=== cacheline_adaptor ===
==> cacheline_adaptor/clock_nets.png <==
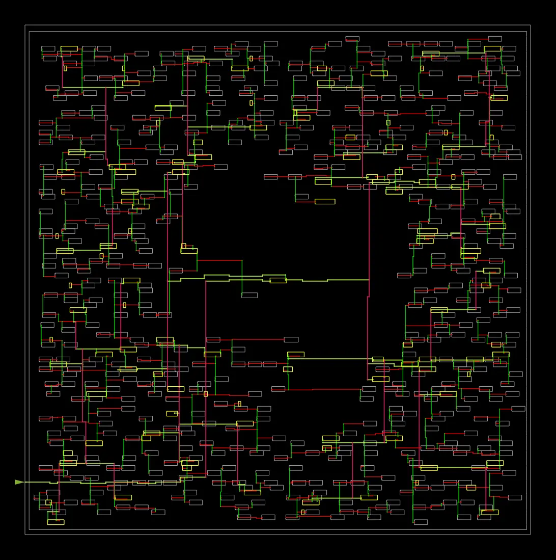

==> config.mk <==
export PLATFORM = sky130hd
export DESIGN_NAME = cacheline_adaptor
export DESIGN_NICKNAME = d
export VERILOG_FILES = /design/src/rtl/cacheline_adaptor.sv
export SDC_FILE = /design/constraint.sdc
export NUM_CORES = 1
export LEC_CHECK = 0
export ABC_AREA = 1
export CAP_MARGIN = 20
export CELL_PAD_IN_SITES_DETAIL_PLACEMENT = 1
export CELL_PAD_IN_SITES_GLOBAL_PLACEMENT = 1
export CORE_AREA = 2 2 277 279
export DETAILED_ROUTE_END_ITERATION = 6
export DIE_AREA = 0 0 279 281
export PLACE_DENSITY_LB_ADDON = 0.3
export SYNTH_ARGS = -nofsm -noshare
export SYNTH_HDL_FRONTEND = slang
export SYNTH_SLANG_ARGS = --single-unit
==> constraint.sdc <==
create_clock -name clk -period 3.65 [get_ports clk]
set_input_delay 0.5475 -clock clk [delete_from_list [all_inputs] [get_ports clk]]
set_output_delay 0.5475 -clock clk [all_outputs]
set_load 0.05 [all_outputs]
==> src/rtl/cacheline_adaptor.sv <==
// ============================================================================
// Module   : cacheline_adaptor
// Purpose  : Bridges a 256-bit cache line port to a 64-bit, 4-beat burst
//            memory interface (line fill and line write-back).
// Revision : 1.0 - initial release
// ============================================================================
`default_nettype none

module cacheline_adaptor #(
    parameter int S_LINE   = 256,
    parameter int S_BURST  = 64,
    parameter int S_OFFSET = 5
) (
    input  logic                clk,
    input  logic                rst,

    input  logic [S_LINE-1:0]   line_i,
    output logic [S_LINE-1:0]   line_o,
    input  logic [31:0]         address_i,
    input  logic                read_i,
    input  logic                write_i,
    output logic                resp_o,

    input  logic [S_BURST-1:0]  burst_i,
    output logic [S_BURST-1:0]  burst_o,
    output logic [31:0]         address_o,
    output logic                read_o,
    output logic                write_o,
    input  logic                resp_i
);

    localparam int S_BEATS = S_LINE / S_BURST;
    localparam int C_CW    = $clog2(S_BEATS);
    localparam logic [C_CW-1:0] C_LAST_BEAT = C_CW'(S_BEATS - 1);

    typedef enum logic [1:0] {
        IDLE  = 2'd0,
        READ  = 2'd1,
        WRITE = 2'd2,
        DONE  = 2'd3
    } state_t;

    state_t              state_q, state_d;
    logic [C_CW-1:0]     count_q, count_d;
    logic [S_LINE-1:0]   line_q,  line_d;
    logic [S_LINE-1:0]   buf_q,   buf_d;
    logic [31:0]         addr_q,  addr_d;
    logic [31:0]         w_addr_aligned;
    logic                w_unused;

    assign w_addr_aligned = {address_i[31:S_OFFSET], {S_OFFSET{1'b0}}};
    // Byte-offset bits are deliberately dropped by the alignment above.
    assign w_unused       = ^address_i[S_OFFSET-1:0];

    always_ff @(posedge clk) begin
        if (rst) begin
            state_q <= IDLE;
            count_q <= '0;
            line_q  <= '0;
            buf_q   <= '0;
            addr_q  <= '0;
        end else begin
            state_q <= state_d;
            count_q <= count_d;
            line_q  <= line_d;
            buf_q   <= buf_d;
            addr_q  <= addr_d;
        end
    end

    always_comb begin
        state_d = state_q;
        count_d = count_q;
        line_d  = line_q;
        buf_d   = buf_q;
        addr_d  = addr_q;
        case (state_q)
            IDLE: begin
                // Write-back wins when both requests arrive together; the
                // controller keeps read_i asserted until it is serviced.
                if (write_i) begin
                    addr_d  = w_addr_aligned;
                    buf_d   = line_i;
                    count_d = '0;
                    state_d = WRITE;
                end else if (read_i) begin
                    addr_d  = w_addr_aligned;
                    count_d = '0;
                    state_d = READ;
                end
            end
            READ: begin
                if (resp_i) begin
                    line_d[count_q*S_BURST +: S_BURST] = burst_i;
                    count_d = count_q + C_CW'(1);
                    if (count_q == C_LAST_BEAT) state_d = DONE;
                end
            end
            WRITE: begin
                if (resp_i) begin
                    count_d = count_q + C_CW'(1);
                    if (count_q == C_LAST_BEAT) state_d = DONE;
                end
            end
            DONE:    state_d = IDLE;
            default: state_d = IDLE;
        endcase
    end

    assign line_o    = line_q;
    assign address_o = addr_q;
    assign read_o    = (state_q == READ);
    assign write_o   = (state_q == WRITE);
    assign resp_o    = (state_q == DONE);
    assign burst_o   = (state_q == WRITE) ? buf_q[count_q*S_BURST +: S_BURST]
                                          : '0;

endmodule

`default_nettype wire
=== axi_w_beat_issuer ===
===== config.mk =====
export PLATFORM = sky130hd
export DESIGN_NAME = axi_w_beat_issuer
export DESIGN_NICKNAME = d
export VERILOG_FILES = /design/src/rtl/axi_w_beat_issuer.sv
export SDC_FILE = /design/constraint.sdc
export NUM_CORES = 1
export LEC_CHECK = 0
export CORE_MARGIN = 5
export CORE_UTILIZATION = 53
export CTS_CLUSTER_DIAMETER = 120
export CTS_CLUSTER_SIZE = 28
export DETAILED_ROUTE_END_ITERATION = 10
export PLACE_DENSITY = 0.94
export SYNTH_ARGS = -nofsm -noshare
export SYNTH_HDL_FRONTEND = slang
export SYNTH_SLANG_ARGS = --single-unit

===== constraint.sdc =====
create_clock -name clk -period 3.96 [get_ports clk]
set_input_delay 0.396 -clock clk [delete_from_list [all_inputs] [get_ports clk]]
set_output_delay 0.396 -clock clk [all_outputs]
set_load 0.05 [all_outputs]

===== src/rtl/axi_w_beat_issuer.sv =====
// axi_w_beat_issuer: drains a show-ahead write-data FIFO into AXI W-channel
// bursts. Beat counts come from the address path, one command per burst.
// A 2-entry output buffer (head + skid) keeps one beat per cycle flowing
// under a fully registered valid/ready W interface.
module axi_w_beat_issuer #(
  parameter int unsigned DATA_WIDTH = 32,
  parameter int unsigned LEN_WIDTH  = 8
) (
  input  logic                  clk,
  input  logic                  rst_n,
  input  logic [DATA_WIDTH-1:0] fifo_data_i,
  input  logic                  fifo_empty_i,
  output logic                  fifo_rd_en_o,
  input  logic                  cmd_valid_i,
  output logic                  cmd_ready_o,
  input  logic [LEN_WIDTH-1:0]  cmd_len_i,
  output logic [DATA_WIDTH-1:0] w_data_o,
  output logic                  w_last_o,
  output logic                  w_valid_o,
  input  logic                  w_ready_i,
  output logic                  busy_o
);

  localparam logic [0:0] ST_IDLE  = 1'b0;
  localparam logic [0:0] ST_BURST = 1'b1;

  logic [0:0]            state_q, state_d;
  logic [LEN_WIDTH-1:0]  beat_cnt_q, beat_cnt_d;
  logic [1:0]            occ_q, occ_d;
  logic [DATA_WIDTH-1:0] head_data_q, head_data_d;
  logic [DATA_WIDTH-1:0] skid_data_q, skid_data_d;
  logic                  head_last_q, head_last_d;
  logic                  skid_last_q, skid_last_d;

  logic pop;
  logic cmd_fire;
  logic xfer;
  logic cnt_zero;

  assign cnt_zero     = (beat_cnt_q == '0);
  // rst_n gating keeps the combinational handshakes quiet during reset.
  assign pop          = rst_n && (state_q == ST_BURST) && !fifo_empty_i && (occ_q != 2'd2);
  assign cmd_ready_o  = rst_n && ((state_q == ST_IDLE) || (pop && cnt_zero));
  assign cmd_fire     = cmd_valid_i && cmd_ready_o;
  assign xfer         = (occ_q != 2'd0) && w_ready_i;

  assign fifo_rd_en_o = pop;
  assign w_data_o     = head_data_q;
  assign w_last_o     = head_last_q;
  assign w_valid_o    = (occ_q != 2'd0);
  assign busy_o       = (state_q == ST_BURST) || (occ_q != 2'd0);

  // Burst framing: load the beat count on command accept, count pops down.
  always_comb begin
    state_d    = state_q;
    beat_cnt_d = beat_cnt_q;
    if (state_q == ST_IDLE) begin
      if (cmd_fire) begin
        state_d    = ST_BURST;
        beat_cnt_d = cmd_len_i;
      end
    end else if (pop) begin
      if (!cnt_zero) begin
        beat_cnt_d = beat_cnt_q - 1'b1;
      end else if (cmd_fire) begin
        // Next burst chained onto the final pop: stay in BURST, no bubble.
        beat_cnt_d = cmd_len_i;
      end else begin
        state_d = ST_IDLE;
      end
    end
  end

  // Output buffer: head drives the W channel, skid absorbs one beat of stall.
  always_comb begin
    occ_d       = occ_q;
    head_data_d = head_data_q;
    head_last_d = head_last_q;
    skid_data_d = skid_data_q;
    skid_last_d = skid_last_q;
    case (occ_q)
      2'd0: begin
        if (pop) begin
          head_data_d = fifo_data_i;
          head_last_d = cnt_zero;
          occ_d       = 2'd1;
        end
      end
      2'd1: begin
        if (pop && xfer) begin
          head_data_d = fifo_data_i;
          head_last_d = cnt_zero;
        end else if (pop) begin
          skid_data_d = fifo_data_i;
          skid_last_d = cnt_zero;
          occ_d       = 2'd2;
        end else if (xfer) begin
          occ_d = 2'd0;
        end
      end
      default: begin
        // Full: pop is blocked, so only a transfer can change anything.
        if (xfer) begin
          head_data_d = skid_data_q;
          head_last_d = skid_last_q;
          occ_d       = 2'd1;
        end
      end
    endcase
  end

  // State registers with synchronous active-low reset.
  always_ff @(posedge clk) begin
    if (!rst_n) begin
      state_q     <= ST_IDLE;
      beat_cnt_q  <= '0;
      occ_q       <= 2'd0;
      head_data_q <= '0;
      head_last_q <= 1'b0;
      skid_data_q <= '0;
      skid_last_q <= 1'b0;
    end else begin
      state_q     <= state_d;
      beat_cnt_q  <= beat_cnt_d;
      occ_q       <= occ_d;
      head_data_q <= head_data_d;
      head_last_q <= head_last_d;
      skid_data_q <= skid_data_d;
      skid_last_q <= skid_last_d;
    end
  end

endmodule


=== rr_mult_pipe_flat ===
**src/rtl/rr_mult_pkg.sv**
```systemverilog
// Shared widths, split helper and pipeline payload type for the recursive-split multiplier.
package rr_mult_pkg;

    localparam int unsigned RR_W     = 8;
    localparam int unsigned RR_L     = 2;
    localparam int unsigned RR_APX_K = 2;
    localparam int unsigned RR_ERR_W = 16;

    function automatic int unsigned split_hi_w(input int unsigned w, input int unsigned l);
        return w - l;
    endfunction

    localparam int unsigned RR_H    = split_hi_w(RR_W, RR_L);
    localparam int unsigned PP_HH_W = 2 * RR_H;
    localparam int unsigned PP_HL_W = RR_H + RR_L;
    localparam int unsigned PP_LL_W = 2 * RR_L;
    localparam int unsigned XSUM_W  = RR_H + RR_L + 1;
    localparam int unsigned PROD_W  = 2 * RR_W;

    // Operand beat as captured by the first pipeline stage.
    typedef struct packed {
        logic [RR_W-1:0] a;
        logic [RR_W-1:0] b;
        logic            apx;
    } rr_payload_t;

endpackage

```
**src/rtl/rr_mult_pipe_if.sv**
```systemverilog
// Operand/product stream and error-monitor signals of rr_mult_pipe.
interface rr_mult_pipe_if #(
    parameter int unsigned W     = rr_mult_pkg::RR_W,
    parameter int unsigned ERR_W = rr_mult_pkg::RR_ERR_W
);
    logic             in_valid;
    logic             in_ready;
    logic [W-1:0]     in_a;
    logic [W-1:0]     in_b;
    logic             in_apx;
    logic             out_valid;
    logic             out_ready;
    logic [2*W-1:0]   out_p;
    logic             out_apx;
    logic             err_clr;
    logic [ERR_W-1:0] err_cnt;
    logic [2*W-1:0]   err_max;

    modport master (
        output in_valid, in_a, in_b, in_apx, out_ready, err_clr,
        input  in_ready, out_valid, out_p, out_apx, err_cnt, err_max
    );

    modport slave (
        input  in_valid, in_a, in_b, in_apx, out_ready, err_clr,
        output in_ready, out_valid, out_p, out_apx, err_cnt, err_max
    );
endinterface

```
**src/rtl/rr_split_pp.sv**
```systemverilog
// Combinational generator of the four high/low partial products of a W x W split multiply.
module rr_split_pp
    import rr_mult_pkg::*;
#(
    parameter int unsigned W = RR_W,
    parameter int unsigned L = RR_L
) (
    input  logic [W-1:0]         a_i,
    input  logic [W-1:0]         b_i,
    output logic [2*(W-L)-1:0]   p1_o,
    output logic [W-1:0]         p2_o,
    output logic [W-1:0]         p3_o,
    output logic [2*L-1:0]       p4_o
);
    localparam int unsigned H    = split_hi_w(W, L);
    localparam int unsigned HH_W = 2 * H;
    localparam int unsigned LL_W = 2 * L;

    logic [H-1:0] ah;
    logic [H-1:0] bh;
    logic [L-1:0] al;
    logic [L-1:0] bl;

    assign ah = a_i[W-1:L];
    assign al = a_i[L-1:0];
    assign bh = b_i[W-1:L];
    assign bl = b_i[L-1:0];

    assign p1_o = HH_W'(ah) * HH_W'(bh);
    assign p2_o = W'(ah) * W'(bl);
    assign p3_o = W'(al) * W'(bh);
    assign p4_o = LL_W'(al) * LL_W'(bl);

endmodule

```
**src/rtl/rr_mult_pipe.sv**
```systemverilog
// Three-stage W x W unsigned multiplier with one high/low split and per-beat approximate cross-term add.
// Define ERR_MON_EN to build the exact-product shadow path and the error monitor.
module rr_mult_pipe
    import rr_mult_pkg::*;
#(
    parameter int unsigned W     = RR_W,
    parameter int unsigned L     = RR_L,
    parameter int unsigned APX_K = RR_APX_K,
    parameter int unsigned ERR_W = RR_ERR_W
) (
    input  logic          clk,
    input  logic          rst_n,
    rr_mult_pipe_if.slave bus
);
    localparam int unsigned H    = split_hi_w(W, L);
    localparam int unsigned HH_W = 2 * H;
    localparam int unsigned HL_W = H + L;
    localparam int unsigned LL_W = 2 * L;
    localparam int unsigned X_W  = H + L + 1;
    localparam int unsigned P_W  = 2 * W;

    function automatic logic [P_W-1:0] merge_pp(input logic [HH_W-1:0] p1,
                                                input logic [X_W-1:0]  x,
                                                input logic [LL_W-1:0] p4);
        return (P_W'(p1) << (2 * L)) + (P_W'(x) << L) + P_W'(p4);
    endfunction

    // A stalled output freezes every stage at once.
    logic stall;
    logic en;
    assign stall        = bus.out_valid && !bus.out_ready;
    assign en           = !stall;
    assign bus.in_ready = en;

    // S1: operand capture
    rr_payload_t s1_d;
    rr_payload_t s1_q;
    logic        v1_q;

    assign s1_d = '{a: bus.in_a, b: bus.in_b, apx: bus.in_apx};

    always_ff @(posedge clk or negedge rst_n) begin
        if (!rst_n) begin
            v1_q <= 1'b0;
            s1_q <= '0;
        end else if (en) begin
            v1_q <= bus.in_valid;
            if (bus.in_valid) s1_q <= s1_d;
        end
    end

    // S2: partial products
    logic [HH_W-1:0] pp1_c;
    logic [HL_W-1:0] pp2_c;
    logic [HL_W-1:0] pp3_c;
    logic [LL_W-1:0] pp4_c;
    logic [HH_W-1:0] p1_q;
    logic [HL_W-1:0] p2_q;
    logic [HL_W-1:0] p3_q;
    logic [LL_W-1:0] p4_q;
    logic            apx2_q;
    logic            v2_q;

    rr_split_pp #(.W(W), .L(L)) u_pp (
        .a_i  (s1_q.a),
        .b_i  (s1_q.b),
        .p1_o (pp1_c),
        .p2_o (pp2_c),
        .p3_o (pp3_c),
        .p4_o (pp4_c)
    );

    always_ff @(posedge clk or negedge rst_n) begin
        if (!rst_n) begin
            v2_q   <= 1'b0;
            apx2_q <= 1'b0;
            p1_q   <= '0;
            p2_q   <= '0;
            p3_q   <= '0;
            p4_q   <= '0;
        end else if (en) begin
            v2_q <= v1_q;
            if (v1_q) begin
                apx2_q <= s1_q.apx;
                p1_q   <= pp1_c;
                p2_q   <= pp2_c;
                p3_q   <= pp3_c;
                p4_q   <= pp4_c;
            end
        end
    end

    // S3: cross-term add; approx mode ORs the low APX_K bits and drops their carry.
    logic [X_W-1:0] x_exact_c;
    logic [X_W-1:0] x_apx_c;
    logic [X_W-1:0] x_sel_c;
    logic [P_W-1:0] prod_d;

    assign x_exact_c = X_W'(p2_q) + X_W'(p3_q);

    generate
        if (APX_K == 0) begin : g_no_apx
            assign x_apx_c = x_exact_c;
        end else begin : g_apx
            localparam int unsigned XH_W = X_W - APX_K;
            assign x_apx_c = {XH_W'(p2_q[HL_W-1:APX_K]) + XH_W'(p3_q[HL_W-1:APX_K]),
                              p2_q[APX_K-1:0] | p3_q[APX_K-1:0]};
        end
    endgenerate

    assign x_sel_c = apx2_q ? x_apx_c : x_exact_c;
    assign prod_d  = merge_pp(p1_q, x_sel_c, p4_q);

    logic           out_valid_q;
    logic [P_W-1:0] out_p_q;
    logic           out_apx_q;

    always_ff @(posedge clk or negedge rst_n) begin
        if (!rst_n) begin
            out_valid_q <= 1'b0;
            out_p_q     <= '0;
            out_apx_q   <= 1'b0;
        end else if (en) begin
            out_valid_q <= v2_q;
            if (v2_q) begin
                out_p_q   <= prod_d;
                out_apx_q <= apx2_q;
            end
        end
    end

    assign bus.out_valid = out_valid_q;
    assign bus.out_p     = out_p_q;
    assign bus.out_apx   = out_apx_q;

`ifdef ERR_MON_EN
    // Exact shadow path, aligned stage-for-stage with the main datapath.
    logic [HH_W-1:0] ep1_c;
    logic [HL_W-1:0] ep2_c;
    logic [HL_W-1:0] ep3_c;
    logic [LL_W-1:0] ep4_c;
    logic [HH_W-1:0] ep1_q;
    logic [HL_W-1:0] ep2_q;
    logic [HL_W-1:0] ep3_q;
    logic [LL_W-1:0] ep4_q;
    logic [P_W-1:0]  exact_d;
    logic [P_W-1:0]  exact_q;

    rr_split_pp #(.W(W), .L(L)) u_pp_exact (
        .a_i  (s1_q.a),
        .b_i  (s1_q.b),
        .p1_o (ep1_c),
        .p2_o (ep2_c),
        .p3_o (ep3_c),
        .p4_o (ep4_c)
    );

    assign exact_d = merge_pp(ep1_q, X_W'(ep2_q) + X_W'(ep3_q), ep4_q);

    always_ff @(posedge clk or negedge rst_n) begin
        if (!rst_n) begin
            ep1_q   <= '0;
            ep2_q   <= '0;
            ep3_q   <= '0;
            ep4_q   <= '0;
            exact_q <= '0;
        end else if (en) begin
            if (v1_q) begin
                ep1_q <= ep1_c;
                ep2_q <= ep2_c;
                ep3_q <= ep3_c;
                ep4_q <= ep4_c;
            end
            if (v2_q) exact_q <= exact_d;
        end
    end

    // Error monitor: clear has priority over a coincident update.
    logic [ERR_W-1:0] err_cnt_d;
    logic [ERR_W-1:0] err_cnt_q;
    logic [P_W-1:0]   err_max_d;
    logic [P_W-1:0]   err_max_q;
    logic [P_W-1:0]   diff_c;

    assign diff_c = exact_q - out_p_q;

    always_comb begin
        err_cnt_d = err_cnt_q;
        err_max_d = err_max_q;
        if (bus.err_clr) begin
            err_cnt_d = '0;
            err_max_d = '0;
        end else if (out_valid_q && bus.out_ready && (diff_c != '0)) begin
            if (err_cnt_q != '1) err_cnt_d = err_cnt_q + ERR_W'(1);
            if (diff_c > err_max_q) err_max_d = diff_c;
        end
    end

    always_ff @(posedge clk or negedge rst_n) begin
        if (!rst_n) begin
            err_cnt_q <= '0;
            err_max_q <= '0;
        end else begin
            err_cnt_q <= err_cnt_d;
            err_max_q <= err_max_d;
        end
    end

    assign bus.err_cnt = err_cnt_q;
    assign bus.err_max = err_max_q;
`else
    assign bus.err_cnt = '0;
    assign bus.err_max = '0;
`endif

endmodule

```
**src/flat_wrapper.sv**
```systemverilog
// flat-port wrapper written by rule: the top's interface ports become plain ports
module rr_mult_pipe_flat import rr_mult_pkg::*;
#(
    parameter int unsigned W     = RR_W,
    parameter int unsigned L     = RR_L,
    parameter int unsigned APX_K = RR_APX_K,
    parameter int unsigned ERR_W = RR_ERR_W
)
  (clk, rst_n, bus_in_valid, bus_in_a, bus_in_b, bus_in_apx, bus_out_ready, bus_err_clr, bus_in_ready, bus_out_valid, bus_out_p, bus_out_apx, bus_err_cnt, bus_err_max);
  rr_mult_pipe_if #(.W(W), .ERR_W(ERR_W)) bus_i ();
  input  logic clk;
  input  logic rst_n;
  input wire logic [$bits(bus_i.in_valid)-1:0] bus_in_valid;
  input wire logic [$bits(bus_i.in_a)-1:0] bus_in_a;
  input wire logic [$bits(bus_i.in_b)-1:0] bus_in_b;
  input wire logic [$bits(bus_i.in_apx)-1:0] bus_in_apx;
  input wire logic [$bits(bus_i.out_ready)-1:0] bus_out_ready;
  input wire logic [$bits(bus_i.err_clr)-1:0] bus_err_clr;
  output wire logic [$bits(bus_i.in_ready)-1:0] bus_in_ready;
  output wire logic [$bits(bus_i.out_valid)-1:0] bus_out_valid;
  output wire logic [$bits(bus_i.out_p)-1:0] bus_out_p;
  output wire logic [$bits(bus_i.out_apx)-1:0] bus_out_apx;
  output wire logic [$bits(bus_i.err_cnt)-1:0] bus_err_cnt;
  output wire logic [$bits(bus_i.err_max)-1:0] bus_err_max;
  assign bus_i.in_valid = bus_in_valid;
  assign bus_i.in_a = bus_in_a;
  assign bus_i.in_b = bus_in_b;
  assign bus_i.in_apx = bus_in_apx;
  assign bus_i.out_ready = bus_out_ready;
  assign bus_i.err_clr = bus_err_clr;
  assign bus_in_ready = bus_i.in_ready;
  assign bus_out_valid = bus_i.out_valid;
  assign bus_out_p = bus_i.out_p;
  assign bus_out_apx = bus_i.out_apx;
  assign bus_err_cnt = bus_i.err_cnt;
  assign bus_err_max = bus_i.err_max;
  rr_mult_pipe #(.W(W), .L(L), .APX_K(APX_K), .ERR_W(ERR_W)) u_core (.clk(clk), .rst_n(rst_n), .bus(bus_i));
endmodule
```
**config.mk**
```make
export PLATFORM = sky130hd
export DESIGN_NAME = rr_mult_pipe_flat
export DESIGN_NICKNAME = d
export VERILOG_FILES = /design/src/rtl/rr_mult_pkg.sv /design/src/rtl/rr_mult_pipe_if.sv /design/src/rtl/rr_split_pp.sv /design/src/rtl/rr_mult_pipe.sv /design/src/flat_wrapper.sv
export SDC_FILE = /design/constraint.sdc
export NUM_CORES = 1
export LEC_CHECK = 0
export CAP_MARGIN = 20
export CORE_ASPECT_RATIO = 1.4
export CORE_MARGIN = 2
export CORE_UTILIZATION = 35
export CTS_BUF_LIST = sky130_fd_sc_hd__clkbuf_2 sky130_fd_sc_hd__clkbuf_4 sky130_fd_sc_hd__clkbuf_8
export DETAILED_ROUTE_END_ITERATION = 10
export GPL_ROUTABILITY_DRIVEN = 0
export PLACE_DENSITY = 0.51
export SYNTH_ARGS = -nofsm -noshare
export SYNTH_HDL_FRONTEND = slang
export SYNTH_HIERARCHICAL = 1
export SYNTH_SLANG_ARGS = --single-unit
```
**constraint.sdc**
```tcl
create_clock -name clk -period 4.6 [get_ports clk]
set_input_delay 0.46 -clock clk [delete_from_list [all_inputs] [get_ports clk]]
set_output_delay 0.46 -clock clk [all_outputs]
set_load 0.05 [all_outputs]
```
==> axi_w_beat_issuer/clock_nets.png <==
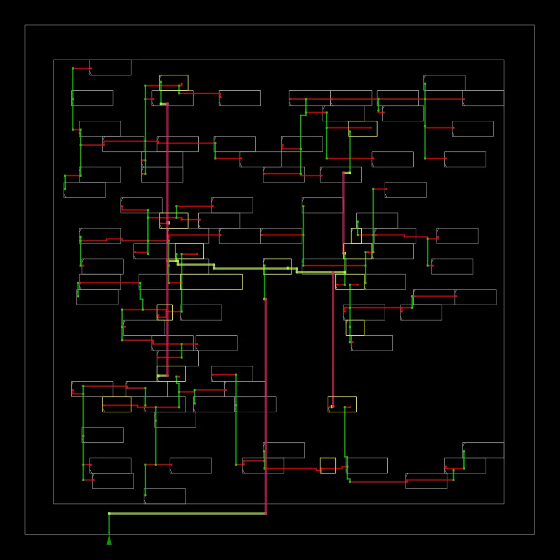
worst clock skew on the final layout: 0.01695 ns
final-layout clock buffer total: 10
Inserted Clock Buffers: 9
number of clock sinks: 77

==> run summary, axi_w_beat_issuer <==
The synthesis and place-and-route flow finished, so here is a summary.

The met3 wirelength from detailed routing came out at roughly 440 um. The worst endpoint required time came out at between 3 and 4 ns. The number of global-route vias before repair came out at just under 3,000.

The flow ran to the end, and the final reports show no timing, DRC or antenna violations. The horizontal extent of the die came out at between 90 and 100 um.

The cell depth of the worst hold path is 2. The number of iterations in the first detailed-routing pass came out at 4. The cell type that accounts for the most area after synthesis is dfxtp_1. The dominant kind of combinational cell is AND-OR/OR-AND gates. For reference, the post-synthesis area per instance comes to roughly 8.7 um^2. In the Yosys stats the netlist draws on ~54 distinct library cells.

The number of flops mapped to enable cells by yosys is 0. On the critical path the data arrives at about 2.8 ns. The global-route wire length before repair is between 10,000 and 15,000 um. For reference, the critical path cell chain is inv_1 -> ha_1 -> nor3b_1 -> a21boi_2 -> nor3_1 -> clkdlybuf4s50_1. After its last routability iteration, the placer logged a weighted congestion of a little under 0.9. The wire length per cell came out at approximately 15 um.

Setup repair after global routing left no endpoint under its margin. The worst setup path is captured at an output pin.

Timing would allow up to roughly 0.32 GHz. Looking at the clock tree report, the root buffer type is clkbuf_8.

The beginning of the worst hold path is skid_data_q[14]. For this design, the slowest cell found on the critical path is clkdlybuf4s50_1. Fill cells in the final layout number 491. The detailed router placed between 3,000 and 4,000 vias in this run. Per the run report, area growth between synthesis and finish was 29.75%.

The worst hold-check path type is reg -> reg.
==> axi_w_beat_issuer: per-stage QoR <==
stage / setup WS, ns
floorplan: 1.255
global placement: 1.027
detailed placement: 1.047
CTS: 0.7801
global route: 0.6132
finish: 0.8130
==> axi_w_beat_issuer: area by class of cell <==
type                    count  area [um^2]  area share [%]
multi-input cells         281         1724           38.68
flip-flops and latches     77         1543           34.61
repair buffers             86        860.8           19.31
clock buffers              10        137.6           3.087
well taps                  77        96.34           2.161
clock inverters             5        58.81           1.319
inverters                  10        37.54          0.8420
==> axi_w_beat_issuer: worst min-delay path, cell delays in order (launching register included) <==
cell,delay [ns]
dfxtp_1,0.31
nand2_1,0.05
a21oi_1,0.05
==> rr_mult_pipe_flat/floorplan.png <==
Pins as bars on the die edge. Tap cells in gray.
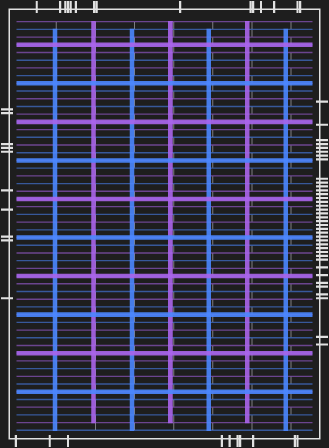
[purple] VDD
[blue] VSS
tap cells: 192
signal pins: 73

==> rr_mult_pipe_flat/clock_wires.png <==
Bar = 20 um.
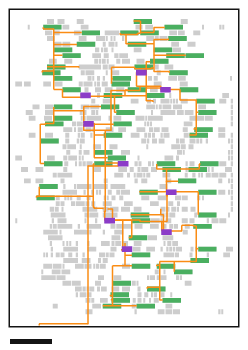
[purple] clock-net drivers | count: 9
[green] flip-flops | count: 70
[orange] clock wires | length: 1,110 um
flops lie: all over the die
routed clock nets: 10

==> run summary, rr_mult_pipe_flat <==
The synthesis and place-and-route flow finished, so here is a summary.

The run finished with clean final reports. Counting the buffers created by CTS gives 9. The initial DRC count is 132. The initial antenna violation count is 0. The final critical delay including setup and external delays came out at 3.891 ns.

Ranking logic cells in the layout by count gives the top entries 70 x dfrtp_1, 55 x mux2_2, 52 x inv_1, 52 x ha_1, 46 x and2_1. In the detailed route, the total length drawn on met3 is roughly 320 um. The slack of the critical path is a little over 0.7 ns.

OpenSTA lists the critical path endpoint as u_core/p1_q[10]. The overall track demand over capacity in global routing is 14.22%. In this run, the synthesized area fraction spent on and/or/nand/nor cells is recorded as between 10% and 20%.

The combinational cell area excluding buffers and inverters is between 3000 and 4000 um^2. The buffer count from post-CTS setup fixing came out at 0. Yosys stat counts ~530 cells in the synthesized netlist. The worst stage delay on the critical path came out at between 0.5 and 0.6 ns. In this run the clock root is driven by a clkbuf_8.

The core region area is between 15,000 and 20,000 um^2. The final period utilization came out at 84.60%. In this run the core area contains ~53 standard-cell rows. The stage logs contain a warning count of 30.

The report counts max-capacitance violations totalling 0. Detailed placement reports a standard cell area of slightly below 6000 um^2. The global-route wire length before repair is ~18,000 um. The flow reports an fmax of 0.2570 GHz.

The clock-pin slew on the worst setup and hold paths came out at 0.08 ns.
rr_mult_pipe_flat: state kept, by name (all words and copies together), names as in the netlist:
name / count
u_core/p1_q: 12
u_core/v1_q: 1
u_core/bus.out_apx: 1
u_core/s1_q: 17
u_core/apx2_q: 1
u_core/p2_q: 8
u_core/bus.out_p: 16
u_core/bus.out_valid: 1
u_core/p3_q: 8
u_core/p4_q: 4
u_core/v2_q: 1
rr_mult_pipe_flat: worst max-delay path, delay by kind of cell, from the launching register on:
family | cells | cell delay [ns]
fa+ha+maj | 4 | 1.93
buf+inv | 3 | 0.14
mux | 2 | 0.49
flops | 1 | 0.56
simple gates | 4 | 0.64
rr_mult_pipe_flat: per-layer routing:
| metal | global-route usage [%] | up-vias |
|---|---|---|
| met5 | 0 | - |
| met4 | 4.679 | 0 |
| met3 | 2.668 | 12 |
| met2 | 25.25 | 72 |
| met1 | 17.10 | 1713 |
| li1 | - | 1807 |
rr_mult_pipe_flat: through the flow:
stage / util, %
detailed placement: 38.93
global placement: 38.93
finish: 40.24
CTS: 40.24
global route: 40.24
floorplan: -
==> cacheline_adaptor/floorplan.png <==
Pins as bars on the die edge. Tap cells in gray.
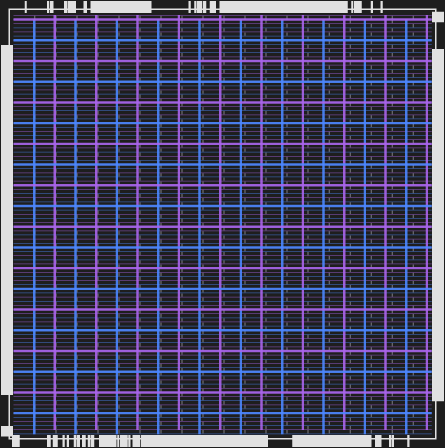
[purple] VDD
[blue] VSS
met5 straps: 20
tap cells: 978

==> cacheline_adaptor/class_map.png <==
Bar = 100 um.
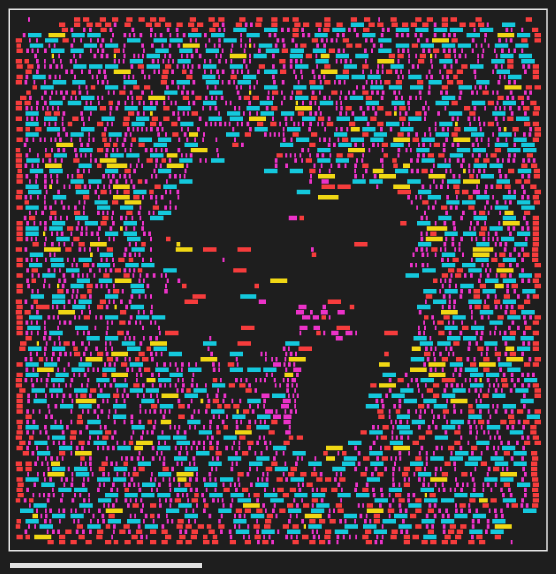
[yellow] clock drivers and dummy loads | cells: 118
[red] remaining buffers and delay cells | cells: 751
[magenta] remaining logic cells | cells: 2,294
[cyan] sequential cells | cells: 543

About cacheline_adaptor/clock_nets.png:
layout sequential cell count: 543
number of clock sinks: 543
clock latency reported for the late side of the worst-skew pair: 0.61 ns
final-layout clock buffer total: 97

==> run summary, cacheline_adaptor <==
The synthesis and place-and-route flow finished, so here is a summary.

The number of hold violations in the final report came out at 0. The count of buffers inserted at the top-level ports is roughly 700. The pin slew with the least headroom to its limit came out at between 0.9 and 1 ns. The aggregate negative setup slack came out at 0 ns.

The post-route core utilization is 42.32%. The plain and repair buffers instantiated in the layout total roughly 750. For this run, combinational gates with multiple inputs come to around 2,200.

The worst relative slew slack came out at 39.00%. Measured on the final layout, the clock distribution area share stands at under 10%. The flow ran to the end, and the final reports show no timing, DRC or antenna violations.

The most critical min-delay path falls under in -> reg. Routing resource usage on met3 recorded by global route was between 7 and 8%. The buffer count from post-CTS setup fixing came out at 0. The count of max-cap constraint violations is 0. The final cell count without fillers came out at around 4,700.

The final period utilization is around nine tenths. The tap cell count came out at slightly below 1,000. The setup-violating endpoint count in the final report is 0. The fraction of standard cell area that is sequential is 34.06%. The met2 track utilization from global routing came out at between 30% and 40%.

Together, buffers and inverters on the worst path number 2. The instance count after placement with tap cells included came out at between 4,000 and 5,000.
## cacheline_adaptor: cell families after synthesis
group                      Yosys count  synth area share (%)
and+or+nand+nor                   1348                 23.95
other                                1               0.01708
AOI/OAI and AO/OA                  845                 19.29
DFF                                543                 49.50
buffers and inverters              340                 6.512
adders and majority gates           13                0.7407
## cacheline_adaptor: synth_stat cells, drive strengths merged
cell,count,share of area [%]
nor2,909,16
dfxtp,543,49
o21ai,521,12
a21oi,323,7.4
nand2,303,5.2
clkbuf,139,2.4
nand3,135,3.1
buf,118,2.7
inv,82,1.4
ha,13,0.74
a21o,1,0.034
clkinv,1,0.017
conb,1,0.017
or2,1,0.029
## cacheline_adaptor: worst paths after layout
check / from / end / cells after the start
setup / recovery: count_q[0] / burst_o[49] / 4
hold / removal: rst / count_q[1] / 4
setup reg to reg: count_q[0] / line_o[58] / 9
hold reg to reg: line_o[129] / line_o[129] / 2

==> layout pictures side by side <==
Gate-type map.
picture 1
Bar = 20 um.
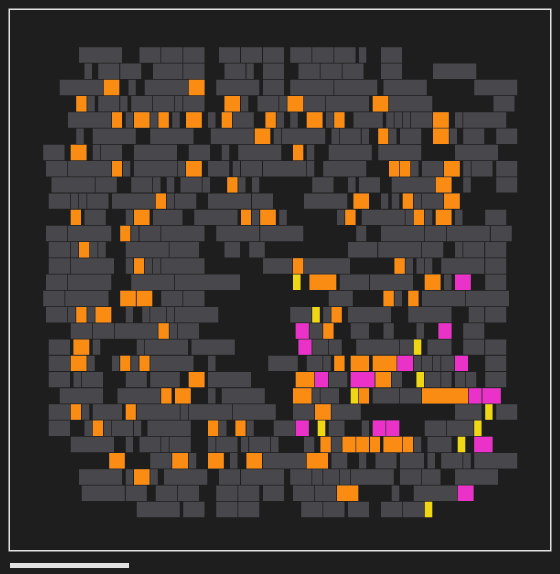
picture 2
Bar = 20 um.
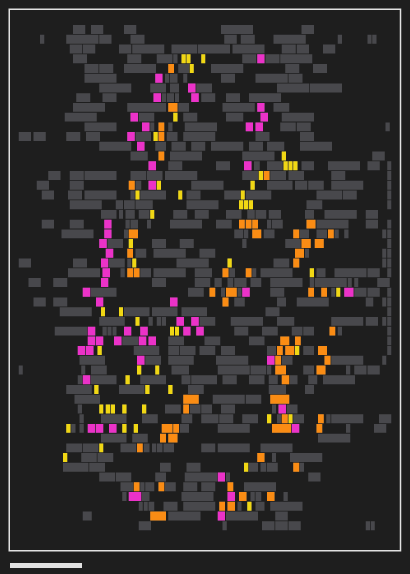
picture 3
Bar = 100 um.
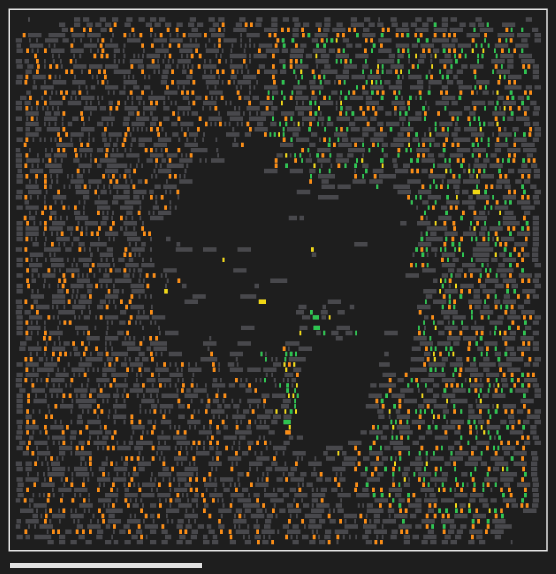
axi_w_beat_issuer: picture 1
rr_mult_pipe_flat: picture 2
cacheline_adaptor: picture 3

Key to picture 1:
[orange] aoi and oai cells | cells: 88 | most used: a21oi_1
[magenta] and/or cells | cells: 15 | most used: or3_1
[yellow] inv cells | cells: 10 | most used: inv_1 | where: south-east


=== xor_share_arbiter ===
==> xor_share_arbiter/floorplan.png <==
Pins as bars on the die edge. Tap cells in gray.
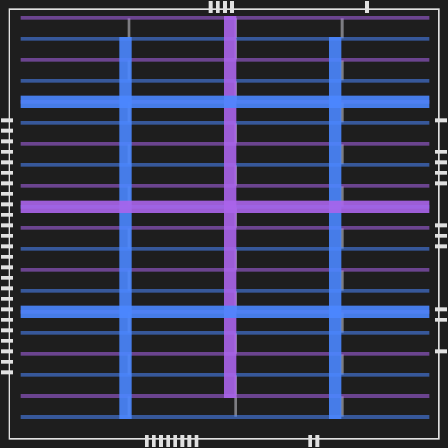

<file path="src/rtl/xor_arb_pkg.sv">
// Shared types and constants for the XOR-sharing arbiter.
package xor_arb_pkg;
   localparam int WORD_W    = 4;
   localparam int N_REQ_MAX = 8;

   typedef enum logic [1:0] {
      IDLE = 2'd0,
      CALC = 2'd1,
      HOLD = 2'd2
   } state_t;
endpackage

</file>
<file path="src/rtl/exor_gate_4b.sv">
// 4-bit bitwise XOR gate, the shared datapath.
module exor_gate_4b (
   input  logic [3:0] a,
   input  logic [3:0] b,
   output logic [3:0] y
);
   assign y = a ^ b;
endmodule

</file>
<file path="src/rtl/rr_pick.sv">
// Combinational round-robin picker: first set req bit at or after ptr+1, wrapping.
module rr_pick #(
   parameter int N_REQ = 4,
   parameter int ID_W  = $clog2(N_REQ)
) (
   input  logic [N_REQ-1:0] req,
   input  logic [ID_W-1:0]  ptr,
   output logic [ID_W-1:0]  win_idx,
   output logic [N_REQ-1:0] win_onehot,
   output logic             any
);
   // Scan from the farthest offset down to ptr+1 so the nearest hit is written last.
   always_comb begin
      int j;
      logic [ID_W-1:0] idx;
      win_idx    = '0;
      win_onehot = '0;
      any        = 1'b0;
      for (int i = N_REQ; i >= 1; i--) begin
         j = int'(ptr) + i;
         if (j >= N_REQ) j = j - N_REQ;
         idx = ID_W'(j);
         if (req[idx]) begin
            win_idx = idx;
            any     = 1'b1;
         end
      end
      if (any) win_onehot[win_idx] = 1'b1;
   end
endmodule

</file>
<file path="src/rtl/xor_share_arbiter.sv">
// Round-robin sharing of one exor_gate_4b among N_REQ requesters.
// IDLE grants and latches operands, CALC registers the result, HOLD waits for y_ready.
module xor_share_arbiter
   import xor_arb_pkg::*;
#(
   parameter int N_REQ = 4,
   parameter int ID_W  = $clog2(N_REQ)
) (
   input  logic                  clk,
   input  logic                  rst_n,
   input  logic [N_REQ-1:0]      req,
   input  logic [WORD_W*N_REQ-1:0] a_in,
   input  logic [WORD_W*N_REQ-1:0] b_in,
   output logic [N_REQ-1:0]      gnt,
   output logic [WORD_W-1:0]     y_out,
   output logic [ID_W-1:0]       y_id,
   output logic                  y_valid,
   input  logic                  y_ready,
   output logic                  busy
);
   state_t              state, state_nxt;
   logic [ID_W-1:0]     ptr;
   logic [WORD_W-1:0]   op_a, op_b, xor_y;
   logic [ID_W-1:0]     win_idx;
   logic [N_REQ-1:0]    win_onehot;
   logic                any;
   logic                ld_op, ld_res, clr_vld;

   rr_pick #(.N_REQ(N_REQ), .ID_W(ID_W)) u_pick (
      .req        (req),
      .ptr        (ptr),
      .win_idx    (win_idx),
      .win_onehot (win_onehot),
      .any        (any)
   );

   exor_gate_4b u_xor (
      .a (op_a),
      .b (op_b),
      .y (xor_y)
   );

   // State register.
   always_ff @(posedge clk or negedge rst_n) begin
      if (!rst_n) state <= IDLE;
      else        state <= state_nxt;
   end

   // Next state and register-load strobes; req is only looked at in IDLE.
   always_comb begin
      state_nxt = state;
      ld_op     = 1'b0;
      ld_res    = 1'b0;
      clr_vld   = 1'b0;
      case (state)
         IDLE: if (any) begin
            state_nxt = CALC;
            ld_op     = 1'b1;
         end
         CALC: begin
            state_nxt = HOLD;
            ld_res    = 1'b1;
         end
         HOLD: if (y_ready) begin
            state_nxt = IDLE;
            clr_vld   = 1'b1;
         end
         default: state_nxt = IDLE;
      endcase
   end

   // Grant pulse, operand capture and pointer advance; ptr resets to the last
   // index so requester 0 is favoured first.
   always_ff @(posedge clk or negedge rst_n) begin
      if (!rst_n) begin
         gnt  <= '0;
         op_a <= '0;
         op_b <= '0;
         ptr  <= ID_W'(N_REQ - 1);
      end else begin
         gnt <= ld_op ? win_onehot : '0;
         if (ld_op) begin
            op_a <= a_in[win_idx*WORD_W +: WORD_W];
            op_b <= b_in[win_idx*WORD_W +: WORD_W];
            ptr  <= win_idx;
         end
      end
   end

   // Result registers, held stable in HOLD until the handshake.
   always_ff @(posedge clk or negedge rst_n) begin
      if (!rst_n) begin
         y_out   <= '0;
         y_id    <= '0;
         y_valid <= 1'b0;
      end else if (ld_res) begin
         y_out   <= xor_y;
         y_id    <= ptr;
         y_valid <= 1'b1;
      end else if (clr_vld) begin
         y_valid <= 1'b0;
      end
   end

   assign busy = (state != IDLE);
endmodule

</file>
<file path="config.mk">
export PLATFORM = sky130hd
export DESIGN_NAME = xor_share_arbiter
export DESIGN_NICKNAME = d
export VERILOG_FILES = /design/src/rtl/xor_arb_pkg.sv /design/src/rtl/exor_gate_4b.sv /design/src/rtl/rr_pick.sv /design/src/rtl/xor_share_arbiter.sv
export SDC_FILE = /design/constraint.sdc
export NUM_CORES = 1
export LEC_CHECK = 0
export CAP_MARGIN = 10
export CORE_MARGIN = 1
export CORE_UTILIZATION = 41
export DETAILED_ROUTE_END_ITERATION = 6
export HOLD_SLACK_MARGIN = 0.06
export PLACE_DENSITY = 0.75
export SYNTH_ARGS = -nofsm -noshare
export SYNTH_HDL_FRONTEND = slang
export SYNTH_SLANG_ARGS = --single-unit
export TNS_END_PERCENT = 50
</file>
<file path="constraint.sdc">
create_clock -name clk -period 2.1 [get_ports clk]
set_input_delay 0.315 -clock clk [delete_from_list [all_inputs] [get_ports clk]]
set_output_delay 0.315 -clock clk [all_outputs]
set_load 0.005 [all_outputs]
</file>
=== skyline_layer ===
**config.mk**
```make
export PLATFORM = sky130hd
export DESIGN_NAME = skyline_layer
export DESIGN_NICKNAME = d
export VERILOG_FILES = /design/src/rtl/skyline_layer.sv
export SDC_FILE = /design/constraint.sdc
export NUM_CORES = 1
export LEC_CHECK = 0
export CORE_MARGIN = 4
export CORE_UTILIZATION = 45
export CTS_BUF_LIST = sky130_fd_sc_hd__clkbuf_2 sky130_fd_sc_hd__clkbuf_4 sky130_fd_sc_hd__clkbuf_8
export DETAILED_ROUTE_END_ITERATION = 7
export GPL_TIMING_DRIVEN = 0
export PLACE_DENSITY_LB_ADDON = 0.05
export SYNTH_ARGS = -nofsm -noshare
export SYNTH_HDL_FRONTEND = slang
export SYNTH_SLANG_ARGS = --single-unit
```
**constraint.sdc**
```tcl
create_clock -name clk -period 3.19 [get_ports clk]
set_input_delay 0.4785 -clock clk [delete_from_list [all_inputs] [get_ports clk]]
set_output_delay 0.4785 -clock clk [all_outputs]
set_load 0.02 [all_outputs]
```
**src/rtl/skyline_layer.sv**
```systemverilog
// Per-layer skyline generator: column LFSR heights, scroll base, vertical row schedule, registered hit/border.
// Optional lit-window output is built only when SKYLINE_WINDOWS_EN is defined; otherwise window is tied 0.
module skyline_layer #(
    parameter int         COL_W_LOG2 = 3,
    parameter int         ROW_HEIGHT = 16,
    parameter int         BASE_LINE  = 116,
    parameter int         SCROLL_DIV = 1,
    parameter logic [8:0] LFSR_SEED  = 9'h1FF
) (
    input  logic       clk,
    input  logic       rst_n,
    input  logic       pix_en,
    input  logic       line_start,
    input  logic       frame_start,
    input  logic [9:0] vcount,
    output logic       hit,
    output logic       border,
    output logic       window
);

    localparam int            CW       = COL_W_LOG2;
    localparam logic [CW-1:0] COL_MAX  = {CW{1'b1}};
    localparam logic [CW-1:0] COL_ONE  = CW'(1);
    localparam logic [3:0]    ROW_LAST = 4'(ROW_HEIGHT - 1);
    localparam logic [3:0]    DIV_LAST = 4'(SCROLL_DIV - 1);
    localparam logic [9:0]    BASE_V   = 10'(BASE_LINE);

    function automatic logic [8:0] lfsr_step(input logic [8:0] v);
        return {v[7:0], v[8] ^ v[4]};
    endfunction

    logic [8:0]    lfsr_q, lfsr_d, lfsr_b_q, lfsr_b_d;
    logic [CW-1:0] col_q, col_d, col_b_q, col_b_d;
    logic [3:0]    div_cnt_q, div_cnt_d;
    logic [4:0]    cutoff_q, cutoff_d;
    logic [3:0]    row_line_q, row_line_d;
    logic          started_q, started_d;
    logic          hit_q, border_q;
    logic          hit_cond, border_cond;

    // Horizontal walk: a line reload overrides pixel stepping in the same cycle.
    always_comb begin
        lfsr_d = lfsr_q;
        col_d  = col_q;
        if (line_start) begin
            lfsr_d = lfsr_b_q;
            col_d  = col_b_q;
        end else if (pix_en) begin
            col_d = col_q + 1'b1;
            if (col_q == COL_MAX) begin
                lfsr_d = lfsr_step(lfsr_q);
            end
        end
    end

    always_comb begin
        lfsr_b_d  = lfsr_b_q;
        col_b_d   = col_b_q;
        div_cnt_d = div_cnt_q;
        if (frame_start) begin
            if (div_cnt_q == DIV_LAST) begin
                div_cnt_d = '0;
                col_b_d   = col_b_q + 1'b1;
                if (col_b_q == COL_MAX) begin
                    lfsr_b_d = lfsr_step(lfsr_b_q);
                end
            end else begin
                div_cnt_d = div_cnt_q + 1'b1;
            end
        end
    end

    // Vertical schedule: frame_start clears, BASE_LINE arms, each completed row raises the cutoff.
    always_comb begin
        cutoff_d   = cutoff_q;
        row_line_d = row_line_q;
        started_d  = started_q;
        if (frame_start) begin
            cutoff_d   = '0;
            row_line_d = '0;
            started_d  = 1'b0;
        end else if (line_start) begin
            if (vcount == BASE_V) begin
                started_d  = 1'b1;
                cutoff_d   = 5'd1;
                row_line_d = '0;
            end else if (started_q) begin
                if (row_line_q == ROW_LAST) begin
                    row_line_d = '0;
                    if (cutoff_q < 5'd16) begin
                        cutoff_d = cutoff_q + 1'b1;
                    end
                end else begin
                    row_line_d = row_line_q + 1'b1;
                end
            end
        end
    end

    assign hit_cond    = ({1'b0, lfsr_q[3:0]} < cutoff_q);
    assign border_cond = hit_cond && started_q &&
                         ((col_q <= COL_ONE) || (row_line_q == 4'd0) || (row_line_q == ROW_LAST));

    always_ff @(posedge clk) begin
        if (!rst_n) begin
            lfsr_q     <= LFSR_SEED;
            lfsr_b_q   <= LFSR_SEED;
            col_q      <= '0;
            col_b_q    <= '0;
            div_cnt_q  <= '0;
            cutoff_q   <= '0;
            row_line_q <= '0;
            started_q  <= 1'b0;
            hit_q      <= 1'b0;
            border_q   <= 1'b0;
        end else begin
            lfsr_q     <= lfsr_d;
            lfsr_b_q   <= lfsr_b_d;
            col_q      <= col_d;
            col_b_q    <= col_b_d;
            div_cnt_q  <= div_cnt_d;
            cutoff_q   <= cutoff_d;
            row_line_q <= row_line_d;
            started_q  <= started_d;
            hit_q      <= pix_en & hit_cond;
            border_q   <= pix_en & border_cond;
        end
    end

    assign hit    = hit_q;
    assign border = border_q;

`ifdef SKYLINE_WINDOWS_EN
    logic window_q;
    logic window_cond;

    // Windows on odd columns and alternate line pairs; lfsr bit 4..7 picks lit/unlit per row band.
    assign window_cond = hit_cond && !border_cond && col_q[0] && row_line_q[1] &&
                         lfsr_q[{2'b01, row_line_q[3:2]}];

    always_ff @(posedge clk) begin
        if (!rst_n) begin
            window_q <= 1'b0;
        end else begin
            window_q <= pix_en & window_cond;
        end
    end

    assign window = window_q;
`else
    assign window = 1'b0;
`endif

endmodule
```

==> notes/layouts.md <==
Pictures saved along the way, in no particular order.

Gate-type map.
Bar = 20 um.
image #1
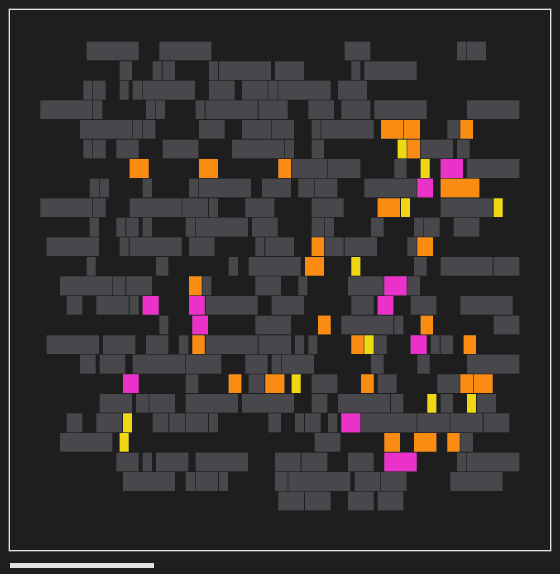
image #2
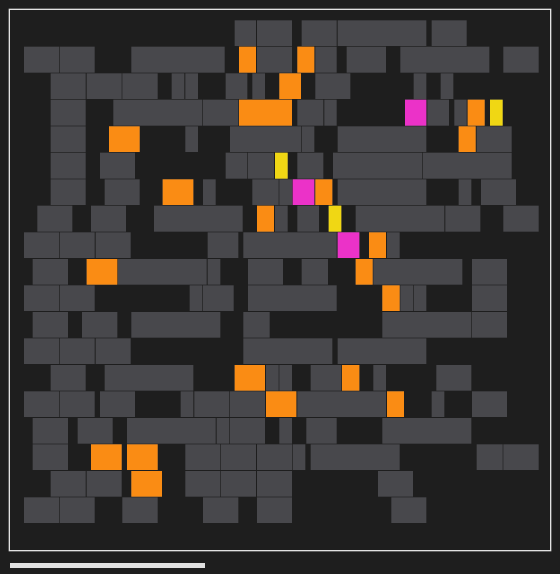
| picture | from |
|---|---|
| image #2 | xor_share_arbiter |
| image #1 | skyline_layer |
- largest die: image #1
- most cells: image #1

==> xor_share_arbiter/clock_nets.png <==
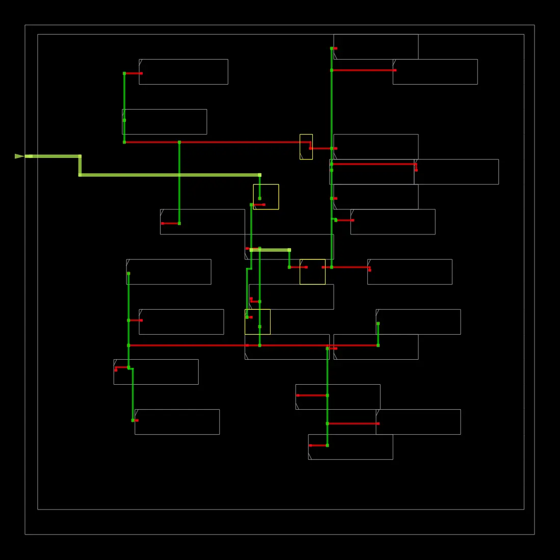
worst clock skew on the final layout: 0.006794 ns
final-layout clock buffer total: 4
Inserted Clock Buffers: 3

## Picture notes: xor_share_arbiter/floorplan.png
[purple] VDD
[blue] VSS
signal pins: 51
met4 straps: 3
rows: 19

==> run summary, xor_share_arbiter <==
The synthesis and place-and-route flow finished, so here is a summary.

The number of nets at the end of the flow came out at around 200. The tool flagged a number of max-cap violations equal to 0. The switching power is around 0.00071 W.

The core region area is 2734 um^2. The global-route wire length before repair came out at about 4200 um. The worst register-to-register path begins at ptr[1]. On the critical path, the stage with the largest delay is an instance of clkdlybuf4s50_1.

Listed in order, past its start point the critical path passes clkdlybuf4s50_1 -> nor2b_1 -> a21oi_1 -> o221ai_2 -> buf_12 -> mux2i_1 -> o221ai_1. The cell count in the Yosys report is 110. The routed length on met1 is between 900 and 1000 um. The antenna violation net count after detailed routing is 0. The number of iterations in the first detailed-routing pass came out at 4. The flow ran to the end, and the final reports show no timing, DRC or antenna violations. The setup-violating endpoint count in the final report is 0. Setup total negative slack on the finished layout was measured at 0 ns. The met2 track utilization from global routing is roughly a third.

The number of unique standard cell types used by synthesis is 23. The area figure in the yosys stat output came out at 1170 um^2. The combinational cell area excluding buffers and inverters came out at about 530 um^2. The wire length per cell came out at roughly 12 um. The most critical setup path has its endpoint at op_b[0].
[xor_share_arbiter: worst min path at each step]
stage             start        to  slack [ns]
6_report          rst_n   op_a[0]        0.35
5_1_grt           rst_n   y_valid        0.37
4_1_cts           rst_n   y_id[0]        0.36
3_5_place_dp   y_out[3]  y_out[3]        0.47
3_3_place_gp   y_out[2]  y_out[2]        0.46
2_1_floorplan     rst_n    gnt[0]        0.02
[xor_share_arbiter: logic make-up (layout without fill, tap and decap cells)]
kind of cell / count (synthesis) / count (layout) / synth area share, %
AND/OR/NAND/NOR: 34 / 34 / 12.83
buffers and inverters: 8 / 60 / 5.454
AND-OR/OR-AND: 23 / 23 / 13.80
flip-flops: 23 / 23 / 49.41
multiplexers: 18 / 18 / 15.51
XOR/XNOR: 4 / 4 / 2.994
[xor_share_arbiter: per-stage QoR]
stage | std cells | setup WS (ns)
after CTS | 193 | 0.3464
after floorplan | 110 | 0.4609
after global placement | 189 | 0.1370
after detailed placement | 189 | 0.02987
final | 193 | 0.3301
after global routing | 193 | 0.2370
[xor_share_arbiter: area by class of cell]
class,instances,area share [%]
clock buffers,4,1.529
inverters,3,0.6555
multi-input cells,79,30.74
flip-flops and latches,23,33.65
well taps,31,2.258
repair buffers,53,31.17
==> skyline_layer/clock_nets.png <==
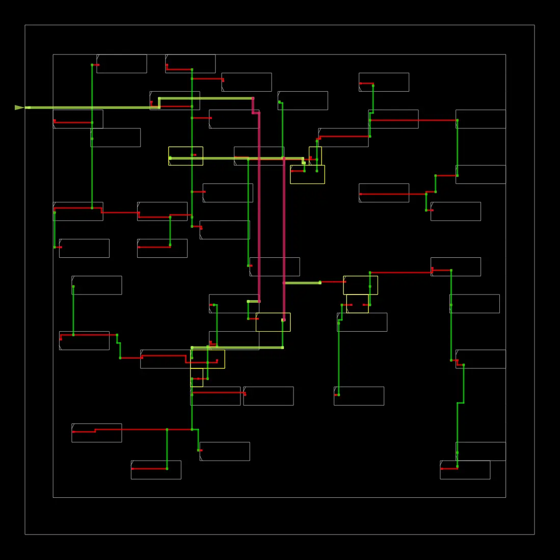
layout sequential cell count: 40
worst clock skew on the final layout: 0.006950 ns
final-layout clock buffer total: 5
power dissipated in the clock network: 0.000333 W
number of clock sinks: 40

==> run summary, skyline_layer <==
The synthesis and place-and-route flow finished, so here is a summary.

The share of Yosys cell area claimed by the top area cell type is between 30 and 40%. The met3 wirelength from detailed routing came out at between 90 and 100 um. The mapped cell area came out at between 2000 and 2500 um^2. The routed design could run at a clock period as short as 1.788 ns. A synthesized cell averages approximately 9.0 um^2. The setup-violating endpoint count in the final report is 0.

The routed via count divided by cell count came out at between 5 and 6. The beginning of the worst hold path is started_q. The instance count of the mapped netlist is 224. The post-route worst hold slack came out at ~0.49 ns. The total number of yosys warnings is 0.

The number of antenna diodes is 0. Per the cell usage report, the commonest logic cell in the layout is dfxtp_1. The run finished with clean final reports. The met3 track utilization from global routing is 3.738%.

The most heavily used metal layer in global routing is met2. On met2, the global router reports a usage of between 20 and 25%. The final hold violation count recorded for this run is 0. The core region area came out at 4354 um^2. Dividing the detail-routed wire length by the instance count gives 12.72 um. The highest clock rate this design can be run at is about 0.56 GHz. The floorplan step records an initial core utilization of a little under half. In this run, synthesis inferred 0 flip-flops with an integrated enable.

The pin slew with the least headroom to its limit came out at a little over 0.5 ns.
[skyline_layer: flip-flops by register name, indices dropped and copies added, names as in the netlist]
register and count:
border 1, hit 1, div_cnt_q 4, lfsr_b_q 9, row_line_q 4, lfsr_q 9
cutoff_q 5, col_b_q 3, col_q 3, started_q 1
[skyline_layer: worst max path at each step]
stage,to,slack (ns),cells after the start
2_1_floorplan,lfsr_q[2],1.61,6
3_3_place_gp,cutoff_q[2],1.09,5
3_5_place_dp,cutoff_q[3],1.08,5
4_1_cts,cutoff_q[2],1.40,5
5_1_grt,lfsr_q[3],1.31,5
6_report,cutoff_q[2],1.40,5
[skyline_layer: area by class of cell]
cell class	instances	area [um^2]
sequential	40	800.8
multi-input combinational	162	1130
clock buffer	5	68.82
fill	416	2037
inverter	11	41.29
buffer	11	52.55
tap	52	65.06
timing repair buffer	14	140.1
clock inverter	3	18.77
[skyline_layer: worst max-delay path, stage by stage]
cell	delay, ns
clkdlybuf4s50_1	0.44
nor4b_4	0.39
nand3_1	0.32
a31oi_1	0.25
a311oi_1	0.06
[skyline_layer: where the power goes]
part           switching [W]  internal [W]
sequential        0.00000826      0.000507
combinational      0.0000367     0.0000405
clock               0.000180      0.000152
total               0.000225      0.000700

=== bus_cycle_ctrl_flat ===
==> bus_cycle_ctrl_flat/floorplan.png <==
Pins as bars on the die edge. Tap cells in gray.
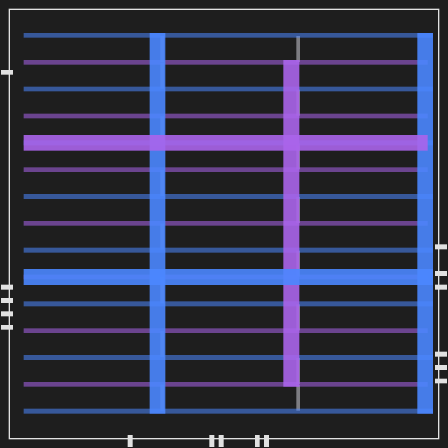

[config.mk]
export PLATFORM = sky130hd
export DESIGN_NAME = bus_cycle_ctrl_flat
export DESIGN_NICKNAME = d
export VERILOG_FILES = /design/src/rtl/bus_cycle_ctrl_pkg.sv /design/src/rtl/bus_cycle_ctrl_if.sv /design/src/rtl/bus_cycle_ctrl.sv /design/src/flat_wrapper.sv
export SDC_FILE = /design/constraint.sdc
export NUM_CORES = 1
export LEC_CHECK = 0
export CAP_MARGIN = 30
export CORE_UTILIZATION = 54
export DETAILED_ROUTE_END_ITERATION = 12
export GPL_ROUTABILITY_DRIVEN = 0
export PLACE_DENSITY = 0.84
export SKIP_LAST_GASP = 1
export SLEW_MARGIN = 25
export SYNTH_ARGS = -nofsm -noshare
export SYNTH_HDL_FRONTEND = slang
export SYNTH_SLANG_ARGS = --single-unit
export TNS_END_PERCENT = 100
[constraint.sdc]
create_clock -name clk -period 4.5 [get_ports clk]
set_clock_uncertainty 0.1 [all_clocks]
set_input_delay 1.125 -clock clk [delete_from_list [all_inputs] [get_ports clk]]
set_output_delay 1.125 -clock clk [all_outputs]
set_load 0.01 [all_outputs]
[src/rtl/bus_cycle_ctrl_pkg.sv]
// Shared types for the target-side bus cycle sequencer.
// State encoding, default timeout and the ready qualifier.
package bus_cycle_ctrl_pkg;

  typedef enum logic [2:0] {
    BC_IDLE   = 3'd0,
    BC_DECODE = 3'd1,
    BC_WAIT   = 3'd2,
    BC_DATA   = 3'd3,
    BC_TURN   = 3'd4
  } bc_state_e;

  localparam int BC_TIMEOUT = 16;

  typedef struct packed {
    logic devsel_n;
    logic trdy_n;
    logic wr_stb;
    logic rd_stb;
    logic busy;
    logic timeout_err;
  } bc_out_t;

  localparam bc_out_t BC_OUT_RST = '{
    devsel_n:    1'b1,
    trdy_n:      1'b1,
    wr_stb:      1'b0,
    rd_stb:      1'b0,
    busy:        1'b0,
    timeout_err: 1'b0
  };

  // A resource only blocks when the addressed
  // register actually depends on it.
  function automatic logic bc_ready_ok(
    input logic need_dac,
    input logic need_adc,
    input logic dac_ready,
    input logic adc_ready
  );
    return !(need_dac && !dac_ready) &&
           !(need_adc && !adc_ready);
  endfunction

  function automatic logic [7:0] bc_sat_inc(
    input logic [7:0] v
  );
    return (v == 8'hff) ? v : v + 8'd1;
  endfunction

endpackage

[src/rtl/bus_cycle_ctrl_if.sv]
// Bus-side bundle between the initiator/decoder and the sequencer.
// master: bus/decoder side; slave: cycle sequencer.
interface bus_cycle_ctrl_if;

  logic valid_pci;
  logic a_d;
  logic wr;
  logic sel_hit;
  logic need_dac;
  logic need_adc;
  logic dac_ready;
  logic adc_ready;

  logic devsel_;
  logic trdy_;
  logic wr_stb;
  logic rd_stb;
  logic busy;
  logic timeout_err;

  modport master (
    output valid_pci,
    output a_d,
    output wr,
    output sel_hit,
    output need_dac,
    output need_adc,
    output dac_ready,
    output adc_ready,
    input  devsel_,
    input  trdy_,
    input  wr_stb,
    input  rd_stb,
    input  busy,
    input  timeout_err
  );

  modport slave (
    input  valid_pci,
    input  a_d,
    input  wr,
    input  sel_hit,
    input  need_dac,
    input  need_adc,
    input  dac_ready,
    input  adc_ready,
    output devsel_,
    output trdy_,
    output wr_stb,
    output rd_stb,
    output busy,
    output timeout_err
  );

endinterface

[src/rtl/bus_cycle_ctrl.sv]
// Target bus cycle sequencer: decode, wait states, strobes, timeout.
// Ports: clk, rst_ (sync active-low), bus (slave modport).
module bus_cycle_ctrl
  import bus_cycle_ctrl_pkg::*;
#(
  parameter int TIMEOUT = BC_TIMEOUT
) (
  input  logic          clk,
  input  logic          rst_,
  bus_cycle_ctrl_if.slave bus
);

  localparam logic [7:0] WLIM = 8'(TIMEOUT - 1);

  bc_state_e  state_q, state_d;
  logic       wr_q, wr_d;
  logic       ndac_q, ndac_d;
  logic       nadc_q, nadc_d;
  logic [7:0] wcnt_q, wcnt_d;
  bc_out_t    out_q, out_d;
  logic       err_d;
  logic       rdy_ok;

  assign rdy_ok = bc_ready_ok(ndac_q, nadc_q,
                              bus.dac_ready,
                              bus.adc_ready);

  always_ff @(posedge clk) begin
    if (!rst_) begin
      state_q <= BC_IDLE;
      wr_q    <= 1'b0;
      ndac_q  <= 1'b0;
      nadc_q  <= 1'b0;
      wcnt_q  <= 8'd0;
      out_q   <= BC_OUT_RST;
    end else begin
      state_q <= state_d;
      wr_q    <= wr_d;
      ndac_q  <= ndac_d;
      nadc_q  <= nadc_d;
      wcnt_q  <= wcnt_d;
      out_q   <= out_d;
    end
  end

  always_comb begin
    state_d = state_q;
    wr_d    = wr_q;
    ndac_d  = ndac_q;
    nadc_d  = nadc_q;
    wcnt_d  = wcnt_q;
    err_d   = 1'b0;
    unique case (state_q)
      BC_IDLE: begin
        if (bus.valid_pci && bus.a_d) begin
          wr_d    = bus.wr;
          state_d = BC_DECODE;
        end
      end
      BC_DECODE: begin
        if (bus.sel_hit) begin
          ndac_d  = bus.need_dac;
          nadc_d  = bus.need_adc;
          wcnt_d  = 8'd0;
          state_d = BC_WAIT;
        end else begin
          state_d = BC_IDLE;
        end
      end
      BC_WAIT: begin
        // Abandon beats new-address error,
        // which beats a ready data phase.
        if (!bus.valid_pci) begin
          state_d = BC_TURN;
        end else if (bus.a_d) begin
          state_d = BC_TURN;
          err_d   = 1'b1;
        end else if (rdy_ok) begin
          state_d = BC_DATA;
        end else if (wcnt_q == WLIM) begin
          state_d = BC_TURN;
          err_d   = 1'b1;
        end else begin
          wcnt_d = bc_sat_inc(wcnt_q);
        end
      end
      BC_DATA: state_d = BC_TURN;
      BC_TURN: state_d = BC_IDLE;
      default: state_d = BC_IDLE;
    endcase
  end

  // Outputs are registered from the next
  // state so they line up with it.
  always_comb begin
    out_d             = BC_OUT_RST;
    out_d.devsel_n    = !(state_d == BC_WAIT ||
                          state_d == BC_DATA);
    out_d.trdy_n      = (state_d != BC_DATA);
    out_d.wr_stb      = (state_d == BC_DATA) && wr_q;
    out_d.rd_stb      = (state_d == BC_DATA) && !wr_q;
    out_d.busy        = (state_d != BC_IDLE);
    out_d.timeout_err = err_d;
  end

  assign bus.devsel_     = out_q.devsel_n;
  assign bus.trdy_       = out_q.trdy_n;
  assign bus.wr_stb      = out_q.wr_stb;
  assign bus.rd_stb      = out_q.rd_stb;
  assign bus.busy        = out_q.busy;
  assign bus.timeout_err = out_q.timeout_err;

endmodule

[src/flat_wrapper.sv]
// flat-port wrapper written by rule: the top's interface ports become plain ports
module bus_cycle_ctrl_flat import bus_cycle_ctrl_pkg::*;
#(
  parameter int TIMEOUT = BC_TIMEOUT
)
  (clk, rst_, bus_valid_pci, bus_a_d, bus_wr, bus_sel_hit, bus_need_dac, bus_need_adc, bus_dac_ready, bus_adc_ready, bus_devsel_, bus_trdy_, bus_wr_stb, bus_rd_stb, bus_busy, bus_timeout_err);
  bus_cycle_ctrl_if bus_i ();
  input  logic clk;
  input  logic rst_;
  input wire logic [$bits(bus_i.valid_pci)-1:0] bus_valid_pci;
  input wire logic [$bits(bus_i.a_d)-1:0] bus_a_d;
  input wire logic [$bits(bus_i.wr)-1:0] bus_wr;
  input wire logic [$bits(bus_i.sel_hit)-1:0] bus_sel_hit;
  input wire logic [$bits(bus_i.need_dac)-1:0] bus_need_dac;
  input wire logic [$bits(bus_i.need_adc)-1:0] bus_need_adc;
  input wire logic [$bits(bus_i.dac_ready)-1:0] bus_dac_ready;
  input wire logic [$bits(bus_i.adc_ready)-1:0] bus_adc_ready;
  output wire logic [$bits(bus_i.devsel_)-1:0] bus_devsel_;
  output wire logic [$bits(bus_i.trdy_)-1:0] bus_trdy_;
  output wire logic [$bits(bus_i.wr_stb)-1:0] bus_wr_stb;
  output wire logic [$bits(bus_i.rd_stb)-1:0] bus_rd_stb;
  output wire logic [$bits(bus_i.busy)-1:0] bus_busy;
  output wire logic [$bits(bus_i.timeout_err)-1:0] bus_timeout_err;
  assign bus_i.valid_pci = bus_valid_pci;
  assign bus_i.a_d = bus_a_d;
  assign bus_i.wr = bus_wr;
  assign bus_i.sel_hit = bus_sel_hit;
  assign bus_i.need_dac = bus_need_dac;
  assign bus_i.need_adc = bus_need_adc;
  assign bus_i.dac_ready = bus_dac_ready;
  assign bus_i.adc_ready = bus_adc_ready;
  assign bus_devsel_ = bus_i.devsel_;
  assign bus_trdy_ = bus_i.trdy_;
  assign bus_wr_stb = bus_i.wr_stb;
  assign bus_rd_stb = bus_i.rd_stb;
  assign bus_busy = bus_i.busy;
  assign bus_timeout_err = bus_i.timeout_err;
  bus_cycle_ctrl #(.TIMEOUT(TIMEOUT)) u_core (.clk(clk), .rst_(rst_), .bus(bus_i));
endmodule
=== gemm_result_collector ===
### src/rtl/gemm_result_collector.sv
// Result collector for the fixed-weights GEMM wrapper: buffers de-skewed output rows
// in a first-word-fall-through FIFO and replays them on a valid/ready stream with tile framing.
module gemm_result_collector #(
  parameter int SA_SIZE                = 4,
  parameter int WEIGHT_ACTIVATION_SIZE = 8,
  parameter int DEPTH                  = 8,
  parameter int TILE_ROWS              = 4
) (
  input  logic                              clk,
  input  logic                              resetn,
  input  logic [WEIGHT_ACTIVATION_SIZE-1:0] in_data [SA_SIZE],
  input  logic                              in_valid,
  input  logic                              capture_en,
  input  logic                              clear_status,
  output logic [WEIGHT_ACTIVATION_SIZE-1:0] out_data [SA_SIZE],
  output logic                              out_valid,
  input  logic                              out_ready,
  output logic                              out_last,
  output logic [$clog2(DEPTH+1)-1:0]        fifo_count,
  output logic                              overflow,
  output logic [15:0]                       drop_count
);

  localparam int W  = WEIGHT_ACTIVATION_SIZE;
  localparam int PW = $clog2(DEPTH);
  localparam int CW = $clog2(DEPTH+1);
  localparam int RW = (TILE_ROWS > 1) ? $clog2(TILE_ROWS) : 1;

  logic [W-1:0]  mem_data_q [DEPTH][SA_SIZE];
  logic [W-1:0]  mem_data_d [DEPTH][SA_SIZE];
  logic          mem_last_q [DEPTH];
  logic          mem_last_d [DEPTH];
  logic [PW-1:0] wr_ptr_q, wr_ptr_d;
  logic [PW-1:0] rd_ptr_q, rd_ptr_d;
  logic [CW-1:0] count_q, count_d;
  logic [RW-1:0] row_idx_q, row_idx_d;
  logic          overflow_q, overflow_d;
  logic [15:0]   drop_count_q, drop_count_d;

  logic offer, pop, push, drop, last_tag;

  always_comb begin
    offer    = in_valid && capture_en;
    pop      = (count_q != '0) && out_ready;
    push     = offer && ((count_q < CW'(DEPTH)) || pop);
    drop     = offer && !push;
    last_tag = (row_idx_q == RW'(TILE_ROWS-1));

    mem_data_d   = mem_data_q;
    mem_last_d   = mem_last_q;
    wr_ptr_d     = wr_ptr_q;
    rd_ptr_d     = rd_ptr_q;
    count_d      = count_q;
    row_idx_d    = row_idx_q;
    overflow_d   = overflow_q;
    drop_count_d = drop_count_q;

    if (push) begin
      mem_data_d[wr_ptr_q] = in_data;
      mem_last_d[wr_ptr_q] = last_tag;
      wr_ptr_d = (wr_ptr_q == PW'(DEPTH-1)) ? '0 : wr_ptr_q + 1'b1;
    end
    if (pop) begin
      rd_ptr_d = (rd_ptr_q == PW'(DEPTH-1)) ? '0 : rd_ptr_q + 1'b1;
    end
    if (push && !pop) begin
      count_d = count_q + 1'b1;
    end else if (pop && !push) begin
      count_d = count_q - 1'b1;
    end

    // Framing follows the array stream, so dropped rows still advance the index.
    if (offer) begin
      row_idx_d = last_tag ? '0 : row_idx_q + 1'b1;
    end

    if (clear_status) begin
      overflow_d   = 1'b0;
      drop_count_d = '0;
    end
    if (drop) begin
      overflow_d = 1'b1;
      if (clear_status) begin
        drop_count_d = 16'd1;
      end else if (drop_count_q != 16'hFFFF) begin
        drop_count_d = drop_count_q + 16'd1;
      end
    end
  end

  always_ff @(posedge clk) begin
    if (!resetn) begin
      wr_ptr_q     <= '0;
      rd_ptr_q     <= '0;
      count_q      <= '0;
      row_idx_q    <= '0;
      overflow_q   <= 1'b0;
      drop_count_q <= '0;
    end else begin
      wr_ptr_q     <= wr_ptr_d;
      rd_ptr_q     <= rd_ptr_d;
      count_q      <= count_d;
      row_idx_q    <= row_idx_d;
      overflow_q   <= overflow_d;
      drop_count_q <= drop_count_d;
    end
  end

  // Row storage needs no reset; the head is only meaningful while out_valid is high.
  always_ff @(posedge clk) begin
    mem_data_q <= mem_data_d;
    mem_last_q <= mem_last_d;
  end

  always_comb begin
    out_data   = mem_data_q[rd_ptr_q];
    out_valid  = (count_q != '0);
    out_last   = out_valid && mem_last_q[rd_ptr_q];
    fifo_count = count_q;
    overflow   = overflow_q;
    drop_count = drop_count_q;
  end

endmodule

### config.mk
export PLATFORM = sky130hd
export DESIGN_NAME = gemm_result_collector
export DESIGN_NICKNAME = d
export VERILOG_FILES = /design/src/rtl/gemm_result_collector.sv
export SDC_FILE = /design/constraint.sdc
export NUM_CORES = 1
export LEC_CHECK = 0
export ABC_AREA = 1
export CORE_UTILIZATION = 52
export DETAILED_ROUTE_END_ITERATION = 10
export PLACE_DENSITY = 0.75
export SLEW_MARGIN = 25
export SYNTH_ARGS = -nofsm -noshare
export SYNTH_HDL_FRONTEND = slang
export SYNTH_SLANG_ARGS = --single-unit
export TNS_END_PERCENT = 100
### constraint.sdc
create_clock -name clk -period 2.8 [get_ports clk]
set_input_delay 0.28 -clock clk [delete_from_list [all_inputs] [get_ports clk]]
set_output_delay 0.28 -clock clk [all_outputs]
set_load 0.005 [all_outputs]
==> bus_cycle_ctrl_flat/class_map.png <==
Bar = 10 um.
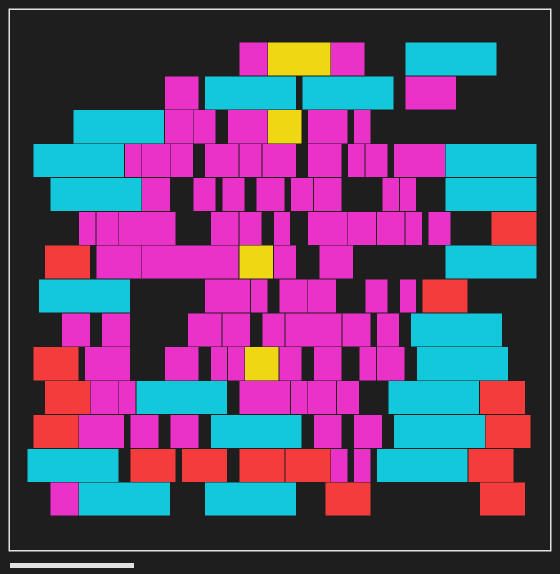
[cyan] sequential cells | cells: 20
[red] remaining buffers and delay cells | cells: 15
[yellow] clock drivers and dummy loads | cells: 4
[magenta] remaining logic cells | cells: 78

About bus_cycle_ctrl_flat/floorplan.png:
[purple] VDD
[blue] VSS
met1 rails: 15
signal pins: 16
met4 straps: 3
rows: 14
tap cells: 16

==> run summary, bus_cycle_ctrl_flat <==
The synthesis and place-and-route flow finished, so here is a summary.

The setup path with the least slack is of type in -> reg. The number of buffers between clock root and the deepest sink came out at 2. In the routed layout, each cell is associated on average with a via count of between 5 and 6. The stage logs contain a warning count of 26.

The checks that failed: design-rule violations. The clock buffer count from CTS is 3. Once the clock tree was built, the setup fixing pass inserted 0 buffers. The post-route worst hold slack is ~0.35 ns. The DRC violations left came out at 4. The setup-violating endpoint count in the final report came out at 0.

The min-delay analysis places its worst path in the category reg -> reg. The met3 track utilization from global routing is under 10%. The number of H-tree levels came out at 1. The core region is about 1600 um^2.

In this run the core area contains 14 standard-cell rows. Summing all non-filler instances in the final layout gives an area of 1107 um^2. The critical path's slowest stage uses the library cell clkdlybuf4s50_1. The flow ran to the end, but the final reports show violations. Sorting the Yosys area breakdown by cell type puts at the top dfxtp_1.

Each instance of the synthesized netlist takes up on average a little over 9 um^2. For flop-to-flop paths, the worst setup slack is 2.46 ns. The maximum net fanout on the critical path came out at 10. The cell count in the Yosys report came out at 102.

The overall track demand over capacity in global routing came out at 21.14%. Per the cell usage report, the commonest logic cell in the layout is dfxtp_1.
==> bus_cycle_ctrl_flat: through the flow <==
stage               setup slack (ns)  util [%]  cells
floorplan                      2.030         -    102
global placement               1.454     68.70    129
detailed placement             1.441     68.70    129
CTS                            1.748     71.03    133
global route                   1.623     71.03    133
finish                         1.738     71.03    133
==> bus_cycle_ctrl_flat: report_power, final <==
group	leakage, nW	total (W)	switching [W]	internal, W
clock network	0.0210	0.000102	0.0000530	0.0000493
logic	0.232	0.0000239	0.0000102	0.0000137
registers	0.162	0.000181	0.00000129	0.000179
total	0.415	0.000307	0.0000645	0.000242
==> bus_cycle_ctrl_flat: per-layer routing <==
| layer | share of wire [%] | routed length (um) |
|---|---|---|
| met4 | 1.9 | 33 |
| met3 | 5.3 | 91 |
| met2 | 43 | 747 |
| met5 | 0 | 0 |
| met1 | 49 | 845 |
==> bus_cycle_ctrl_flat: layout make-up <==
class                      instances  area share [%]
clock buffer                       4           3.277
inverter                           2          0.6780
multi-input combinational         76           44.52
sequential                        20           36.16
tap                               16           1.808
timing repair buffer              15           13.56
==> gemm_result_collector/clock_wires.png <==
Bar = 50 um.
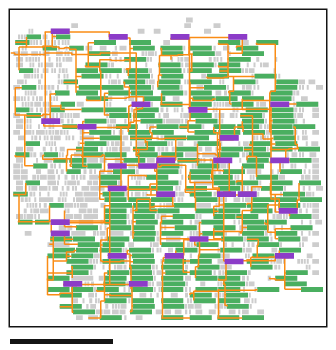
[purple] clock-net drivers | count: 29
[green] flip-flops | count: 293
[orange] clock wires | length: 3,030 um
routed clock nets: 30
flops lie: all over the die

==> run summary, gemm_result_collector <==
The synthesis and place-and-route flow finished, so here is a summary.

The flow ran to the end, and the final reports show no timing, DRC or antenna violations. The CTS report gives the tree buffer count as 29. The worst-case reg-to-reg path depth came out at 15. At the end of routability-driven placement, the weighted congestion stood at 0.8162.

The routed length on met1 came out at 10,850 um. The global route total overflow came out at 0. The async set-or-reset flop fraction in the synthesized netlist came out at 0%. The total wirelength of the detailed-routed design came out at roughly 25,000 um. The number of hold violations in the final report came out at 0. The final worst clock skew came out at between 0.006 and 0.007 ns.

The maximum net fanout on the critical path came out at 29. The count of buffers inserted at the top-level ports came out at ~92. The final cell count without fillers came out at roughly 1,400. The number of nets in the synthesized netlist is approximately 1,100.

The buffer count from post-CTS setup fixing is 3. The overall track demand over capacity in global routing came out at between 20 and 25%.
==> gemm_result_collector: area by class of cell <==
class,count,area [um^2]
fillers,1557,7747
flip-flops and latches,293,8516
multi-input cells,622,3039
well taps,280,350.3
repair buffers,130,1414
clock buffers,41,780.7
clock inverters,9,87.58
inverters,40,158.9
==> gemm_result_collector: power by group through the flow <==
stage	registers, W	clock network [W]	logic (W)
CTS	0.00501	0.00364	0.00307
finish	0.00501	0.00359	0.00314
detailed placement	0.00514	0	0.00298
global placement	0.00514	0	0.00293
floorplan	0.00506	0	0.00163
global route	0.00502	0.00382	0.00344
==> gemm_result_collector: sequential cells by signal, indices dropped and copies added, names as in the netlist <==
signal      count
wr_ptr_q        3
mem_data_q    256
rd_ptr_q        3
drop_count     16
fifo_count      4
mem_last_q      8
row_idx_q       2
overflow        1
==> gemm_result_collector: per-layer routing <==
metal | vias up | track usage, %
met5 | - | 0
met4 | 0 | 5.339
met3 | 44 | 3.714
met2 | 317 | 35.23
met1 | 3838 | 30.07
li1 | 3779 | -

=== clock_period_meter ===
==> clock_period_meter/floorplan.png <==
Pins as bars on the die edge. Tap cells in gray.
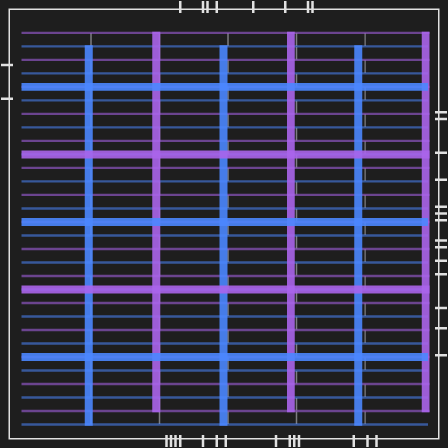

<file path="src/rtl/clock_period_meter.sv">
// Measures the period and high time of clk_meas_i in clk_i cycles. Also flags
// lock on repeated identical periods and a sticky timeout when the input stops.
module clock_period_meter #(
    parameter int CNT_WIDTH  = 16,
    parameter int LOCK_COUNT = 4
) (
    input  logic                 clk_i,
    input  logic                 rst_i,
    input  logic                 clk_meas_i,
    output logic [CNT_WIDTH-1:0] period_o,
    output logic [CNT_WIDTH-1:0] high_o,
    output logic                 valid_o,
    output logic                 locked_o,
    output logic                 timeout_o
);

    typedef enum logic {
        ST_IDLE,
        ST_MEASURE
    } state_t;

    // Last count value before the counter would overflow (2^CNT_WIDTH-2).
    localparam logic [CNT_WIDTH-1:0] CNT_LAST  = {{(CNT_WIDTH-1){1'b1}}, 1'b0};
    localparam logic [7:0]           MATCH_MAX = 8'(LOCK_COUNT);

    logic                 r_s1;
    logic                 r_s2;
    logic                 r_s3;
    state_t               r_state;
    logic [CNT_WIDTH-1:0] r_cnt;
    logic [CNT_WIDTH-1:0] r_high_pend;
    logic [7:0]           r_match;
    logic                 r_first;

    logic                 w_rise;
    logic                 w_fall;
    logic [CNT_WIDTH-1:0] w_cnt_inc;
    logic [7:0]           w_match_next;

    assign w_rise    = r_s2 & ~r_s3;
    assign w_fall    = ~r_s2 & r_s3;
    assign w_cnt_inc = r_cnt + CNT_WIDTH'(1);

    // The first period after reset or timeout never counts as a match.
    always_comb begin
        // NOTE: default assignment first so no path through the block infers a latch.
        w_match_next = '0;
        if (!r_first && (w_cnt_inc == period_o)) begin
            if (r_match >= MATCH_MAX) begin
                w_match_next = MATCH_MAX;
            end else begin
                w_match_next = r_match + 8'd1;
            end
        end
    end

    always_ff @(posedge clk_i or posedge rst_i) begin
        if (rst_i) begin
            r_s1        <= 1'b0;
            r_s2        <= 1'b0;
            r_s3        <= 1'b0;
            r_state     <= ST_IDLE;
            r_cnt       <= '0;
            r_high_pend <= '0;
            r_match     <= '0;
            r_first     <= 1'b1;
            period_o    <= '0;
            high_o      <= '0;
            valid_o     <= 1'b0;
            locked_o    <= 1'b0;
            timeout_o   <= 1'b0;
        end else begin
            // NOTE: non-blocking so every register samples the pre-edge values.
            r_s1    <= clk_meas_i;
            r_s2    <= r_s1;
            r_s3    <= r_s2;
            valid_o <= 1'b0;

            case (r_state)
                ST_IDLE: begin
                    if (w_rise) begin
                        r_cnt   <= '0;
                        r_state <= ST_MEASURE;
                    end
                end
                ST_MEASURE: begin
                    if (w_rise) begin
                        period_o  <= w_cnt_inc;
                        high_o    <= r_high_pend;
                        valid_o   <= 1'b1;
                        timeout_o <= 1'b0;
                        r_cnt     <= '0;
                        r_match   <= w_match_next;
                        locked_o  <= (w_match_next == MATCH_MAX);
                        r_first   <= 1'b0;
                    end else begin
                        if (w_fall) begin
                            r_high_pend <= w_cnt_inc;
                        end
                        // A rise on the last count still wins over the timeout.
                        if (r_cnt == CNT_LAST) begin
                            timeout_o <= 1'b1;
                            locked_o  <= 1'b0;
                            r_match   <= '0;
                            r_first   <= 1'b1;
                            r_state   <= ST_IDLE;
                        end else begin
                            r_cnt <= w_cnt_inc;
                        end
                    end
                end
            endcase
        end
    end

endmodule

</file>
<file path="config.mk">
export PLATFORM = sky130hd
export DESIGN_NAME = clock_period_meter
export DESIGN_NICKNAME = d
export VERILOG_FILES = /design/src/rtl/clock_period_meter.sv
export SDC_FILE = /design/constraint.sdc
export NUM_CORES = 1
export LEC_CHECK = 0
export CAP_MARGIN = 5
export CORE_MARGIN = 2
export CORE_UTILIZATION = 57
export CTS_CLUSTER_DIAMETER = 200
export DETAILED_ROUTE_END_ITERATION = 16
export PLACE_DENSITY = 0.8
export SKIP_LAST_GASP = 1
export SLEW_MARGIN = 5
export SYNTH_ARGS = -nofsm -noshare
export SYNTH_HDL_FRONTEND = slang
export SYNTH_SLANG_ARGS = --single-unit
</file>
<file path="constraint.sdc">
create_clock -name clk_i -period 3.5 [get_ports clk_i]
set_clock_uncertainty 0.15 [all_clocks]
set_input_delay 0.7 -clock clk_i [delete_from_list [all_inputs] [get_ports clk_i]]
set_output_delay 0.7 -clock clk_i [all_outputs]
set_load 0.01 [all_outputs]
</file>
=== lr35902_brom_loader ===
<file path="src/rtl/lr35902_brom_loader.sv">
// -----------------------------------------------------------------------------
// lr35902_brom_loader
//
// Receives a boot image over a valid/ready byte stream and writes it into a
// 256-byte boot RAM. The CPU is held in reset until a complete frame has been
// received and its checksum verified.
//
// Frame: SYNC_BYTE, 256 image bytes (addresses 0..255 in order), 1 checksum
// byte. The image is good when (sum of image bytes + checksum) mod 256 == 0.
//
// Ports
//   clk      in   rising-edge clock
//   reset_n  in   asynchronous active-low reset
//   start    in   restart request, honoured only in DONE or ERROR
//   s_data   in   [7:0] stream byte
//   s_valid  in   stream byte valid
//   s_ready  out  loader accepts a byte this cycle (SYNC, DATA, CSUM)
//   wr_adr   out  [7:0] boot RAM write address
//   wr_data  out  [7:0] boot RAM write data
//   wr_en    out  boot RAM write strobe, one cycle per image byte
//   hold     out  CPU reset hold, released only in DONE
//   done     out  image loaded and checksum good
//   err      out  checksum mismatch or inter-byte timeout
// -----------------------------------------------------------------------------
module lr35902_brom_loader #(
    parameter logic [7:0]  SYNC_BYTE = 8'hA5,
    parameter logic [15:0] TIMEOUT   = 16'd65535
) (
    input  logic       clk,
    input  logic       reset_n,
    input  logic       start,
    input  logic [7:0] s_data,
    input  logic       s_valid,
    output logic       s_ready,
    output logic [7:0] wr_adr,
    output logic [7:0] wr_data,
    output logic       wr_en,
    output logic       hold,
    output logic       done,
    output logic       err
);

    typedef enum logic [2:0] {
        ST_SYNC,
        ST_DATA,
        ST_CSUM,
        ST_DONE,
        ST_ERROR
    } state_e;

    state_e      state_q, state_d;
    logic [7:0]  idx_q, idx_d;
    logic [7:0]  sum_q, sum_d;
    logic [15:0] tmo_q, tmo_d;
    logic        wr_en_q, wr_en_d;
    logic [7:0]  wr_adr_q, wr_adr_d;
    logic [7:0]  wr_data_q, wr_data_d;
    logic        hold_q, hold_d;
    logic        done_q, done_d;
    logic        err_q, err_d;

    logic        accept;

    // Ready is a pure decode of the state register, so it never depends on
    // s_valid and cannot form a combinational loop with the source.
    assign s_ready = (state_q == ST_SYNC) || (state_q == ST_DATA) || (state_q == ST_CSUM);
    assign accept  = s_valid && s_ready;

    always_comb begin
        // NOTE: every signal written here gets a default first so that no path
        // through the case statement leaves one unassigned and infers a latch.
        state_d   = state_q;
        idx_d     = idx_q;
        sum_d     = sum_q;
        tmo_d     = tmo_q;
        wr_en_d   = 1'b0;
        wr_adr_d  = wr_adr_q;
        wr_data_d = wr_data_q;

        unique case (state_q)
            ST_SYNC: begin
                tmo_d = '0;
                if (accept && (s_data == SYNC_BYTE)) begin
                    state_d = ST_DATA;
                    idx_d   = '0;
                    sum_d   = '0;
                end
            end

            ST_DATA: begin
                // Acceptance is tested before expiry so a byte arriving on the
                // expiry cycle still counts.
                if (accept) begin
                    tmo_d     = '0;
                    wr_en_d   = 1'b1;
                    wr_adr_d  = idx_q;
                    wr_data_d = s_data;
                    sum_d     = 8'(sum_q + s_data);
                    idx_d     = 8'(idx_q + 8'd1);
                    if (idx_q == 8'hFF) begin
                        state_d = ST_CSUM;
                    end
                end else if (tmo_q == TIMEOUT) begin
                    state_d = ST_ERROR;
                    tmo_d   = '0;
                end else begin
                    tmo_d = 16'(tmo_q + 16'd1);
                end
            end

            ST_CSUM: begin
                // start is not looked at here: the checksum result always wins.
                if (accept) begin
                    tmo_d   = '0;
                    state_d = (8'(sum_q + s_data) == 8'h00) ? ST_DONE : ST_ERROR;
                end else if (tmo_q == TIMEOUT) begin
                    state_d = ST_ERROR;
                    tmo_d   = '0;
                end else begin
                    tmo_d = 16'(tmo_q + 16'd1);
                end
            end

            ST_DONE, ST_ERROR: begin
                tmo_d = '0;
                if (start) begin
                    state_d = ST_SYNC;
                    idx_d   = '0;
                    sum_d   = '0;
                end
            end

            default: begin
                state_d = ST_SYNC;
                idx_d   = '0;
                sum_d   = '0;
                tmo_d   = '0;
            end
        endcase

        // Status flags are registered copies of the next state, so they change
        // on the same edge as the state itself.
        hold_d = (state_d != ST_DONE);
        done_d = (state_d == ST_DONE);
        err_d  = (state_d == ST_ERROR);
    end

    // NOTE: sequential state uses non-blocking assignments only, so every
    // register samples its pre-edge inputs regardless of statement order.
    always_ff @(posedge clk or negedge reset_n) begin
        if (!reset_n) begin
            state_q   <= ST_SYNC;
            idx_q     <= '0;
            sum_q     <= '0;
            tmo_q     <= '0;
            wr_en_q   <= 1'b0;
            wr_adr_q  <= '0;
            wr_data_q <= '0;
            hold_q    <= 1'b1;
            done_q    <= 1'b0;
            err_q     <= 1'b0;
        end else begin
            state_q   <= state_d;
            idx_q     <= idx_d;
            sum_q     <= sum_d;
            tmo_q     <= tmo_d;
            wr_en_q   <= wr_en_d;
            wr_adr_q  <= wr_adr_d;
            wr_data_q <= wr_data_d;
            hold_q    <= hold_d;
            done_q    <= done_d;
            err_q     <= err_d;
        end
    end

    assign wr_en   = wr_en_q;
    assign wr_adr  = wr_adr_q;
    assign wr_data = wr_data_q;
    assign hold    = hold_q;
    assign done    = done_q;
    assign err     = err_q;

endmodule

</file>
<file path="config.mk">
export PLATFORM = sky130hd
export DESIGN_NAME = lr35902_brom_loader
export DESIGN_NICKNAME = d
export VERILOG_FILES = /design/src/rtl/lr35902_brom_loader.sv
export SDC_FILE = /design/constraint.sdc
export NUM_CORES = 1
export LEC_CHECK = 0
export CORE_MARGIN = 2
export CORE_UTILIZATION = 50
export CTS_CLUSTER_SIZE = 40
export DETAILED_ROUTE_END_ITERATION = 6
export GPL_TIMING_DRIVEN = 1
export MAX_ROUTING_LAYER = met4
export PLACE_DENSITY = 0.77
export SLEW_MARGIN = 20
export SYNTH_ARGS = -nofsm -noshare
export SYNTH_HDL_FRONTEND = slang
export SYNTH_SLANG_ARGS = --single-unit
export TNS_END_PERCENT = 10
</file>
<file path="constraint.sdc">
create_clock -name clk -period 7.1 [get_ports clk]
set_input_delay 1.065 -clock clk [delete_from_list [all_inputs] [get_ports clk]]
set_output_delay 1.065 -clock clk [all_outputs]
set_load 0.01 [all_outputs]
</file>
=== charge_meter_ctrl ===
## src/rtl/charge_meter_pkg.sv

```systemverilog
// charge_meter_pkg: state/mode codes and active-low 7-segment glyphs for the charging meter
package charge_meter_pkg;
  typedef enum logic [2:0] {
    S_OFF  = 3'd0,
    S_IDLE = 3'd1,
    S_HOLD = 3'd2,
    S_RUN  = 3'd3,
    S_DONE = 3'd4
  } state_t;
  localparam logic [1:0] MODE_NONE = 2'b00;
  localparam logic [1:0] MODE_UNIT = 2'b01;
  localparam logic [1:0] MODE_PKG  = 2'b11;
  localparam logic [7:0] SEG_DASH  = 8'hBF;
  localparam logic [7:0] SEG_BLANK = 8'hFF;
  localparam logic [7:0] SEG_DP    = 8'h7F;
  localparam logic [9:0][7:0] SEG_DIGITS = {
    8'h90, 8'h80, 8'hF8, 8'h82, 8'h92, 8'h99, 8'hB0, 8'hA4, 8'hF9, 8'hC0
  };
  function automatic logic [7:0] seg_of(input logic [3:0] d);
    return d > 4'd9 ? SEG_BLANK : SEG_DIGITS[d];
  endfunction
endpackage

```

## src/rtl/charge_meter_ctrl_seg_bcd_decode.sv

```systemverilog
// seg_bcd_decode: binary to BCD by double dabble, then segments for one selected digit
module seg_bcd_decode
  import charge_meter_pkg::*;
#(
  parameter int VAL_W  = 8,
  parameter int DIGITS = 4,
  localparam int IW    = $clog2(DIGITS)
) (
  input  logic [VAL_W-1:0] val,
  input  logic [IW-1:0]    idx,
  output logic [7:0]       seg
);
  logic [4*DIGITS-1:0] bcd;
  always_comb begin
    bcd = '0;
    for (int i = VAL_W - 1; i >= 0; i--) begin
      for (int j = 0; j < DIGITS; j++)
        if (bcd[4*j +: 4] > 4'd4) bcd[4*j +: 4] = bcd[4*j +: 4] + 4'd3;
      bcd = {bcd[4*DIGITS-2:0], val[i]};
    end
    // digit 0 is always shown; higher digits blank when nothing significant remains
    seg = (idx != '0 && (bcd >> (4 * idx)) == '0) ? SEG_BLANK : seg_of(bcd[4*idx +: 4]);
  end
endmodule

```

## src/rtl/charge_meter_ctrl.sv

```systemverilog
// charge_meter_ctrl: charging-point session FSM with fee settlement and multiplexed 7-seg display
module charge_meter_ctrl
  import charge_meter_pkg::*;
#(
  parameter int MAX_UNITS   = 5,
  parameter int CNT_W       = 4,
  parameter int CHARGE_W    = 8,
  parameter int UNIT_FEE    = 2,
  parameter int DISC_MIN    = 3,
  parameter int BONUS       = 6,
  parameter int PKG_HIGH    = 10,
  parameter int PKG_LOW     = 15,
  parameter int PKG_FULL    = 20,
  parameter int TIMEOUT_CYC = 500000,
  parameter int DIGITS      = 4,
  parameter int SCAN_DIV    = 10000
) (
  input  logic                clk,
  input  logic                reset,
  input  logic                signal,
  input  logic                one,
  input  logic                ten,
  input  logic                high,
  input  logic                low,
  input  logic                cancel,
  output logic                work,
  output logic                hold_in,
  output logic [1:0]          mode,
  output logic [2:0]          state,
  output logic [CNT_W-1:0]    cnt,
  output logic [CHARGE_W-1:0] charge,
  output logic                fin,
  output logic                overflow,
  output logic [DIGITS-1:0]   en,
  output logic [7:0]          show
);
  localparam int TW = $clog2(TIMEOUT_CYC);
  localparam int SW = $clog2(SCAN_DIV);
  localparam int IW = $clog2(DIGITS);
  localparam int VW = CHARGE_W > CNT_W ? CHARGE_W : CNT_W;
  localparam logic [31:0] MAXC = 32'((2 ** CHARGE_W) - 1);
  function automatic logic [CHARGE_W-1:0] sat(input logic [31:0] v);
    return v > MAXC ? CHARGE_W'(MAXC) : CHARGE_W'(v);
  endfunction
  state_t st, st_n;
  logic [5:0] prev;
  logic e_one, e_ten, e_high, e_low, e_cancel, e_any, sig_fall;
  logic hold_n, fin_n, ovf_n;
  logic [1:0] mode_n;
  logic [CNT_W-1:0] cnt_n;
  logic [CHARGE_W-1:0] charge_n;
  logic [31:0] unit_fee;
  logic [TW-1:0] tmo, tmo_n;
  logic [SW-1:0] sc;
  logic [IW-1:0] di, idx;
  logic [VW-1:0] val;
  logic [7:0] dec_seg, seg_n;
  assign {e_one, e_ten, e_high, e_low, e_cancel} = {one, ten, high, low, cancel} & ~prev[4:0];
  assign e_any = |{e_one, e_ten, e_high, e_low, e_cancel};
  assign sig_fall = prev[5] & ~signal;
  assign unit_fee = 32'(cnt) * 32'(UNIT_FEE);
  assign work = st != S_OFF;
  assign state = st;
  always_comb begin
    st_n = st;
    hold_n = hold_in;
    mode_n = mode;
    cnt_n = cnt;
    charge_n = charge;
    fin_n = fin;
    ovf_n = overflow;
    tmo_n = '0;
    // unplug wins over every button edge seen in the same cycle
    if (sig_fall && (st == S_HOLD || st == S_RUN || st == S_DONE)) begin
      st_n = S_IDLE;
      hold_n = 1'b0;
      mode_n = MODE_NONE;
      cnt_n = '0;
      charge_n = '0;
      fin_n = 1'b0;
      ovf_n = 1'b0;
    end else begin
      case (st)
        S_OFF: st_n = S_IDLE;
        S_IDLE: if (signal) begin
          st_n = S_HOLD;
          hold_n = 1'b1;
        end
        S_HOLD: if (e_one) begin
          st_n = S_RUN;
          mode_n = MODE_UNIT;
          cnt_n = CNT_W'(1);
        end else if (e_ten) begin
          st_n = S_RUN;
          mode_n = MODE_PKG;
        end else if (e_cancel || tmo == TW'(TIMEOUT_CYC - 1)) begin
          st_n = S_IDLE;
          hold_n = 1'b0;
        end else tmo_n = e_any ? '0 : tmo + 1'b1;
        S_RUN: if (mode == MODE_UNIT) begin
          if (e_cancel || (e_low && cnt >= CNT_W'(DISC_MIN))) begin
            charge_n = sat(e_cancel ? unit_fee : unit_fee + 32'(BONUS));
            fin_n = 1'b1;
            st_n = S_DONE;
          end else if (e_one && !overflow) begin
            cnt_n = cnt + 1'b1;
            ovf_n = cnt + 1'b1 == CNT_W'(MAX_UNITS);
          end
        end else if (e_high || e_low || e_cancel) begin
          charge_n = sat(e_high ? 32'(PKG_HIGH) : e_low ? 32'(PKG_LOW) : 32'(PKG_FULL));
          fin_n = 1'b1;
          st_n = S_DONE;
        end
        default: ;
      endcase
    end
  end
  // in S_DONE digit 0 is the half-unit, so the integer part starts at digit 1
  assign val = st == S_DONE ? VW'(charge >> 1) : VW'(cnt);
  assign idx = st == S_DONE ? di - 1'b1 : di;
  seg_bcd_decode #(.VAL_W(VW), .DIGITS(DIGITS)) u_dec (.val(val), .idx(idx), .seg(dec_seg));
  always_comb
    seg_n = st == S_OFF ? SEG_BLANK :
            st == S_IDLE ? SEG_DASH :
            st != S_DONE ? dec_seg :
            di == '0 ? seg_of(charge[0] ? 4'd5 : 4'd0) :
            di == IW'(1) ? dec_seg & SEG_DP : dec_seg;
  always_ff @(posedge clk or negedge reset)
    if (!reset) begin
      st <= S_OFF;
      prev <= '0;
      hold_in <= 1'b0;
      mode <= MODE_NONE;
      cnt <= '0;
      charge <= '0;
      fin <= 1'b0;
      overflow <= 1'b0;
      tmo <= '0;
      sc <= '0;
      di <= '0;
      en <= '1;
      show <= SEG_BLANK;
    end else begin
      st <= st_n;
      prev <= {signal, one, ten, high, low, cancel};
      hold_in <= hold_n;
      mode <= mode_n;
      cnt <= cnt_n;
      charge <= charge_n;
      fin <= fin_n;
      overflow <= ovf_n;
      tmo <= tmo_n;
      sc <= sc == SW'(SCAN_DIV - 1) ? '0 : sc + 1'b1;
      if (sc == SW'(SCAN_DIV - 1)) di <= di == IW'(DIGITS - 1) ? '0 : di + 1'b1;
      en <= st == S_OFF ? '1 : ~(DIGITS'(1) << di);
      show <= seg_n;
    end
endmodule

```

## config.mk

```make
export PLATFORM = sky130hd
export DESIGN_NAME = charge_meter_ctrl
export DESIGN_NICKNAME = d
export VERILOG_FILES = /design/src/rtl/charge_meter_pkg.sv /design/src/rtl/charge_meter_ctrl_seg_bcd_decode.sv /design/src/rtl/charge_meter_ctrl.sv
export SDC_FILE = /design/constraint.sdc
export NUM_CORES = 1
export LEC_CHECK = 0
export ABC_AREA = 1
export CAP_MARGIN = 20
export CORE_ASPECT_RATIO = 0.7
export CORE_MARGIN = 2
export CORE_UTILIZATION = 52
export DETAILED_ROUTE_END_ITERATION = 6
export PLACE_DENSITY = 0.84
export SKIP_CTS_REPAIR_TIMING = 1
export SYNTH_ARGS = -nofsm -noshare
export SYNTH_HDL_FRONTEND = slang
export SYNTH_SLANG_ARGS = --single-unit
```

## constraint.sdc

```tcl
create_clock -name clk -period 3.3 [get_ports clk]
set_clock_uncertainty 0.1 [all_clocks]
set_input_delay 0.495 -clock clk [delete_from_list [all_inputs] [get_ports clk]]
set_output_delay 0.495 -clock clk [all_outputs]
set_load 0.02 [all_outputs]
```

=== lsu_mem_ctrl ===
### config.mk
export PLATFORM = sky130hd
export DESIGN_NAME = lsu_mem_ctrl
export DESIGN_NICKNAME = d
export VERILOG_FILES = /design/src/rtl/lsu_mem_ctrl.sv
export SDC_FILE = /design/constraint.sdc
export NUM_CORES = 1
export LEC_CHECK = 0
export CAP_MARGIN = 20
export CORE_MARGIN = 2
export CORE_UTILIZATION = 41
export CTS_BUF_LIST = sky130_fd_sc_hd__clkbuf_8
export CTS_CLUSTER_SIZE = 10
export DETAILED_ROUTE_END_ITERATION = 7
export PLACE_DENSITY = 0.86
export SLEW_MARGIN = 10
export SYNTH_ARGS = -nofsm -noshare
export SYNTH_HDL_FRONTEND = slang
export SYNTH_SLANG_ARGS = --single-unit
### constraint.sdc
create_clock -name clk -period 2 [get_ports clk]
set_input_delay 0.3 -clock clk [delete_from_list [all_inputs] [get_ports clk]]
set_output_delay 0.3 -clock clk [all_outputs]
set_load 0.005 [all_outputs]
### src/rtl/lsu_mem_ctrl.sv
// Load/store unit: single-request initiator on the big-endian, word-wide
// data memory port. Sub-word loads are lane-extracted and extended;
// sub-word stores are done as a read-modify-write of the containing word.
module lsu_mem_ctrl #(
  parameter int MEM_BYTES = 256
) (
  input  logic        clk,
  input  logic        rst,
  input  logic        req_valid,
  output logic        req_ready,
  input  logic        req_we,
  input  logic [1:0]  req_size,
  input  logic        req_unsigned,
  input  logic [31:0] req_addr,
  input  logic [31:0] req_wdata,
  output logic        resp_valid,
  output logic [31:0] resp_rdata,
  output logic        resp_err,
  output logic [31:0] mem_addr,
  output logic [31:0] mem_wr_data,
  output logic        mem_wr,
  output logic        mem_rd,
  input  logic [31:0] mem_rd_data
);

  typedef enum logic [1:0] {IDLE, RD, WR, RESP} state_t;

  state_t      state_q, state_d;
  logic        req_ready_q, req_ready_d;
  logic        resp_valid_q, resp_valid_d;
  logic        resp_err_q, resp_err_d;
  logic [31:0] resp_rdata_q, resp_rdata_d;
  logic [31:0] mem_addr_q, mem_addr_d;
  logic [31:0] mem_wr_data_q, mem_wr_data_d;
  logic        mem_wr_q, mem_wr_d;
  logic        mem_rd_q, mem_rd_d;

  // Latched request fields (data only, never reset)
  logic        we_q, we_d;
  logic [1:0]  size_q, size_d;
  logic        uns_q, uns_d;
  logic [1:0]  off_q, off_d;
  logic [15:0] wdata_q, wdata_d;

  logic        req_err;
  logic [32:0] last_byte;

  // Pick the addressed lane (big-endian) and sign- or zero-extend it.
  function automatic logic [31:0] load_extract(input logic [31:0] word,
                                               input logic [1:0]  size,
                                               input logic [1:0]  off,
                                               input logic        uns);
    logic signed [7:0]  b;
    logic signed [15:0] h;
    logic signed [31:0] ext;
    case (off)
      2'd0:    b = word[31:24];
      2'd1:    b = word[23:16];
      2'd2:    b = word[15:8];
      default: b = word[7:0];
    endcase
    h   = off[1] ? word[15:0] : word[31:16];
    ext = word;
    if (size == 2'b00) begin
      if (uns) ext = {24'h0, b};
      else     ext = 32'(b);
    end else if (size == 2'b01) begin
      if (uns) ext = {16'h0, h};
      else     ext = 32'(h);
    end
    return ext;
  endfunction

  // Replace only the target lane of the fetched word with the store data.
  function automatic logic [31:0] merge_store(input logic [31:0] word,
                                              input logic [1:0]  size,
                                              input logic [1:0]  off,
                                              input logic [15:0] wdata);
    logic [31:0] m;
    m = word;
    if (size == 2'b01) begin
      if (off[1]) m[15:0]  = wdata;
      else        m[31:16] = wdata;
    end else begin
      case (off)
        2'd0:    m[31:24] = wdata[7:0];
        2'd1:    m[23:16] = wdata[7:0];
        2'd2:    m[15:8]  = wdata[7:0];
        default: m[7:0]   = wdata[7:0];
      endcase
    end
    return m;
  endfunction

  // Range check in 33 bits so high address bits can never wrap into range.
  assign last_byte = {1'b0, req_addr[31:2], 2'b00} + 33'd3;
  assign req_err   = (req_size == 2'b11)
                   | ((req_size == 2'b01) & req_addr[0])
                   | ((req_size == 2'b10) & (|req_addr[1:0]))
                   | (last_byte >= 33'(MEM_BYTES));

  // Next-state and next-output computation for the request FSM
  always_comb begin
    state_d       = state_q;
    req_ready_d   = 1'b0;
    resp_valid_d  = 1'b0;
    resp_err_d    = 1'b0;
    resp_rdata_d  = 32'h0;
    mem_addr_d    = mem_addr_q;
    mem_wr_data_d = mem_wr_data_q;
    mem_wr_d      = 1'b0;
    mem_rd_d      = 1'b0;
    we_d          = we_q;
    size_d        = size_q;
    uns_d         = uns_q;
    off_d         = off_q;
    wdata_d       = wdata_q;
    case (state_q)
      IDLE: begin
        req_ready_d = 1'b1;
        mem_addr_d  = 32'h0;
        if (req_valid && req_ready_q) begin
          req_ready_d = 1'b0;
          we_d        = req_we;
          size_d      = req_size;
          uns_d       = req_unsigned;
          off_d       = req_addr[1:0];
          wdata_d     = req_wdata[15:0];
          if (req_err) begin
            state_d      = RESP;
            resp_valid_d = 1'b1;
            resp_err_d   = 1'b1;
          end else if (req_we && req_size == 2'b10) begin
            state_d       = WR;
            mem_wr_d      = 1'b1;
            mem_addr_d    = {req_addr[31:2], 2'b00};
            mem_wr_data_d = req_wdata;
          end else begin
            state_d    = RD;
            mem_rd_d   = 1'b1;
            mem_addr_d = {req_addr[31:2], 2'b00};
          end
        end
      end
      RD: begin
        if (we_q) begin
          state_d       = WR;
          mem_wr_d      = 1'b1;
          mem_wr_data_d = merge_store(mem_rd_data, size_q, off_q, wdata_q);
        end else begin
          state_d      = RESP;
          resp_valid_d = 1'b1;
          resp_rdata_d = load_extract(mem_rd_data, size_q, off_q, uns_q);
          mem_addr_d   = 32'h0;
        end
      end
      WR: begin
        state_d      = RESP;
        resp_valid_d = 1'b1;
        mem_addr_d   = 32'h0;
      end
      default: begin
        state_d     = IDLE;
        req_ready_d = 1'b1;
        mem_addr_d  = 32'h0;
      end
    endcase
  end

  // State and registered outputs; request fields are held through reset
  always_ff @(posedge clk) begin
    if (rst) begin
      state_q       <= IDLE;
      req_ready_q   <= 1'b1;
      resp_valid_q  <= 1'b0;
      resp_err_q    <= 1'b0;
      resp_rdata_q  <= 32'h0;
      mem_addr_q    <= 32'h0;
      mem_wr_data_q <= 32'h0;
      mem_wr_q      <= 1'b0;
      mem_rd_q      <= 1'b0;
    end else begin
      state_q       <= state_d;
      req_ready_q   <= req_ready_d;
      resp_valid_q  <= resp_valid_d;
      resp_err_q    <= resp_err_d;
      resp_rdata_q  <= resp_rdata_d;
      mem_addr_q    <= mem_addr_d;
      mem_wr_data_q <= mem_wr_data_d;
      mem_wr_q      <= mem_wr_d;
      mem_rd_q      <= mem_rd_d;
      we_q          <= we_d;
      size_q        <= size_d;
      uns_q         <= uns_d;
      off_q         <= off_d;
      wdata_q       <= wdata_d;
    end
  end

  assign req_ready   = req_ready_q;
  assign resp_valid  = resp_valid_q;
  assign resp_err    = resp_err_q;
  assign resp_rdata  = resp_rdata_q;
  assign mem_addr    = mem_addr_q;
  assign mem_wr_data = mem_wr_data_q;
  assign mem_wr      = mem_wr_q;
  assign mem_rd      = mem_rd_q;

endmodule

==> charge_meter_ctrl/floorplan.png <==
Pins as bars on the die edge. Tap cells in gray.
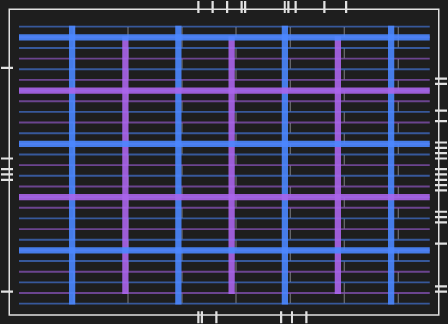
[blue] VSS
[purple] VDD
tap cells: 98
rows: 26

==> run summary, charge_meter_ctrl <==
The synthesis and place-and-route flow finished, so here is a summary.

The flow ran to the end, and the final reports show no timing, DRC or antenna violations. The number of buffers between clock root and the deepest sink came out at 2. The most area-hungry cell class in the final design is multi-input combinational cells. The post-route worst hold slack came out at 0.2302 ns.

The number of storage elements in the synthesis netlist came out at between 70 and 80. The area figure in the yosys stat output is ~4000 um^2. In the global route stage, overall resource usage came out at roughly a quarter. The number of clock sinks came out at around 71.

Broken down by cell family, the worst path's largest delay share belongs to simple AND/OR/NAND/NOR gates. The critical path goes through nor2_4 -> nand3_2 -> nand2_2 -> nand2_2 -> ha_1 -> inv_1 -> nand3_1 -> nand3_2 -> nand2_2 -> nand2_2 -> nand2_1 -> a21oi_4 -> inv_2 -> ha_1 -> or2_2 -> nand2_2 -> nand2_1 -> nand2_2 -> o21ai_1 -> nand2_1. For reference, the critical path is captured by show[1]. The setup slack of the most critical reg-to-reg path came out at between 0.2 and 0.25 ns.

The clock network area share is approximately 4.0%. The routed via count divided by cell count came out at between 5 and 6. The I/O pin count is approximately 41.

The average cell area after synthesis is 7.972 um^2. Across the whole layout, multi-input logic makes up roughly two fifths of the cell area. The fraction of power consumed by the clock network is 18.3%. The number of logic stages on the critical path including buffering came out at 20.

The launch point of the worst reg-to-reg path is state[0]. The cell count in the Yosys report is about 500. The min-delay analysis places its worst path in the category in -> async.
==> charge_meter_ctrl: power by group through the flow <==
stage                     Clock, W  Combinational, W  Sequential, W
after floorplan                  0           0.00105        0.00129
after global placement           0           0.00166        0.00115
after detailed placement         0           0.00173        0.00116
after CTS                 0.000687           0.00174        0.00115
after global routing      0.000730           0.00207        0.00116
final                     0.000671           0.00186        0.00114
==> charge_meter_ctrl: metrics by stage <==
| stage | TNS (ns) | total power (W) | cells | setup slack, ns | utilization, % |
|---|---|---|---|---|---|
| floorplan | 0 | 0.002340 | 507 | 0.2821 | - |
| global placement | 0 | 0.002811 | 642 | 0.2460 | 60.95 |
| detailed placement | 0 | 0.002889 | 642 | 0.03572 | 60.95 |
| CTS | -0.06806 | 0.003575 | 658 | -0.02448 | 63.55 |
| global route | -0.006545 | 0.003962 | 665 | -0.003527 | 64.64 |
| finish | 0 | 0.003674 | 665 | 0.2106 | 64.64 |
==> charge_meter_ctrl: sequential cells by signal (all words and copies together) (netlist names) <==
name,flops
charge,6
cnt,4
di,2
en,4
fin,1
hold_in,1
mode,2
overflow,1
prev,6
sc,14
show,8
state,3
tmo,19
==> clock_period_meter/clock_nets.png <==
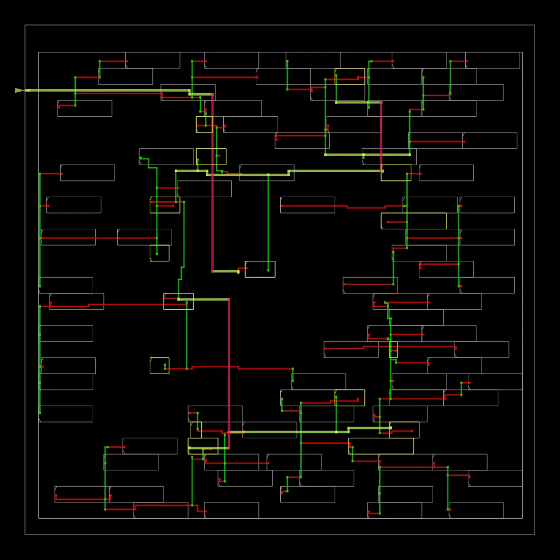
Inserted Clock Buffers: 9
final-layout clock buffer total: 10
power dissipated in the clock network: 0.000751 W
clock latency reported for the late side of the worst-skew pair: 0.36 ns
layout sequential cell count: 80

==> clock_period_meter/gates.png <==
Bar = 20 um.
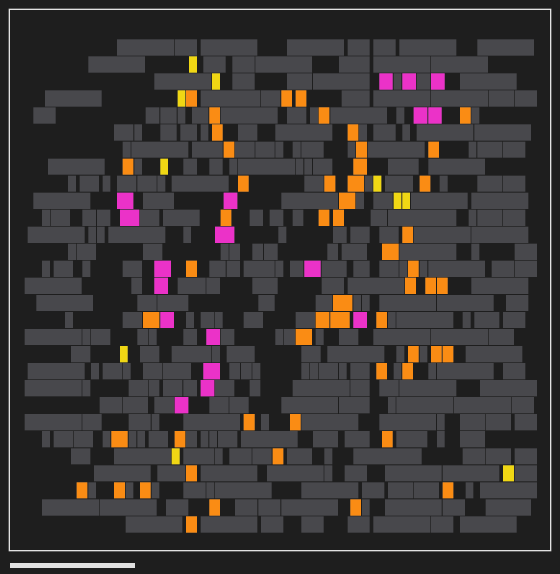
[orange] aoi and oai cells | cells: 53 | most used: o21ai_0
[magenta] and/or cells | cells: 18 | most used: and2_1
[yellow] inv cells | cells: 10 | most used: inv_1

## Picture notes: clock_period_meter/floorplan.png
[blue] VSS
[purple] VDD
met4 straps: 6
met1 rails: 30

==> run summary, clock_period_meter <==
The synthesis and place-and-route flow finished, so here is a summary.

At the placement stage, the worst setup path has a slack of ~0.57 ns. The count of max-cap constraint violations is 0. The synthesized-area fraction occupied by and/or/nand/nor cells is 18.22%.

According to the timing report, the critical path is captured at r_match[1]. The final timing summary puts the cycle share of the worst path at 84.33%. The post-route utilization of the core is recorded as about 69%. The clock-pin slew on the worst setup and hold paths came out at 0.08 ns. The clock network area share came out at 4.896%. The number of antenna diodes came out at 0. The count of buffering cells on the critical path with inverters included came out at 0. The run finished with clean final reports.

Measured along the x axis, the die boundary spans roughly 86 um. Across the whole layout, multi-input logic makes up around 38% of the cell area. The switching portion of total power came out at between 20% and 30%. For reference, the top cells by count after synthesis are 79 x dfrtp_1, 53 x nand2_1, 38 x o21ai_0, 30 x xnor2_1, 27 x nor2_1. The switching power came out at ~0.00066 W. In the final layout, non-clock buffers account for 9.285% of the cell area.
clock_period_meter: cell usage in the layout (no fill, tap or decap), types with 4 or more instances in the layout:
master and instances:
and2_1 6, xnor2_1 30, nand2_1 53, o21ai_0 38, nand3_1 8, a21oi_1 5, dfrtp_1 79, nand3b_1 4
nor4_1 4, mux2_2 16, ha_1 4, inv_1 9, xor2_1 17, nand4_1 8, nor2_1 27, clkdlybuf4s50_1 37
clkbuf_8 9
clock_period_meter: metal layers:
layer	vias to the layer above	part of all wire [%]	GRT usage (%)
li1	1320	-	-
met5	-	0	0
met2	71	48	37.07
met3	11	4.7	4.857
met4	0	1.3	7.813
met1	1338	46	34.65
clock_period_meter: state kept, by name, indices dropped and copies added (netlist names):
| signal | flops |
|---|---|
| r_s2 | 1 |
| high_o | 16 |
| r_cnt | 16 |
| r_match | 8 |
| period_o | 16 |
| r_s3 | 1 |
| r_s1 | 1 |
| r_high_pend | 16 |
| locked_o | 1 |
| timeout_o | 1 |
| valid_o | 1 |
| r_first | 1 |
| r_state | 1 |
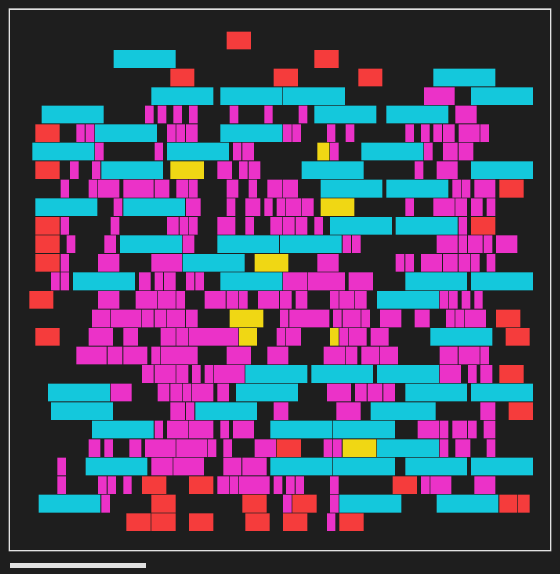
(lr35902_brom_loader/class_map.png)
Bar = 20 um.
[yellow] clock drivers and dummy loads | cells: 8
[cyan] sequential cells | cells: 55
[magenta] remaining logic cells | cells: 236
[red] remaining buffers and delay cells | cells: 33

==> lr35902_brom_loader/clock_nets.png <==
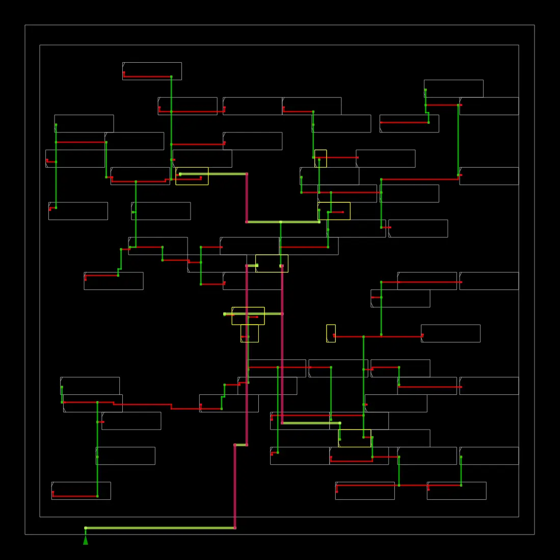
layout sequential cell count: 55
final-layout clock buffer total: 6
worst clock skew on the final layout: 0.009362 ns

==> run summary, lr35902_brom_loader <==
The synthesis and place-and-route flow finished, so here is a summary.

After clock tree synthesis, the setup repair step added 0 buffers. For this run the aggregate overflow at the end of global routing stands at 0. The largest individual stage delay along the critical path comes from the cell clkdlybuf4s50_1.

After detailed placement, the total cell area comes to 3174 um^2. For the worst setup path, the data arrival time is 3.59 ns. Row generation in the floorplan step produced 27 rows. Across the whole layout, storage elements make up between 40% and 50% of the cell area. The sequential power share came out at around 46%. The worst-case reg-to-reg path depth is 6. In this run, distinct cell masters in the synthesized netlist total 48. The layout buffering overhead excluding clock cells is 9.904%.

Yosys attributes the largest share of cell area to dfrtp_1 48%, nand2_1 9.1%, ha_1 4.0%. The proportion of power drawn by combinational gates came out at between 30% and 40%. The horizontal extent of the die came out at ~79 um.

The flow ran to the end, and the final reports show no timing, DRC or antenna violations. The element type at the critical path end is a register. The Yosys step of the flow raised 0 warnings. The number of H-tree levels came out at 2. In this run the critical register-to-register path is captured at idx_q[7].

The area growth from synthesis to layout is 15.06%. The script logs the ratio of routed vias to standard cells as between 5 and 6.
==> lr35902_brom_loader: cell usage in the layout (no fill, tap or decap), drive strengths merged, types with 3 or more instances in the layout <==
| cell type | synthesis | routed |
|---|---|---|
| a21oi | 9 | 9 |
| a22o | 5 | 5 |
| and3 | 7 | 7 |
| clkbuf | 4 | 6 |
| clkdlybuf4s50 | 0 | 31 |
| dfrtp | 54 | 54 |
| ha | 9 | 9 |
| inv | 10 | 10 |
| nand2 | 69 | 69 |
| nand2b | 3 | 3 |
| nand3 | 6 | 6 |
| nand3b | 3 | 3 |
| nand4 | 6 | 6 |
| nor2 | 30 | 30 |
| nor3 | 5 | 5 |
| nor3b | 4 | 4 |
| o21ai | 24 | 24 |
| or3 | 3 | 3 |
| xnor2 | 9 | 9 |
| xor2 | 10 | 10 |
==> lr35902_brom_loader: metrics by stage <==
stage / worst slack (ns) / hold slack (ns)
floorplan: 4.133 / 0.4415
global placement: 3.512 / 0.4583
detailed placement: 3.422 / 0.4617
CTS: 3.745 / 0.4905
global route: 3.659 / 0.5191
finish: 3.715 / 0.4839
==> lsu_mem_ctrl/floorplan.png <==
Pins as bars on the die edge. Tap cells in gray.
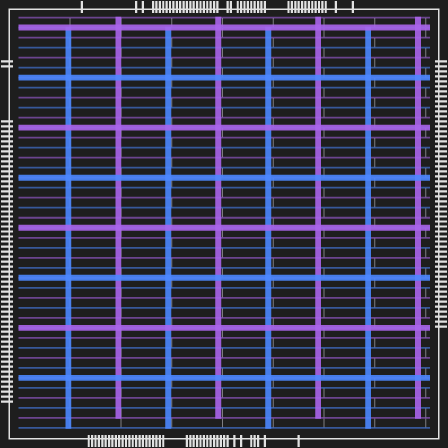
[blue] VSS
[purple] VDD
met1 rails: 42
met4 straps: 8
rows: 41
tap cells: 172
met5 straps: 8

==> lsu_mem_ctrl/class_map.png <==
Bar = 20 um.
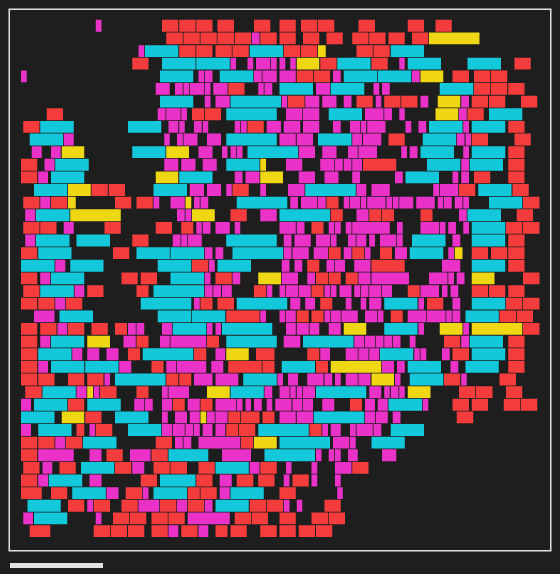
[magenta] remaining logic cells | cells: 388
[cyan] sequential cells | cells: 123
[red] remaining buffers and delay cells | cells: 253
[yellow] clock drivers and dummy loads | cells: 32

==> run summary, lsu_mem_ctrl <==
The synthesis and place-and-route flow finished, so here is a summary.

The slack of the critical path came out at -0.05806 ns. The setup-violating endpoint count in the final report is 26. Averaged over all synthesized cells, the footprint is between 9 and 10 um^2. The total wirelength of the detailed-routed design came out at about 18,000 um.

The count of final max-slew check failures is 0. The most common logic cell in the final layout is clkdlybuf4s50_1. The transition time recorded at the tightest slew-check pin is 0.6722 ns. By area the synthesized netlist is led by dfxtp_1 39%, edfxtp_1 13%, a21oi_1 6.7%. The core region area came out at around 12,000 um^2. Counting the warning lines in the Yosys log gives 0. The maximum vdd ir drop came out at between 0.0006 and 0.0007 V. Entering global routing, the biggest net connects 37 pins. Setup repair after global routing could not meet its margin everywhere. The checks that failed: negative setup slack. The layout inverter count without the clock tree is 5. The final critical delay including setup and external delays is about 2 ns. Along the worst path, the maximum fanout reaches 23. The launch point of the worst register-to-register path is recorded as state_q[1]. The worst-case reg-to-reg path depth came out at 8.

The met2 track utilization from global routing is around 43%. The footprint of the flip-flops and latches is 2688 um^2. The area figure in the yosys stat output is roughly 5200 um^2. The final-layout fill cell count came out at 929. The post-route report lists met1 wire length as ~7000 um. The weighted congestion reported at the end of routability-driven placement came out at approximately 0.96. The flow ran to the end, but the final reports show violations.

The buffer count from post-CTS setup fixing is 1. Yosys shows that the main logic family after synthesis is AND-OR/OR-AND gates. For this design the top-level I/O count stands at 204.
[lsu_mem_ctrl: through the flow]
| stage | util, % | hold WS, ns | power (W) | area (um^2) | setup slack (ns) |
|---|---|---|---|---|---|
| 3_3_place_gp | 61.52 | 0.4428 | 0.004755 | 7669 | -0.4895 |
| 3_5_place_dp | 61.52 | 0.4435 | 0.004833 | 7669 | -0.5896 |
| 6_report | 66.49 | 0.2453 | 0.007349 | 8288 | -0.05806 |
| 5_1_grt | 66.49 | 0.2308 | 0.007668 | 8288 | -0.1207 |
| 2_1_floorplan | - | 0.3989 | 0.003877 | 5204 | 0.0006635 |
| 4_1_cts | 65.60 | 0.2258 | 0.007256 | 8178 | -0.005024 |
[lsu_mem_ctrl: critical path: cells and delay by family, from the launching register on]
family	cells	cell delay, ns
buffers and inverters	2	0.23
flip-flops	1	0.37
adder cells (fa/ha/maj)	1	0.16
AND-OR/OR-AND	3	0.72
AND/OR/NAND/NOR	2	0.48
[lsu_mem_ctrl: power breakdown]
part	internal, W	total (W)	switching (W)
logic	0.00101	0.00206	0.00105
clock network	0.00147	0.00242	0.000950
registers	0.00274	0.00287	0.000133
total	0.00522	0.00735	0.00213

==> screenshots <==
Clock network drawn from the DEF.
Bar = 20 um.
Plate I
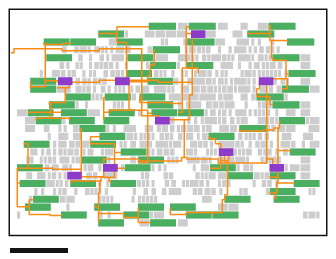
Plate II
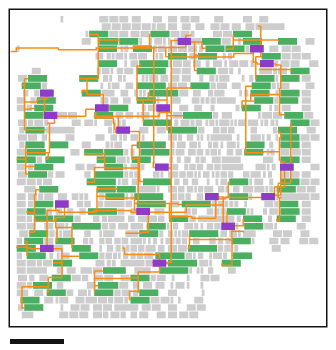
Plate III
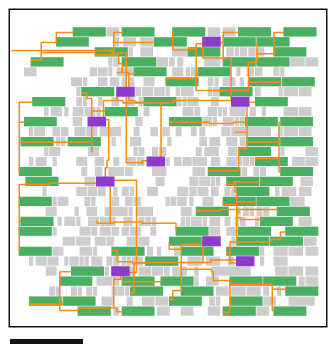
Plate IV
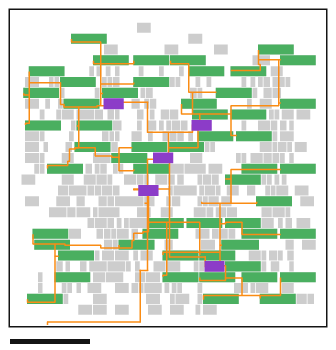
The one with the smallest die is Plate IV.
clock_period_meter -> Plate III
lr35902_brom_loader -> Plate IV
lsu_mem_ctrl -> Plate II
charge_meter_ctrl -> Plate I

Key to Plate III:
[green] flip-flops | count: 80
[purple] clock-net drivers | count: 9
[orange] clock wires | length: 957 um
flops lie: all over the die
routed clock nets: 10


=== rnd_sample_buffer ===
==> src/rtl/rnd_pkg.sv <==
// rnd_pkg: shared definitions for the random-sample consumer path.
//   RND_WIDTH   - default sample width, shared with the generator block
//   rnd_state_e - sequencing states of rnd_sample_buffer
package rnd_pkg;

    localparam int RND_WIDTH = 8;

    typedef enum logic [1:0] {
        ST_IDLE  = 2'd0,
        ST_SEED  = 2'd1,
        ST_RUN   = 2'd2,
        ST_DRAIN = 2'd3
    } rnd_state_e;

endpackage

==> src/rtl/rnd_fifo.sv <==
// rnd_fifo: circular synchronous FIFO with a registered head read.
//   clk_i, rst_i     - clock, synchronous active-high reset
//   push_i, wdata_i  - write request and data (caller never pushes when full)
//   pop_i            - remove head; ignored while empty
//   rdata_o          - registered head entry, stable until the next pop
//   full_o, empty_o  - occupancy flags
//   count_o          - occupancy, 0..DEPTH
module rnd_fifo #(
    parameter int WIDTH = 8,
    parameter int DEPTH = 4
) (
    input  logic                   clk_i,
    input  logic                   rst_i,
    input  logic                   push_i,
    input  logic [WIDTH-1:0]       wdata_i,
    input  logic                   pop_i,
    output logic [WIDTH-1:0]       rdata_o,
    output logic                   full_o,
    output logic                   empty_o,
    output logic [$clog2(DEPTH):0] count_o
);

    localparam int              AW       = $clog2(DEPTH);
    localparam logic [AW-1:0]   PTR_ONE  = AW'(1);
    localparam logic [AW:0]     CNT_ONE  = (AW+1)'(1);
    localparam logic [AW:0]     CNT_FULL = (AW+1)'(DEPTH);

    logic [WIDTH-1:0] mem_q [DEPTH];
    logic [AW-1:0]    wr_ptr_q, wr_ptr_d, rd_ptr_q, rd_ptr_d;
    logic [AW:0]      count_q, count_d;
    logic [WIDTH-1:0] head_q, head_d;
    logic             do_pop;

    assign empty_o = (count_q == '0);
    assign full_o  = (count_q == CNT_FULL);
    assign count_o = count_q;
    assign rdata_o = head_q;
    assign do_pop  = pop_i && !empty_o;

    always_comb begin
        wr_ptr_d = push_i ? wr_ptr_q + PTR_ONE : wr_ptr_q;
        rd_ptr_d = do_pop ? rd_ptr_q + PTR_ONE : rd_ptr_q;
        count_d  = count_q;
        if (push_i && !do_pop)
            count_d = count_q + CNT_ONE;
        else if (!push_i && do_pop)
            count_d = count_q - CNT_ONE;
        // The head register looks one cycle ahead: if the slot that becomes
        // the head is being written right now, forward the write data.
        head_d = (push_i && (wr_ptr_q == rd_ptr_d)) ? wdata_i : mem_q[rd_ptr_d];
    end

    always_ff @(posedge clk_i) begin
        if (push_i)
            mem_q[wr_ptr_q] <= wdata_i;
    end

    always_ff @(posedge clk_i) begin
        if (rst_i) begin
            wr_ptr_q <= '0;
            rd_ptr_q <= '0;
            count_q  <= '0;
            head_q   <= '0;
        end else begin
            wr_ptr_q <= wr_ptr_d;
            rd_ptr_q <= rd_ptr_d;
            count_q  <= count_d;
            head_q   <= head_d;
        end
    end

endmodule

==> src/rtl/rnd_sample_buffer.sv <==
// rnd_sample_buffer: seeds the random generator, pulls samples with an
// enable, keeps the ones inside [min, max] (signed, inclusive) and buffers
// them for a valid/ready consumer.
//   in_clock, in_reset           - clock, synchronous active-high reset
//   in_start, in_stop            - session control pulses
//   in_seed, in_min, in_max      - session configuration, latched on start
//   out_gen_reset/enable/seed    - generator control
//   in_rnd                       - generator sample, valid the cycle after enable
//   out_valid, out_data, in_ready- downstream handshake on the FIFO head
//   out_busy                     - session in progress
//   out_cfg_error                - last start had min > max
//   out_reject_count             - saturating count of out-of-range samples
module rnd_sample_buffer
    import rnd_pkg::*;
#(
    parameter int WIDTH       = RND_WIDTH,
    parameter int DEPTH       = 4,
    parameter int SEED_CYCLES = 2
) (
    input  logic             in_clock,
    input  logic             in_reset,
    input  logic             in_start,
    input  logic             in_stop,
    input  logic [WIDTH-1:0] in_seed,
    input  logic [WIDTH-1:0] in_min,
    input  logic [WIDTH-1:0] in_max,
    output logic             out_gen_reset,
    output logic             out_gen_enable,
    output logic [WIDTH-1:0] out_gen_seed,
    input  logic [WIDTH-1:0] in_rnd,
    output logic             out_valid,
    output logic [WIDTH-1:0] out_data,
    input  logic             in_ready,
    output logic             out_busy,
    output logic             out_cfg_error,
    output logic [7:0]       out_reject_count
);

    localparam int              AW        = $clog2(DEPTH);
    localparam int              CW        = (SEED_CYCLES > 1) ? $clog2(SEED_CYCLES) : 1;
    localparam logic [CW-1:0]   SEED_LAST = CW'(SEED_CYCLES - 1);
    localparam logic [AW+1:0]   OCC_LIMIT = (AW+2)'(DEPTH);

    rnd_state_e       state_q, state_d;
    logic [CW-1:0]    seed_cnt_q, seed_cnt_d;
    logic [WIDTH-1:0] min_q, min_d, max_q, max_d, seed_q, seed_d;
    logic             cfg_err_q, cfg_err_d;
    logic [7:0]       rej_q, rej_d;
    logic             pend_q;

    logic             in_range, push, reject, pop;
    logic             fifo_full, fifo_empty;
    logic [AW:0]      fifo_count;
    logic [AW+1:0]    occupancy;

    // A sample requested last cycle will land this cycle, so it already
    // owns a FIFO slot; that keeps pushes from ever hitting a full FIFO.
    assign occupancy      = {1'b0, fifo_count} + {{(AW+1){1'b0}}, pend_q};
    assign out_gen_enable = (state_q == ST_RUN) && !in_stop && (occupancy < OCC_LIMIT);

    assign in_range = ($signed(in_rnd) >= $signed(min_q)) && ($signed(in_rnd) <= $signed(max_q));
    assign push     = pend_q && in_range;
    assign reject   = pend_q && !in_range;
    assign pop      = out_valid && in_ready;

    assign out_gen_reset    = (state_q == ST_SEED);
    assign out_gen_seed     = seed_q;
    assign out_busy         = (state_q != ST_IDLE);
    assign out_cfg_error    = cfg_err_q;
    assign out_reject_count = rej_q;
    assign out_valid        = !fifo_empty;

    always_comb begin
        state_d    = state_q;
        seed_cnt_d = seed_cnt_q;
        min_d      = min_q;
        max_d      = max_q;
        seed_d     = seed_q;
        cfg_err_d  = cfg_err_q;
        rej_d      = rej_q;
        if (reject && (rej_q != 8'hFF))
            rej_d = rej_q + 8'd1;
        unique case (state_q)
            ST_IDLE: begin
                if (in_start) begin
                    if ($signed(in_min) > $signed(in_max)) begin
                        cfg_err_d = 1'b1;
                    end else begin
                        cfg_err_d  = 1'b0;
                        rej_d      = '0;
                        min_d      = in_min;
                        max_d      = in_max;
                        seed_d     = in_seed;
                        seed_cnt_d = '0;
                        state_d    = ST_SEED;
                    end
                end
            end
            ST_SEED: begin
                if (seed_cnt_q == SEED_LAST) begin
                    seed_cnt_d = '0;
                    state_d    = ST_RUN;
                end else begin
                    seed_cnt_d = seed_cnt_q + CW'(1);
                end
            end
            ST_RUN: begin
                if (in_stop)
                    state_d = ST_DRAIN;
            end
            ST_DRAIN: begin
                if (!pend_q)
                    state_d = ST_IDLE;
            end
            default: state_d = ST_IDLE;
        endcase
    end

    always_ff @(posedge in_clock) begin
        if (in_reset) begin
            state_q    <= ST_IDLE;
            seed_cnt_q <= '0;
            min_q      <= '0;
            max_q      <= '0;
            seed_q     <= '0;
            cfg_err_q  <= 1'b0;
            rej_q      <= '0;
            pend_q     <= 1'b0;
        end else begin
            state_q    <= state_d;
            seed_cnt_q <= seed_cnt_d;
            min_q      <= min_d;
            max_q      <= max_d;
            seed_q     <= seed_d;
            cfg_err_q  <= cfg_err_d;
            rej_q      <= rej_d;
            pend_q     <= out_gen_enable;
        end
    end

    always_ff @(posedge in_clock) begin
        if (!in_reset)
            assert (!(push && fifo_full));
    end

    rnd_fifo #(
        .WIDTH (WIDTH),
        .DEPTH (DEPTH)
    ) u_fifo (
        .clk_i   (in_clock),
        .rst_i   (in_reset),
        .push_i  (push),
        .wdata_i (in_rnd),
        .pop_i   (pop),
        .rdata_o (out_data),
        .full_o  (fifo_full),
        .empty_o (fifo_empty),
        .count_o (fifo_count)
    );

endmodule

==> config.mk <==
export PLATFORM = sky130hd
export DESIGN_NAME = rnd_sample_buffer
export DESIGN_NICKNAME = d
export VERILOG_FILES = /design/src/rtl/rnd_pkg.sv /design/src/rtl/rnd_fifo.sv /design/src/rtl/rnd_sample_buffer.sv
export SDC_FILE = /design/constraint.sdc
export NUM_CORES = 1
export LEC_CHECK = 0
export CORE_ASPECT_RATIO = 1.5
export CORE_MARGIN = 2
export CORE_UTILIZATION = 25
export DETAILED_ROUTE_END_ITERATION = 6
export PLACE_DENSITY_LB_ADDON = 0.2
export RECOVER_POWER = 50
export SYNTH_ARGS = -nofsm -noshare
export SYNTH_HDL_FRONTEND = slang
export SYNTH_HIERARCHICAL = 1
export SYNTH_SLANG_ARGS = --single-unit
==> constraint.sdc <==
create_clock -name in_clock -period 4 [get_ports in_clock]
set_input_delay 0.4 -clock in_clock [delete_from_list [all_inputs] [get_ports in_clock]]
set_output_delay 0.4 -clock in_clock [all_outputs]
set_load 0.005 [all_outputs]
=== narrow_bus_bridge_flat ===
[config.mk]
export PLATFORM = sky130hd
export DESIGN_NAME = narrow_bus_bridge_flat
export DESIGN_NICKNAME = d
export VERILOG_FILES = /design/src/rtl/bus_pkg.sv /design/src/rtl/narrow_bus_bridge_if.sv /design/src/rtl/beat_shifter.sv /design/src/rtl/narrow_bus_bridge.sv /design/src/flat_wrapper.sv
export SDC_FILE = /design/constraint.sdc
export NUM_CORES = 1
export LEC_CHECK = 0
export CORE_UTILIZATION = 30
export DETAILED_ROUTE_END_ITERATION = 16
export DONT_BUFFER_PORTS = 1
export GPL_ROUTABILITY_DRIVEN = 0
export GPL_TIMING_DRIVEN = 0
export REMOVE_ABC_BUFFERS = 1
export SLEW_MARGIN = 40
export SYNTH_ARGS = -nofsm -noshare
export SYNTH_HDL_FRONTEND = slang
export SYNTH_SLANG_ARGS = --single-unit
export TNS_END_PERCENT = 1
[constraint.sdc]
create_clock -name clock -period 6.7 [get_ports clock]
set_input_delay 2.01 -clock clock [delete_from_list [all_inputs] [get_ports clock]]
set_output_delay 2.01 -clock clock [all_outputs]
set_load 0.02 [all_outputs]
[src/rtl/bus_pkg.sv]
// Shared definitions for the narrow bus bridge.
//   size_e          : transfer size as presented by the core (3 is folded into word)
//   state_e         : bridge FSM states
//   CMD_*           : bit positions inside the command beat
//   data_beat_count : number of data beats needed for a given transfer size
package bus_pkg;

    typedef enum logic [1:0] {
        SIZE_BYTE = 2'd0,
        SIZE_HALF = 2'd1,
        SIZE_WORD = 2'd2
    } size_e;

    typedef enum logic [2:0] {
        IDLE,
        COMMAND,
        ADDRESS,
        DATA,
        RESPOND
    } state_e;

    // Command beat layout: {0..., size[1:0], write}
    localparam int CMD_WRITE_BIT = 0;
    localparam int CMD_SIZE_LSB  = 1;
    localparam int CMD_SIZE_MSB  = 2;

    // max(1, ceil((8 << size) / pin_width)), capped at data_width / pin_width
    function automatic int data_beat_count(input size_e size, input int pin_width,
                                           input int data_width);
        int bits;
        int beats;
        bits  = 8 << size;
        beats = (bits + pin_width - 1) / pin_width;
        if (beats < 1) begin
            beats = 1;
        end
        if (beats > data_width / pin_width) begin
            beats = data_width / pin_width;
        end
        return beats;
    endfunction

endpackage

[src/rtl/narrow_bus_bridge_if.sv]
// Signal bundle between the core load/store port, the bridge and the pin bus.
//   slave  : the bridge's view (takes requests, answers responses, drives pins)
//   master : the environment's view (core plus the external pin-side device)
interface narrow_bus_bridge_if #(
    parameter int CPU_ADDRESS_WIDTH = 16,
    parameter int CPU_DATA_WIDTH    = 32,
    parameter int PIN_WIDTH         = 8
);
    // Core request side
    logic                         request_valid;
    logic                         request_ready;
    logic                         request_write;
    logic [1:0]                   request_size;
    logic [CPU_ADDRESS_WIDTH-1:0] request_address;
    logic [CPU_DATA_WIDTH-1:0]    request_write_data;
    // Core response side
    logic                         response_valid;
    logic [CPU_DATA_WIDTH-1:0]    response_read_data;
    logic                         response_error;
    // Pin bus
    logic [PIN_WIDTH-1:0]         pin_out;
    logic                         pin_oe;
    logic [PIN_WIDTH-1:0]         pin_in;
    logic                         pin_valid;
    logic                         pin_ready;
    logic                         pin_last;

    modport slave (
        input  request_valid, request_write, request_size, request_address, request_write_data,
        output request_ready,
        output response_valid, response_read_data, response_error,
        output pin_out, pin_oe, pin_valid, pin_last,
        input  pin_in, pin_ready
    );

    modport master (
        output request_valid, request_write, request_size, request_address, request_write_data,
        input  request_ready,
        input  response_valid, response_read_data, response_error,
        input  pin_out, pin_oe, pin_valid, pin_last,
        output pin_in, pin_ready
    );
endinterface

[src/rtl/beat_shifter.sv]
// Lane shift register used for both directions of the pin bus.
//   load_i/load_data_i : parallel load of the whole word (has priority over shift)
//   shift_i            : move every lane down by PIN_WIDTH; serial_i enters the top lane
//   word_o             : current contents; the bottom lane is the outgoing beat
// WIDTH must be a multiple of PIN_WIDTH.
module beat_shifter #(
    parameter int WIDTH     = 32,
    parameter int PIN_WIDTH = 8
) (
    input  logic                 clock,
    input  logic                 reset_n,
    input  logic                 load_i,
    input  logic [WIDTH-1:0]     load_data_i,
    input  logic                 shift_i,
    input  logic [PIN_WIDTH-1:0] serial_i,
    output logic [WIDTH-1:0]     word_o
);
    localparam int LANES = WIDTH / PIN_WIDTH;

    logic [WIDTH-1:0] word_q;
    logic [WIDTH-1:0] word_d;
    logic [WIDTH-1:0] shifted;

    genvar gi;
    generate
        for (gi = 0; gi < LANES; gi++) begin : g_lane
            if (gi == LANES - 1) begin : g_top
                assign shifted[gi*PIN_WIDTH +: PIN_WIDTH] = serial_i;
            end else begin : g_lower
                assign shifted[gi*PIN_WIDTH +: PIN_WIDTH] = word_q[(gi+1)*PIN_WIDTH +: PIN_WIDTH];
            end
        end
    endgenerate

    always_comb begin
        word_d = word_q;
        if (load_i) begin
            word_d = load_data_i;
        end else if (shift_i) begin
            word_d = shifted;
        end
    end

    always_ff @(posedge clock or negedge reset_n) begin
        if (!reset_n) begin
            word_q <= '0;
        end else begin
            word_q <= word_d;
        end
    end

    assign word_o = word_q;
endmodule

[src/rtl/narrow_bus_bridge.sv]
// Serialises core load/store requests onto a narrow pin bus:
// one command beat, ADDRESS_BEATS address beats (LSB first), then the data beats
// (write data LSB first, or read data collected LSB first from pin_in).
//   clock, reset_n : single clock, asynchronous active-low reset
//   bus (slave)    : request/response handshake towards the core and the pin bus
// A beat that stalls for TIMEOUT_CYCLES consecutive cycles aborts the transfer with
// response_error set (TIMEOUT_CYCLES = 0 disables the abort).
// request_ready is also raised during the RESPOND cycle so a waiting request is taken
// at the edge that ends it and back-to-back transfers have no idle gap.
module narrow_bus_bridge #(
    parameter int CPU_ADDRESS_WIDTH = 16,
    parameter int CPU_DATA_WIDTH    = 32,
    parameter int PIN_WIDTH         = 8,
    parameter int TIMEOUT_CYCLES    = 255
) (
    input logic                clock,
    input logic                reset_n,
    narrow_bus_bridge_if.slave bus
);
    import bus_pkg::*;

    localparam int ADDRESS_BEATS  = (CPU_ADDRESS_WIDTH + PIN_WIDTH - 1) / PIN_WIDTH;
    localparam int DATA_BEATS_MAX = CPU_DATA_WIDTH / PIN_WIDTH;
    localparam int MAX_BEATS      = (ADDRESS_BEATS > DATA_BEATS_MAX) ? ADDRESS_BEATS : DATA_BEATS_MAX;
    localparam int BEAT_W         = $clog2(MAX_BEATS + 1);
    localparam int SHIFT_W        = (ADDRESS_BEATS * PIN_WIDTH > CPU_DATA_WIDTH)
                                    ? ADDRESS_BEATS * PIN_WIDTH : CPU_DATA_WIDTH;
    // A disabled timeout still needs a 1-bit counter to keep the declarations legal.
    localparam int STALL_W        = (TIMEOUT_CYCLES > 0) ? $clog2(TIMEOUT_CYCLES + 1) : 1;
    localparam logic [STALL_W-1:0] STALL_LIMIT       = STALL_W'(TIMEOUT_CYCLES);
    localparam logic [BEAT_W-1:0]  LAST_ADDRESS_BEAT = BEAT_W'(ADDRESS_BEATS - 1);

    state_e                    state_q, state_d;
    logic [BEAT_W-1:0]         beat_q, beat_d;
    logic [STALL_W-1:0]        stall_q, stall_d;
    logic                      error_q, error_d;
    logic                      write_q, write_d;
    size_e                     size_q, size_d;
    logic [CPU_DATA_WIDTH-1:0] wdata_q, wdata_d;

    logic                      shift_load;
    logic [SHIFT_W-1:0]        shift_load_data;
    logic                      shift_en;
    logic [PIN_WIDTH-1:0]      shift_serial;
    logic [SHIFT_W-1:0]        shift_word;

    logic [BEAT_W-1:0]         data_beats;
    logic                      beat_done;
    logic                      stalled;
    logic                      accept;
    logic [STALL_W-1:0]        stall_inc;
    logic [SHIFT_W-1:0]        rd_aligned;
    logic [PIN_WIDTH-1:0]      command_beat;

    // One shifter serves the whole transfer: address is loaded on accept, then either
    // the write data or zero is loaded when the last address beat completes. On reads
    // pin_in enters at the top, so the received beats end up in the top lanes.
    beat_shifter #(
        .WIDTH     (SHIFT_W),
        .PIN_WIDTH (PIN_WIDTH)
    ) u_shifter (
        .clock       (clock),
        .reset_n     (reset_n),
        .load_i      (shift_load),
        .load_data_i (shift_load_data),
        .shift_i     (shift_en),
        .serial_i    (shift_serial),
        .word_o      (shift_word)
    );

    assign data_beats = BEAT_W'(data_beat_count(size_q, PIN_WIDTH, CPU_DATA_WIDTH));
    assign stall_inc  = stall_q + STALL_W'(1);
    // Bring the received beats down to bit 0; everything above them is the zeros
    // loaded before the data phase.
    assign rd_aligned = shift_word >> (SHIFT_W - int'(data_beats) * PIN_WIDTH);

    always_comb begin
        command_beat                                = '0;
        command_beat[CMD_WRITE_BIT]                 = write_q;
        command_beat[CMD_SIZE_MSB:CMD_SIZE_LSB]     = size_q;
    end

    always_comb begin
        state_d         = state_q;
        beat_d          = beat_q;
        stall_d         = stall_q;
        error_d         = error_q;
        write_d         = write_q;
        size_d          = size_q;
        wdata_d         = wdata_q;
        shift_load      = 1'b0;
        shift_load_data = '0;
        shift_en        = 1'b0;
        shift_serial    = '0;

        bus.request_ready      = (state_q == IDLE) || (state_q == RESPOND);
        bus.response_valid     = 1'b0;
        bus.response_error     = 1'b0;
        bus.response_read_data = '0;
        bus.pin_out            = '0;
        bus.pin_oe             = 1'b0;
        bus.pin_valid          = (state_q == COMMAND) || (state_q == ADDRESS) || (state_q == DATA);
        bus.pin_last           = 1'b0;

        beat_done = bus.pin_valid && bus.pin_ready;
        stalled   = bus.pin_valid && !bus.pin_ready;
        accept    = bus.request_ready && bus.request_valid;

        if (beat_done) begin
            stall_d = '0;
        end else if (stalled && (TIMEOUT_CYCLES != 0)) begin
            stall_d = stall_inc;
        end

        unique case (state_q)
            IDLE: begin
            end
            COMMAND: begin
                bus.pin_oe  = 1'b1;
                bus.pin_out = command_beat;
                if (beat_done) begin
                    state_d = ADDRESS;
                    beat_d  = '0;
                end
            end
            ADDRESS: begin
                bus.pin_oe  = 1'b1;
                bus.pin_out = shift_word[PIN_WIDTH-1:0];
                if (beat_done) begin
                    if (beat_q == LAST_ADDRESS_BEAT) begin
                        state_d         = DATA;
                        beat_d          = '0;
                        shift_load      = 1'b1;
                        shift_load_data = write_q ? SHIFT_W'(wdata_q) : '0;
                    end else begin
                        beat_d   = beat_q + BEAT_W'(1);
                        shift_en = 1'b1;
                    end
                end
            end
            DATA: begin
                bus.pin_oe   = write_q;
                bus.pin_out  = write_q ? shift_word[PIN_WIDTH-1:0] : '0;
                bus.pin_last = (beat_q == data_beats - BEAT_W'(1));
                if (beat_done) begin
                    shift_en     = 1'b1;
                    shift_serial = write_q ? '0 : bus.pin_in;
                    if (bus.pin_last) begin
                        state_d = RESPOND;
                        beat_d  = '0;
                    end else begin
                        beat_d = beat_q + BEAT_W'(1);
                    end
                end
            end
            RESPOND: begin
                bus.response_valid = 1'b1;
                bus.response_error = error_q;
                if (!error_q && !write_q) begin
                    bus.response_read_data = rd_aligned[CPU_DATA_WIDTH-1:0];
                end
                state_d = IDLE;
            end
            default: begin
                state_d = IDLE;
            end
        endcase

        // Timeout only fires on a stalled beat, so it never coincides with a shift.
        if ((TIMEOUT_CYCLES != 0) && stalled && (stall_inc == STALL_LIMIT)) begin
            state_d = RESPOND;
            error_d = 1'b1;
            beat_d  = '0;
            stall_d = '0;
        end

        if (accept) begin
            state_d         = COMMAND;
            beat_d          = '0;
            stall_d         = '0;
            error_d         = 1'b0;
            write_d         = bus.request_write;
            size_d          = (bus.request_size == 2'd3) ? SIZE_WORD : size_e'(bus.request_size);
            wdata_d         = bus.request_write_data;
            shift_load      = 1'b1;
            shift_load_data = SHIFT_W'(bus.request_address);
        end
    end

    always_ff @(posedge clock or negedge reset_n) begin
        if (!reset_n) begin
            state_q <= IDLE;
            beat_q  <= '0;
            stall_q <= '0;
            error_q <= 1'b0;
            write_q <= 1'b0;
            size_q  <= SIZE_BYTE;
            wdata_q <= '0;
        end else begin
            state_q <= state_d;
            beat_q  <= beat_d;
            stall_q <= stall_d;
            error_q <= error_d;
            write_q <= write_d;
            size_q  <= size_d;
            wdata_q <= wdata_d;
        end
    end
endmodule
[src/flat_wrapper.sv]
// flat-port wrapper written by rule: the top's interface ports become plain ports
module narrow_bus_bridge_flat import bus_pkg::*;
#(
    parameter int CPU_ADDRESS_WIDTH = 16,
    parameter int CPU_DATA_WIDTH    = 32,
    parameter int PIN_WIDTH         = 8,
    parameter int TIMEOUT_CYCLES    = 255
)
  (clock, reset_n, bus_request_valid, bus_request_write, bus_request_size, bus_request_address, bus_request_write_data, bus_request_ready, bus_response_valid, bus_response_read_data, bus_response_error, bus_pin_out, bus_pin_oe, bus_pin_valid, bus_pin_last, bus_pin_in, bus_pin_ready);
  narrow_bus_bridge_if #(.CPU_ADDRESS_WIDTH(CPU_ADDRESS_WIDTH), .CPU_DATA_WIDTH(CPU_DATA_WIDTH), .PIN_WIDTH(PIN_WIDTH)) bus_i ();
  input logic clock;
  input logic reset_n;
  input wire logic [$bits(bus_i.request_valid)-1:0] bus_request_valid;
  input wire logic [$bits(bus_i.request_write)-1:0] bus_request_write;
  input wire logic [$bits(bus_i.request_size)-1:0] bus_request_size;
  input wire logic [$bits(bus_i.request_address)-1:0] bus_request_address;
  input wire logic [$bits(bus_i.request_write_data)-1:0] bus_request_write_data;
  output wire logic [$bits(bus_i.request_ready)-1:0] bus_request_ready;
  output wire logic [$bits(bus_i.response_valid)-1:0] bus_response_valid;
  output wire logic [$bits(bus_i.response_read_data)-1:0] bus_response_read_data;
  output wire logic [$bits(bus_i.response_error)-1:0] bus_response_error;
  output wire logic [$bits(bus_i.pin_out)-1:0] bus_pin_out;
  output wire logic [$bits(bus_i.pin_oe)-1:0] bus_pin_oe;
  output wire logic [$bits(bus_i.pin_valid)-1:0] bus_pin_valid;
  output wire logic [$bits(bus_i.pin_last)-1:0] bus_pin_last;
  input wire logic [$bits(bus_i.pin_in)-1:0] bus_pin_in;
  input wire logic [$bits(bus_i.pin_ready)-1:0] bus_pin_ready;
  assign bus_i.request_valid = bus_request_valid;
  assign bus_i.request_write = bus_request_write;
  assign bus_i.request_size = bus_request_size;
  assign bus_i.request_address = bus_request_address;
  assign bus_i.request_write_data = bus_request_write_data;
  assign bus_request_ready = bus_i.request_ready;
  assign bus_response_valid = bus_i.response_valid;
  assign bus_response_read_data = bus_i.response_read_data;
  assign bus_response_error = bus_i.response_error;
  assign bus_pin_out = bus_i.pin_out;
  assign bus_pin_oe = bus_i.pin_oe;
  assign bus_pin_valid = bus_i.pin_valid;
  assign bus_pin_last = bus_i.pin_last;
  assign bus_i.pin_in = bus_pin_in;
  assign bus_i.pin_ready = bus_pin_ready;
  narrow_bus_bridge #(.CPU_ADDRESS_WIDTH(CPU_ADDRESS_WIDTH), .CPU_DATA_WIDTH(CPU_DATA_WIDTH), .PIN_WIDTH(PIN_WIDTH), .TIMEOUT_CYCLES(TIMEOUT_CYCLES)) u_core (.clock(clock), .reset_n(reset_n), .bus(bus_i));
endmodule
=== alu_seq ===
### src/rtl/alu_seq_pkg.sv
// Shared opcode, state and sizing definitions for the sequential ALU.
package alu_seq_pkg;

    localparam logic [2:0] OP_ADD = 3'b000;
    localparam logic [2:0] OP_INC = 3'b001;
    localparam logic [2:0] OP_SUB = 3'b010;
    localparam logic [2:0] OP_DEC = 3'b011;
    localparam logic [2:0] OP_MUL = 3'b100;
    localparam logic [2:0] OP_DIV = 3'b110;

    typedef enum logic [1:0] {
        S_IDLE = 2'd0,
        S_MUL  = 2'd1,
        S_DONE = 2'd2,
        S_DIV  = 2'd3
    } state_t;

    function automatic int unsigned clog2(input int unsigned v);
        int unsigned n;
        n = 0;
        for (int unsigned i = 0; i < 32; i++) begin
            if ((64'd1 << i) < 64'(v)) n = i + 1;
        end
        return n;
    endfunction

endpackage

### src/rtl/alu_seq_iter.sv
// Iterative datapath: W-step shift-add multiplier and, with ALU_DIV_EN,
// a restoring divider sharing the same accumulator and counter.
// done_c and result_c are combinational: they flag and carry the final step.
module alu_seq_iter
    import alu_seq_pkg::*;
#(
    parameter int unsigned W = 4
) (
    input  logic              clk,
    input  logic              rst,
    input  logic              start,
`ifdef ALU_DIV_EN
    input  logic              div,
`endif
    input  logic [W-1:0]      a,
    input  logic [W-1:0]      b,
    output logic              done_c,
    output logic [2*W-1:0]    result_c
);

    localparam int unsigned CW = clog2(W);
    localparam int unsigned RW = 2 * W;

    logic          busy;
    logic [CW-1:0] cnt;
    logic [RW-1:0] acc;
    logic [W-1:0]  mcand;
    logic [W-1:0]  mplier;
    logic [RW-1:0] mul_nxt;
    logic [RW-1:0] acc_nxt;

    assign mul_nxt = acc + (mplier[0] ? (RW'(mcand) << cnt) : '0);

`ifdef ALU_DIV_EN
    // Divide layout: acc[2W-1:W] is the partial remainder, acc[W-1:0] the
    // dividend being shifted out while quotient bits shift in.
    logic          div_q;
    logic [W:0]    rem_sh;
    logic [W:0]    trial;
    logic [RW-1:0] div_nxt;

    always_comb begin
        rem_sh  = acc[RW-1:W-1];
        trial   = rem_sh - {1'b0, mcand};
        div_nxt = '0;
        if (!trial[W]) div_nxt = {trial[W-1:0], acc[W-2:0], 1'b1};
        else           div_nxt = {rem_sh[W-1:0], acc[W-2:0], 1'b0};
    end

    assign acc_nxt = div_q ? div_nxt : mul_nxt;
`else
    assign acc_nxt = mul_nxt;
`endif

    assign done_c   = busy && (cnt == CW'(W - 1));
    assign result_c = acc_nxt;

    always_ff @(posedge clk) begin
        if (rst) begin
            busy   <= 1'b0;
            cnt    <= '0;
            acc    <= '0;
            mcand  <= '0;
            mplier <= '0;
`ifdef ALU_DIV_EN
            div_q  <= 1'b0;
`endif
        end else if (start) begin
            busy   <= 1'b1;
            cnt    <= '0;
            mplier <= b;
`ifdef ALU_DIV_EN
            div_q  <= div;
            acc    <= div ? RW'(a) : '0;
            mcand  <= div ? b : a;
`else
            acc    <= '0;
            mcand  <= a;
`endif
        end else if (busy) begin
            acc    <= acc_nxt;
            mplier <= mplier >> 1;
            cnt    <= cnt + CW'(1);
            if (done_c) busy <= 1'b0;
        end
    end

endmodule

### src/rtl/alu_seq.sv
// Sequential add/sub/mul ALU with valid/ready handshakes on both sides.
// Optional macro ALU_DIV_EN adds an iterative unsigned divider on f=110.
module alu_seq
    import alu_seq_pkg::*;
#(
    parameter int unsigned W = 4
) (
    input  logic             clk,
    input  logic             rst,
    input  logic             in_valid,
    output logic             in_ready,
    input  logic [W-1:0]     a,
    input  logic [W-1:0]     b,
    input  logic [2:0]       f,
    output logic             out_valid,
    input  logic             out_ready,
    output logic [2*W-1:0]   r,
    output logic             err
);

    localparam int unsigned RW = 2 * W;

    state_t        state;
    state_t        state_nxt;
    logic          accept_c;
    logic          is_mul_c;
    logic          is_div_c;
    logic          start_c;
    logic          done_c;
    logic [RW-1:0] iter_res_c;
    logic [W:0]    sum_c;
    logic [W:0]    inc_c;
    logic [W:0]    sub_c;
    logic [W:0]    dec_c;
    logic [RW-1:0] single_r_c;
    logic          single_err_c;

    assign accept_c = in_valid && (state == S_IDLE);
    assign is_mul_c = (f[2:1] == OP_MUL[2:1]);
`ifdef ALU_DIV_EN
    assign is_div_c = (f == OP_DIV);
`else
    assign is_div_c = 1'b0;
`endif
    assign start_c  = accept_c && (is_mul_c || is_div_c);

    alu_seq_iter #(.W(W)) u_iter (
        .clk      (clk),
        .rst      (rst),
        .start    (start_c),
`ifdef ALU_DIV_EN
        .div      (is_div_c),
`endif
        .a        (a),
        .b        (b),
        .done_c   (done_c),
        .result_c (iter_res_c)
    );

    // Single-cycle ops: sums zero-extend, differences sign-extend.
    assign sum_c = {1'b0, a} + {1'b0, b};
    assign inc_c = {1'b0, a} + (W + 1)'(1);
    assign sub_c = {1'b0, a} - {1'b0, b};
    assign dec_c = {1'b0, a} - (W + 1)'(1);

    always_comb begin
        single_r_c   = '0;
        single_err_c = 1'b0;
        case (f)
            OP_ADD:  single_r_c = RW'(sum_c);
            OP_INC:  single_r_c = RW'(inc_c);
            OP_SUB:  single_r_c = {{(RW - W - 1){sub_c[W]}}, sub_c};
            OP_DEC:  single_r_c = {{(RW - W - 1){dec_c[W]}}, dec_c};
            default: single_err_c = 1'b1;
        endcase
    end

    always_ff @(posedge clk) begin
        if (rst) state <= S_IDLE;
        else     state <= state_nxt;
    end

    always_comb begin
        state_nxt = state;
        case (state)
            S_IDLE: begin
                if (accept_c) begin
                    if (is_mul_c)      state_nxt = S_MUL;
`ifdef ALU_DIV_EN
                    else if (is_div_c) state_nxt = S_DIV;
`endif
                    else               state_nxt = S_DONE;
                end
            end
            S_MUL:   if (done_c) state_nxt = S_DONE;
`ifdef ALU_DIV_EN
            S_DIV:   if (done_c) state_nxt = S_DONE;
`endif
            S_DONE:  if (out_ready) state_nxt = S_IDLE;
            default: state_nxt = S_IDLE;
        endcase
    end

    always_comb begin
        in_ready  = 1'b0;
        out_valid = 1'b0;
        case (state)
            S_IDLE:  in_ready  = 1'b1;
            S_DONE:  out_valid = 1'b1;
            default: ;
        endcase
    end

    // Result registers: loaded on accept for single-cycle ops, on the last
    // iteration for mul/div, and otherwise held through backpressure.
    always_ff @(posedge clk) begin
        if (rst) begin
            r   <= '0;
            err <= 1'b0;
        end else if (accept_c) begin
            if (start_c) begin
                err <= is_div_c && (b == '0);
            end else begin
                r   <= single_r_c;
                err <= single_err_c;
            end
        end else if (done_c) begin
            r <= iter_res_c;
        end
    end

endmodule

### config.mk
export PLATFORM = sky130hd
export DESIGN_NAME = alu_seq
export DESIGN_NICKNAME = d
export VERILOG_FILES = /design/src/rtl/alu_seq_pkg.sv /design/src/rtl/alu_seq_iter.sv /design/src/rtl/alu_seq.sv
export SDC_FILE = /design/constraint.sdc
export NUM_CORES = 1
export LEC_CHECK = 0
export ABC_CLOCK_PERIOD_IN_PS = 6800
export CAP_MARGIN = 20
export CORE_MARGIN = 2
export CORE_UTILIZATION = 55
export CTS_CLUSTER_DIAMETER = 30
export DETAILED_ROUTE_END_ITERATION = 10
export GPL_ROUTABILITY_DRIVEN = 0
export PLACE_DENSITY = 0.75
export SKIP_CTS_REPAIR_TIMING = 1
export SYNTH_ARGS = -nofsm -noshare
export SYNTH_HDL_FRONTEND = slang
export SYNTH_SLANG_ARGS = --single-unit
export TNS_END_PERCENT = 20
### constraint.sdc
create_clock -name clk -period 6.8 [get_ports clk]
set_input_delay 2.04 -clock clk [delete_from_list [all_inputs] [get_ports clk]]
set_output_delay 2.04 -clock clk [all_outputs]
set_load 0.02 [all_outputs]
==> alu_seq/class_map.png <==
Bar = 20 um.
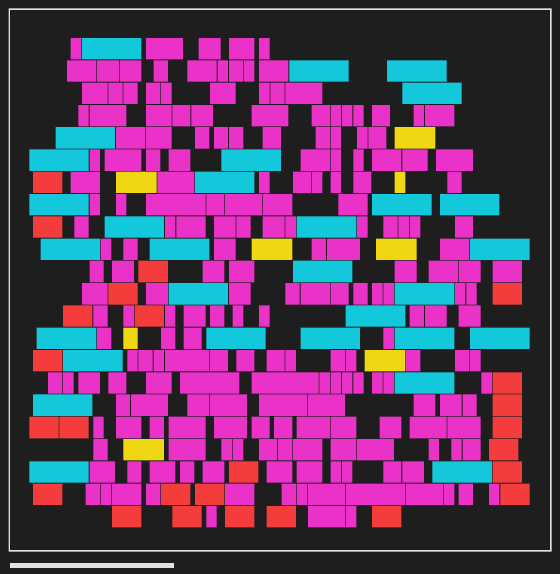
[magenta] remaining logic cells | cells: 209
[yellow] clock drivers and dummy loads | cells: 8
[cyan] sequential cells | cells: 30
[red] remaining buffers and delay cells | cells: 25

==> alu_seq/gates.png <==
Bar = 20 um.
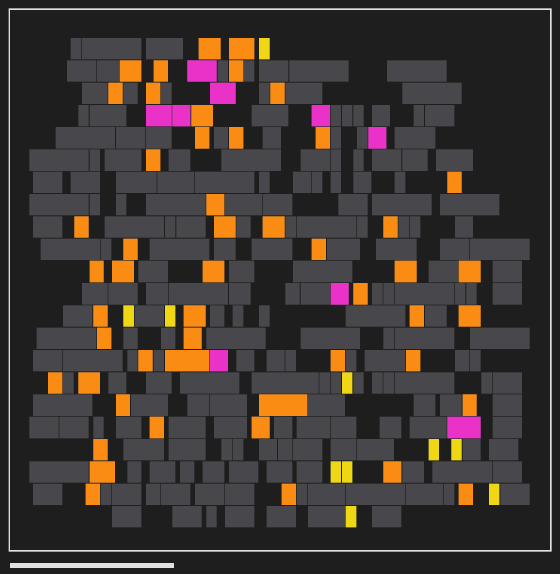
[yellow] inv cells | cells: 10 | most used: inv_1
[orange] aoi and oai cells | cells: 50 | most used: a21oi_1
[magenta] and/or cells | cells: 9 | most used: or3_1

==> run summary, alu_seq <==
The synthesis and place-and-route flow finished, so here is a summary.

The number of multi-input combinational cells in the layout is roughly 200. The beginning of the worst hold path is err. In the detailed route, the total length drawn on met2 is 2201 um. On the worst setup and hold paths after CTS, the clock-pin slew comes to 0.06 ns. The final worst clock skew is 0.003263 ns.

Before any placement, the netlist area is recorded as approximately 2100 um^2. The total number of yosys warnings came out at 0. The horizontal extent of the die came out at 65.93 um. TritonCTS built the clock tree.

The power consumed by sequential cells is 0.000192 W. Of the total standard cell area in the layout, the sequential portion is approximately 25%. The count of final max-slew check failures came out at 0. The run finished with clean final reports.

The launch point of the worst path is f[1]. The worst relative slew slack is 42.62%. During I/O placement, the number of pins put on the boundary was 26. The first global-routing pass estimated 8273 um of wire. The layout inverter count without the clock tree is 10. The final period utilization is between 60% and 70%. The proportion of cell area occupied by multi-input gates is between 50% and 60%.

The antenna violation net count after detailed routing came out at 0. The global route total overflow came out at 0. In this run the critical path is formed by clkdlybuf4s50_1 -> nor3b_1 -> or2_2 -> ha_1 -> fa_1 -> mux2_2 -> a221oi_2 -> nor3_1.

The most numerous logic cell after layout is nor2_1. Cells fill 66.92% of the core in the end.
## alu_seq: registers in the layout, indices dropped and copies added, names as in the netlist
| signal | cells |
|---|---|
| u_iter.acc | 8 |
| err | 1 |
| state | 2 |
| u_iter.cnt | 2 |
| u_iter.mplier | 4 |
| u_iter.busy | 1 |
| r | 8 |
| u_iter.mcand | 4 |
## alu_seq: critical path, delay by kind of cell
family,cells,cell delay (ns)
AOI/OAI and AO/OA,1,0.24
adders and majority gates,2,0.59
buffers and inverters,1,0.64
muxes,1,0.28
and+or+nand+nor,3,0.77
## alu_seq: per-stage QoR
| stage | setup WS [ns] | power [W] | hold slack [ns] |
|---|---|---|---|
| after floorplan | 2.788 | 0.0002591 | 0.4452 |
| after global placement | 2.240 | 0.0002916 | 0.4467 |
| after detailed placement | 2.100 | 0.0002921 | 0.4549 |
| after CTS | 2.407 | 0.0004431 | 0.4673 |
| after global routing | 2.244 | 0.0004613 | 0.4961 |
| final | 2.386 | 0.0004388 | 0.4633 |
==> narrow_bus_bridge_flat/floorplan.png <==
Pins as bars on the die edge. Tap cells in gray.
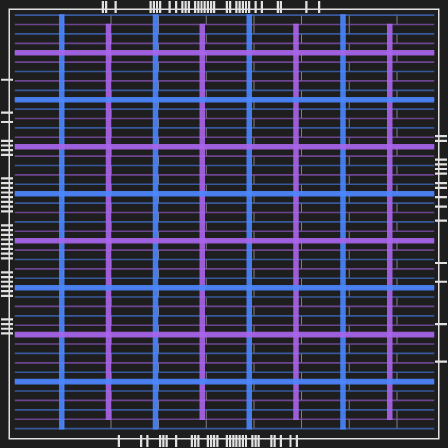
[purple] VDD
[blue] VSS
tap cells: 184
signal pins: 109
met1 rails: 45
met5 straps: 8
met4 straps: 8

==> run summary, narrow_bus_bridge_flat <==
The synthesis and place-and-route flow finished, so here is a summary.

By area the synthesized netlist is led by dfrtp_1 46%, nand2_1 12%, a221oi_1 4.3%. The maximum vdd ir drop came out at roughly 0.00013 V. The core region area is between 10,000 and 15,000 um^2. According to the floorplan report, the total die area is 15,350 um^2. The sequential power share is around 38%. The slack of the critical path came out at between 1 and 1.5 ns. The met3 track utilization from global routing is 4.121%. After synthesis the cells add up to between 4000 and 5000 um^2. The wire length per cell is 19.05 um.

The combinational cell area excluding buffers and inverters came out at about 2300 um^2. The flow ran to the end, and the final reports show no timing, DRC or antenna violations. The count of final max-slew check failures came out at 0. The register share after synthesis is between 40% and 50%. The end-of-flow timing check tallies setup violations at 0. STA classifies the critical path startpoint as a register.
narrow_bus_bridge_flat: tightest hold or removal path, cell delays in order (launching register included):
cell and delay [ns]:
dfrtp_1 0.34, nand2_1 0.05, nand2_1 0.05
narrow_bus_bridge_flat: cells by family (layout without fill, tap and decap cells):
logic type | after synthesis | after routing | share of synthesized area (%)
muxes | 10 | 10 | 4.492
and+or+nand+nor | 268 | 268 | 27.04
xor gates and xnor gates | 6 | 6 | 1.179
DFF | 82 | 82 | 46.04
buffers and inverters | 50 | 40 | 4.660
adders and majority gates | 6 | 6 | 1.684
AOI/OAI and AO/OA | 98 | 98 | 14.91
narrow_bus_bridge_flat: path summary, 6_finish.rpt:
kind,from,endpoint,slack [ns],cells past startpoint
worst min register to register,u_core.wdata_q[24],u_core.wdata_q[24],0.48,2
worst max register to register,u_core.size_q[0],u_core.state_q[1],3.65,9
worst max-delay path,u_core.size_q[0],bus_response_read_data[11],1.14,6
min in group asynchronous,reset_n,u_core.stall_q[6],1.37,0
worst min-delay path,u_core.wdata_q[24],u_core.wdata_q[24],0.48,2
max in group asynchronous,reset_n,u_core.u_shifter.word_o[24],5.21,0
==> rnd_sample_buffer/gates.png <==
Bar = 20 um.
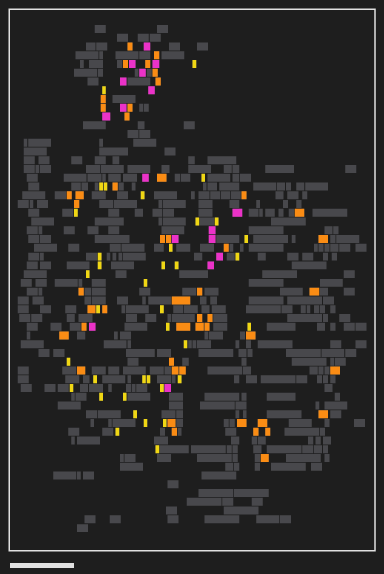
[yellow] inv cells | cells: 37 | most used: inv_1
[orange] aoi and oai cells | cells: 48 | most used: a21oi_1
[magenta] and/or cells | cells: 17

==> rnd_sample_buffer/class_map.png <==
Bar = 20 um.
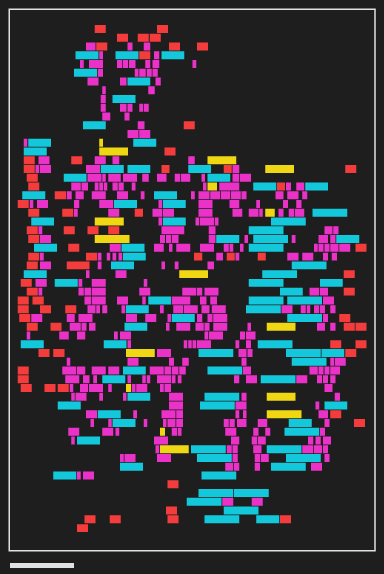
[magenta] remaining logic cells | cells: 338
[red] remaining buffers and delay cells | cells: 73
[cyan] sequential cells | cells: 84
[yellow] clock drivers and dummy loads | cells: 16

==> run summary, rnd_sample_buffer <==
The synthesis and place-and-route flow finished, so here is a summary.

The flow ran to the end, but the final reports show violations. The checks that failed: design-rule violations. The met1 global-route usage is between 10 and 15%. The core region area came out at around 17,000 um^2.

The DRC violations left is 3. Hold timing on the final database bottoms out at a slack of roughly 0.48 ns. The weighted congestion reported at the end of routability-driven placement came out at between 0.7 and 0.8.

The half-perimeter wire length after placement came out at between 8000 and 9000 um. The proportion of cell area occupied by multi-input gates is about two fifths. No sink is reached through more buffers than the 2 on the longest clock path. The total tool warning count is 33. Walking the critical path from launch to capture passes 12 cell instances.

The global route total overflow is 0. The worst stage delay on the critical path came out at 0.67 ns. The area of the die came out at 18,970 um^2.

The antenna violation net count after detailed routing came out at 0. Grouping stages by cell kind, the critical path spends the most delay in adder cells.
==> rnd_sample_buffer: flip-flops by register name (all words and copies together), names as in the netlist <==
| signal | count |
|---|---|
| u_fifo/mem_q | 32 |
| max_q | 8 |
| min_q | 8 |
| out_gen_seed | 8 |
| out_reject_count | 8 |
| u_fifo/rdata_o | 8 |
| u_fifo/count_o | 3 |
| state_q | 2 |
| u_fifo/rd_ptr_q | 2 |
| u_fifo/wr_ptr_q | 2 |
| out_cfg_error | 1 |
| pend_q | 1 |
| seed_cnt_q | 1 |
==> rnd_sample_buffer: power groups by stage <==
stage | sequential, W | clock [W] | combinational, W
after CTS | 0.000980 | 0.000929 | 0.000503
after global routing | 0.000987 | 0.000966 | 0.000537
after detailed placement | 0.000998 | 0 | 0.000498
after floorplan | 0.000990 | 0 | 0.000316
after global placement | 0.000997 | 0 | 0.000484
final | 0.000978 | 0.000896 | 0.000474
==> rnd_sample_buffer: worst reg2reg max path: stages, from the launching register on <==
cell     delay, ns
dfxtp_1       0.37
nor3_1        0.34
nor2b_1       0.09
o31a_1        0.13
inv_1         0.75
ha_1          0.35
inv_1         0.07
fa_1          0.37
xor2_1        0.16
or3_1         0.30
a21oi_1       0.14

==> notes/layouts.md <==
Pictures saved along the way, in no particular order.

Clock wiring as the flow saved it.
(a)
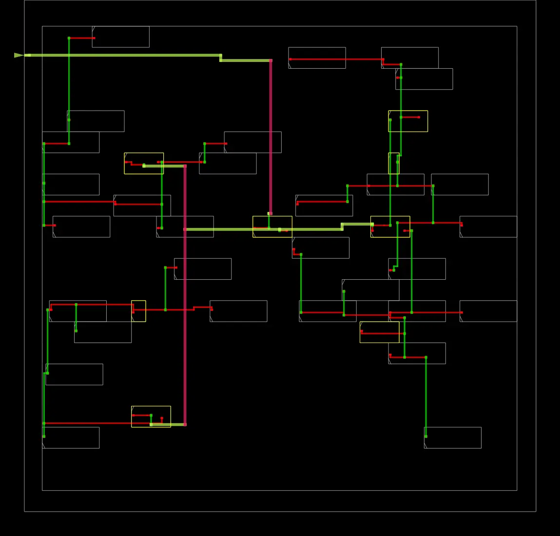
(b)
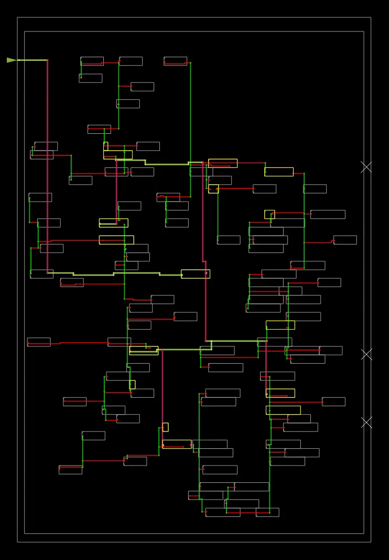
(c)
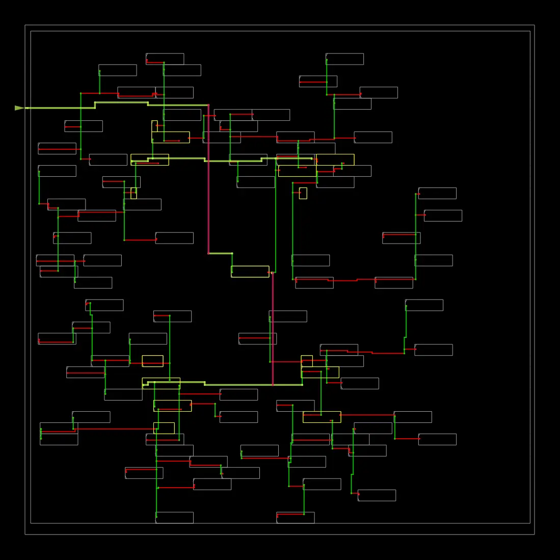
| picture | from |
|---|---|
| (a) | alu_seq |
| (c) | narrow_bus_bridge_flat |
| (b) | rnd_sample_buffer |
Of these, fewest sequential cells: (a)



## Gallery

Power grid.
Pins as bars on the die edge. Tap cells in gray.
shot_01.png
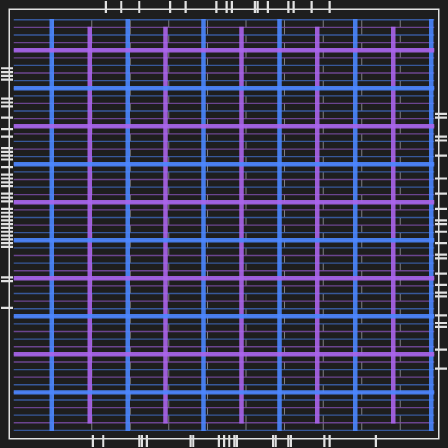
shot_02.png
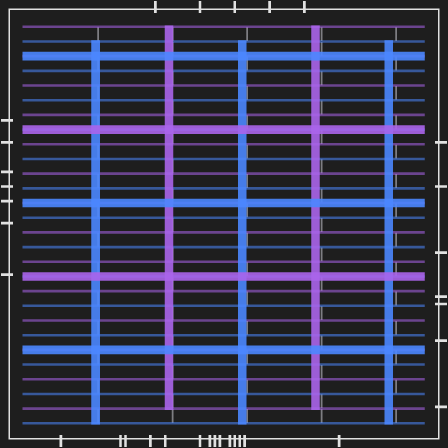
shot_03.png
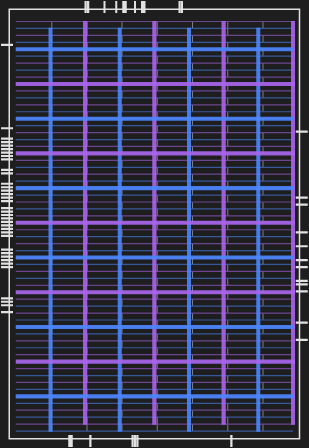
shot_04.png
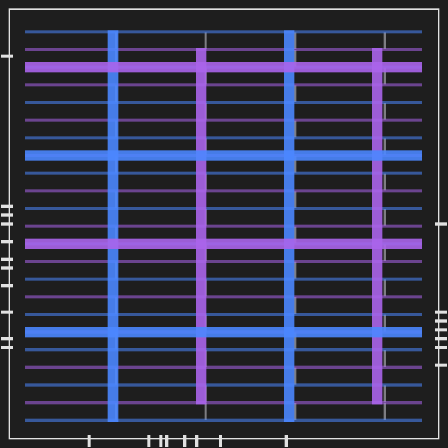
shot_05.png
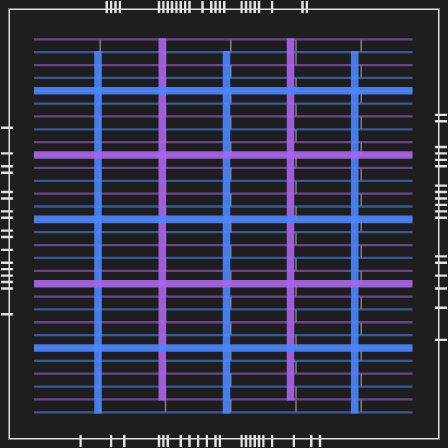
shot_06.png
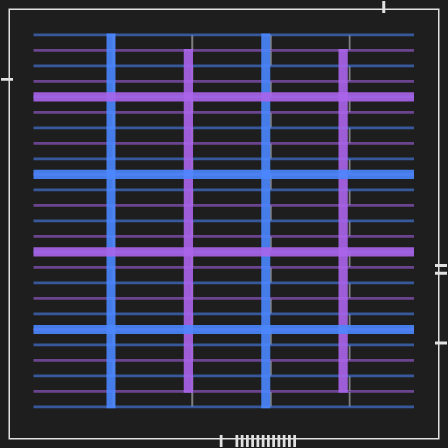
- shot_02.png = lr35902_brom_loader
- shot_05.png = axi_w_beat_issuer
- shot_04.png = alu_seq
- shot_06.png = skyline_layer
- shot_03.png = rnd_sample_buffer
- shot_01.png = gemm_result_collector
Of these, fewest pins: shot_06.png
Of these, smallest die: shot_04.png


## Gallery

Placement by cell class.
panel A
Bar = 20 um.
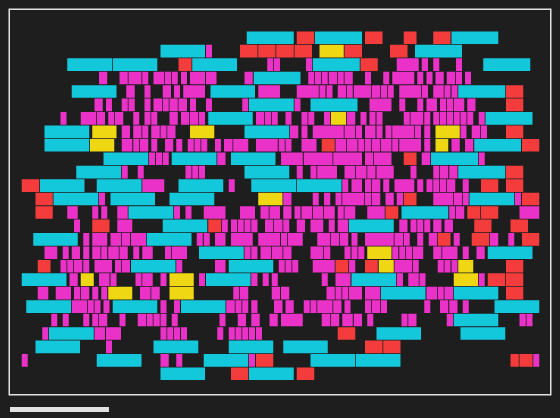
panel B
Bar = 20 um.
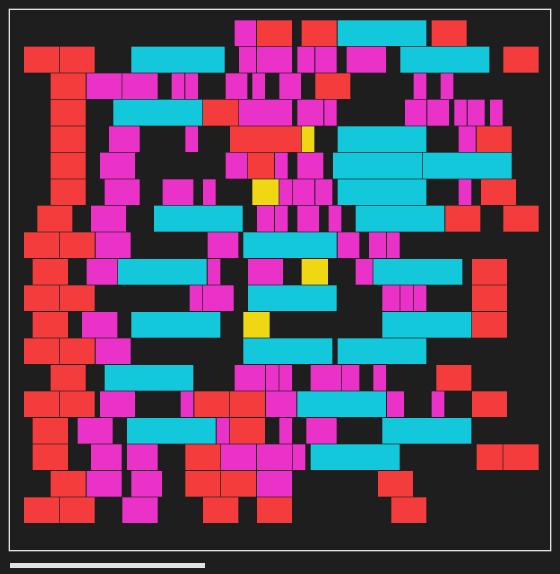
panel C
Bar = 20 um.
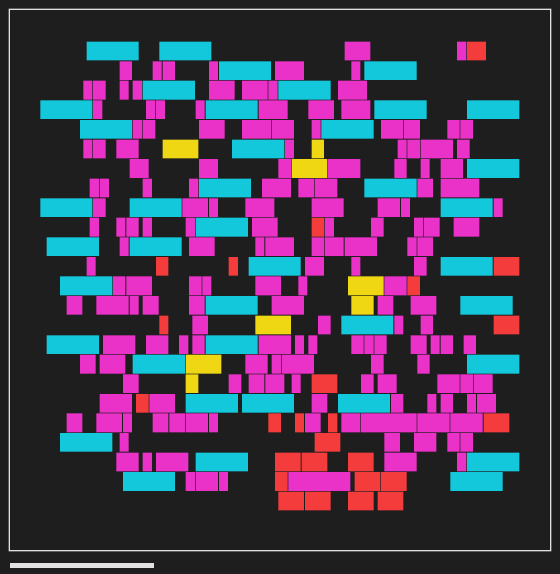
panel D
Bar = 20 um.
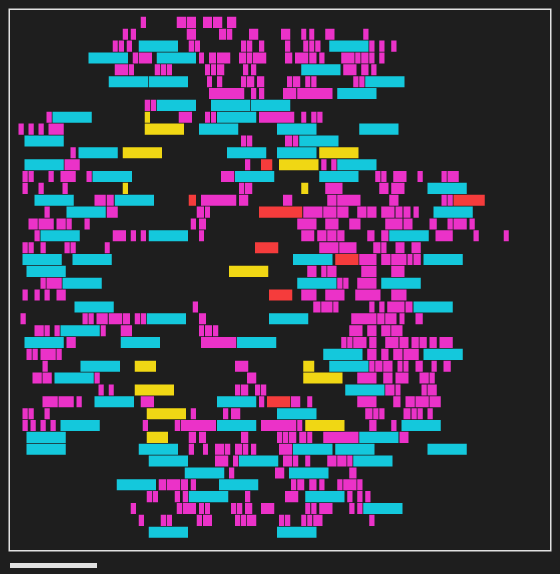
panel E
Bar = 50 um.
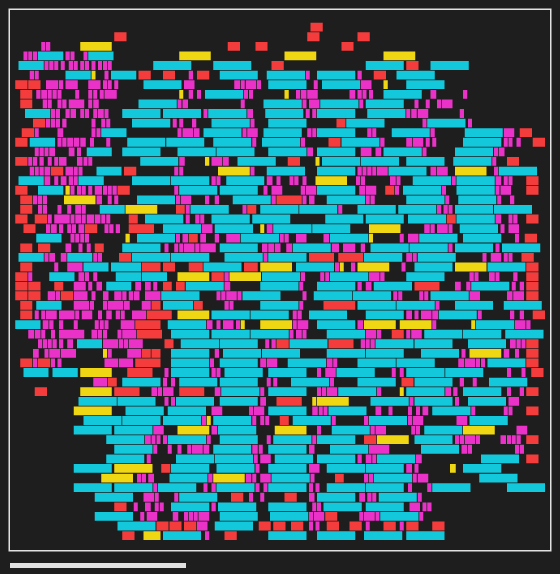
panel F
Bar = 20 um.
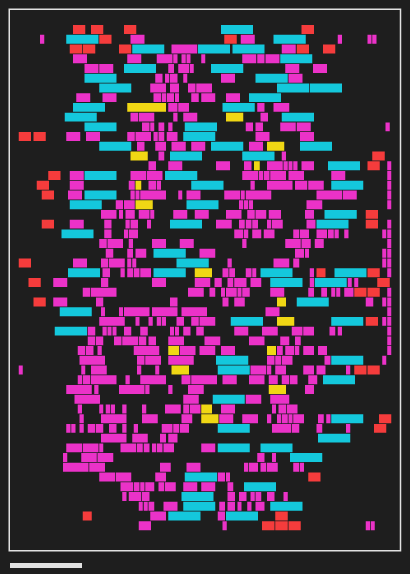
charge_meter_ctrl -> panel A
skyline_layer -> panel C
xor_share_arbiter -> panel B
narrow_bus_bridge_flat -> panel D
gemm_result_collector -> panel E
rr_mult_pipe_flat -> panel F

Power figures rest on the tool's default switching activity, not on a simulated workload.
